# ---- design 1 ----
**Design 1: gate families picked out**

Scale: 3 px per um.
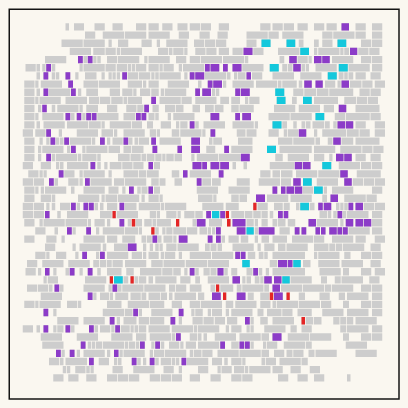

**config.mk**
```make
export PLATFORM = sky130hd
export DESIGN_NAME = apb_mem_slave
export DESIGN_NICKNAME = d
export VERILOG_FILES = /design/src/rtl/apb_mem_slave.sv
export SDC_FILE = /design/constraint.sdc
export NUM_CORES = 1
export LEC_CHECK = 0
export CAP_MARGIN = 20
export CORE_MARGIN = 4
export CORE_UTILIZATION = 55
export CTS_BUF_LIST = sky130_fd_sc_hd__clkbuf_8
export CTS_CLUSTER_SIZE = 40
export DETAILED_ROUTE_END_ITERATION = 10
export PLACE_DENSITY = 0.86
export SLEW_MARGIN = 30
export SYNTH_ARGS = -nofsm -noshare
export SYNTH_HDL_FRONTEND = slang
export SYNTH_SLANG_ARGS = --single-unit
```
**constraint.sdc**
```tcl
create_clock -name clk -period 3.94 [get_ports clk]
set_clock_uncertainty 0.1 [all_clocks]
set_input_delay 0.788 -clock clk [delete_from_list [all_inputs] [get_ports clk]]
set_output_delay 0.788 -clock clk [all_outputs]
set_load 0.005 [all_outputs]
```
**src/rtl/apb_mem_slave.sv**
```systemverilog
// APB completer that turns APB transfers into handshaked single-word memory requests.
// Define APB_SLV_RDONLY_REGION_EN to make the top RO_BYTES of the window reject writes.

module apb_mem_slave #(
  parameter int                    ADDR_WIDTH = 32,
  parameter int                    DATA_WIDTH = 32,
  parameter logic [ADDR_WIDTH-1:0] BASE_ADDR  = 'h1100_0000,
  parameter int                    MEM_BYTES  = 1024,
  parameter int                    TIMEOUT    = 16
`ifdef APB_SLV_RDONLY_REGION_EN
  , parameter int                  RO_BYTES   = 64
`endif
) (
  input  logic                    clk,
  input  logic                    rst,
  input  logic                    psel,
  input  logic                    penable,
  input  logic                    pwrite,
  input  logic [ADDR_WIDTH-1:0]   paddr,
  input  logic [DATA_WIDTH-1:0]   pwdata,
  input  logic [1:0]              dsel,
  output logic [DATA_WIDTH-1:0]   prdata,
  output logic                    pready,
  output logic                    pslverr,
  output logic                    mem_wr,
  output logic                    mem_rd,
  output logic [DATA_WIDTH/8-1:0] mem_be,
  output logic [ADDR_WIDTH-1:0]   mem_address,
  output logic [DATA_WIDTH-1:0]   mem_data_in,
  input  logic [DATA_WIDTH-1:0]   mem_data_out,
  input  logic                    mem_ack
);

  localparam int BE_WIDTH = DATA_WIDTH / 8;

  localparam logic [1:0] S_IDLE   = 2'd0;
  localparam logic [1:0] S_ACCESS = 2'd1;
  localparam logic [1:0] S_WAIT   = 2'd2;
  localparam logic [1:0] S_RESP   = 2'd3;

  localparam logic [1:0] SZ_WORD = 2'd0;
  localparam logic [1:0] SZ_HALF = 2'd1;
  localparam logic [1:0] SZ_BYTE = 2'd2;

  logic [1:0]            r_state;
  logic [7:0]            r_cnt;
  logic [ADDR_WIDTH-1:0] r_addr;
  logic [DATA_WIDTH-1:0] r_wdata;
  logic                  r_write;
  logic [1:0]            r_dsel;

  logic [ADDR_WIDTH-1:0] w_offset;
  logic [ADDR_WIDTH-1:0] w_offsetAligned;
  logic                  w_inRange;
  logic                  w_sizeErr;
  logic                  w_roErr;
  logic                  w_err;
  logic [1:0]            w_lane;
  logic [BE_WIDTH-1:0]   w_be;
  logic [DATA_WIDTH-1:0] w_wdata;
  logic [DATA_WIDTH-1:0] w_rshift;
  logic [DATA_WIDTH-1:0] w_rdata;
  logic                  w_timeout;

  // The offset wraps for addresses below the base, so the lower bound is checked separately.
  assign w_offset        = r_addr - BASE_ADDR;
  assign w_offsetAligned = {w_offset[ADDR_WIDTH-1:2], 2'b00};
  assign w_inRange       = (r_addr >= BASE_ADDR) && (w_offset < ADDR_WIDTH'(MEM_BYTES));
  assign w_sizeErr       = (r_dsel == 2'd3) || ((r_dsel == SZ_HALF) && r_addr[0]);

`ifdef APB_SLV_RDONLY_REGION_EN
  assign w_roErr = r_write && (w_offset >= ADDR_WIDTH'(MEM_BYTES - RO_BYTES));
`else
  assign w_roErr = 1'b0;
`endif

  assign w_err     = !w_inRange || w_sizeErr || w_roErr;
  assign w_timeout = (r_cnt == 8'(TIMEOUT - 1));

  always_comb begin
    w_lane = 2'd0;
    w_be   = '1;
    case (r_dsel)
      SZ_HALF: begin
        w_lane = {r_addr[1], 1'b0};
        w_be   = r_addr[1] ? BE_WIDTH'(4'b1100) : BE_WIDTH'(4'b0011);
      end
      SZ_BYTE: begin
        w_lane = r_addr[1:0];
        w_be   = BE_WIDTH'(4'b0001) << r_addr[1:0];
      end
      default: begin
        w_lane = 2'd0;
        w_be   = '1;
      end
    endcase
  end

  assign w_wdata  = r_wdata << {w_lane, 3'b000};
  assign w_rshift = mem_data_out >> {w_lane, 3'b000};

  always_comb begin
    w_rdata = w_rshift;
    case (r_dsel)
      SZ_HALF: w_rdata = DATA_WIDTH'(w_rshift[15:0]);
      SZ_BYTE: w_rdata = DATA_WIDTH'(w_rshift[7:0]);
      default: w_rdata = w_rshift;
    endcase
  end

  // Abort (psel dropped) takes precedence over ack; ack takes precedence over timeout.
  always_ff @(posedge clk) begin
    if (rst) begin
      r_state     <= S_IDLE;
      r_cnt       <= '0;
      r_addr      <= '0;
      r_wdata     <= '0;
      r_write     <= 1'b0;
      r_dsel      <= '0;
      prdata      <= '0;
      pready      <= 1'b0;
      pslverr     <= 1'b0;
      mem_wr      <= 1'b0;
      mem_rd      <= 1'b0;
      mem_be      <= '0;
      mem_address <= '0;
      mem_data_in <= '0;
    end else begin
      case (r_state)
        S_IDLE: begin
          pready  <= 1'b0;
          pslverr <= 1'b0;
          prdata  <= '0;
          if (psel && !penable) begin
            r_addr  <= paddr;
            r_wdata <= pwdata;
            r_write <= pwrite;
            r_dsel  <= dsel;
            r_state <= S_ACCESS;
          end
        end
        S_ACCESS: begin
          if (!psel) begin
            r_state <= S_IDLE;
          end else if (w_err) begin
            pready  <= 1'b1;
            pslverr <= 1'b1;
            prdata  <= '0;
            r_state <= S_RESP;
          end else begin
            mem_wr      <= r_write;
            mem_rd      <= !r_write;
            mem_be      <= w_be;
            mem_address <= w_offsetAligned;
            mem_data_in <= w_wdata;
            r_cnt       <= '0;
            r_state     <= S_WAIT;
          end
        end
        S_WAIT: begin
          if (!psel || mem_ack || w_timeout) begin
            mem_wr      <= 1'b0;
            mem_rd      <= 1'b0;
            mem_be      <= '0;
            mem_address <= '0;
            mem_data_in <= '0;
          end
          if (!psel) begin
            r_state <= S_IDLE;
          end else if (mem_ack) begin
            pready  <= 1'b1;
            pslverr <= 1'b0;
            prdata  <= r_write ? '0 : w_rdata;
            r_state <= S_RESP;
          end else if (w_timeout) begin
            pready  <= 1'b1;
            pslverr <= 1'b1;
            prdata  <= '0;
            r_state <= S_RESP;
          end else begin
            r_cnt <= r_cnt + 8'd1;
          end
        end
        S_RESP: begin
          pready  <= 1'b0;
          pslverr <= 1'b0;
          prdata  <= '0;
          r_state <= S_IDLE;
        end
        default: r_state <= S_IDLE;
      endcase
    end
  end

endmodule

```
# ---- design 2 ----
--- src/rtl/elevator_scan_ctrl.sv ---
// SCAN-scheduled elevator car controller for an N-floor shaft: latches calls,
// keeps direction while requests remain ahead, timed floor moves and door dwell.
module elevator_scan_ctrl #(
  parameter int FLOORS     = 3,
  parameter int FW         = $clog2(FLOORS),
  parameter int TRAVEL_CYC = 4,
  parameter int DOOR_CYC   = 3
) (
  input  logic              clk,
  input  logic              rst,
  input  logic [FLOORS-1:0] call_req,
  output logic [FW-1:0]     current_floor,
  output logic [FLOORS-1:0] pending,
  output logic              up_led,
  output logic              down_led,
  output logic              door_open,
  output logic              moving
);

  localparam int CMAX = (TRAVEL_CYC > DOOR_CYC) ? TRAVEL_CYC : DOOR_CYC;
  localparam int CW   = $clog2(CMAX + 1);
  localparam logic [CW-1:0] T_LAST = CW'(TRAVEL_CYC - 1);
  localparam logic [CW-1:0] D_LAST = CW'(DOOR_CYC - 1);

  typedef enum logic [1:0] {S_IDLE, S_MOVE, S_DOOR} state_t;

  state_t          state;
  logic            dir_up;
  logic [CW-1:0]   tcnt;
  logic [CW-1:0]   dcnt;

  logic [FLOORS-1:0] req;
  logic [FLOORS-1:0] clr;
  logic [FW-1:0]     nxt;
  logic              above;
  logic              below;
  logic              beyond;
  logic              hit_cur;
  logic              hit_nxt;
  logic              arrive;

  // Calls presented this cycle count as requests immediately, so an idle car
  // reacts on the same edge the call is sampled.
  always_comb begin
    req    = pending | call_req;
    nxt    = dir_up ? current_floor + FW'(1) : current_floor - FW'(1);
    above  = 1'b0;
    below  = 1'b0;
    beyond = 1'b0;
    for (int i = 0; i < FLOORS; i++) begin
      if (req[i] && (i > int'(current_floor))) above = 1'b1;
      if (req[i] && (i < int'(current_floor))) below = 1'b1;
      if (req[i] && (dir_up ? (i > int'(nxt)) : (i < int'(nxt)))) beyond = 1'b1;
    end
    hit_cur = req[current_floor];
    hit_nxt = req[nxt];
    arrive  = (state == S_MOVE) && (tcnt == T_LAST);

    clr = '0;
    case (state)
      S_IDLE:  if (hit_cur) clr[current_floor] = 1'b1;
      S_MOVE:  if (arrive && hit_nxt) clr[nxt] = 1'b1;
      // With the door open, a call for this floor is absorbed rather than latched.
      S_DOOR:  clr[current_floor] = 1'b1;
      default: clr = '0;
    endcase
  end

  always_ff @(posedge clk) begin
    if (rst) begin
      state         <= S_IDLE;
      dir_up        <= 1'b1;
      current_floor <= '0;
      pending       <= '0;
      tcnt          <= '0;
      dcnt          <= '0;
      up_led        <= 1'b0;
      down_led      <= 1'b0;
      door_open     <= 1'b0;
      moving        <= 1'b0;
    end else begin
      pending <= req & ~clr;
      case (state)
        S_IDLE: begin
          tcnt <= '0;
          dcnt <= '0;
          if (hit_cur) begin
            state     <= S_DOOR;
            door_open <= 1'b1;
          end else if (above && (dir_up || !below)) begin
            state  <= S_MOVE;
            dir_up <= 1'b1;
            moving <= 1'b1;
            up_led <= 1'b1;
          end else if (below) begin
            state    <= S_MOVE;
            dir_up   <= 1'b0;
            moving   <= 1'b1;
            down_led <= 1'b1;
          end
        end

        S_MOVE: begin
          dcnt <= '0;
          if (arrive) begin
            current_floor <= nxt;
            tcnt          <= '0;
            if (hit_nxt) begin
              state     <= S_DOOR;
              door_open <= 1'b1;
              moving    <= 1'b0;
              up_led    <= 1'b0;
              down_led  <= 1'b0;
            end else if (!beyond) begin
              state    <= S_IDLE;
              moving   <= 1'b0;
              up_led   <= 1'b0;
              down_led <= 1'b0;
            end
          end else begin
            tcnt <= tcnt + CW'(1);
          end
        end

        S_DOOR: begin
          tcnt <= '0;
          // A fresh call for this floor keeps the door open for a full dwell.
          if (call_req[current_floor]) begin
            dcnt <= '0;
          end else if (dcnt == D_LAST) begin
            state     <= S_IDLE;
            door_open <= 1'b0;
            dcnt      <= '0;
          end else begin
            dcnt <= dcnt + CW'(1);
          end
        end

        default: begin
          state     <= S_IDLE;
          tcnt      <= '0;
          dcnt      <= '0;
          moving    <= 1'b0;
          up_led    <= 1'b0;
          down_led  <= 1'b0;
          door_open <= 1'b0;
        end
      endcase
    end
  end

endmodule

--- config.mk ---
export PLATFORM = sky130hd
export DESIGN_NAME = elevator_scan_ctrl
export DESIGN_NICKNAME = d
export VERILOG_FILES = /design/src/rtl/elevator_scan_ctrl.sv
export SDC_FILE = /design/constraint.sdc
export NUM_CORES = 1
export LEC_CHECK = 0
export CORE_MARGIN = 3
export CORE_UTILIZATION = 53
export DETAILED_ROUTE_END_ITERATION = 10
export PLACE_DENSITY_LB_ADDON = 0.05
export SLEW_MARGIN = 10
export SYNTH_ARGS = -nofsm -noshare
export SYNTH_HDL_FRONTEND = slang
export SYNTH_SLANG_ARGS = --single-unit
--- constraint.sdc ---
create_clock -name clk -period 2.25 [get_ports clk]
set_clock_uncertainty 0.05 [all_clocks]
set_input_delay 0.3375 -clock clk [delete_from_list [all_inputs] [get_ports clk]]
set_output_delay 0.3375 -clock clk [all_outputs]
set_load 0.02 [all_outputs]
# ---- design 3 ----
$ cat config.mk
export PLATFORM = sky130hd
export DESIGN_NAME = lcd_frame_writer
export DESIGN_NICKNAME = d
export VERILOG_FILES = /design/src/rtl/lcd_frame_writer.sv
export SDC_FILE = /design/constraint.sdc
export NUM_CORES = 1
export LEC_CHECK = 0
export CAP_MARGIN = 20
export CORE_ASPECT_RATIO = 1.5
export CORE_MARGIN = 4
export CORE_UTILIZATION = 31
export CTS_BUF_LIST = sky130_fd_sc_hd__clkbuf_4 sky130_fd_sc_hd__clkbuf_8
export DETAILED_ROUTE_END_ITERATION = 8
export GPL_TIMING_DRIVEN = 0
export HOLD_SLACK_MARGIN = 0.03
export SYNTH_ARGS = -nofsm -noshare
export SYNTH_HDL_FRONTEND = slang
export SYNTH_SLANG_ARGS = --single-unit
$ cat constraint.sdc
create_clock -name clk -period 4.2 [get_ports clk]
set_input_delay 0.63 -clock clk [delete_from_list [all_inputs] [get_ports clk]]
set_output_delay 0.63 -clock clk [all_outputs]
set_load 0.01 [all_outputs]
$ cat src/rtl/lcd_frame_writer.sv
// ============================================================================
// Module      : lcd_frame_writer
// Description : Takes over the 4-bit HD44780 bus once the CGRAM loader has
//               finished. Before that it passes the loader pins through.
//               Each frame request writes 2 rows x 16 character codes from
//               the frame buffer into DDRAM.
// Revision    : 1.0 - initial release
// ============================================================================
`default_nettype none

module lcd_frame_writer #(
  parameter int SETUP_CYC  = 2,
  parameter int E_HIGH_CYC = 4,
  parameter int HOLD_CYC   = 2,
  parameter int GAP_CYC    = 8
) (
  input  logic       clk,
  input  logic       rst,
  input  logic       init_rs,
  input  logic       init_rw,
  input  logic       init_e,
  input  logic [3:0] init_data,
  input  logic       init_end,
  input  logic       frame_req,
  output logic [4:0] fb_addr,
  input  logic [7:0] fb_data,
  output logic       busy,
  output logic       frame_done,
  output logic       lcd_rs,
  output logic       lcd_rw,
  output logic       lcd_e,
  output logic [3:0] lcd_data
);

  // Byte timing: two nibble windows followed by an idle gap
  localparam int C_NIB  = SETUP_CYC + E_HIGH_CYC + HOLD_CYC;
  localparam int C_BYTE = 2 * C_NIB + GAP_CYC;
  localparam int C_CW   = $clog2(C_BYTE);

  localparam logic [C_CW-1:0] C_CNT_LAST = C_CW'(C_BYTE - 1);
  localparam logic [C_CW-1:0] C_NIB_W    = C_CW'(C_NIB);
  localparam logic [C_CW-1:0] C_NIB2_W   = C_CW'(2 * C_NIB);
  localparam logic [C_CW-1:0] C_E_ON     = C_CW'(SETUP_CYC);
  localparam logic [C_CW-1:0] C_E_OFF    = C_CW'(SETUP_CYC + E_HIGH_CYC);

  localparam logic [2:0] S_WAIT_INIT = 3'd0;
  localparam logic [2:0] S_IDLE      = 3'd1;
  localparam logic [2:0] S_CMD       = 3'd2;
  localparam logic [2:0] S_FETCH     = 3'd3;
  localparam logic [2:0] S_CHAR      = 3'd4;
  localparam logic [2:0] S_DONE      = 3'd5;

  logic [2:0]      r_state;
  logic [2:0]      w_state_nxt;
  logic            r_bus_sel;
  logic            r_pending;
  logic [C_CW-1:0] r_cnt;
  logic            r_fph;
  logic [4:0]      r_pos;
  logic [7:0]      r_char;
  logic [4:0]      r_fb_addr;

  logic            w_sending;
  logic            w_byte_end;
  logic            w_accept;
  logic [7:0]      w_byte;
  logic            w_hi;
  logic            w_in_nib;
  logic [C_CW-1:0] w_off;
  logic            w_own_rs;
  logic            w_own_e;
  logic [3:0]      w_own_data;

  assign w_sending  = (r_state == S_CMD) || (r_state == S_CHAR);
  assign w_byte_end = w_sending && (r_cnt == C_CNT_LAST);
  assign w_accept   = (r_state == S_IDLE) && (frame_req || r_pending);
  assign fb_addr    = r_fb_addr;

  // State register
  always_ff @(posedge clk or posedge rst) begin
    if (rst) r_state <= S_WAIT_INIT;
    else     r_state <= w_state_nxt;
  end

  // Next-state logic; a low init_end aborts from anywhere
  always_comb begin
    w_state_nxt = r_state;
    case (r_state)
      S_WAIT_INIT: if (init_end) w_state_nxt = S_IDLE;
      S_IDLE:      if (w_accept) w_state_nxt = S_CMD;
      S_CMD:       if (w_byte_end) w_state_nxt = S_FETCH;
      S_FETCH:     if (r_fph) w_state_nxt = S_CHAR;
      S_CHAR: begin
        if (w_byte_end) begin
          if (r_pos == 5'd31)      w_state_nxt = S_DONE;
          else if (r_pos == 5'd15) w_state_nxt = S_CMD;
          else                     w_state_nxt = S_FETCH;
        end
      end
      S_DONE:      w_state_nxt = S_IDLE;
      default:     w_state_nxt = S_WAIT_INIT;
    endcase
    if (!init_end && (r_state != S_WAIT_INIT)) w_state_nxt = S_WAIT_INIT;
  end

  // Output decode: byte selection, nibble phase and e strobe window
  always_comb begin
    w_byte     = (r_state == S_CHAR) ? r_char : {1'b1, r_pos[4], 6'd0};
    w_hi       = (r_cnt < C_NIB_W);
    w_in_nib   = (r_cnt < C_NIB2_W);
    w_off      = w_hi ? r_cnt : (r_cnt - C_NIB_W);
    w_own_rs   = 1'b0;
    w_own_e    = 1'b0;
    w_own_data = 4'd0;
    if (w_sending) begin
      w_own_rs   = (r_state == S_CHAR);
      w_own_e    = w_in_nib && (w_off >= C_E_ON) && (w_off < C_E_OFF);
      w_own_data = w_hi ? w_byte[7:4] : w_byte[3:0];
    end
    busy       = (r_state == S_CMD) || (r_state == S_FETCH) || (r_state == S_CHAR);
    frame_done = (r_state == S_DONE);
  end

  // Pin mux: loader passthrough until the bus has been handed over
  always_comb begin
    lcd_rs   = r_bus_sel ? w_own_rs   : init_rs;
    lcd_rw   = r_bus_sel ? 1'b0       : init_rw;
    lcd_e    = r_bus_sel ? w_own_e    : init_e;
    lcd_data = r_bus_sel ? w_own_data : init_data;
  end

  // Bus ownership follows the sampled init_end level
  always_ff @(posedge clk or posedge rst) begin
    if (rst) r_bus_sel <= 1'b0;
    else     r_bus_sel <= init_end;
  end

  // One-deep request memory; requests arriving mid-frame or in DONE merge
  always_ff @(posedge clk or posedge rst) begin
    if (rst)                                     r_pending <= 1'b0;
    else if (!init_end || r_state == S_WAIT_INIT) r_pending <= 1'b0;
    else if (r_state == S_IDLE)                  r_pending <= 1'b0;
    else if (frame_req)                          r_pending <= 1'b1;
  end

  // Datapath: byte cycle counter, fetch phase, character pointer, address
  always_ff @(posedge clk or posedge rst) begin
    if (rst) begin
      r_cnt     <= '0;
      r_fph     <= 1'b0;
      r_pos     <= 5'd0;
      r_char    <= 8'd0;
      r_fb_addr <= 5'd0;
    end else begin
      if (w_sending && (r_cnt != C_CNT_LAST)) r_cnt <= r_cnt + 1'b1;
      else                                     r_cnt <= '0;
      r_fph <= (r_state == S_FETCH) ? ~r_fph : 1'b0;
      if ((r_state == S_FETCH) && r_fph) r_char <= fb_data;
      if (r_state == S_IDLE)                   r_pos <= 5'd0;
      else if ((r_state == S_CHAR) && w_byte_end) r_pos <= r_pos + 5'd1;
      // Address is presented in the first FETCH cycle
      if ((w_state_nxt == S_FETCH) && (r_state != S_FETCH))
        r_fb_addr <= (r_state == S_CHAR) ? (r_pos + 5'd1) : r_pos;
    end
  end

endmodule

`default_nettype wire

# ---- design 4 ----
File: config.mk
export PLATFORM = sky130hd
export DESIGN_NAME = lfsr_range_gen
export DESIGN_NICKNAME = d
export VERILOG_FILES = /design/src/rtl/lfsr_range_gen.sv
export SDC_FILE = /design/constraint.sdc
export NUM_CORES = 1
export LEC_CHECK = 0
export ABC_AREA = 0
export CORE_UTILIZATION = 30
export DETAILED_ROUTE_END_ITERATION = 6
export GPL_ROUTABILITY_DRIVEN = 0
export GPL_TIMING_DRIVEN = 0
export SYNTH_ARGS = -nofsm -noshare
export SYNTH_HDL_FRONTEND = slang
export SYNTH_SLANG_ARGS = --single-unit
export TNS_END_PERCENT = 50
File: constraint.sdc
create_clock -name clk -period 2.7 [get_ports clk]
set_clock_uncertainty 0.1 [all_clocks]
set_input_delay 0.405 -clock clk [delete_from_list [all_inputs] [get_ports clk]]
set_output_delay 0.405 -clock clk [all_outputs]
set_load 0.05 [all_outputs]
File: src/rtl/lfsr_range_gen.sv
// Fibonacci LFSR random source with runtime seeding, a zero-state guard, and a
// handshaked engine that draws uniform values in [0, limit) by masked rejection.
module lfsr_range_gen #(
  parameter int                 WIDTH     = 16,
  parameter logic [WIDTH-1:0]   TAPS      = 16'hB400,
  parameter logic [WIDTH-1:0]   INIT_SEED = 16'hACE1,
  parameter int                 OUT_W     = 4,
  parameter int                 MAX_TRIES = 8
) (
  input  logic             clk,
  input  logic             rst,
  input  logic             en,
  input  logic             seed_load,
  input  logic [WIDTH-1:0] seed_in,
  input  logic             req_valid,
  output logic             req_ready,
  input  logic [OUT_W-1:0] req_limit,
  output logic             out_valid,
  input  logic             out_ready,
  output logic [OUT_W-1:0] out_value,
  output logic             out_fallback,
  output logic [WIDTH-1:0] random
);

  localparam int                TRY_W    = (MAX_TRIES > 1) ? $clog2(MAX_TRIES) : 1;
  localparam logic [TRY_W-1:0]  LAST_TRY = TRY_W'(MAX_TRIES - 1);

  typedef enum logic [1:0] {
    IDLE = 2'd0,
    DRAW = 2'd1,
    RESP = 2'd2
  } state_t;

  state_t           state;
  logic [OUT_W:0]   lim_r;
  logic [OUT_W-1:0] mask_r;
  logic [TRY_W-1:0] tries;

  logic [OUT_W:0]   lim_in;
  logic [OUT_W-1:0] cand;
  logic [OUT_W:0]   cand_ext;
  logic [OUT_W:0]   fb_diff;
  logic             hit;
  logic             last_try;

  function automatic logic [WIDTH-1:0] lfsr_step(input logic [WIDTH-1:0] s);
    return {s[WIDTH-2:0], ^(s & TAPS)};
  endfunction

  // A limit of zero selects the full 2^OUT_W range, hence the extra bit.
  function automatic logic [OUT_W:0] range_of(input logic [OUT_W-1:0] l);
    return (l == '0) ? {1'b1, {OUT_W{1'b0}}} : {1'b0, l};
  endfunction

  // Smallest all-ones mask covering lim-1; lim is never zero here.
  function automatic logic [OUT_W-1:0] mask_for(input logic [OUT_W:0] lim);
    logic [OUT_W:0] m;
    m = lim - (OUT_W + 1)'(1);
    for (int i = 1; i <= OUT_W; i++) begin
      m = m | (m >> i);
    end
    return m[OUT_W-1:0];
  endfunction

  assign lim_in   = range_of(req_limit);
  assign cand     = random[OUT_W-1:0] & mask_r;
  assign cand_ext = {1'b0, cand};
  assign hit      = (cand_ext < lim_r);
  assign fb_diff  = cand_ext - lim_r;
  assign last_try = (tries == LAST_TRY);

  // LFSR: reset, then seed load, then zero-state recovery, then stepping.
  always_ff @(posedge clk) begin
    if (rst) begin
      random <= INIT_SEED;
    end else if (seed_load) begin
      random <= (seed_in == '0) ? INIT_SEED : seed_in;
    end else if (random == '0) begin
      random <= INIT_SEED;
    end else if (en || (state == DRAW)) begin
      random <= lfsr_step(random);
    end
  end

  // Draw bookkeeping; always re-initialised when a request is accepted.
  always_ff @(posedge clk) begin
    if ((state == IDLE) && req_valid) begin
      lim_r  <= lim_in;
      mask_r <= mask_for(lim_in);
      tries  <= '0;
    end else if ((state == DRAW) && !hit && !last_try) begin
      tries  <= tries + TRY_W'(1);
    end
  end

  always_ff @(posedge clk) begin
    if (rst) begin
      state        <= IDLE;
      req_ready    <= 1'b1;
      out_valid    <= 1'b0;
      out_value    <= '0;
      out_fallback <= 1'b0;
    end else begin
      case (state)
        IDLE: begin
          if (req_valid) begin
            state     <= DRAW;
            req_ready <= 1'b0;
          end
        end
        DRAW: begin
          if (hit) begin
            out_value    <= cand;
            out_fallback <= 1'b0;
            out_valid    <= 1'b1;
            state        <= RESP;
          end else if (last_try) begin
            // mask < 2*lim, so a rejected candidate minus lim is in range.
            out_value    <= fb_diff[OUT_W-1:0];
            out_fallback <= 1'b1;
            out_valid    <= 1'b1;
            state        <= RESP;
          end
        end
        RESP: begin
          if (out_ready) begin
            out_valid <= 1'b0;
            req_ready <= 1'b1;
            state     <= IDLE;
          end
        end
        default: begin
          state     <= IDLE;
          req_ready <= 1'b1;
          out_valid <= 1'b0;
        end
      endcase
    end
  end

endmodule
# ---- design 5 ----
File: src/rtl/dmem_io_if.sv
// dmem_io_if: core-side load/store bus between the CPU and the data memory / IO block
interface dmem_io_if;
  logic        memwrite;
  logic [31:0] aluout;
  logic [31:0] writedata;
  logic [31:0] readdata;
  modport master (output memwrite, aluout, writedata, input readdata);
  modport slave (input memwrite, aluout, writedata, output readdata);
endinterface

File: src/rtl/dmem_io.sv
// dmem_io: word-addressed data RAM plus cycle counter, compare timer, and GPIO registers
module dmem_io #(
  parameter int RAM_WORDS = 64,
  parameter int GPIO_W = 8
) (
  input  logic              clk,
  input  logic              reset,
  dmem_io_if.slave          bus,
  output logic [GPIO_W-1:0] gpio_out,
  input  logic [GPIO_W-1:0] gpio_in,
  output logic              timer_irq
);
  localparam int AW = $clog2(RAM_WORDS);
  localparam logic [31:0] CNT_A = 32'hFFFF_0000;
  localparam logic [31:0] CMP_A = 32'hFFFF_0004;
  localparam logic [31:0] STAT_A = 32'hFFFF_0008;
  localparam logic [31:0] GOUT_A = 32'hFFFF_000C;
  localparam logic [31:0] GIN_A = 32'hFFFF_0010;
  logic [31:0] ram [RAM_WORDS];
  logic [31:0] cnt, cmp;
  logic flag, en;
  logic [GPIO_W-1:0] sync1, sync2;
  logic ram_sel, wr_cnt, wr_cmp, wr_stat, wr_gout, match;
  assign ram_sel = bus.aluout < 32'(4 * RAM_WORDS);
  assign wr_cnt = bus.memwrite && bus.aluout == CNT_A;
  assign wr_cmp = bus.memwrite && bus.aluout == CMP_A;
  assign wr_stat = bus.memwrite && bus.aluout == STAT_A;
  assign wr_gout = bus.memwrite && bus.aluout == GOUT_A;
  assign match = cnt == cmp && cmp != '0;
  assign timer_irq = flag & en;
  always_ff @(posedge clk)
    if (bus.memwrite && ram_sel) ram[bus.aluout[AW+1:2]] <= bus.writedata;
  // match is taken from the pre-edge count, so it survives a same-edge CNT write and beats a W1C
  always_ff @(posedge clk or negedge reset)
    if (!reset) begin
      cnt <= '0;
      cmp <= '0;
      flag <= 1'b0;
      en <= 1'b0;
      gpio_out <= '0;
      sync1 <= '0;
      sync2 <= '0;
    end else begin
      cnt <= wr_cnt ? '0 : cnt + 32'd1;
      if (wr_cmp) cmp <= bus.writedata;
      flag <= match | (flag & ~(wr_stat & bus.writedata[0]));
      if (wr_stat) en <= bus.writedata[1];
      if (wr_gout) gpio_out <= bus.writedata[GPIO_W-1:0];
      sync1 <= gpio_in;
      sync2 <= sync1;
    end
  always_comb
    bus.readdata = ram_sel ? ram[bus.aluout[AW+1:2]] :
                   bus.aluout == CNT_A ? cnt :
                   bus.aluout == CMP_A ? cmp :
                   bus.aluout == STAT_A ? {30'd0, en, flag} :
                   bus.aluout == GOUT_A ? 32'(gpio_out) :
                   bus.aluout == GIN_A ? 32'(sync2) : '0;
endmodule

File: src/flat_wrapper.sv
// flat-port wrapper written by rule: the top's interface ports become plain ports
module dmem_io_flat 
#(
  parameter int RAM_WORDS = 64,
  parameter int GPIO_W = 8
)
  (clk, reset, gpio_out, gpio_in, timer_irq, bus_memwrite, bus_aluout, bus_writedata, bus_readdata);
  dmem_io_if bus_i ();
  input  logic clk;
  input  logic reset;
  output logic [GPIO_W-1:0] gpio_out;
  input  logic [GPIO_W-1:0] gpio_in;
  output logic timer_irq;
  input wire logic [$bits(bus_i.memwrite)-1:0] bus_memwrite;
  input wire logic [$bits(bus_i.aluout)-1:0] bus_aluout;
  input wire logic [$bits(bus_i.writedata)-1:0] bus_writedata;
  output wire logic [$bits(bus_i.readdata)-1:0] bus_readdata;
  assign bus_i.memwrite = bus_memwrite;
  assign bus_i.aluout = bus_aluout;
  assign bus_i.writedata = bus_writedata;
  assign bus_readdata = bus_i.readdata;
  dmem_io #(.RAM_WORDS(RAM_WORDS), .GPIO_W(GPIO_W)) u_core (.clk(clk), .reset(reset), .bus(bus_i), .gpio_out(gpio_out), .gpio_in(gpio_in), .timer_irq(timer_irq));
endmodule
File: config.mk
export PLATFORM = sky130hd
export DESIGN_NAME = dmem_io_flat
export DESIGN_NICKNAME = d
export VERILOG_FILES = /design/src/rtl/dmem_io_if.sv /design/src/rtl/dmem_io.sv /design/src/flat_wrapper.sv
export SDC_FILE = /design/constraint.sdc
export NUM_CORES = 2
export LEC_CHECK = 0
export CAP_MARGIN = 20
export CELL_PAD_IN_SITES_DETAIL_PLACEMENT = 1
export CELL_PAD_IN_SITES_GLOBAL_PLACEMENT = 2
export CORE_ASPECT_RATIO = 0.5
export CORE_MARGIN = 5
export CORE_UTILIZATION = 30
export DETAILED_ROUTE_END_ITERATION = 7
export PLACE_DENSITY = 0.64
export SYNTH_ARGS = -nofsm -noshare
export SYNTH_HDL_FRONTEND = slang
export SYNTH_SLANG_ARGS = --single-unit
File: constraint.sdc
create_clock -name clk -period 4 [get_ports clk]
set_input_delay 1.2 -clock clk [delete_from_list [all_inputs] [get_ports clk]]
set_output_delay 1.2 -clock clk [all_outputs]
set_load 0.01 [all_outputs]
**Design 3: I/O nets highlighted**

Scale: 4 px per um.
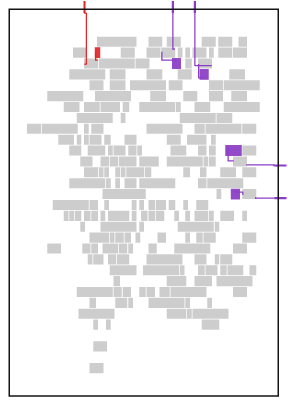
legend:
  red:
    port: rst
    direction: input
    edge: top
    end_cells: 1
    buffers: 1
    wire: 16.9 um
  purple:
    port: lcd_data
    direction: output
    edge: 2 top, 2 right
    end_cells: 4
    buffers: 4
    wire: 58.8 um
io pins: 33
input/output buffers: 32

==> PnR_summary.wiki, design 3 <==
== Metrics ==
{| class="wikitable"
! Metric !! Value
|-
| Status || complete, no violations
|-
| Number of distinct library cell variants in the gate-level netlist after synthesis || 37
|-
| Post-synth EDFFs || 0
|-
| Most frequently used flop master after synthesis || dfrtp_1
|-
| Maximum VDD drop || 0.176 mV
|-
| Min-Delay Endpoint || r_cnt[0]
|-
| Worst r2r dst || fb_addr[0]
|-
| Share of the clock period used by the worst path || 0.761
|-
| Amount of wire on met3 after detailed routing || 142 um
|-
| Max-cap violations || 0
|-
| Crit. Startpoint || r_state[0]
|-
| Proportion of power drawn by flip-flops and latches || 0.403
|-
| Routed wire length on met2 || 2.02 mm
|-
| Pleak || 0.955 nW
|-
| Post-route standard cell area excluding fillers || 0.00216 mm2
|-
| Sum of negative setup slack || 0 ns
|}
==> design 3: cells in the final DEF (no fill, tap or decap), drive strengths merged, types with 5 or more instances in the layout <==
cell type      instances
clkbuf                11
clkdlybuf4s50         32
nor2                  15
dfrtp                 29
nand2b                 5
nand2                 21
ha                     5
a21oi                  8
o21ai                  9
inv                    9
mux2                  15
==> design 3: area by class of cell <==
type                       instances  area [um2]
sequential                        29         726
fill                             504        2760
clock inverter                     1        30.0
tap                               66        82.6
inverter                           9        33.8
multi-input combinational        121         826
timing repair buffer              33         348
clock buffer                       7        90.1
buffer                             6        27.5
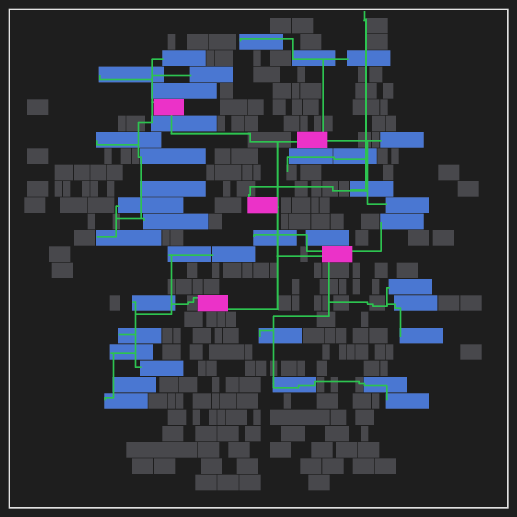
**Above:** design 4 (clock distribution).
Scale: 6 px per um.
legend:
  magenta:
    item: clock drivers
    count: 5
  green:
    item: clock wires
    length: 456 um
  blue:
    item: flip-flops
    count: 37
routed clock nets: 6
part of the power in the clock network: 0.268
clock network power consumption: 0.367 mW
latest clock arrival within the worst-skew pair: 0.29 ns

==> PnR_summary.wiki, design 4 <==
== Metrics ==
{| class="wikitable"
! Metric !! Value
|-
| Wire length the detailed router placed on met1 || 2.22 mm
|-
| Sequential cell count || 37
|-
| Area of placed instances || 0.00252 mm2
|-
| GR met3 Demand/Resource || 0.0348
|-
| Met2 track demand over resource || 0.216
|-
| Number of non-filler instances in the completed layout || between 300 and 400
|-
| Routed wire length on met2 || 2.08 mm
|-
| Clock tree from TritonCTS || done
|-
| Net total in the final layout || 300
|-
| Proportion of final cell area spent on non-clock buffers || 0.204
|-
| Flops & latches, synth || 37
|-
| Max-cap violations || 0
|-
| Main kind of combinational logic by area || AND-OR/OR-AND gates
|-
| Top Consumer || registers
|-
| Flop+latch power || 0.641 mW
|-
| Tally of yosys warning messages || 0
|-
| Post-DP HPWL || 3.60 mm
|-
| Status || complete, no violations
|-
| Required time worst endpoint || 2.77 ns
|-
| Area occupied by multi-input gates || around 0.001 mm2
|-
| Final Slew Violations || 0
|-
| Via-per-instance ratio || 4.87
|-
| Total length of routed wires || 4.57 mm
|-
| Overall via count from detail_route || 1665
|-
| Synth Area in XOR/XNOR || 0.0268
|-
| Largest registers ranked by flip-flop count || random x16, lim_r x5
|-
| Number of failing setup endpoints in the final timing report || 0
|-
| Cell area power density || 525 mW/mm2
|-
| Reg2reg start || mask_r[1]
|-
| Critical-path top delay cell || edfxtp_1
|-
| Sequential cell area || between 800 and 900 um2
|-
| Final hold slack || ~0.36 ns
|-
| Async set-or-reset flop fraction in the synthesized netlist || 0
|-
| Library cell with the largest summed area after synthesis || dfxtp_1
|-
| Synth top cells by count || 28 x dfxtp_1, 24 x nor2_1, 21 x nand2_1
|-
| Finished Core Util || 0.413
|-
| Relative slew slack || 0.389
|-
| Post-synth EDFFs || 9
|-
| Total of plain and repair buffers excluding clock buffers || 55
|-
| Count of antenna diodes in the layout || 0
|-
| Share of total power in combinational logic || 0.263
|-
| Die Outline Area || 0.00686 mm2
|-
| Post-place setup slack || 0.248 ns
|-
| YS chip area || 0.00196 mm2
|-
| Number of distinct library cell variants in the gate-level netlist after synthesis || 49
|-
| Most common cell in the netlist || dfxtp_1
|-
| Sum of negative setup slack || 0 ns
|-
| Wire length per cell || 13.4 um
|-
| Max reg flops || 16
|}
[design 4: layout by cell type (no fill, tap or decap), types with 5 or more instances in the layout]
| cell | count |
|---|---|
| o21ai_0 | 9 |
| clkbuf_1 | 7 |
| inv_1 | 15 |
| edfxtp_1 | 9 |
| ha_1 | 9 |
| nand2_1 | 21 |
| dfxtp_1 | 28 |
| a211o_1 | 7 |
| clkdlybuf4s50_1 | 46 |
| clkbuf_8 | 5 |
| a21oi_1 | 9 |
| a211oi_1 | 7 |
| nor3_1 | 5 |
| nor2_1 | 24 |
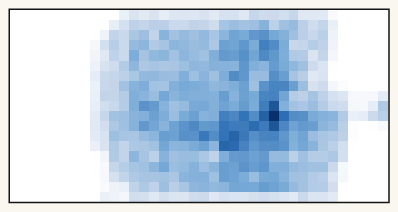
**Above:** design 5 (wiring heat map).
Scale: 0.5 px per um. 38 x 19 tiles, from white (low) to dark blue (high), scaled to the fullest tile. Values are wire area over tile area, all layers added.
fullest tile: 0.68
tiles over half the peak: 16%
densest ninth of the die: center
mean over tiles: 0.17
nearly empty tiles: 33%
total length of routed wires: 306 mm
wire length per cell: 33.2 um

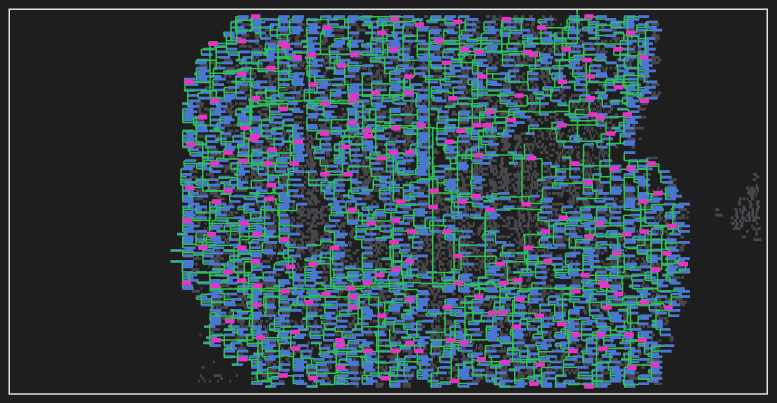
**Above:** design 5 (clock distribution).
Scale: 1 px per um.
legend:
  green:
    item: clock wires
    length: 25.8 mm
  magenta:
    item: clock drivers
    count: 207
  blue:
    item: flip-flops
    count: 2138
routed clock nets: 208
part of the power in the clock network: 0.411
latest clock arrival within the worst-skew pair: 0.83 ns
clock network power consumption: 19.4 mW
clock skew: 0.0274 ns

==> PnR_summary.wiki, design 5 <==
== Metrics ==
{| class="wikitable"
! Metric !! Value
|-
| Via-per-instance ratio || 5.37
|-
| Async set-or-reset flop fraction in the synthesized netlist || 0.0421
|-
| Status || finished, violations left
|-
| Transition at the pin with the smallest max-transition slack || 1.20 ns
|-
| Fraction of the mapped netlist area in adder cells || 0.000150
|-
| Worst path setup slack after routing || -1.02 ns
|-
| Synth Area in XOR/XNOR || 0.00650
|-
| Largest fanout on the critical path || 7
|-
| Amount of wire on met3 after detailed routing || 27.2 mm
|-
| Violations in the final reports || setup timing
|-
| Inserted Clock Buffers || 207
|-
| Pleak || around 36 nW
|-
| Number of failing setup endpoints in the final timing report || 32
|-
| Initial DRC Count || 6423
|-
| Global-route wire length before repair || 417 mm
|-
| Clock buffer cells || roughly 280
|-
| Avg Cell Area, Syn || ~20 um2
|}
==> design 5: worst max-delay path: cells and delay by family <==
kind | cells | cell delay (ns)
multiplexers | 2 | 0.64
buffers and inverters | 9 | 1.26
AND-OR/OR-AND | 3 | 0.69
==> design 5: state kept, by name, summed over array words and instances (netlist names) <==
signal / count
u_core.cmp: 32
u_core.sync1: 8
u_core.gpio_out: 8
u_core.en: 1
u_core.sync2: 8
u_core.flag: 1
u_core.cnt: 32
u_core.ram: 2048
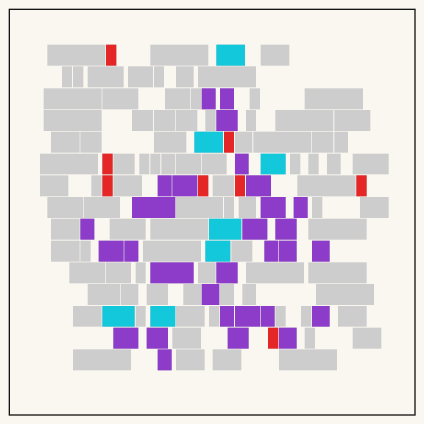
**Above:** design 2 (gate families picked out).
Scale: 8 px per um.
legend:
  cyan:
    family: non-inverting ao/oa cells
    cells: 7
  purple:
    family: aoi and oai cells
    cells: 30
  red:
    family: inv cells
    cells: 8
number of non-filler instances in the completed layout: 159
logic gate fraction of the total cell area: 0.518
dominant logic cell type in the layout: dfxtp_1

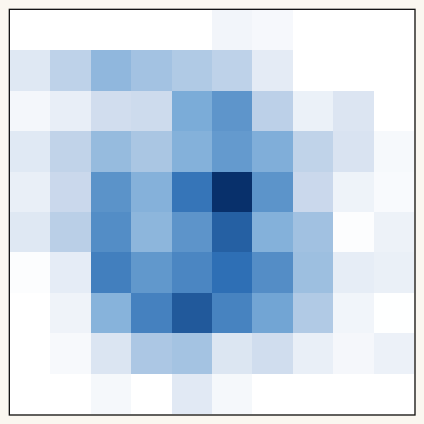
**Above:** design 2 (wiring heat map).
Scale: 8 px per um. 10 x 10 tiles, from white (low) to dark blue (high), scaled to the fullest tile. Values are wire area over tile area, all layers added.
emptiest ninth of the die: upper right
nearly empty tiles: 24%
fullest tile: 0.58
densest ninth of the die: center
mean over tiles: 0.14
total length of routed wires: 2.31 mm
wire length per cell: 14.5 um
overall via count from detail_route: 975
global-route usage over all layers: 0.201

==> PnR_summary.wiki, design 2 <==
== Metrics ==
{| class="wikitable"
! Metric !! Value
|-
| Status || complete, no violations
|-
| Most frequent cells in the layout || 18 x dfxtp_1, 13 x clkdlybuf4s50_1, 12 x nor2_1
|-
| Avg Cell Area, Syn || slightly below 9 um2
|-
| Post-DP HPWL || 1.79 mm
|-
| Comb gates || between 80 and 90
|-
| Horizontal die dimension || 50.5 um
|-
| Cell area leaders || dfxtp_1 34%, ha_1 9.5%, nor2_1 4.3%
|-
| # Taps || 25
|-
| Worst path setup slack after routing || 0.402 ns
|-
| Final hold slack || 0.386 ns
|-
| Worst r2r dst || state[1]
|-
| Fraction of the mapped netlist area in adder cells || 0.0952
|-
| Global placement routability congestion || 0.874
|-
| Most frequently used flop master after synthesis || dfxtp_1
|-
| Cell area power density || 713 mW/mm2
|-
| Count of instantiated cells in the yosys netlist || roughly 120
|-
| Number of sinks on the clock net || 18
|-
| Drt pass-1 iters || 4
|}
design 2: per-layer routing:
layer	GRT usage	up-vias	share of wire
met2	0.322	34	0.48
met1	0.258	468	0.46
met5	0	-	0
met3	0.0445	2	0.050
met4	0.0852	0	0.0065
li1	-	471	-
design 2: worst max-delay path, stage by stage, from the launching register on:
cell and delay [ns]:
dfxtp_1 0.34, buf_4 0.20, clkdlybuf4s50_1 0.63
design 2: state kept, by name, indices dropped and copies added, names as in the netlist:
name	count
dir_up	1
tcnt	3
current_floor	2
dcnt	3
door_open	1
state	2
down_led	1
up_led	1
moving	1
pending	3
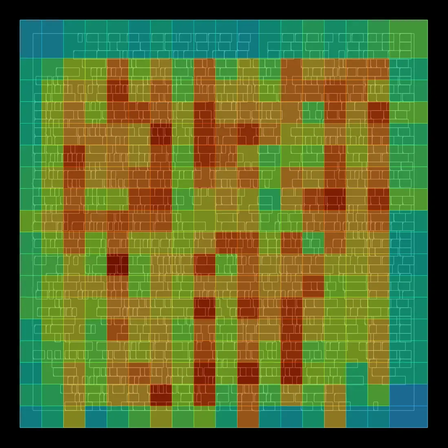
**Above:** design 1 (congestion heat map).
met1 global-route usage: 0.357
wire length per cell: 17.6 um
Finished Core Util: 0.733

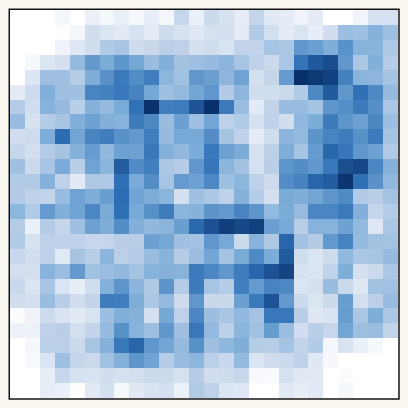
**Above:** design 1 (wiring heat map).
Scale: 3 px per um. 26 x 26 tiles, from white (low) to dark blue (high), scaled to the fullest tile. Values are wire area over tile area, all layers added.
mean over tiles: 0.22
fullest tile: 0.59
tiles over half the peak: 28%
nearly empty tiles: 5.6%
total length of routed wires: 22.9 mm
overall via count from detail_route: 7548

About 'gate families picked out' of design 1:
legend:
  cyan:
    family: non-inverting ao/oa cells
    cells: 23
  purple:
    family: aoi and oai cells
    cells: 177
    where: widely spread
  red:
    family: inv cells
    cells: 14
logic gate fraction of the total cell area: 0.388
dominant logic cell type in the layout: nand2_1
number of non-filler instances in the completed layout: 1300

==> PnR_summary.wiki, design 1 <==
== Metrics ==
{| class="wikitable"
! Metric !! Value
|-
| Flop+latch power || 1.88 mW
|-
| Depth of the CTS H-tree || 4
|-
| Global-route wire length before repair || between 30 and 40 mm
|-
| Pleak || 4.09 nW
|-
| Avg Cell Area, Syn || 8.66 um2
|-
| Final critical path time including I/O delays and setup || 3.13 ns
|-
| Series of cell instances along the critical path || inv_1 -> ha_1 -> nor3b_1 -> mux2i_1 -> nand4_2 -> nand2_1 -> buf_4 -> o21ai_0
|-
| NetSw || 0.868 mW
|-
| Most frequently used flop master after synthesis || dfxtp_1
|-
| Vertical die dimension || 129 um
|-
| Reg2reg start || r_addr[24]
|-
| Sequential area share after synthesis || 0.442
|-
| Global placement routability congestion || 0.870
|-
| Async set-or-reset flop fraction in the synthesized netlist || 0
|-
| Combinational gate power || 0.370 mW
|-
| Post-route standard cell area excluding fillers || between 0.01 and 0.015 mm2
|-
| Die Outline Area || 0.0167 mm2
|-
| Min-delay src || mem_address[4]
|-
| Top layer reached by signal wires || met4
|-
| Max-cap violations || 0
|-
| Count of instantiated cells in the yosys netlist || 936
|-
| Post-place setup slack || 0.547 ns
|-
| Tool warnings || 31
|-
| Min-Delay Endpoint || mem_address[4]
|-
| Synth Area in XOR/XNOR || 0
|-
| Internal Pwr Total || 2.67 mW
|-
| Number of cells produced by synthesis || 936
|-
| Clock input transition at the sequential cells of the worst setup and hold paths || 0.09 ns
|-
| Critical-path top delay cell || nand2_1
|-
| Cell count after placement || 1269
|-
| Required time worst endpoint || 4.18 ns
|-
| Hold Path Cell Cnt || 2
|-
| Remaining number of nets flagged by the antenna check after routing || 0
|-
| Master cell of the clock root buffer || clkbuf_8
|-
| Worst path setup slack after routing || between 0.8 and 0.9 ns
|-
| Unrepaired setup endpoints after global routing || false
|-
| Largest fanout on the critical path || 26
|-
| Crit. Startpoint || r_addr[24]
|-
| Via-per-instance ratio || 5.81
|-
| Fraction of final layout cells with drive strength greater than 1 || 0.100
|-
| Sw Ratio || 0.245
|-
| Post-synth EDFFs || 0
|-
| Initial DRC Count || 739
|-
| Max Clock Freq || 319 MHz
|-
| CTS Hold Buffers Added || 0
|-
| Setup fix buffers added after clock tree synthesis || 0
|-
| Count of antenna diodes in the layout || 0
|-
| Inserted Clock Buffers || 17
|-
| Status || complete, no violations
|-
| DRC violation count after routing || 0
|}
## design 1: critical path: cells and delay by family (launching register included)
kind                       cells  cell delay [ns]
AOI/OAI and AO/OA              1             0.10
adders and majority gates      1             0.19
buffers and inverters          2             0.35
DFF                            1             0.36
muxes                          1             0.40
and+or+nand+nor                3             1.51
## design 1: final cells by class
cell class / instances / area (um2)
Sequential cell: 179 / 3580
Multi-Input combinational cell: 665 / 4120
Tap cell: 184 / 230
Clock inverter: 12 / 141
Timing Repair Buffer: 227 / 2230
Inverter: 14 / 52.6
Clock buffer: 19 / 262
Fill cell: 1102 / 3860

# ---- design 6 ----
**Design 6: wiring heat map**

Scale: 6 px per um. 14 x 14 tiles, from white (low) to dark blue (high), scaled to the fullest tile. Values are wire area over tile area, all layers added.
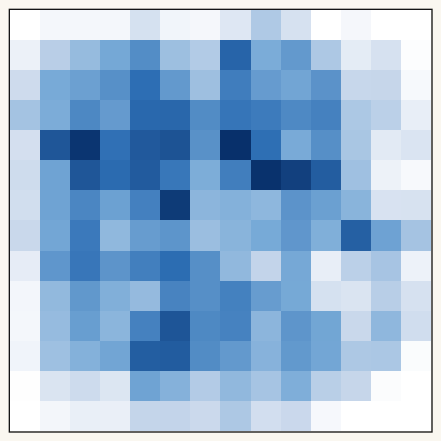

--- src/rtl/ti_share_codec_pkg.sv ---
// Shared types and constants for the 3-share threshold-implementation codec.
package ti_share_codec_pkg;

  localparam int WIDTH_DEF = 5;

  typedef enum logic [1:0] {
    IDLE     = 2'd0,
    WAIT_RND = 2'd1,
    HOLD     = 2'd2
  } mask_state_t;

endpackage

--- src/rtl/ti_share_recombine.sv ---
// Unmask path: single-entry output register holding y1^y2^y3, 1-cycle latency.
// Accepts a new word whenever the slot is empty or draining this cycle.
module ti_share_recombine #(
  parameter int WIDTH = 5
) (
  input  logic             clk,
  input  logic             rst,
  input  logic             u_in_valid,
  input  logic [WIDTH-1:0] u_in_y1,
  input  logic [WIDTH-1:0] u_in_y2,
  input  logic [WIDTH-1:0] u_in_y3,
  output logic             u_in_ready,
  output logic             u_out_valid,
  output logic [WIDTH-1:0] u_out_data,
  input  logic             u_out_ready
);

  assign u_in_ready = !u_out_valid || u_out_ready;

  always_ff @(posedge clk or posedge rst) begin
    if (rst) begin
      u_out_valid <= 1'b0;
      u_out_data  <= '0;
    end else if (u_in_valid && u_in_ready) begin
      u_out_valid <= 1'b1;
      u_out_data  <= u_in_y1 ^ u_in_y2 ^ u_in_y3;
    end else if (u_out_ready) begin
      u_out_valid <= 1'b0;
    end
  end

endmodule

--- src/rtl/ti_share_codec.sv ---
// Masks a plain word into three shares (a1,a2,a4) using fresh randomness and
// recombines three S-box output shares; the two paths never stall each other.
module ti_share_codec
  import ti_share_codec_pkg::*;
#(
  parameter int WIDTH = WIDTH_DEF
) (
  input  logic               clk,
  input  logic               rst,
  input  logic               m_in_valid,
  input  logic [WIDTH-1:0]   m_in_data,
  output logic               m_in_ready,
  input  logic               rnd_valid,
  input  logic [2*WIDTH-1:0] rnd_data,
  output logic               rnd_ready,
  output logic               m_out_valid,
  output logic [WIDTH-1:0]   m_out_a1,
  output logic [WIDTH-1:0]   m_out_a2,
  output logic [WIDTH-1:0]   m_out_a4,
  input  logic               m_out_ready,
  input  logic               u_in_valid,
  input  logic [WIDTH-1:0]   u_in_y1,
  input  logic [WIDTH-1:0]   u_in_y2,
  input  logic [WIDTH-1:0]   u_in_y3,
  output logic               u_in_ready,
  output logic               u_out_valid,
  output logic [WIDTH-1:0]   u_out_data,
  input  logic               u_out_ready
);

  mask_state_t      state;
  logic [WIDTH-1:0] x_q;
  logic [WIDTH-1:0] r0;
  logic [WIDTH-1:0] r1;
  logic [WIDTH-1:0] share_src;

  assign r0 = rnd_data[WIDTH-1:0];
  assign r1 = rnd_data[2*WIDTH-1:WIDTH];

  // Randomness is only offered when a plain word is present or arriving, so
  // every accepted rnd word is bound to exactly one masking operation.
  assign m_in_ready = !rst && (state == IDLE);
  assign rnd_ready  = !rst && ((state == WAIT_RND) || ((state == IDLE) && m_in_valid));
  assign share_src  = (state == WAIT_RND) ? x_q : m_in_data;

  always_ff @(posedge clk or posedge rst) begin
    if (rst) begin
      state       <= IDLE;
      x_q         <= '0;
      m_out_valid <= 1'b0;
      m_out_a1    <= '0;
      m_out_a2    <= '0;
      m_out_a4    <= '0;
    end else begin
      case (state)
        IDLE: begin
          if (m_in_valid) begin
            if (rnd_valid) begin
              m_out_a1    <= r0;
              m_out_a2    <= r1;
              m_out_a4    <= share_src ^ r0 ^ r1;
              m_out_valid <= 1'b1;
              x_q         <= '0;
              state       <= HOLD;
            end else begin
              x_q   <= m_in_data;
              state <= WAIT_RND;
            end
          end
        end
        WAIT_RND: begin
          if (rnd_valid) begin
            m_out_a1    <= r0;
            m_out_a2    <= r1;
            m_out_a4    <= share_src ^ r0 ^ r1;
            m_out_valid <= 1'b1;
            x_q         <= '0;  // plain word must not outlive the masking step
            state       <= HOLD;
          end
        end
        HOLD: begin
          if (m_out_ready) begin
            m_out_valid <= 1'b0;
            state       <= IDLE;
          end
        end
        default: state <= IDLE;
      endcase
    end
  end

  ti_share_recombine #(.WIDTH(WIDTH)) u_recombine (
    .clk        (clk),
    .rst        (rst),
    .u_in_valid (u_in_valid),
    .u_in_y1    (u_in_y1),
    .u_in_y2    (u_in_y2),
    .u_in_y3    (u_in_y3),
    .u_in_ready (u_in_ready),
    .u_out_valid(u_out_valid),
    .u_out_data (u_out_data),
    .u_out_ready(u_out_ready)
  );

endmodule

--- config.mk ---
export PLATFORM = sky130hd
export DESIGN_NAME = ti_share_codec
export DESIGN_NICKNAME = d
export VERILOG_FILES = /design/src/rtl/ti_share_codec_pkg.sv /design/src/rtl/ti_share_recombine.sv /design/src/rtl/ti_share_codec.sv
export SDC_FILE = /design/constraint.sdc
export NUM_CORES = 1
export LEC_CHECK = 0
export ABC_AREA = 1
export CORE_MARGIN = 3
export CORE_UTILIZATION = 40
export DETAILED_ROUTE_END_ITERATION = 10
export PLACE_DENSITY = 0.82
export SETUP_SLACK_MARGIN = 0.4
export SYNTH_ARGS = -nofsm -noshare
export SYNTH_HDL_FRONTEND = slang
export SYNTH_HIERARCHICAL = 1
export SYNTH_SLANG_ARGS = --single-unit
--- constraint.sdc ---
create_clock -name clk -period 1.12 [get_ports clk]
set_input_delay 0.224 -clock clk [delete_from_list [all_inputs] [get_ports clk]]
set_output_delay 0.224 -clock clk [all_outputs]
set_load 0.05 [all_outputs]
# ---- design 7 ----
--- config.mk ---
export PLATFORM = sky130hd
export DESIGN_NAME = serial_datapath_flat
export DESIGN_NICKNAME = d
export VERILOG_FILES = /design/src/rtl/serial_datapath_if.sv /design/src/rtl/serial_datapath.sv /design/src/flat_wrapper.sv
export SDC_FILE = /design/constraint.sdc
export NUM_CORES = 1
export LEC_CHECK = 0
export CAP_MARGIN = 10
export CORE_MARGIN = 4
export CORE_UTILIZATION = 39
export CTS_BUF_LIST = sky130_fd_sc_hd__clkbuf_4 sky130_fd_sc_hd__clkbuf_8
export DETAILED_ROUTE_END_ITERATION = 7
export PLACE_DENSITY_LB_ADDON = 0.25
export SLEW_MARGIN = 20
export SYNTH_ARGS = -nofsm -noshare
export SYNTH_HDL_FRONTEND = slang
export SYNTH_SLANG_ARGS = --single-unit
--- constraint.sdc ---
create_clock -name i_clk -period 1.89 [get_ports i_clk]
set_clock_uncertainty 0.15 [all_clocks]
set_input_delay 0.378 -clock i_clk [delete_from_list [all_inputs] [get_ports i_clk]]
set_output_delay 0.378 -clock i_clk [all_outputs]
set_load 0.01 [all_outputs]
--- src/rtl/serial_datapath_if.sv ---
// Control/operand bundle and register-file outputs of the bit-serial datapath.
interface serial_datapath_if;
    logic [7:0] i_sw;
    logic [2:0] i_con_mux8;
    logic       i_con_mux;
    logic       i_con_muxalu;
    logic       i_con_gpr_region;
    logic       i_con_gpr_write;
    logic       i_con_gpr_shift;
    logic [7:0] o_r0;
    logic [7:0] o_r1;
    logic       o_cout;
    logic       o_done;

    modport master (
        output i_sw, i_con_mux8, i_con_mux, i_con_muxalu,
               i_con_gpr_region, i_con_gpr_write, i_con_gpr_shift,
        input  o_r0, o_r1, o_cout, o_done
    );

    modport slave (
        input  i_sw, i_con_mux8, i_con_mux, i_con_muxalu,
               i_con_gpr_region, i_con_gpr_write, i_con_gpr_shift,
        output o_r0, o_r1, o_cout, o_done
    );
endinterface

--- src/rtl/serial_datapath.sv ---
// Bit-serial two-register datapath: one-bit ALU, LSB-first; load, copy and add
// each take eight shift steps driven by an external sequencer.
module serial_datapath (
    input  logic               i_clk,
    input  logic               i_rst_n,
    serial_datapath_if.slave   dp
);

    logic [7:0] r0_q, r0_d;
    logic [7:0] r1_q, r1_d;
    logic       c_q, c_d;
    logic       cout_q, cout_d;
    logic       done_q, done_d;

    logic cin;
    logic sum_bit;
    logic alu_bit;
    logic alu_carry;
    logic sin_bit;
    logic tgt_msb;

    // Carry-in is forced low on step 0 so a stale carry never leaks into a new add.
    always_comb begin
        cin       = (dp.i_con_mux8 == 3'd0) ? 1'b0 : c_q;
        sum_bit   = r0_q[0] ^ r1_q[0] ^ cin;
        alu_carry = (r0_q[0] & r1_q[0]) | (r0_q[0] & cin) | (r1_q[0] & cin);
        alu_bit   = dp.i_con_muxalu ? r0_q[0] : sum_bit;
        sin_bit   = dp.i_con_mux ? dp.i_sw[dp.i_con_mux8] : alu_bit;
    end

    always_comb begin
        r0_d    = r0_q;
        r1_d    = r1_q;
        c_d     = c_q;
        cout_d  = cout_q;
        done_d  = 1'b0;
        tgt_msb = 1'b0;
        if (dp.i_con_gpr_shift) begin
            if (dp.i_con_gpr_region == 1'b0) begin
                tgt_msb = (dp.i_con_gpr_write | dp.i_con_muxalu) ? sin_bit : r0_q[0];
                r0_d    = {tgt_msb, r0_q[7:1]};
                r1_d    = {r1_q[0], r1_q[7:1]};
            end else begin
                tgt_msb = (dp.i_con_gpr_write | dp.i_con_muxalu) ? sin_bit : r1_q[0];
                r1_d    = {tgt_msb, r1_q[7:1]};
                r0_d    = {r0_q[0], r0_q[7:1]};
            end
            if (!dp.i_con_muxalu) begin
                c_d = alu_carry;
            end
            // Carry-out is published only when the final step of an add writes back.
            if ((dp.i_con_mux8 == 3'd7) && !dp.i_con_muxalu && !dp.i_con_mux &&
                dp.i_con_gpr_write) begin
                cout_d = alu_carry;
            end
            done_d = (dp.i_con_mux8 == 3'd7) && dp.i_con_gpr_write &&
                     (dp.i_con_gpr_region == 1'b0);
        end
    end

    always_ff @(posedge i_clk or negedge i_rst_n) begin
        if (!i_rst_n) begin
            r0_q   <= 8'h00;
            r1_q   <= 8'h00;
            c_q    <= 1'b0;
            cout_q <= 1'b0;
            done_q <= 1'b0;
        end else begin
            r0_q   <= r0_d;
            r1_q   <= r1_d;
            c_q    <= c_d;
            cout_q <= cout_d;
            done_q <= done_d;
        end
    end

    assign dp.o_r0   = r0_q;
    assign dp.o_r1   = r1_q;
    assign dp.o_cout = cout_q;
    assign dp.o_done = done_q;

endmodule

--- src/flat_wrapper.sv ---
// flat-port wrapper written by rule: the top's interface ports become plain ports
module serial_datapath_flat 
  (i_clk, i_rst_n, dp_i_sw, dp_i_con_mux8, dp_i_con_mux, dp_i_con_muxalu, dp_i_con_gpr_region, dp_i_con_gpr_write, dp_i_con_gpr_shift, dp_o_r0, dp_o_r1, dp_o_cout, dp_o_done);
  serial_datapath_if dp_i ();
  input  logic i_clk;
  input  logic i_rst_n;
  input wire logic [$bits(dp_i.i_sw)-1:0] dp_i_sw;
  input wire logic [$bits(dp_i.i_con_mux8)-1:0] dp_i_con_mux8;
  input wire logic [$bits(dp_i.i_con_mux)-1:0] dp_i_con_mux;
  input wire logic [$bits(dp_i.i_con_muxalu)-1:0] dp_i_con_muxalu;
  input wire logic [$bits(dp_i.i_con_gpr_region)-1:0] dp_i_con_gpr_region;
  input wire logic [$bits(dp_i.i_con_gpr_write)-1:0] dp_i_con_gpr_write;
  input wire logic [$bits(dp_i.i_con_gpr_shift)-1:0] dp_i_con_gpr_shift;
  output wire logic [$bits(dp_i.o_r0)-1:0] dp_o_r0;
  output wire logic [$bits(dp_i.o_r1)-1:0] dp_o_r1;
  output wire logic [$bits(dp_i.o_cout)-1:0] dp_o_cout;
  output wire logic [$bits(dp_i.o_done)-1:0] dp_o_done;
  assign dp_i.i_sw = dp_i_sw;
  assign dp_i.i_con_mux8 = dp_i_con_mux8;
  assign dp_i.i_con_mux = dp_i_con_mux;
  assign dp_i.i_con_muxalu = dp_i_con_muxalu;
  assign dp_i.i_con_gpr_region = dp_i_con_gpr_region;
  assign dp_i.i_con_gpr_write = dp_i_con_gpr_write;
  assign dp_i.i_con_gpr_shift = dp_i_con_gpr_shift;
  assign dp_o_r0 = dp_i.o_r0;
  assign dp_o_r1 = dp_i.o_r1;
  assign dp_o_cout = dp_i.o_cout;
  assign dp_o_done = dp_i.o_done;
  serial_datapath u_core (.i_clk(i_clk), .i_rst_n(i_rst_n), .dp(dp_i));
endmodule

==> layout pictures side by side <==
Gate families picked out.
Scale: 6 px per um.
image #1
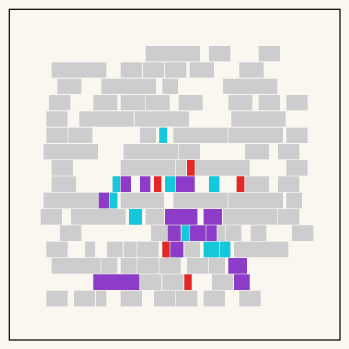
image #2
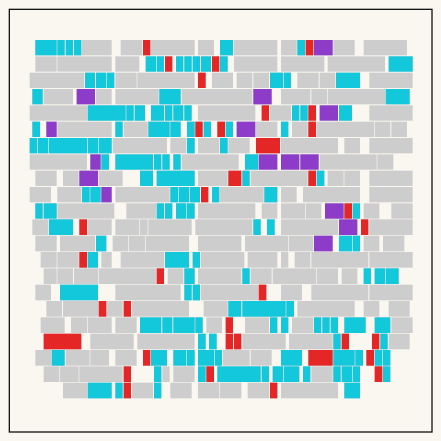
The one with the largest die is image #2.
image #2 -> design 6
image #1 -> design 7

**Design 6: I/O nets highlighted**

Scale: 6 px per um.
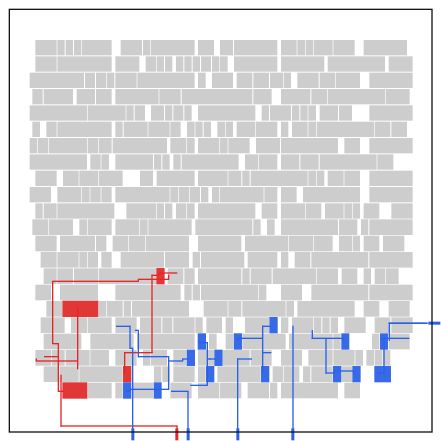
legend:
  blue:
    port: u_in_y1
    direction: input
    edge: 4 bottom, 1 right
    end_cells: 15
    buffers: 5
    wire: 154 um
  red:
    port: rst
    direction: input
    edge: bottom
    end_cells: 4
    buffers: 3
    wire: 114 um
input/output buffers: 61
io pins: 62

Notes on 'wiring heat map' of design 6 above:
fullest tile: 0.57
mean over tiles: 0.24
tiles over half the peak: 42%
global-route usage over all layers: 0.269
overall via count from detail_route: 2112

==> PnR_summary.wiki, design 6 <==
== Metrics ==
{| class="wikitable"
! Metric !! Value
|-
| Maximum count of clock buffers along a single path || 2
|-
| Status || finished, violations left
|-
| Amount of wire on met3 after detailed routing || 343 um
|-
| Delay of the slowest cell on the worst path || 0.43 ns
|-
| Avg Cell Area, Syn || about 7.4 um2
|-
| Worst path setup slack after routing || -0.307 ns
|-
| Wire length the detailed router placed on met1 || 2.52 mm
|-
| Post-synth EDFFs || 0
|-
| Violations in the final reports || setup timing
|-
| Die Outline Area || 0.00493 mm2
|-
| Part of the power in the clock network || 0.129
|-
| Most frequent cells in the layout || 72 x nand2_1, 37 x buf_4, 33 x clkdlybuf4s50_1
|-
| Wire length per cell || 18.4 um
|-
| Remaining number of nets flagged by the antenna check after routing || 0
|-
| Unrepaired setup endpoints after global routing || true
|-
| Core area || 0.00383 mm2
|-
| DRC violation count after routing || 0
|-
| Register-to-Register Path Depth || 8
|-
| Internal Pwr Total || 4.99 mW
|-
| Clock tree from TritonCTS || done
|-
| CTS Hold Buffers Added || 0
|-
| Final critical path time including I/O delays and setup || between 1 and 1.5 ns
|-
| Number of failing setup endpoints in the final timing report || 28
|-
| Post-DP HPWL || roughly 3.5 mm
|-
| Synth top cells by count || 87 x nand2_1, 32 x nand3_1, 31 x inv_1
|-
| Max Clock Freq || ~700 MHz
|}
design 6: stage by stage:
stage           util  power, mW  setup TNS [ns]  instances
2_1_floorplan      -       4.19           -1.16        222
3_3_place_gp   0.746       6.25           -7.74        353
3_5_place_dp   0.746       6.36           -8.34        353
4_1_cts        0.856       8.21           -3.52        384
5_1_grt        0.895       9.14           -6.70        391
6_report       0.895       8.84           -5.38        391
design 6: cells by family after synthesis:
group,after synthesis
DFF,29
and+or+nand+nor,140
AOI/OAI and AO/OA,15
buffers and inverters,38
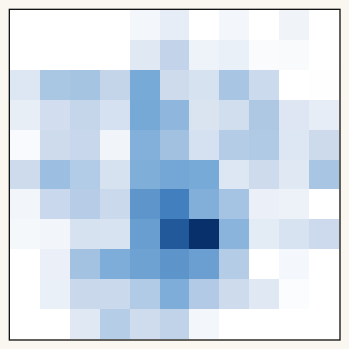
**Above:** design 7 (wiring heat map).
Scale: 6 px per um. 11 x 11 tiles, from white (low) to dark blue (high), scaled to the fullest tile. Values are wire area over tile area, all layers added.
mean over tiles: 0.10
fullest tile: 0.49
tiles over half the peak: 8.3%
nearly empty tiles: 22%
wire length per cell: 13.9 um
global-route usage over all layers: 0.153
total length of routed wires: 1.93 mm

==> PnR_summary.wiki, design 7 <==
== Metrics ==
{| class="wikitable"
! Metric !! Value
|-
| Status || complete, no violations
|-
| Number of distinct library cell variants in the gate-level netlist after synthesis || 23
|-
| DRC violation count after routing || 0
|-
| Depth of the CTS H-tree || 1
|-
| Die Outline Area || 0.00301 mm2
|-
| Startpoint Class || register
|-
| Most congested layer reported by global routing || met2
|-
| CTS Hold Buffers Added || 0
|-
| Pin count of the biggest net entering global routing || 22
|-
| Post-DP HPWL || 1.52 mm
|-
| Final Slew Violations || 0
|-
| Pleak || 0.572 nW
|-
| GR met3 Demand/Resource || 0.0272
|-
| Clock network power consumption || 0.206 mW
|-
| Met2 track demand over resource || 0.244
|}
-- design 7: registers in the layout, indices dropped and copies added, names as in the netlist --
signal	count
u_core.dp.o_done	1
u_core.dp.o_r0	8
u_core.c_q	1
u_core.dp.o_r1	8
u_core.dp.o_cout	1
-- design 7: final cells by class --
type                       instances  area share
clock inverter                     1     0.00377
inverter                           5      0.0142
timing repair buffer              42       0.296
tap                               27      0.0255
multi-input combinational         42       0.285
sequential                        19       0.358
clock buffer                       3      0.0170
-- design 7: repair_timing --
item / 4_1_cts / 5_1_grt
resized: 6 / 6
pin swaps: 2 / 4
endpoints found under the setup margin: 2 / 2

# ---- design 8 ----
**Design 8: congestion heat map**

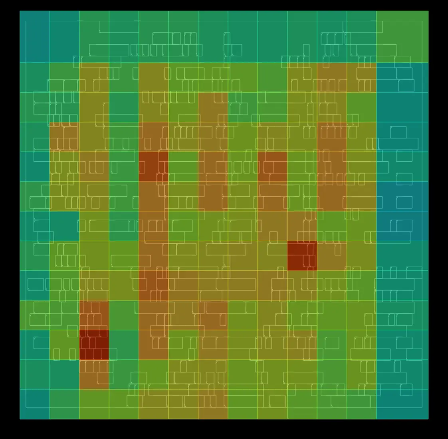

### config.mk
export PLATFORM = sky130hd
export DESIGN_NAME = seq_shift_add_mult
export DESIGN_NICKNAME = d
export VERILOG_FILES = /design/src/rtl/seq_shift_add_mult.sv
export SDC_FILE = /design/constraint.sdc
export NUM_CORES = 1
export LEC_CHECK = 0
export ABC_AREA = 1
export CELL_PAD_IN_SITES_DETAIL_PLACEMENT = 0
export CELL_PAD_IN_SITES_GLOBAL_PLACEMENT = 2
export CORE_UTILIZATION = 34
export CTS_CLUSTER_SIZE = 8
export DETAILED_ROUTE_END_ITERATION = 12
export PLACE_DENSITY_LB_ADDON = 0.1
export RECOVER_POWER = 25
export SKIP_LAST_GASP = 1
export SLEW_MARGIN = 20
export SYNTH_ARGS = -nofsm -noshare
export SYNTH_HDL_FRONTEND = slang
export SYNTH_SLANG_ARGS = --single-unit
### constraint.sdc
create_clock -name SYS_CLOCK -period 3.7 [get_ports SYS_CLOCK]
set_clock_uncertainty 0.1 [all_clocks]
set_input_delay 0.74 -clock SYS_CLOCK [delete_from_list [all_inputs] [get_ports SYS_CLOCK]]
set_output_delay 0.74 -clock SYS_CLOCK [all_outputs]
set_load 0.005 [all_outputs]
### src/rtl/seq_shift_add_mult.sv
// seq_shift_add_mult: sequential shift-add multiplier, unsigned or two's-complement, GO/BUSY/DONE handshake
module seq_shift_add_mult #(
    parameter int WIDTH = 8
) (
    input  logic                 SYS_CLOCK,
    input  logic                 FSM_ARESET_N,
    input  logic                 GO,
    input  logic                 SIGNED_MODE,
    input  logic [WIDTH-1:0]     A,
    input  logic [WIDTH-1:0]     B,
    output logic [2*WIDTH-1:0]   F_REG,
    output logic                 BUSY,
    output logic                 DONE
);
    localparam int CW = $clog2(WIDTH);
    typedef enum logic [1:0] {S_IDLE, S_CALC, S_SIGN, S_DONE} state_t;
    state_t             r_state, w_next;
    logic [WIDTH-1:0]   r_mag_a;
    logic [2*WIDTH-1:0] r_acc;
    logic [CW-1:0]      r_cnt;
    logic               r_neg;
    logic               w_accept;
    logic [WIDTH-1:0]   w_mag_a, w_mag_b;
    logic [WIDTH:0]     w_sum;
    // magnitudes fit WIDTH bits even for the most-negative operand; carry lands in w_sum[WIDTH]
    assign w_mag_a  = (SIGNED_MODE && A[WIDTH-1]) ? -A : A;
    assign w_mag_b  = (SIGNED_MODE && B[WIDTH-1]) ? -B : B;
    assign w_accept = GO && (r_state == S_IDLE || r_state == S_DONE);
    assign w_sum    = {1'b0, r_acc[2*WIDTH-1:WIDTH]} + (r_acc[0] ? {1'b0, r_mag_a} : '0);
    // state register
    always_ff @(posedge SYS_CLOCK or negedge FSM_ARESET_N) begin
        if (!FSM_ARESET_N) r_state <= S_IDLE;
        else               r_state <= w_next;
    end
    // next state and handshake outputs
    always_comb begin
        w_next = w_accept ? S_CALC :
                 (r_state == S_CALC && r_cnt == CW'(WIDTH-1)) ? S_SIGN :
                 (r_state == S_SIGN) ? S_DONE :
                 (r_state == S_DONE) ? S_IDLE : r_state;
        BUSY   = (r_state == S_CALC) || (r_state == S_SIGN);
        DONE   = (r_state == S_DONE);
    end
    // datapath: low half of acc starts as |B| and shifts out one multiplier bit per CALC cycle
    always_ff @(posedge SYS_CLOCK or negedge FSM_ARESET_N) begin
        if (!FSM_ARESET_N) begin
            r_mag_a <= '0;
            r_acc   <= '0;
            r_cnt   <= '0;
            r_neg   <= 1'b0;
            F_REG   <= '0;
        end else begin
            if (w_accept) begin
                r_mag_a <= w_mag_a;
                r_acc   <= {{WIDTH{1'b0}}, w_mag_b};
                r_neg   <= SIGNED_MODE & (A[WIDTH-1] ^ B[WIDTH-1]);
                r_cnt   <= '0;
            end else if (r_state == S_CALC) begin
                r_acc   <= {w_sum, r_acc[WIDTH-1:1]};
                r_cnt   <= r_cnt + CW'(1);
            end
            if (r_state == S_SIGN) F_REG <= r_neg ? -r_acc : r_acc;
        end
    end
endmodule

# ---- design 9 ----
===== config.mk =====
export PLATFORM = sky130hd
export DESIGN_NAME = pqsdn_ram_rw_arb
export DESIGN_NICKNAME = d
export VERILOG_FILES = /design/src/rtl/pqsdn_ram_rw_arb.sv
export SDC_FILE = /design/constraint.sdc
export NUM_CORES = 1
export LEC_CHECK = 0
export CAP_MARGIN = 10
export CELL_PAD_IN_SITES_DETAIL_PLACEMENT = 0
export CELL_PAD_IN_SITES_GLOBAL_PLACEMENT = 2
export CORE_MARGIN = 5
export CORE_UTILIZATION = 26
export DETAILED_ROUTE_END_ITERATION = 7
export GPL_ROUTABILITY_DRIVEN = 0
export HOLD_SLACK_MARGIN = 0.12
export PLACE_DENSITY_LB_ADDON = 0.2
export SETUP_SLACK_MARGIN = 0.05
export SLEW_MARGIN = 0
export SYNTH_ARGS = -nofsm -noshare
export SYNTH_HDL_FRONTEND = slang
export SYNTH_SLANG_ARGS = --single-unit

===== constraint.sdc =====
create_clock -name clk -period 4.6 [get_ports clk]
set_input_delay 0.69 -clock clk [delete_from_list [all_inputs] [get_ports clk]]
set_output_delay 0.69 -clock clk [all_outputs]
set_load 0.05 [all_outputs]

===== src/rtl/pqsdn_ram_rw_arb.sv =====
// pqsdn_ram_rw_arb: round-robin write/read arbiter with write forwarding for a 1W/1R table RAM
module pqsdn_ram_rw_arb #(
  parameter int DATA_W = 64,
  parameter int ADDR_W = 10
) (
  input  logic              clk,
  input  logic              rst_n,
  input  logic              wr_req0_i,
  input  logic              wr_req1_i,
  input  logic [ADDR_W-1:0] wr_addr0_i,
  input  logic [ADDR_W-1:0] wr_addr1_i,
  input  logic [DATA_W-1:0] wr_data0_i,
  input  logic [DATA_W-1:0] wr_data1_i,
  output logic              wr_gnt0_o,
  output logic              wr_gnt1_o,
  input  logic              rd_req0_i,
  input  logic              rd_req1_i,
  input  logic [ADDR_W-1:0] rd_addr0_i,
  input  logic [ADDR_W-1:0] rd_addr1_i,
  output logic              rd_gnt0_o,
  output logic              rd_gnt1_o,
  output logic              rd_vld0_o,
  output logic              rd_vld1_o,
  output logic [DATA_W-1:0] rd_data0_o,
  output logic [DATA_W-1:0] rd_data1_o,
  output logic              ram_en_a_o,
  output logic [ADDR_W-1:0] ram_wraddr_a_o,
  output logic [DATA_W-1:0] ram_wrdata_a_o,
  output logic              ram_rden_b_o,
  output logic [ADDR_W-1:0] ram_rdaddr_b_o,
  input  logic [DATA_W-1:0] ram_rddata_i
);
  logic              wr_ptr;
  logic              rd_ptr;
  logic              fwd_vld;
  logic [ADDR_W-1:0] fwd_addr;
  logic [DATA_W-1:0] fwd_data;
  logic [DATA_W-1:0] rd_sel;
  // grants (forced low in reset), RAM port muxing and hazard-aware read data selection
  always_comb begin
    wr_gnt0_o      = rst_n & wr_req0_i & (~wr_req1_i | ~wr_ptr);
    wr_gnt1_o      = rst_n & wr_req1_i & (~wr_req0_i | wr_ptr);
    rd_gnt0_o      = rst_n & rd_req0_i & (~rd_req1_i | ~rd_ptr);
    rd_gnt1_o      = rst_n & rd_req1_i & (~rd_req0_i | rd_ptr);
    ram_en_a_o     = wr_gnt0_o | wr_gnt1_o;
    ram_wraddr_a_o = wr_gnt0_o ? wr_addr0_i : wr_gnt1_o ? wr_addr1_i : '0;
    ram_wrdata_a_o = wr_gnt0_o ? wr_data0_i : wr_gnt1_o ? wr_data1_i : '0;
    ram_rden_b_o   = rd_gnt0_o | rd_gnt1_o;
    ram_rdaddr_b_o = rd_gnt0_o ? rd_addr0_i : rd_gnt1_o ? rd_addr1_i : '0;
    rd_sel         = (ram_en_a_o && ram_wraddr_a_o == ram_rdaddr_b_o) ? ram_wrdata_a_o :
                     (fwd_vld && fwd_addr == ram_rdaddr_b_o) ? fwd_data : ram_rddata_i;
  end
  // round-robin pointers move to the loser of each grant
  always_ff @(posedge clk or negedge rst_n) begin
    if (!rst_n) begin
      wr_ptr <= 1'b0;
      rd_ptr <= 1'b0;
    end else begin
      if (ram_en_a_o) wr_ptr <= wr_gnt0_o;
      if (ram_rden_b_o) rd_ptr <= rd_gnt0_o;
    end
  end
  // shadow of the RAM's internal write register, valid the cycle after a write grant
  always_ff @(posedge clk or negedge rst_n) begin
    if (!rst_n) begin
      fwd_vld  <= 1'b0;
      fwd_addr <= '0;
      fwd_data <= '0;
    end else begin
      fwd_vld  <= ram_en_a_o;
      fwd_addr <= ram_wraddr_a_o;
      fwd_data <= ram_wrdata_a_o;
    end
  end
  // registered read return to whichever reader was granted
  always_ff @(posedge clk or negedge rst_n) begin
    if (!rst_n) begin
      rd_vld0_o  <= 1'b0;
      rd_vld1_o  <= 1'b0;
      rd_data0_o <= '0;
      rd_data1_o <= '0;
    end else begin
      rd_vld0_o <= rd_gnt0_o;
      rd_vld1_o <= rd_gnt1_o;
      if (rd_gnt0_o) rd_data0_o <= rd_sel;
      if (rd_gnt1_o) rd_data1_o <= rd_sel;
    end
  end
endmodule



## Gallery

Clock distribution.
panel A
Scale: 2 px per um.
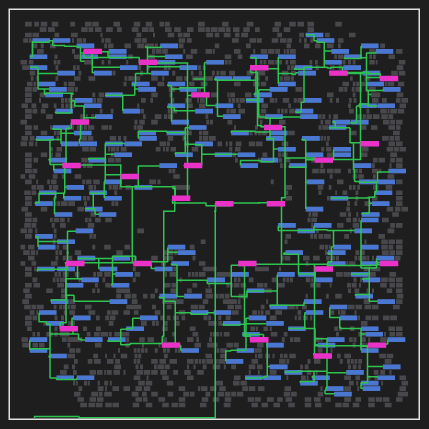
panel B
Scale: 4 px per um.
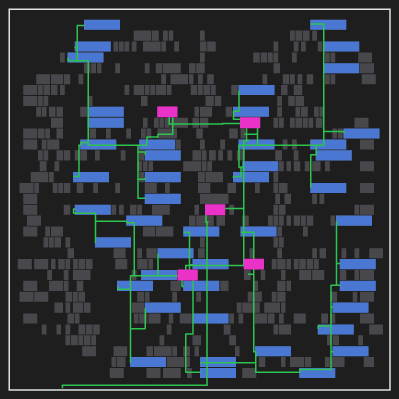
design 8: panel B
design 9: panel A

**Design 9: I/O nets highlighted**

Scale: 2 px per um.
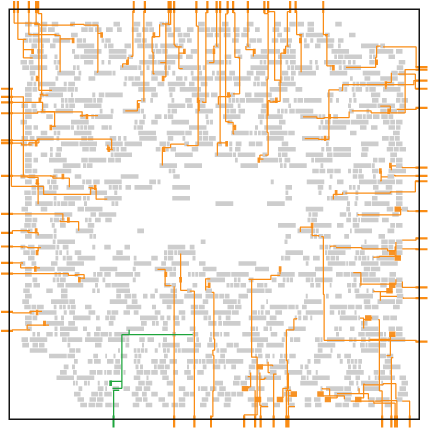
legend:
  orange:
    port: ram_wrdata_a_o
    direction: output
    edge: 22 top, 14 right, 14 bottom, 14 left
    end_cells: 64
    buffers: 64
    wire: 3150 um
  green:
    port: ram_en_a_o
    direction: output
    edge: bottom
    end_cells: 1
    buffers: 1
    wire: 91.8 um
input/output buffers: 457
io pins: 458

==> PnR_summary.wiki, design 9 <==
== Metrics ==
{| class="wikitable"
! Metric !! Value
|-
| Init Core Util || 0.262
|-
| Horizontal die dimension || 204 um
|-
| Status || complete, no violations
|-
| Final Slew Violations || 0
|-
| Pin count of the biggest net entering global routing || 75
|-
| Max Clock Freq || 242 MHz
|-
| Most common cell in the netlist || dfrtp_1
|-
| Worst setup path end || ram_wrdata_a_o[55]
|-
| Sum of negative setup slack || 0 ns
|-
| Fraction of the mapped netlist area in adder cells || 0
|-
| Routed wire length on met2 || 21.3 mm
|-
| # Taps || roughly 500
|-
| Transition at the pin with the smallest max-transition slack || a little over 0.9 ns
|-
| Unrepaired setup endpoints after global routing || false
|-
| Cell count after placement || 1905
|-
| Synth top cells by count || 207 x dfrtp_1, 133 x nand3_1, 116 x a22o_1
|-
| DRC violation count after routing || 0
|-
| Number of non-filler instances in the completed layout || 1950
|-
| Min-Delay Endpoint || rd_data0_o[2]
|-
| Non-Clock Inverter Count || between 50 and 60
|-
| Sequential area share after synthesis || 0.528
|-
| Main kind of combinational logic by area || AND-OR/OR-AND gates
|-
| Internal Pwr Total || roughly 4.4 mW
|-
| Proportion of power drawn by flip-flops and latches || 0.318
|-
| Clock tree from TritonCTS || done
|-
| Setup fix buffers added after clock tree synthesis || 0
|-
| Proportion of final cell area spent on non-clock buffers || 0.303
|-
| Startpoint Class || input pin
|-
| Path type of the worst min-delay path || reg2reg
|-
| Inserted Clock Buffers || 26
|-
| Biggest cell category by area in the final layout || registers
|-
| Count of antenna diodes in the layout || 2
|-
| Pleak || 7.06 nW
|-
| Hold Path Cell Cnt || 2
|-
| Clock network power consumption || about 2.1 mW
|-
| CP top delay family || buffers and inverters
|-
| Total congestion overflow || 0
|-
| Initial antenna violation count || 5
|-
| Flops & latches, synth || 207
|-
| Number of sinks on the clock net || 207
|-
| Tally of yosys warning messages || 0
|}
design 9: through the flow:
step | area, um2 | hold slack, ns | total power [mW] | utilization | setup slack, ns
floorplan | 9810 | 0.394 | 3.94 | - | 1.17
global placement | 14800 | 0.464 | 5.13 | 0.396 | 0.647
detailed placement | 14800 | 0.470 | 5.14 | 0.396 | 0.626
CTS | 15700 | 0.482 | 7.26 | 0.419 | 0.443
global route | 15700 | 0.504 | 7.47 | 0.419 | 0.280
finish | 15700 | 0.477 | 7.17 | 0.419 | 0.463
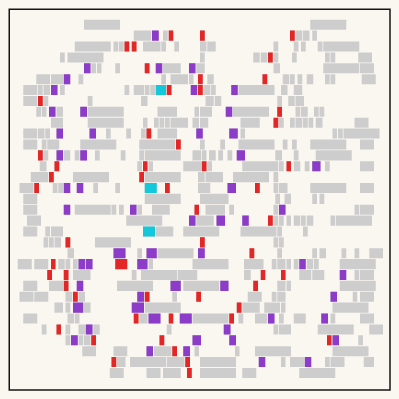
**Above:** design 8 (gate families picked out).
Scale: 4 px per um.
legend:
  red:
    family: inv cells
    cells: 54
  cyan:
    family: non-inverting ao/oa cells
    cells: 3
  purple:
    family: aoi and oai cells
    cells: 57
    where: widely spread
dominant logic cell type in the layout: nand2_1
logic gate fraction of the total cell area: 0.437
number of non-filler instances in the completed layout: 535

Notes on 'congestion heat map' of design 8 above:
Finished Core Util: 0.419
GR met3 Demand/Resource: 0.0290
met1 global-route usage: 0.233
met2 track demand over resource: 0.281
global-route usage over all layers: 0.172

==> PnR_summary.wiki, design 8 <==
== Metrics ==
{| class="wikitable"
! Metric !! Value
|-
| Status || complete, no violations
|-
| Total congestion overflow || 0
|-
| Worst path setup slack after routing || 1.23 ns
|-
| Master cell of the clock root buffer || clkbuf_8
|-
| Via count of the first global-routing pass || between 2000 and 2500
|-
| Sequential area share after synthesis || 0.393
|-
| Largest registers ranked by flip-flop count || F_REG x16, r_acc x16, r_mag_a x8
|-
| YS chip area || approximately 0.0029 mm2
|-
| Endpoint kind of the worst setup timing path || primary output
|-
| Number of sinks on the clock net || about 46
|-
| Crit. Startpoint || r_state[0]
|-
| Number of rows in the core area || 33
|-
| Unrepaired setup endpoints after global routing || false
|-
| Number of failing setup endpoints in the final timing report || 0
|-
| Required time worst endpoint || between 2 and 3 ns
|-
| Depth of the CTS H-tree || 2
|-
| Hold Fails Final Rpt || 0
|-
| # Taps || 105
|-
| Total length of routed wires || 6.88 mm
|-
| Number of distinct library cell variants in the gate-level netlist after synthesis || 36
|-
| Synth top cells by count || 118 x nand2_1, 51 x inv_1, 46 x dfrtp_1
|-
| Comb gates || 285
|-
| Final hold slack || 0.341 ns
|-
| Clock network power consumption || 0.317 mW
|-
| Horizontal die dimension || approximately 95 um
|-
| Worst setup path end || BUSY
|-
| Async set-or-reset flop fraction in the synthesized netlist || 1.00
|-
| Via-per-instance ratio || roughly 4.8
|-
| Worst r2r dst || r_cnt[2]
|-
| Net count of the mapped netlist || 431
|-
| Number of gates given a new drive strength after cts || 0
|-
| Fraction of final layout cells with drive strength greater than 1 || 0.0488
|-
| Setup fix buffers added after clock tree synthesis || 0
|-
| Sequential cell count || 46
|-
| Register-to-Register Path Depth || 6
|-
| Routed wire length on met2 || 3.18 mm
|-
| Initial antenna violation count || 0
|-
| Transition at the pin with the smallest max-transition slack || 0.601 ns
|-
| Area occupied by multi-input gates || 0.00151 mm2
|-
| Relative slew slack || 0.599
|-
| Tool warnings || 28
|}
[design 8: kinds of logic after synthesis]
family,count (synthesis),share of synthesized area
DFF,46,0.393
buffers and inverters,63,0.0910
adders and majority gates,17,0.0752
AOI/OAI and AO/OA,60,0.117
xor gates and xnor gates,11,0.0329
and+or+nand+nor,197,0.290
[design 8: worst max-delay path: stages, from the launching register on]
cell and delay (ns):
dfrtp_1 0.40, inv_1 0.06, ha_1 0.32, inv_1 0.06, clkdlybuf4s50_1 0.49

# ---- design 10 ----
$ cat config.mk
export PLATFORM = sky130hd
export DESIGN_NAME = nabp_swap_control
export DESIGN_NICKNAME = d
export VERILOG_FILES = /design/src/rtl/nabp_swap_control.sv
export SDC_FILE = /design/constraint.sdc
export NUM_CORES = 1
export LEC_CHECK = 0
export CORE_MARGIN = 2
export CORE_UTILIZATION = 57
export CTS_CLUSTER_SIZE = 40
export DETAILED_ROUTE_END_ITERATION = 8
export PLACE_DENSITY = 0.8
export SYNTH_ARGS = -nofsm -noshare
export SYNTH_HDL_FRONTEND = slang
export SYNTH_SLANG_ARGS = --single-unit
$ cat constraint.sdc
create_clock -name clk -period 4.4 [get_ports clk]
set_input_delay 0.44 -clock clk [delete_from_list [all_inputs] [get_ports clk]]
set_output_delay 0.44 -clock clk [all_outputs]
set_load 0.005 [all_outputs]
$ cat src/rtl/nabp_swap_control.sv
// -----------------------------------------------------------------------------
// nabp_swap_control
//
// Angle dispenser and shift arbiter for a pair of NABP state-control units.
// Successive projection angles are handed to whichever unit asks for one. Each
// unit's fill/shift progress is tracked, and a one-cycle swap pulse moves a
// filled unit into its shift phase. At most one unit shifts at any time.
//
// Parameters
//   ANGLE_WIDTH  width of angle values
//   ANGLE_START  first angle issued
//   ANGLE_END    last legal angle, inclusive
//   ANGLE_STEP   angle increment (>= 1)
//
// Ports
//   clk                     clock
//   reset_n                 synchronous, active-low reset
//   sc0/1_next_angle        angle request from unit 0 / 1
//   sc0/1_fill_done         one-cycle pulse: unit's shifter finished filling
//   sc0/1_shift_done        one-cycle pulse: unit's shifter finished shifting
//   sc0/1_angle             angle offered to the unit (registered)
//   sc0/1_angle_valid       offered angle is real; 0 means the unit is parked
//   sc0/1_swap              one-cycle swap pulse (registered)
//   all_done                sticky: all angles issued and both units parked
//   proto_err               sticky: an input arrived that is illegal for the
//                           tracked unit state
// -----------------------------------------------------------------------------
module nabp_swap_control #(
    parameter int ANGLE_WIDTH = 8,
    parameter int ANGLE_START = 0,
    parameter int ANGLE_END   = 179,
    parameter int ANGLE_STEP  = 1
) (
    input  logic                   clk,
    input  logic                   reset_n,
    input  logic                   sc0_next_angle,
    input  logic                   sc1_next_angle,
    input  logic                   sc0_fill_done,
    input  logic                   sc1_fill_done,
    input  logic                   sc0_shift_done,
    input  logic                   sc1_shift_done,
    output logic [ANGLE_WIDTH-1:0] sc0_angle,
    output logic [ANGLE_WIDTH-1:0] sc1_angle,
    output logic                   sc0_angle_valid,
    output logic                   sc1_angle_valid,
    output logic                   sc0_swap,
    output logic                   sc1_swap,
    output logic                   all_done,
    output logic                   proto_err
);

    // One extra bit so the counter can sit just past ANGLE_END without wrapping.
    localparam int CW = ANGLE_WIDTH + 1;
    localparam logic [CW-1:0] CNT_START = CW'(ANGLE_START);
    localparam logic [CW-1:0] CNT_LIMIT = CW'(ANGLE_END + 1);
    localparam logic [CW-1:0] CNT_STEP  = CW'(ANGLE_STEP);

    typedef enum logic [2:0] {
        S_IDLE,
        S_FILL,
        S_FILLED,
        S_SHIFT,
        S_PARKED
    } trk_e;

    // Add with saturation at ANGLE_END+1: once exhausted, the counter stays
    // at the first "no angle available" value.
    function automatic logic [CW-1:0] sat_add(input logic [CW-1:0] a,
                                              input logic [CW-1:0] b);
        logic [CW:0] s;
        s = {1'b0, a} + {1'b0, b};
        if (s > {1'b0, CNT_LIMIT}) begin
            sat_add = CNT_LIMIT;
        end else begin
            sat_add = s[CW-1:0];
        end
    endfunction

    trk_e                   st0_q, st0_d, st1_q, st1_d;
    logic [CW-1:0]          cnt_q, cnt_d;
    logic                   order_q, order_d;     // unit holding the earlier angle
    logic                   sdone0_q, sdone0_d;   // shift_done seen while in SHIFT
    logic                   sdone1_q, sdone1_d;
    logic [ANGLE_WIDTH-1:0] ang0_q, ang0_d, ang1_q, ang1_d;
    logic                   vld0_q, vld0_d, vld1_q, vld1_d;
    logic                   swap0_q, swap0_d, swap1_q, swap1_d;
    logic                   done_q, done_d;
    logic                   err_q, err_d;

    // Combinational helpers
    logic          req0, req1;
    logic [CW-1:0] cnt_p1;
    logic          avail0, avail1;
    logic          busy0, busy1, grant_ok, filled0, filled1;
    logic          err_now;

    always_ff @(posedge clk) begin
        if (!reset_n) begin
            st0_q    <= S_IDLE;
            st1_q    <= S_IDLE;
            cnt_q    <= CNT_START;
            order_q  <= 1'b0;
            sdone0_q <= 1'b0;
            sdone1_q <= 1'b0;
            ang0_q   <= '0;
            ang1_q   <= '0;
            vld0_q   <= 1'b0;
            vld1_q   <= 1'b0;
            swap0_q  <= 1'b0;
            swap1_q  <= 1'b0;
            done_q   <= 1'b0;
            err_q    <= 1'b0;
        end else begin
            st0_q    <= st0_d;
            st1_q    <= st1_d;
            cnt_q    <= cnt_d;
            order_q  <= order_d;
            sdone0_q <= sdone0_d;
            sdone1_q <= sdone1_d;
            ang0_q   <= ang0_d;
            ang1_q   <= ang1_d;
            vld0_q   <= vld0_d;
            vld1_q   <= vld1_d;
            swap0_q  <= swap0_d;
            swap1_q  <= swap1_d;
            done_q   <= done_d;
            err_q    <= err_d;
        end
    end

    always_comb begin
        st0_d    = st0_q;
        st1_d    = st1_q;
        cnt_d    = cnt_q;
        order_d  = order_q;
        sdone0_d = sdone0_q;
        sdone1_d = sdone1_q;
        ang0_d   = ang0_q;
        ang1_d   = ang1_q;
        vld0_d   = vld0_q;
        vld1_d   = vld1_q;
        swap0_d  = 1'b0;
        swap1_d  = 1'b0;
        err_now  = 1'b0;

        // Only requests from IDLE/SHIFT consume angles; PARKED ignores them.
        req0   = sc0_next_angle && (st0_q == S_IDLE || st0_q == S_SHIFT);
        req1   = sc1_next_angle && (st1_q == S_IDLE || st1_q == S_SHIFT);
        cnt_p1 = sat_add(cnt_q, CNT_STEP);
        avail0 = (cnt_q < CNT_LIMIT);
        avail1 = (cnt_p1 < CNT_LIMIT);

        if (sc0_next_angle && (st0_q == S_FILL || st0_q == S_FILLED)) err_now = 1'b1;
        if (sc1_next_angle && (st1_q == S_FILL || st1_q == S_FILLED)) err_now = 1'b1;

        // Angle issue. On simultaneous requests unit 0 takes the lower angle.
        if (req0 && req1) begin
            if (avail0) begin
                st0_d  = S_FILL;
                ang0_d = cnt_q[ANGLE_WIDTH-1:0];
                vld0_d = 1'b1;
            end else begin
                st0_d  = S_PARKED;
                vld0_d = 1'b0;
            end
            if (avail1) begin
                st1_d  = S_FILL;
                ang1_d = cnt_p1[ANGLE_WIDTH-1:0];
                vld1_d = 1'b1;
            end else begin
                st1_d  = S_PARKED;
                vld1_d = 1'b0;
            end
            cnt_d   = sat_add(cnt_p1, CNT_STEP);
            order_d = 1'b0;
        end else if (req0) begin
            if (avail0) begin
                st0_d   = S_FILL;
                ang0_d  = cnt_q[ANGLE_WIDTH-1:0];
                vld0_d  = 1'b1;
                order_d = 1'b1;
            end else begin
                st0_d  = S_PARKED;
                vld0_d = 1'b0;
            end
            cnt_d = cnt_p1;
        end else if (req1) begin
            if (avail0) begin
                st1_d   = S_FILL;
                ang1_d  = cnt_q[ANGLE_WIDTH-1:0];
                vld1_d  = 1'b1;
                order_d = 1'b0;
            end else begin
                st1_d  = S_PARKED;
                vld1_d = 1'b0;
            end
            cnt_d = cnt_p1;
        end

        if (sc0_fill_done) begin
            if (st0_q == S_FILL) st0_d = S_FILLED;
            else                 err_now = 1'b1;
        end
        if (sc1_fill_done) begin
            if (st1_q == S_FILL) st1_d = S_FILLED;
            else                 err_now = 1'b1;
        end

        // A unit that reported shift_done still sits in SHIFT until its next
        // request, but it no longer blocks the other unit from shifting.
        if (sc0_shift_done) begin
            if (st0_q == S_SHIFT) sdone0_d = 1'b1;
            else                  err_now = 1'b1;
        end
        if (sc1_shift_done) begin
            if (st1_q == S_SHIFT) sdone1_d = 1'b1;
            else                  err_now = 1'b1;
        end

        // Shift arbitration
        busy0    = (st0_q == S_SHIFT) && !sdone0_q;
        busy1    = (st1_q == S_SHIFT) && !sdone1_q;
        filled0  = (st0_q == S_FILLED);
        filled1  = (st1_q == S_FILLED);
        grant_ok = !busy0 && !busy1 && !swap0_q && !swap1_q;
        if (grant_ok && filled0 && (!filled1 || !order_q)) begin
            st0_d   = S_SHIFT;
            swap0_d = 1'b1;
        end else if (grant_ok && filled1) begin
            st1_d   = S_SHIFT;
            swap1_d = 1'b1;
        end

        if (st0_d != S_SHIFT) sdone0_d = 1'b0;
        if (st1_d != S_SHIFT) sdone1_d = 1'b0;

        err_d  = err_q | err_now;
        done_d = done_q | ((st0_q == S_PARKED) && (st1_q == S_PARKED));
    end

    assign sc0_angle       = ang0_q;
    assign sc1_angle       = ang1_q;
    assign sc0_angle_valid = vld0_q;
    assign sc1_angle_valid = vld1_q;
    assign sc0_swap        = swap0_q;
    assign sc1_swap        = swap1_q;
    assign all_done        = done_q;
    assign proto_err       = err_q;

endmodule

# ---- design 11 ----
`config.mk`:
```
export PLATFORM = sky130hd
export DESIGN_NAME = inst_fifo_flat
export DESIGN_NICKNAME = d
export VERILOG_FILES = /design/src/rtl/inst_fifo_if.sv /design/src/rtl/inst_fifo.sv /design/src/flat_wrapper.sv
export SDC_FILE = /design/constraint.sdc
export NUM_CORES = 2
export LEC_CHECK = 0
export CAP_MARGIN = 20
export CORE_ASPECT_RATIO = 0.5
export CORE_MARGIN = 2
export CORE_UTILIZATION = 55
export DETAILED_ROUTE_END_ITERATION = 7
export HOLD_SLACK_MARGIN = 0.05
export PLACE_DENSITY = 0.73
export SLEW_MARGIN = 20
export SYNTH_ARGS = -nofsm -noshare
export SYNTH_HDL_FRONTEND = slang
export SYNTH_SLANG_ARGS = --single-unit
```
`constraint.sdc`:
```
create_clock -name clk -period 7.5 [get_ports clk]
set_input_delay 1.125 -clock clk [delete_from_list [all_inputs] [get_ports clk]]
set_output_delay 1.125 -clock clk [all_outputs]
set_load 0.02 [all_outputs]
```
`src/rtl/inst_fifo_if.sv`:
```
// Handshake and data bundle between the IF1 stage register, the
// instruction queue and decode.
interface inst_fifo_if;
    // upstream packet side
    logic        fifo_readygo;
    logic        fifo_allowin;
    logic [31:0] in_pc;
    logic [31:0] in_pc_next;
    logic [31:0] in_inst0;
    logic [31:0] in_inst1;
    logic [31:0] in_badv;
    logic [6:0]  in_exception;
    logic [1:0]  in_excp_flag;
    // decode side
    logic        id_allowin;
    logic        out_valid0;
    logic        out_valid1;
    logic [31:0] out_pc0;
    logic [31:0] out_pc1;
    logic [31:0] out_pc_next0;
    logic [31:0] out_pc_next1;
    logic [31:0] out_inst0;
    logic [31:0] out_inst1;
    logic [31:0] out_badv0;
    logic [6:0]  out_exception0;
    logic [1:0]  out_excp_flag0;

    // the queue itself
    modport slave (
        input  fifo_readygo, in_pc, in_pc_next, in_inst0, in_inst1,
               in_badv, in_exception, in_excp_flag, id_allowin,
        output fifo_allowin, out_valid0, out_valid1, out_pc0, out_pc1,
               out_pc_next0, out_pc_next1, out_inst0, out_inst1,
               out_badv0, out_exception0, out_excp_flag0
    );

    // fetch + decode environment
    modport master (
        output fifo_readygo, in_pc, in_pc_next, in_inst0, in_inst1,
               in_badv, in_exception, in_excp_flag, id_allowin,
        input  fifo_allowin, out_valid0, out_valid1, out_pc0, out_pc1,
               out_pc_next0, out_pc_next1, out_inst0, out_inst1,
               out_badv0, out_exception0, out_excp_flag0
    );
endinterface

```
`src/rtl/inst_fifo.sv`:
```
// Instruction queue between IF1 and decode. Splits 2-instruction fetch
// packets into per-instruction entries and presents up to two show-ahead
// entries per cycle; exception entries are always presented alone in lane 0.
module inst_fifo #(
    parameter int unsigned DEPTH = 16,
    parameter int unsigned PTR_W = 4
) (
    input  logic        clk,
    input  logic        rst,
    input  logic        flush,
    inst_fifo_if.slave  bus
);

    localparam logic [PTR_W:0] CNT_ALLOW_MAX = (PTR_W+1)'(DEPTH - 2);
    localparam logic [PTR_W:0] CNT_DEPTH     = (PTR_W+1)'(DEPTH);

    // per-entry storage
    logic [31:0] pc_mem    [DEPTH];
    logic [31:0] pcn_mem   [DEPTH];
    logic [31:0] inst_mem  [DEPTH];
    logic [31:0] badv_mem  [DEPTH];
    logic [6:0]  exc_mem   [DEPTH];
    logic [1:0]  flag_mem  [DEPTH];

    logic [PTR_W-1:0] head, tail, head1, tail1;
    logic [PTR_W:0]   count;

    logic        lane0_v, lane1_v, has_excp, wr_two;
    logic        push, pop, valid0, valid1;
    logic [1:0]  push_n, pop_n;
    logic [31:0] lane1_pc, e0_pc, e0_pcn, e0_inst;

    assign head1 = head + PTR_W'(1);
    assign tail1 = tail + PTR_W'(1);

    // packet decode: which lanes become entries and what the first entry holds
    always_comb begin
        lane0_v  = ~bus.in_pc[2];
        lane1_v  = ~(lane0_v & (bus.in_pc_next == bus.in_pc + 32'd4));
        has_excp = |bus.in_excp_flag;
        // lane1 is always valid when lane0 is not, so a packet yields 1 or 2 entries
        wr_two   = lane0_v & lane1_v & ~has_excp;
        lane1_pc = {bus.in_pc[31:3], 3'b100};
        e0_pc    = lane0_v ? bus.in_pc    : lane1_pc;
        e0_inst  = lane0_v ? bus.in_inst0 : bus.in_inst1;
        e0_pcn   = wr_two  ? bus.in_pc + 32'd4 : bus.in_pc_next;
        push     = bus.fifo_readygo & bus.fifo_allowin & ~flush;
        push_n   = push ? (wr_two ? 2'd2 : 2'd1) : 2'd0;
        valid0   = (count != '0);
        valid1   = (count >= (PTR_W+1)'(2)) & (flag_mem[head] == 2'b00)
                   & (flag_mem[head1] == 2'b00);
        pop      = bus.id_allowin & ~flush;
        pop_n    = pop ? ({1'b0, valid0} + {1'b0, valid1}) : 2'd0;
    end

    // pointer and occupancy bookkeeping
    always_ff @(posedge clk or posedge rst) begin
        if (rst) begin
            head  <= '0;
            tail  <= '0;
            count <= '0;
        end else if (flush) begin
            head  <= '0;
            tail  <= '0;
            count <= '0;
        end else begin
            head  <= head + PTR_W'(pop_n);
            tail  <= tail + PTR_W'(push_n);
            count <= count + (PTR_W+1)'(push_n) - (PTR_W+1)'(pop_n);
        end
    end

    // entry writes at tail / tail+1; contents need no reset, valids gate them
    always_ff @(posedge clk) begin
        if (push) begin
            pc_mem[tail]   <= e0_pc;
            pcn_mem[tail]  <= e0_pcn;
            inst_mem[tail] <= e0_inst;
            badv_mem[tail] <= bus.in_badv;
            exc_mem[tail]  <= bus.in_exception;
            flag_mem[tail] <= bus.in_excp_flag;
            if (wr_two) begin
                pc_mem[tail1]   <= lane1_pc;
                pcn_mem[tail1]  <= bus.in_pc_next;
                inst_mem[tail1] <= bus.in_inst1;
                badv_mem[tail1] <= bus.in_badv;
                exc_mem[tail1]  <= bus.in_exception;
                flag_mem[tail1] <= bus.in_excp_flag;
            end
        end
    end

    assign bus.fifo_allowin   = (count <= CNT_ALLOW_MAX);
    assign bus.out_valid0     = valid0;
    assign bus.out_valid1     = valid1;
    assign bus.out_pc0        = valid0 ? pc_mem[head]   : '0;
    assign bus.out_pc_next0   = valid0 ? pcn_mem[head]  : '0;
    assign bus.out_inst0      = valid0 ? inst_mem[head] : '0;
    assign bus.out_badv0      = valid0 ? badv_mem[head] : '0;
    assign bus.out_exception0 = valid0 ? exc_mem[head]  : '0;
    assign bus.out_excp_flag0 = valid0 ? flag_mem[head] : '0;
    assign bus.out_pc1        = valid1 ? pc_mem[head1]   : '0;
    assign bus.out_pc_next1   = valid1 ? pcn_mem[head1]  : '0;
    assign bus.out_inst1      = valid1 ? inst_mem[head1] : '0;

    // occupancy can never exceed the storage size
    assert property (@(posedge clk) disable iff (rst) count <= CNT_DEPTH);

endmodule

```
`src/flat_wrapper.sv`:
```
// flat-port wrapper written by rule: the top's interface ports become plain ports
module inst_fifo_flat 
#(
    parameter int unsigned DEPTH = 16,
    parameter int unsigned PTR_W = 4
)
  (clk, rst, flush, bus_fifo_readygo, bus_in_pc, bus_in_pc_next, bus_in_inst0, bus_in_inst1, bus_in_badv, bus_in_exception, bus_in_excp_flag, bus_id_allowin, bus_fifo_allowin, bus_out_valid0, bus_out_valid1, bus_out_pc0, bus_out_pc1, bus_out_pc_next0, bus_out_pc_next1, bus_out_inst0, bus_out_inst1, bus_out_badv0, bus_out_exception0, bus_out_excp_flag0);
  inst_fifo_if bus_i ();
  input  logic clk;
  input  logic rst;
  input  logic flush;
  input wire logic [$bits(bus_i.fifo_readygo)-1:0] bus_fifo_readygo;
  input wire logic [$bits(bus_i.in_pc)-1:0] bus_in_pc;
  input wire logic [$bits(bus_i.in_pc_next)-1:0] bus_in_pc_next;
  input wire logic [$bits(bus_i.in_inst0)-1:0] bus_in_inst0;
  input wire logic [$bits(bus_i.in_inst1)-1:0] bus_in_inst1;
  input wire logic [$bits(bus_i.in_badv)-1:0] bus_in_badv;
  input wire logic [$bits(bus_i.in_exception)-1:0] bus_in_exception;
  input wire logic [$bits(bus_i.in_excp_flag)-1:0] bus_in_excp_flag;
  input wire logic [$bits(bus_i.id_allowin)-1:0] bus_id_allowin;
  output wire logic [$bits(bus_i.fifo_allowin)-1:0] bus_fifo_allowin;
  output wire logic [$bits(bus_i.out_valid0)-1:0] bus_out_valid0;
  output wire logic [$bits(bus_i.out_valid1)-1:0] bus_out_valid1;
  output wire logic [$bits(bus_i.out_pc0)-1:0] bus_out_pc0;
  output wire logic [$bits(bus_i.out_pc1)-1:0] bus_out_pc1;
  output wire logic [$bits(bus_i.out_pc_next0)-1:0] bus_out_pc_next0;
  output wire logic [$bits(bus_i.out_pc_next1)-1:0] bus_out_pc_next1;
  output wire logic [$bits(bus_i.out_inst0)-1:0] bus_out_inst0;
  output wire logic [$bits(bus_i.out_inst1)-1:0] bus_out_inst1;
  output wire logic [$bits(bus_i.out_badv0)-1:0] bus_out_badv0;
  output wire logic [$bits(bus_i.out_exception0)-1:0] bus_out_exception0;
  output wire logic [$bits(bus_i.out_excp_flag0)-1:0] bus_out_excp_flag0;
  assign bus_i.fifo_readygo = bus_fifo_readygo;
  assign bus_i.in_pc = bus_in_pc;
  assign bus_i.in_pc_next = bus_in_pc_next;
  assign bus_i.in_inst0 = bus_in_inst0;
  assign bus_i.in_inst1 = bus_in_inst1;
  assign bus_i.in_badv = bus_in_badv;
  assign bus_i.in_exception = bus_in_exception;
  assign bus_i.in_excp_flag = bus_in_excp_flag;
  assign bus_i.id_allowin = bus_id_allowin;
  assign bus_fifo_allowin = bus_i.fifo_allowin;
  assign bus_out_valid0 = bus_i.out_valid0;
  assign bus_out_valid1 = bus_i.out_valid1;
  assign bus_out_pc0 = bus_i.out_pc0;
  assign bus_out_pc1 = bus_i.out_pc1;
  assign bus_out_pc_next0 = bus_i.out_pc_next0;
  assign bus_out_pc_next1 = bus_i.out_pc_next1;
  assign bus_out_inst0 = bus_i.out_inst0;
  assign bus_out_inst1 = bus_i.out_inst1;
  assign bus_out_badv0 = bus_i.out_badv0;
  assign bus_out_exception0 = bus_i.out_exception0;
  assign bus_out_excp_flag0 = bus_i.out_excp_flag0;
  inst_fifo #(.DEPTH(DEPTH), .PTR_W(PTR_W)) u_core (.clk(clk), .rst(rst), .flush(flush), .bus(bus_i));
endmodule
```
# ---- design 12 ----
`src/rtl/v_store_seq_pkg.sv`:
```
// Package for the vector store sequencer.
// Holds the default bus widths, the VLSU opcode constants, the sequencer
// state type and the small decode helpers shared by the sequencer files.
package v_store_seq_pkg;

    localparam int unsigned ADDR_W = 14;   // data-memory word address width
    localparam int unsigned DATA_W = 32;   // bank word width
    localparam int unsigned SRC_W  = 512;  // source vector-group width

    // VLSU opcodes (loads listed so that they can be rejected)
    localparam logic [3:0] VLSU_VLE8   = 4'h0;
    localparam logic [3:0] VLSU_VLE16  = 4'h1;
    localparam logic [3:0] VLSU_VLE32  = 4'h2;
    localparam logic [3:0] VLSU_VLSE8  = 4'h3;
    localparam logic [3:0] VLSU_VLSE16 = 4'h4;
    localparam logic [3:0] VLSU_VLSE32 = 4'h5;
    localparam logic [3:0] VLSU_VSE8   = 4'h8;
    localparam logic [3:0] VLSU_VSE16  = 4'h9;
    localparam logic [3:0] VLSU_VSE32  = 4'hA;
    localparam logic [3:0] VLSU_VSSE8  = 4'hB;
    localparam logic [3:0] VLSU_VSSE16 = 4'hC;
    localparam logic [3:0] VLSU_VSSE32 = 4'hD;

    localparam logic [2:0] VSEW_8  = 3'b000;
    localparam logic [2:0] VSEW_16 = 3'b001;
    localparam logic [2:0] VSEW_32 = 3'b010;

    typedef enum logic [1:0] {IDLE, ISSUE, FIN, ERR} st_seq_state_e;

    // Beats needed for one vector register; 0 marks an illegal encoding.
    function automatic logic [2:0] beats_per_reg(input logic [2:0] vsew);
        case (vsew)
            VSEW_8:  return 3'd4;
            VSEW_16: return 3'd2;
            VSEW_32: return 3'd1;
            default: return 3'd0;
        endcase
    endfunction

    // Registers in the group; 0 marks an illegal encoding.
    function automatic logic [2:0] regs_of_lmul(input logic [2:0] lmul);
        case (lmul)
            3'b000:  return 3'd1;
            3'b001:  return 3'd2;
            3'b010:  return 3'd4;
            default: return 3'd0;
        endcase
    endfunction

    function automatic logic is_store_op(input logic [3:0] op);
        return (op == VLSU_VSE8)  || (op == VLSU_VSE16)  || (op == VLSU_VSE32) ||
               (op == VLSU_VSSE8) || (op == VLSU_VSSE16) || (op == VLSU_VSSE32);
    endfunction

    function automatic logic is_strided(input logic [3:0] op);
        return (op == VLSU_VSSE8) || (op == VLSU_VSSE16) || (op == VLSU_VSSE32);
    endfunction

endpackage

```
`src/rtl/v_store_seq_if.sv`:
```
// Bus bundle of the vector store sequencer.
// Command side: req_valid/req_ready handshake with op, vsew, lmul, addr,
// stride and data. Memory side: mem_req/mem_gnt handshake with the bank
// arbiter, per-bank we, addresses and write data. Status: busy, done, err.
// Modport master is the environment (issue logic plus arbiter); modport slave
// is the sequencer.
interface v_store_seq_if
    import v_store_seq_pkg::*;
#(
    parameter int unsigned ADDR_W = v_store_seq_pkg::ADDR_W,
    parameter int unsigned DATA_W = v_store_seq_pkg::DATA_W,
    parameter int unsigned SRC_W  = v_store_seq_pkg::SRC_W
);
    logic              req_valid;
    logic              req_ready;
    logic [3:0]        req_op;
    logic [2:0]        req_vsew;
    logic [2:0]        req_lmul;
    logic [ADDR_W-1:0] req_addr;
    logic [4:0]        req_stride;
    logic [SRC_W-1:0]  req_data;

    logic              mem_req;
    logic              mem_gnt;
    logic [3:0]        mem_we;
    logic [ADDR_W-1:0] mem_addr0, mem_addr1, mem_addr2, mem_addr3;
    logic [DATA_W-1:0] mem_wdata0, mem_wdata1, mem_wdata2, mem_wdata3;

    logic              busy;
    logic              done;
    logic              err;

    modport master (
        output req_valid, req_op, req_vsew, req_lmul, req_addr, req_stride, req_data,
        output mem_gnt,
        input  req_ready, mem_req, mem_we,
        input  mem_addr0, mem_addr1, mem_addr2, mem_addr3,
        input  mem_wdata0, mem_wdata1, mem_wdata2, mem_wdata3,
        input  busy, done, err
    );

    modport slave (
        input  req_valid, req_op, req_vsew, req_lmul, req_addr, req_stride, req_data,
        input  mem_gnt,
        output req_ready, mem_req, mem_we,
        output mem_addr0, mem_addr1, mem_addr2, mem_addr3,
        output mem_wdata0, mem_wdata1, mem_wdata2, mem_wdata3,
        output busy, done, err
    );
endinterface

```
`src/rtl/v_store_addr_gen.sv`:
```
// Combinational address and write-enable generator for one store beat.
// Ports: base (word address), stride (words), beat (beat index), strided
// (strided op flag) in; addr[0..3] (per-bank addresses), we_mask out.
// Bank j of beat k holds element 4k+j; addresses wrap modulo 2^ADDR_W.
module v_store_addr_gen #(
    parameter int unsigned ADDR_W = 14
) (
    input  logic [ADDR_W-1:0]      base,
    input  logic [4:0]             stride,
    input  logic [3:0]             beat,
    input  logic                   strided,
    output logic [3:0][ADDR_W-1:0] addr,
    output logic [3:0]             we_mask
);
    logic [3:0][ADDR_W-1:0] step;

    always_comb begin
        for (int j = 0; j < 4; j++) begin
            step[j] = ADDR_W'({beat, 2'(j)});
            if (strided) begin
                step[j] = ADDR_W'(stride) * step[j];
            end
            addr[j] = base + step[j];
        end
        // Zero stride hits one word four times: only the last element is written.
        we_mask = (strided && (stride == 5'd0)) ? 4'b1000 : 4'b1111;
    end
endmodule

```
`src/rtl/v_store_seq.sv`:
```
// Vector unit-stride / strided store sequencer.
// Ports: clk, nrst (synchronous, active-low); bus (slave modport) carrying the
// command handshake, the four bank write ports with mem_req/mem_gnt, and the
// busy/done/err status. A command is latched on accept and split into NB
// beats of four sign-extended elements each.
module v_store_seq
    import v_store_seq_pkg::*;
#(
    parameter int unsigned ADDR_W = v_store_seq_pkg::ADDR_W,
    parameter int unsigned DATA_W = v_store_seq_pkg::DATA_W,
    parameter int unsigned SRC_W  = v_store_seq_pkg::SRC_W
) (
    input logic         clk,
    input logic         nrst,
    v_store_seq_if.slave bus
);
    st_seq_state_e     state_q, state_d;
    logic [3:0]        beat_q, beat_d;
    logic [3:0]        op_q;
    logic [2:0]        vsew_q, lmul_q;
    logic [ADDR_W-1:0] addr_q;
    logic [4:0]        stride_q;
    logic [SRC_W-1:0]  data_q;

    logic                   accept, legal, last_beat, issue;
    logic [4:0]             nb;
    logic [3:0][ADDR_W-1:0] gen_addr;
    logic [3:0]             gen_we;
    logic [3:0][5:0]        elem;
    logic [3:0][DATA_W-1:0] wdata;

    assign accept = (state_q == IDLE) && bus.req_valid;
    assign legal  = is_store_op(bus.req_op) && (beats_per_reg(bus.req_vsew) != 3'd0) &&
                    (regs_of_lmul(bus.req_lmul) != 3'd0);
    assign nb        = 5'(beats_per_reg(vsew_q)) * 5'(regs_of_lmul(lmul_q));
    assign last_beat = ({1'b0, beat_q} == (nb - 5'd1));
    assign issue     = (state_q == ISSUE);

    always_ff @(posedge clk) begin
        if (!nrst) begin
            state_q <= IDLE;
            beat_q  <= 4'd0;
        end else begin
            state_q <= state_d;
            beat_q  <= beat_d;
        end
    end

    // Command payload needs no reset: it is only consumed after an accept.
    always_ff @(posedge clk) begin
        if (accept) begin
            op_q     <= bus.req_op;
            vsew_q   <= bus.req_vsew;
            lmul_q   <= bus.req_lmul;
            addr_q   <= bus.req_addr;
            stride_q <= bus.req_stride;
            data_q   <= bus.req_data;
        end
    end

    always_comb begin
        state_d       = state_q;
        beat_d        = beat_q;
        bus.req_ready = 1'b0;
        bus.mem_req   = 1'b0;
        bus.busy      = 1'b0;
        bus.done      = 1'b0;
        bus.err       = 1'b0;
        case (state_q)
            IDLE: begin
                bus.req_ready = 1'b1;
                if (bus.req_valid) begin
                    state_d = legal ? ISSUE : ERR;
                    beat_d  = 4'd0;
                end
            end
            ISSUE: begin
                bus.mem_req = 1'b1;
                bus.busy    = 1'b1;
                if (bus.mem_gnt) begin
                    if (last_beat) begin
                        state_d = FIN;
                    end else begin
                        beat_d = beat_q + 4'd1;
                    end
                end
            end
            FIN: begin
                bus.busy = 1'b1;
                bus.done = 1'b1;
                state_d  = IDLE;
            end
            ERR: begin
                bus.err = 1'b1;
                state_d = IDLE;
            end
            default: state_d = IDLE;
        endcase
    end

    v_store_addr_gen #(
        .ADDR_W(ADDR_W)
    ) u_addr_gen (
        .base    (addr_q),
        .stride  (stride_q),
        .beat    (beat_q),
        .strided (is_strided(op_q)),
        .addr    (gen_addr),
        .we_mask (gen_we)
    );

    // Element index is masked per width so the part-select stays inside data_q.
    always_comb begin
        for (int j = 0; j < 4; j++) begin
            elem[j]  = {beat_q, 2'(j)};
            wdata[j] = '0;
            if (issue) begin
                case (vsew_q)
                    VSEW_8:  wdata[j] = DATA_W'($signed(data_q[{elem[j], 3'b000} +: 8]));
                    VSEW_16: wdata[j] = DATA_W'($signed(data_q[{elem[j][4:0], 4'b0000} +: 16]));
                    VSEW_32: wdata[j] = DATA_W'($signed(data_q[{elem[j][3:0], 5'b00000} +: 32]));
                    default: wdata[j] = '0;
                endcase
            end
        end
    end

    assign bus.mem_we     = issue ? gen_we : 4'b0000;
    assign bus.mem_addr0  = issue ? gen_addr[0] : '0;
    assign bus.mem_addr1  = issue ? gen_addr[1] : '0;
    assign bus.mem_addr2  = issue ? gen_addr[2] : '0;
    assign bus.mem_addr3  = issue ? gen_addr[3] : '0;
    assign bus.mem_wdata0 = wdata[0];
    assign bus.mem_wdata1 = wdata[1];
    assign bus.mem_wdata2 = wdata[2];
    assign bus.mem_wdata3 = wdata[3];
endmodule

```
`src/flat_wrapper.sv`:
```
// flat-port wrapper written by rule: the top's interface ports become plain ports
module v_store_seq_flat import v_store_seq_pkg::*;
#(
    parameter int unsigned ADDR_W = v_store_seq_pkg::ADDR_W,
    parameter int unsigned DATA_W = v_store_seq_pkg::DATA_W,
    parameter int unsigned SRC_W  = v_store_seq_pkg::SRC_W
)
  (clk, nrst, bus_req_valid, bus_req_op, bus_req_vsew, bus_req_lmul, bus_req_addr, bus_req_stride, bus_req_data, bus_mem_gnt, bus_req_ready, bus_mem_req, bus_mem_we, bus_mem_addr0, bus_mem_addr1, bus_mem_addr2, bus_mem_addr3, bus_mem_wdata0, bus_mem_wdata1, bus_mem_wdata2, bus_mem_wdata3, bus_busy, bus_done, bus_err);
  v_store_seq_if #(.ADDR_W(ADDR_W), .DATA_W(DATA_W), .SRC_W(SRC_W)) bus_i ();
  input logic clk;
  input logic nrst;
  input wire logic [$bits(bus_i.req_valid)-1:0] bus_req_valid;
  input wire logic [$bits(bus_i.req_op)-1:0] bus_req_op;
  input wire logic [$bits(bus_i.req_vsew)-1:0] bus_req_vsew;
  input wire logic [$bits(bus_i.req_lmul)-1:0] bus_req_lmul;
  input wire logic [$bits(bus_i.req_addr)-1:0] bus_req_addr;
  input wire logic [$bits(bus_i.req_stride)-1:0] bus_req_stride;
  input wire logic [$bits(bus_i.req_data)-1:0] bus_req_data;
  input wire logic [$bits(bus_i.mem_gnt)-1:0] bus_mem_gnt;
  output wire logic [$bits(bus_i.req_ready)-1:0] bus_req_ready;
  output wire logic [$bits(bus_i.mem_req)-1:0] bus_mem_req;
  output wire logic [$bits(bus_i.mem_we)-1:0] bus_mem_we;
  output wire logic [$bits(bus_i.mem_addr0)-1:0] bus_mem_addr0;
  output wire logic [$bits(bus_i.mem_addr1)-1:0] bus_mem_addr1;
  output wire logic [$bits(bus_i.mem_addr2)-1:0] bus_mem_addr2;
  output wire logic [$bits(bus_i.mem_addr3)-1:0] bus_mem_addr3;
  output wire logic [$bits(bus_i.mem_wdata0)-1:0] bus_mem_wdata0;
  output wire logic [$bits(bus_i.mem_wdata1)-1:0] bus_mem_wdata1;
  output wire logic [$bits(bus_i.mem_wdata2)-1:0] bus_mem_wdata2;
  output wire logic [$bits(bus_i.mem_wdata3)-1:0] bus_mem_wdata3;
  output wire logic [$bits(bus_i.busy)-1:0] bus_busy;
  output wire logic [$bits(bus_i.done)-1:0] bus_done;
  output wire logic [$bits(bus_i.err)-1:0] bus_err;
  assign bus_i.req_valid = bus_req_valid;
  assign bus_i.req_op = bus_req_op;
  assign bus_i.req_vsew = bus_req_vsew;
  assign bus_i.req_lmul = bus_req_lmul;
  assign bus_i.req_addr = bus_req_addr;
  assign bus_i.req_stride = bus_req_stride;
  assign bus_i.req_data = bus_req_data;
  assign bus_i.mem_gnt = bus_mem_gnt;
  assign bus_req_ready = bus_i.req_ready;
  assign bus_mem_req = bus_i.mem_req;
  assign bus_mem_we = bus_i.mem_we;
  assign bus_mem_addr0 = bus_i.mem_addr0;
  assign bus_mem_addr1 = bus_i.mem_addr1;
  assign bus_mem_addr2 = bus_i.mem_addr2;
  assign bus_mem_addr3 = bus_i.mem_addr3;
  assign bus_mem_wdata0 = bus_i.mem_wdata0;
  assign bus_mem_wdata1 = bus_i.mem_wdata1;
  assign bus_mem_wdata2 = bus_i.mem_wdata2;
  assign bus_mem_wdata3 = bus_i.mem_wdata3;
  assign bus_busy = bus_i.busy;
  assign bus_done = bus_i.done;
  assign bus_err = bus_i.err;
  v_store_seq #(.ADDR_W(ADDR_W), .DATA_W(DATA_W), .SRC_W(SRC_W)) u_core (.clk(clk), .nrst(nrst), .bus(bus_i));
endmodule
```
`config.mk`:
```
export PLATFORM = sky130hd
export DESIGN_NAME = v_store_seq_flat
export DESIGN_NICKNAME = d
export VERILOG_FILES = /design/src/rtl/v_store_seq_pkg.sv /design/src/rtl/v_store_seq_if.sv /design/src/rtl/v_store_addr_gen.sv /design/src/rtl/v_store_seq.sv /design/src/flat_wrapper.sv
export SDC_FILE = /design/constraint.sdc
export NUM_CORES = 2
export LEC_CHECK = 0
export CAP_MARGIN = 20
export CORE_MARGIN = 5
export CORE_UTILIZATION = 35
export CTS_BUF_LIST = sky130_fd_sc_hd__clkbuf_4 sky130_fd_sc_hd__clkbuf_8
export DETAILED_ROUTE_END_ITERATION = 10
export PLACE_DENSITY = 0.72
export SLEW_MARGIN = 5
export SYNTH_ARGS = -nofsm -noshare
export SYNTH_HDL_FRONTEND = slang
export SYNTH_SLANG_ARGS = --single-unit
```
`constraint.sdc`:
```
create_clock -name clk -period 13.64 [get_ports clk]
set_clock_uncertainty 0.05 [all_clocks]
set_input_delay 1.364 -clock clk [delete_from_list [all_inputs] [get_ports clk]]
set_output_delay 1.364 -clock clk [all_outputs]
set_load 0.005 [all_outputs]
```
**Design 12: I/O nets highlighted**

Scale: 1.5 px per um.
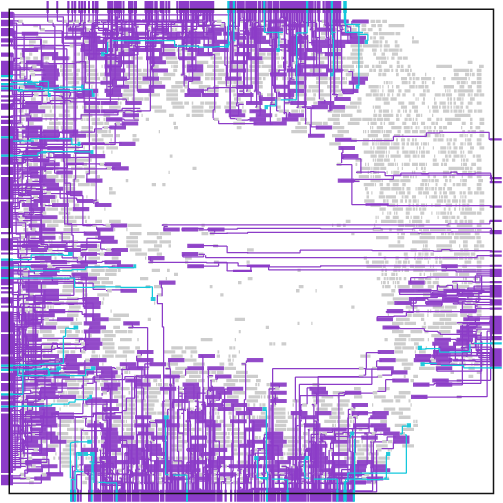
legend:
  cyan:
    port: bus_mem_wdata0
    direction: output
    edge: 12 left, 11 bottom, 7 top, 2 right
    end_cells: 32
    buffers: 32
    wire: 1840 um
  purple:
    port: bus_req_data
    direction: input
    edge: 175 left, 162 bottom, 130 top, 45 right
    end_cells: 512
    buffers: 512
    wire: 27.9 mm
input/output buffers: 737
io pins: 738

==> PnR_summary.wiki, design 12 <==
== Metrics ==
{| class="wikitable"
! Metric !! Value
|-
| Largest fanout on the critical path || 28
|-
| Non-Clock Inverter Count || between 60 and 70
|-
| Flops & latches, synth || about 550
|-
| Startpoint Class || register
|-
| Clock buffer cells || 123
|-
| Dominant logic cell type in the layout || clkdlybuf4s50_1
|-
| Pleak || 14.5 nW
|-
| Number of gates on the worst path with buffers counted || 20
|-
| Most frequently used flop master after synthesis || edfxtp_1
|-
| Horizontal die dimension || roughly 320 um
|-
| Final Slew Violations || 0
|-
| Hold Fails Final Rpt || 0
|-
| Final hold slack || 0.592 ns
|-
| Status || complete, no violations
|-
| Vertical die dimension || 322 um
|-
| Total congestion overflow || 0
|-
| Sequential cell count || between 500 and 600
|-
| Setup fix buffers added after clock tree synthesis || 0
|-
| Initial antenna violation count || 47
|-
| Delay of the slowest cell on the worst path || between 0.5 and 0.6 ns
|-
| Routed wire length on met2 || 59.5 mm
|-
| CP top delay family || adder cells
|-
| Total length of routed wires || 123 mm
|-
| Logic gate fraction of the total cell area || 0.372
|-
| Drt pass-1 iters || 5
|-
| Tally of yosys warning messages || 0
|-
| Type of the worst setup path || reg2out
|-
| Synthesized cell area || ~0.034 mm2
|-
| Area occupied by multi-input gates || about 0.017 mm2
|-
| Most frequent cells in the layout || 737 x clkdlybuf4s50_1, 541 x edfxtp_1, 411 x mux4_2
|-
| Pin count of the biggest net entering global routing || 181
|-
| Number of non-filler instances in the completed layout || roughly 4300
|-
| Sum of negative setup slack || 0 ns
|-
| Amount of wire on met3 after detailed routing || 11.1 mm
|-
| Hold Path Cell Cnt || 2
|-
| Worst r2r dst || u_core.beat_q[3]
|-
| Main kind of combinational logic by area || multiplexers
|-
| DRC violation count after routing || 0
|-
| Sequential cell area || 0.0164 mm2
|-
| Max Clock Freq || 119 MHz
|}
-- design 12: power breakdown --
group          leakage [nW]  switching, mW  internal, mW  total, mW
sequential             5.18          0.347          2.40       2.75
combinational          8.31           1.14          1.12       2.26
clock                  1.05          0.755         0.885       1.64
total                  14.5           2.24          4.41       6.65
-- design 12: state kept, by name (all words and copies together), names as in the netlist --
signal / count
u_core.op_q: 4
u_core.data_q: 512
u_core.lmul_q: 3
u_core.vsew_q: 3
u_core.addr_q: 14
u_core.beat_q: 4
u_core.stride_q: 5
u_core.state_q: 2
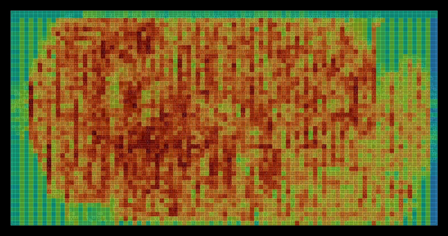
**Above:** design 11 (congestion heat map).
most congested layer reported by global routing: met2
global-route usage over all layers: 0.363
met2 track demand over resource: 0.554
met1 global-route usage: 0.480
GR met3 Demand/Resource: 0.0996

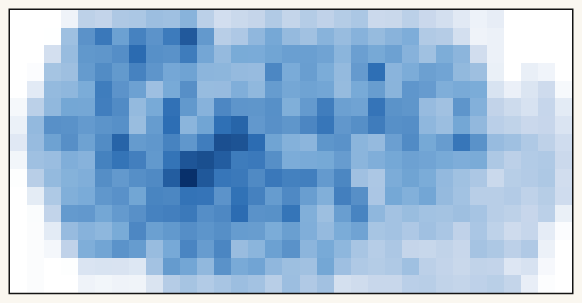
**Above:** design 11 (wiring heat map).
33 x 16 tiles, from white (low) to dark blue (high), scaled to the fullest tile. Values are wire area over tile area, all layers added.
mean over tiles: 0.33
nearly empty tiles: 8.5%
densest ninth of the die: center
fullest tile: 0.81
tiles over half the peak: 38%
total length of routed wires: 393 mm
overall via count from detail_route: 76100
wire length per cell: 41.0 um

==> PnR_summary.wiki, design 11 <==
== Metrics ==
{| class="wikitable"
! Metric !! Value
|-
| Total power draw || 33.2 mW
|-
| Proportion of final cell area spent on non-clock buffers || 0.0497
|-
| Largest fanout on the critical path || 61
|-
| Count of instantiated cells in the yosys netlist || 6694
|-
| Total of plain and repair buffers excluding clock buffers || approximately 640
|-
| Synthesized cell area || 0.116 mm2
|-
| Number of cells produced by synthesis || 6694
|-
| Logic gate fraction of the total cell area || 0.364
|-
| Number of failing setup endpoints in the final timing report || 0
|-
| Async set-or-reset flop fraction in the synthesized netlist || 0.00590
|-
| Synth Area in Compound Gates || 0.0849
|-
| Dominant logic cell type in the layout || edfxtp_1
|-
| Sum of negative setup slack || 0 ns
|-
| Critical-path top delay cell || dfrtp_4
|-
| Required time worst endpoint || around 6.4 ns
|-
| Endpoint kind of the worst setup timing path || primary output
|-
| Final Slew Violations || 0
|-
| Number of gates given a new drive strength after cts || 0
|-
| Finished Core Util || 0.619
|-
| Synth top cells by count || 2144 x edfxtp_1, 1166 x mux4_2, 596 x clkbuf_1
|-
| Transition at the pin with the smallest max-transition slack || 1.26 ns
|-
| Sequential cell count || 2205
|-
| Max-cap violations || 0
|-
| Net total in the final layout || 6857
|-
| Status || complete, no violations
|-
| Cell area power density || about 260 mW/mm2
|-
| Tally of yosys warning messages || 0
|-
| Count of buffering cells on the critical path with inverters included || 3
|-
| P&R area growth vs syn || 11.3%
|-
| Synth Area in XOR/XNOR || 0.00533
|-
| Share of the final layout cell area in sequential cells || 0.510
|-
| Input/output buffers || 409
|-
| Clock skew || 0.0693 ns
|-
| Flops & latches, synth || 2205
|-
| Inserted Clock Buffers || ~200
|-
| Sw Ratio || 0.284
|-
| Initial antenna violation count || 29
|-
| Vertical die dimension || about 330 um
|-
| Flop+latch power || 13.8 mW
|-
| Clock input transition at the sequential cells of the worst setup and hold paths || about 0.070 ns
|-
| Tool warnings || around 54
|-
| Final hold slack || 0.495 ns
|-
| Global placement routability congestion || 0.970
|-
| Drt pass-1 iters || 8
|-
| CP top delay family || buffers and inverters
|-
| Sequential area share after synthesis || 0.567
|-
| Mux cell area share after synthesis || 0.277
|-
| Endpoint arrival time on the critical path || 5.67 ns
|-
| Share of final layout cell area taken by clock buffers and inverters || 0.0484
|-
| CTS Hold Buffers Added || 0
|-
| Most frequently used flop master after synthesis || edfxtp_1
|-
| Global-route wire length before repair || about 550 mm
|-
| Part of the power in the clock network || 0.307
|}
[design 11: worst paths after layout]
| check | start | to | cells after the start |
|---|---|---|---|
| max | u_core.head[0] | bus_out_pc1[6] | 9 |
| max in group asynchronous | rst | u_core.head[1] | 2 |
| min reg2reg | u_core.pc_mem[3][2] | u_core.pc_mem[3][2] | 2 |
| max reg2reg | u_core.count[4] | u_core.inst_mem[6][8] | 11 |
| min in group asynchronous | rst | u_core.head[0] | 2 |
| min | u_core.pc_mem[3][2] | u_core.pc_mem[3][2] | 2 |
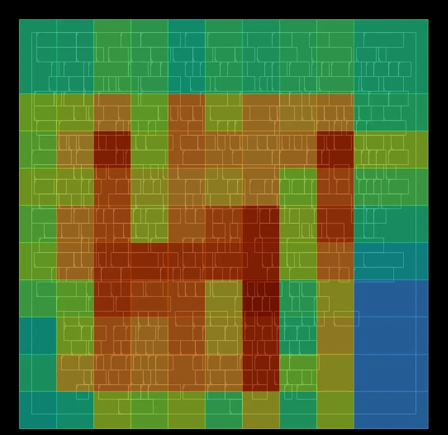
**Above:** design 10 (congestion heat map).
most congested layer reported by global routing: met2
wire length per cell: 17.6 um

==> PnR_summary.wiki, design 10 <==
== Metrics ==
{| class="wikitable"
! Metric !! Value
|-
| Worst r2r dst || cnt_q[0]
|-
| Main kind of combinational logic by area || AND-OR/OR-AND gates
|-
| Area occupied by multi-input gates || 0.00196 mm2
|-
| DRC violation count after routing || 0
|-
| Clock input transition at the sequential cells of the worst setup and hold paths || 0.07 ns
|-
| Avg Cell Area, Syn || 7.79 um2
|-
| Non-Clock Inverter Count || 10
|-
| Worst path setup slack after routing || 0.354 ns
|-
| Initial antenna violation count || 0
|-
| Final Slew Violations || 0
|-
| Status || complete, no violations
|-
| Cell area power density || 461 mW/mm2
|-
| Overall via count from detail_route || 3003
|-
| Sequential cell count || about 40
|-
| Post-synth EDFFs || 0
|-
| CP top delay family || AND-OR/OR-AND gates
|-
| Async set-or-reset flop fraction in the synthesized netlist || 0
|-
| Worst setup path end || cnt_q[0]
|-
| Delay of the slowest cell on the worst path || between 0.4 and 0.5 ns
|-
| Number of rows in the core area || 26
|-
| Minimum setup slack among reg-to-reg paths || 0.35 ns
|-
| Remaining number of nets flagged by the antenna check after routing || 0
|-
| Count of buffering cells on the critical path with inverters included || 1
|-
| Endpoint arrival time on the critical path || 4.22 ns
|-
| Clock buffer cells || 7
|-
| Tool warnings || 28
|-
| Finished Core Util || 0.661
|}
-- design 10: sequential cells by signal, summed over array words and instances (netlist names) --
register	flops
sdone0_q	1
sc1_angle_valid	1
cnt_q	9
sc0_angle	8
st0_q	3
order_q	1
sdone1_q	1
st1_q	3
sc1_angle	8
sc0_angle_valid	1
sc0_swap	1
sc1_swap	1
proto_err	1
all_done	1
-- design 10: where the power goes --
group          switching, mW  internal, mW
logic                  0.464         0.314
registers             0.0750         0.420
clock network          0.123         0.140
total                  0.662         0.874

## Gallery

Clock distribution.
shot_01.png
Scale: 1.5 px per um.
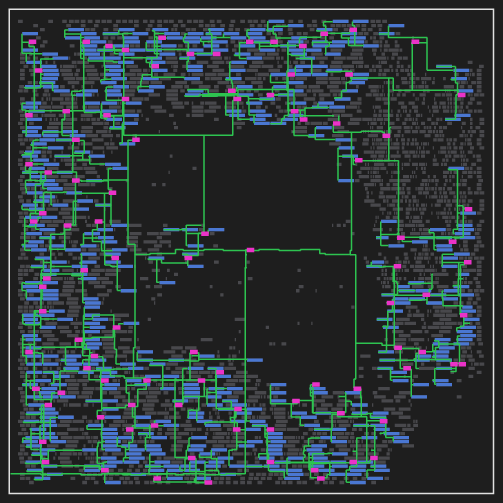
shot_02.png
Scale: 6 px per um.
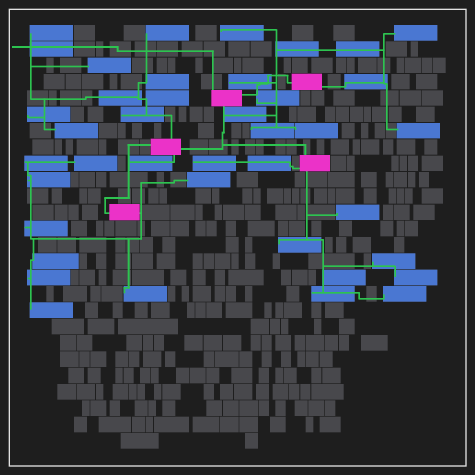
shot_03.png
Scale: 1 px per um.
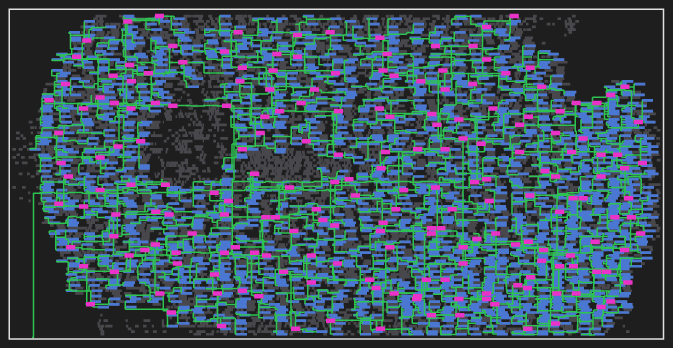
shot_02.png: design 10
shot_01.png: design 12
shot_03.png: design 11
Of these, largest die: shot_03.png
Of these, fewest sequential cells: shot_02.png

Key to shot_02.png:
legend:
  green:
    item: clock wires
    length: 479 um
  blue:
    item: flip-flops
    count: 40
  magenta:
    item: clock drivers
    count: 5
routed clock nets: 6



==> screenshots <==
I/O nets highlighted.
(a)
Scale: 10 px per um.
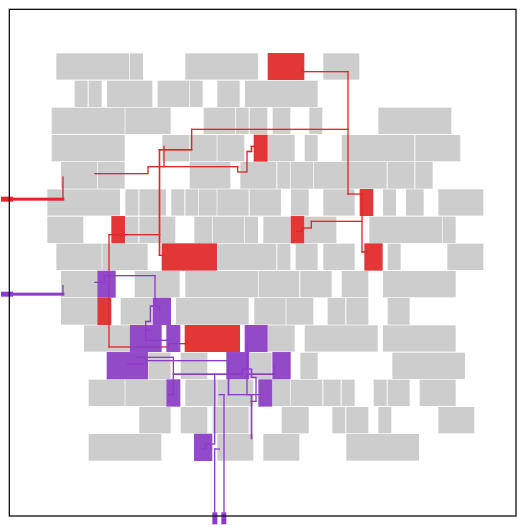
(b)
Scale: 4 px per um.
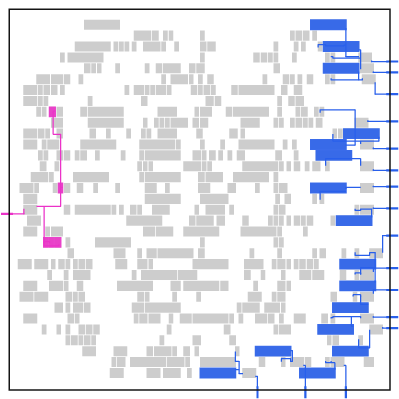
(c)
Scale: 6 px per um.
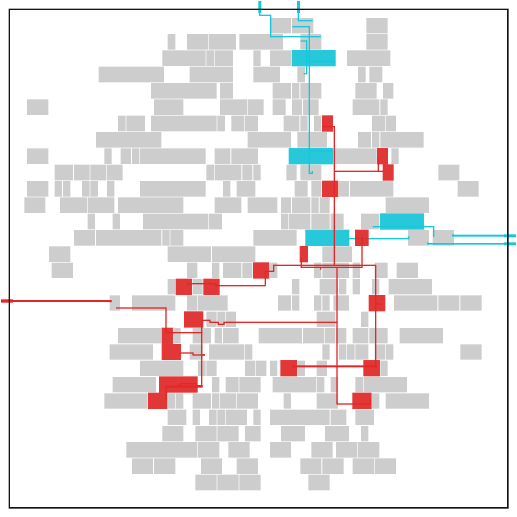
(d)
Scale: 6 px per um.
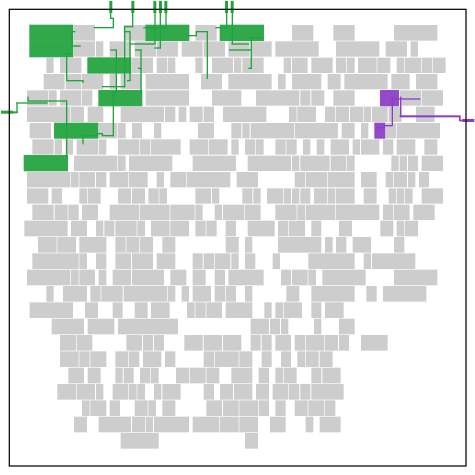
(e)
Scale: 8 px per um.
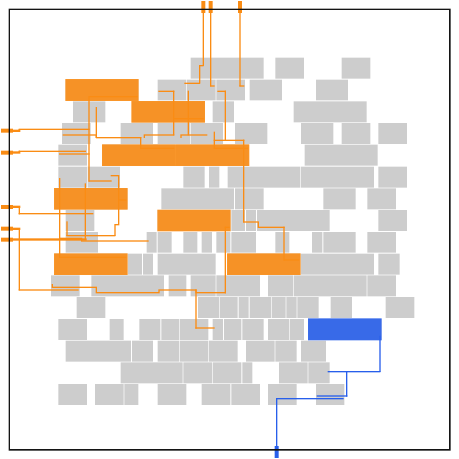
(f)
Scale: 1 px per um.
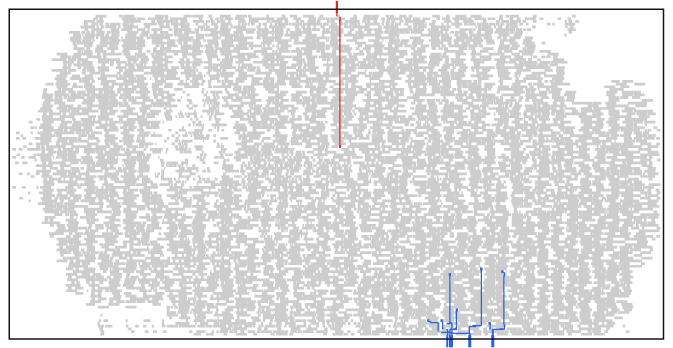
(c) -> design 4
(e) -> design 7
(d) -> design 10
(a) -> design 2
(b) -> design 8
(f) -> design 11
- most cells: (f)
- largest die: (f)


==> gallery <==
Wiring heat map.
Plate I
Scale: 2 px per um. 20 x 20 tiles, from white (low) to dark blue (high), scaled to the fullest tile. Values are wire area over tile area, all layers added.
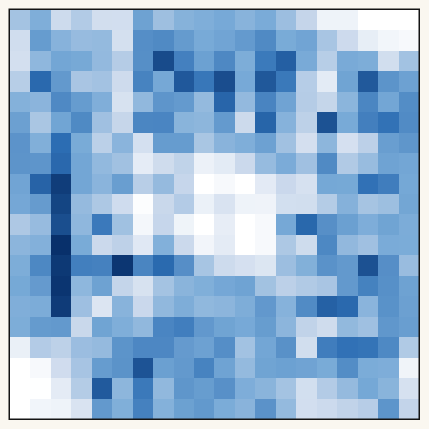
Plate II
Scale: 4 px per um. 15 x 15 tiles, from white (low) to dark blue (high), scaled to the fullest tile. Values are wire area over tile area, all layers added.
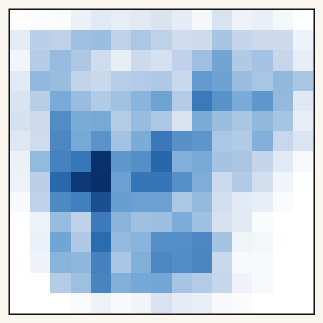
Plate III
Scale: 4 px per um. 17 x 17 tiles, from white (low) to dark blue (high), scaled to the fullest tile. Values are wire area over tile area, all layers added.
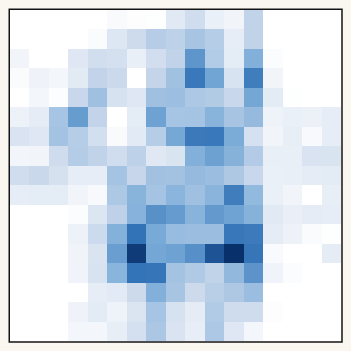
Plate IV
Scale: 1 px per um. 32 x 32 tiles, from white (low) to dark blue (high), scaled to the fullest tile. Values are wire area over tile area, all layers added.
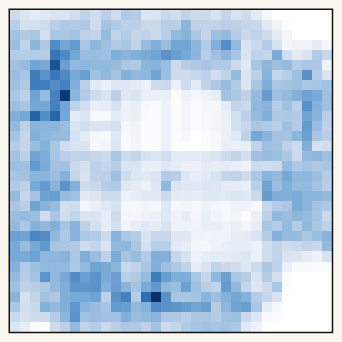
Plate V
Scale: 4 px per um. 13 x 19 tiles, from white (low) to dark blue (high), scaled to the fullest tile. Values are wire area over tile area, all layers added.
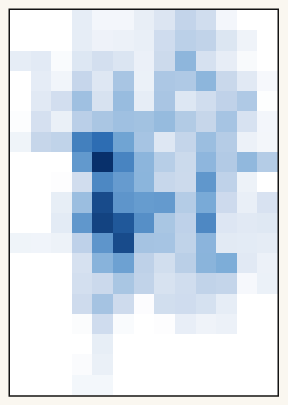
Plate VI
Scale: 4 px per um. 19 x 19 tiles, from white (low) to dark blue (high), scaled to the fullest tile. Values are wire area over tile area, all layers added.
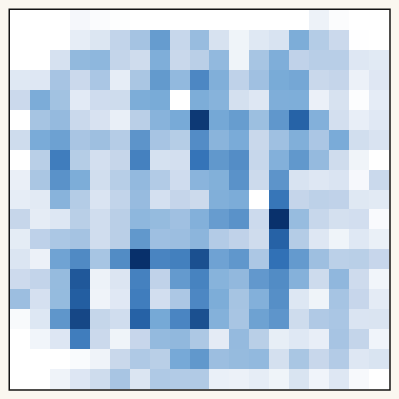
Of these, largest die: Plate IV
Plate III -> design 4
Plate VI -> design 8
Plate II -> design 10
Plate IV -> design 12
Plate I -> design 9
Plate V -> design 3

Key to Plate I:
nearly empty tiles: 3.3%
emptiest ninth of the die: center
densest ninth of the die: top center

Power figures rest on the tool's default switching activity, not on a simulated workload.
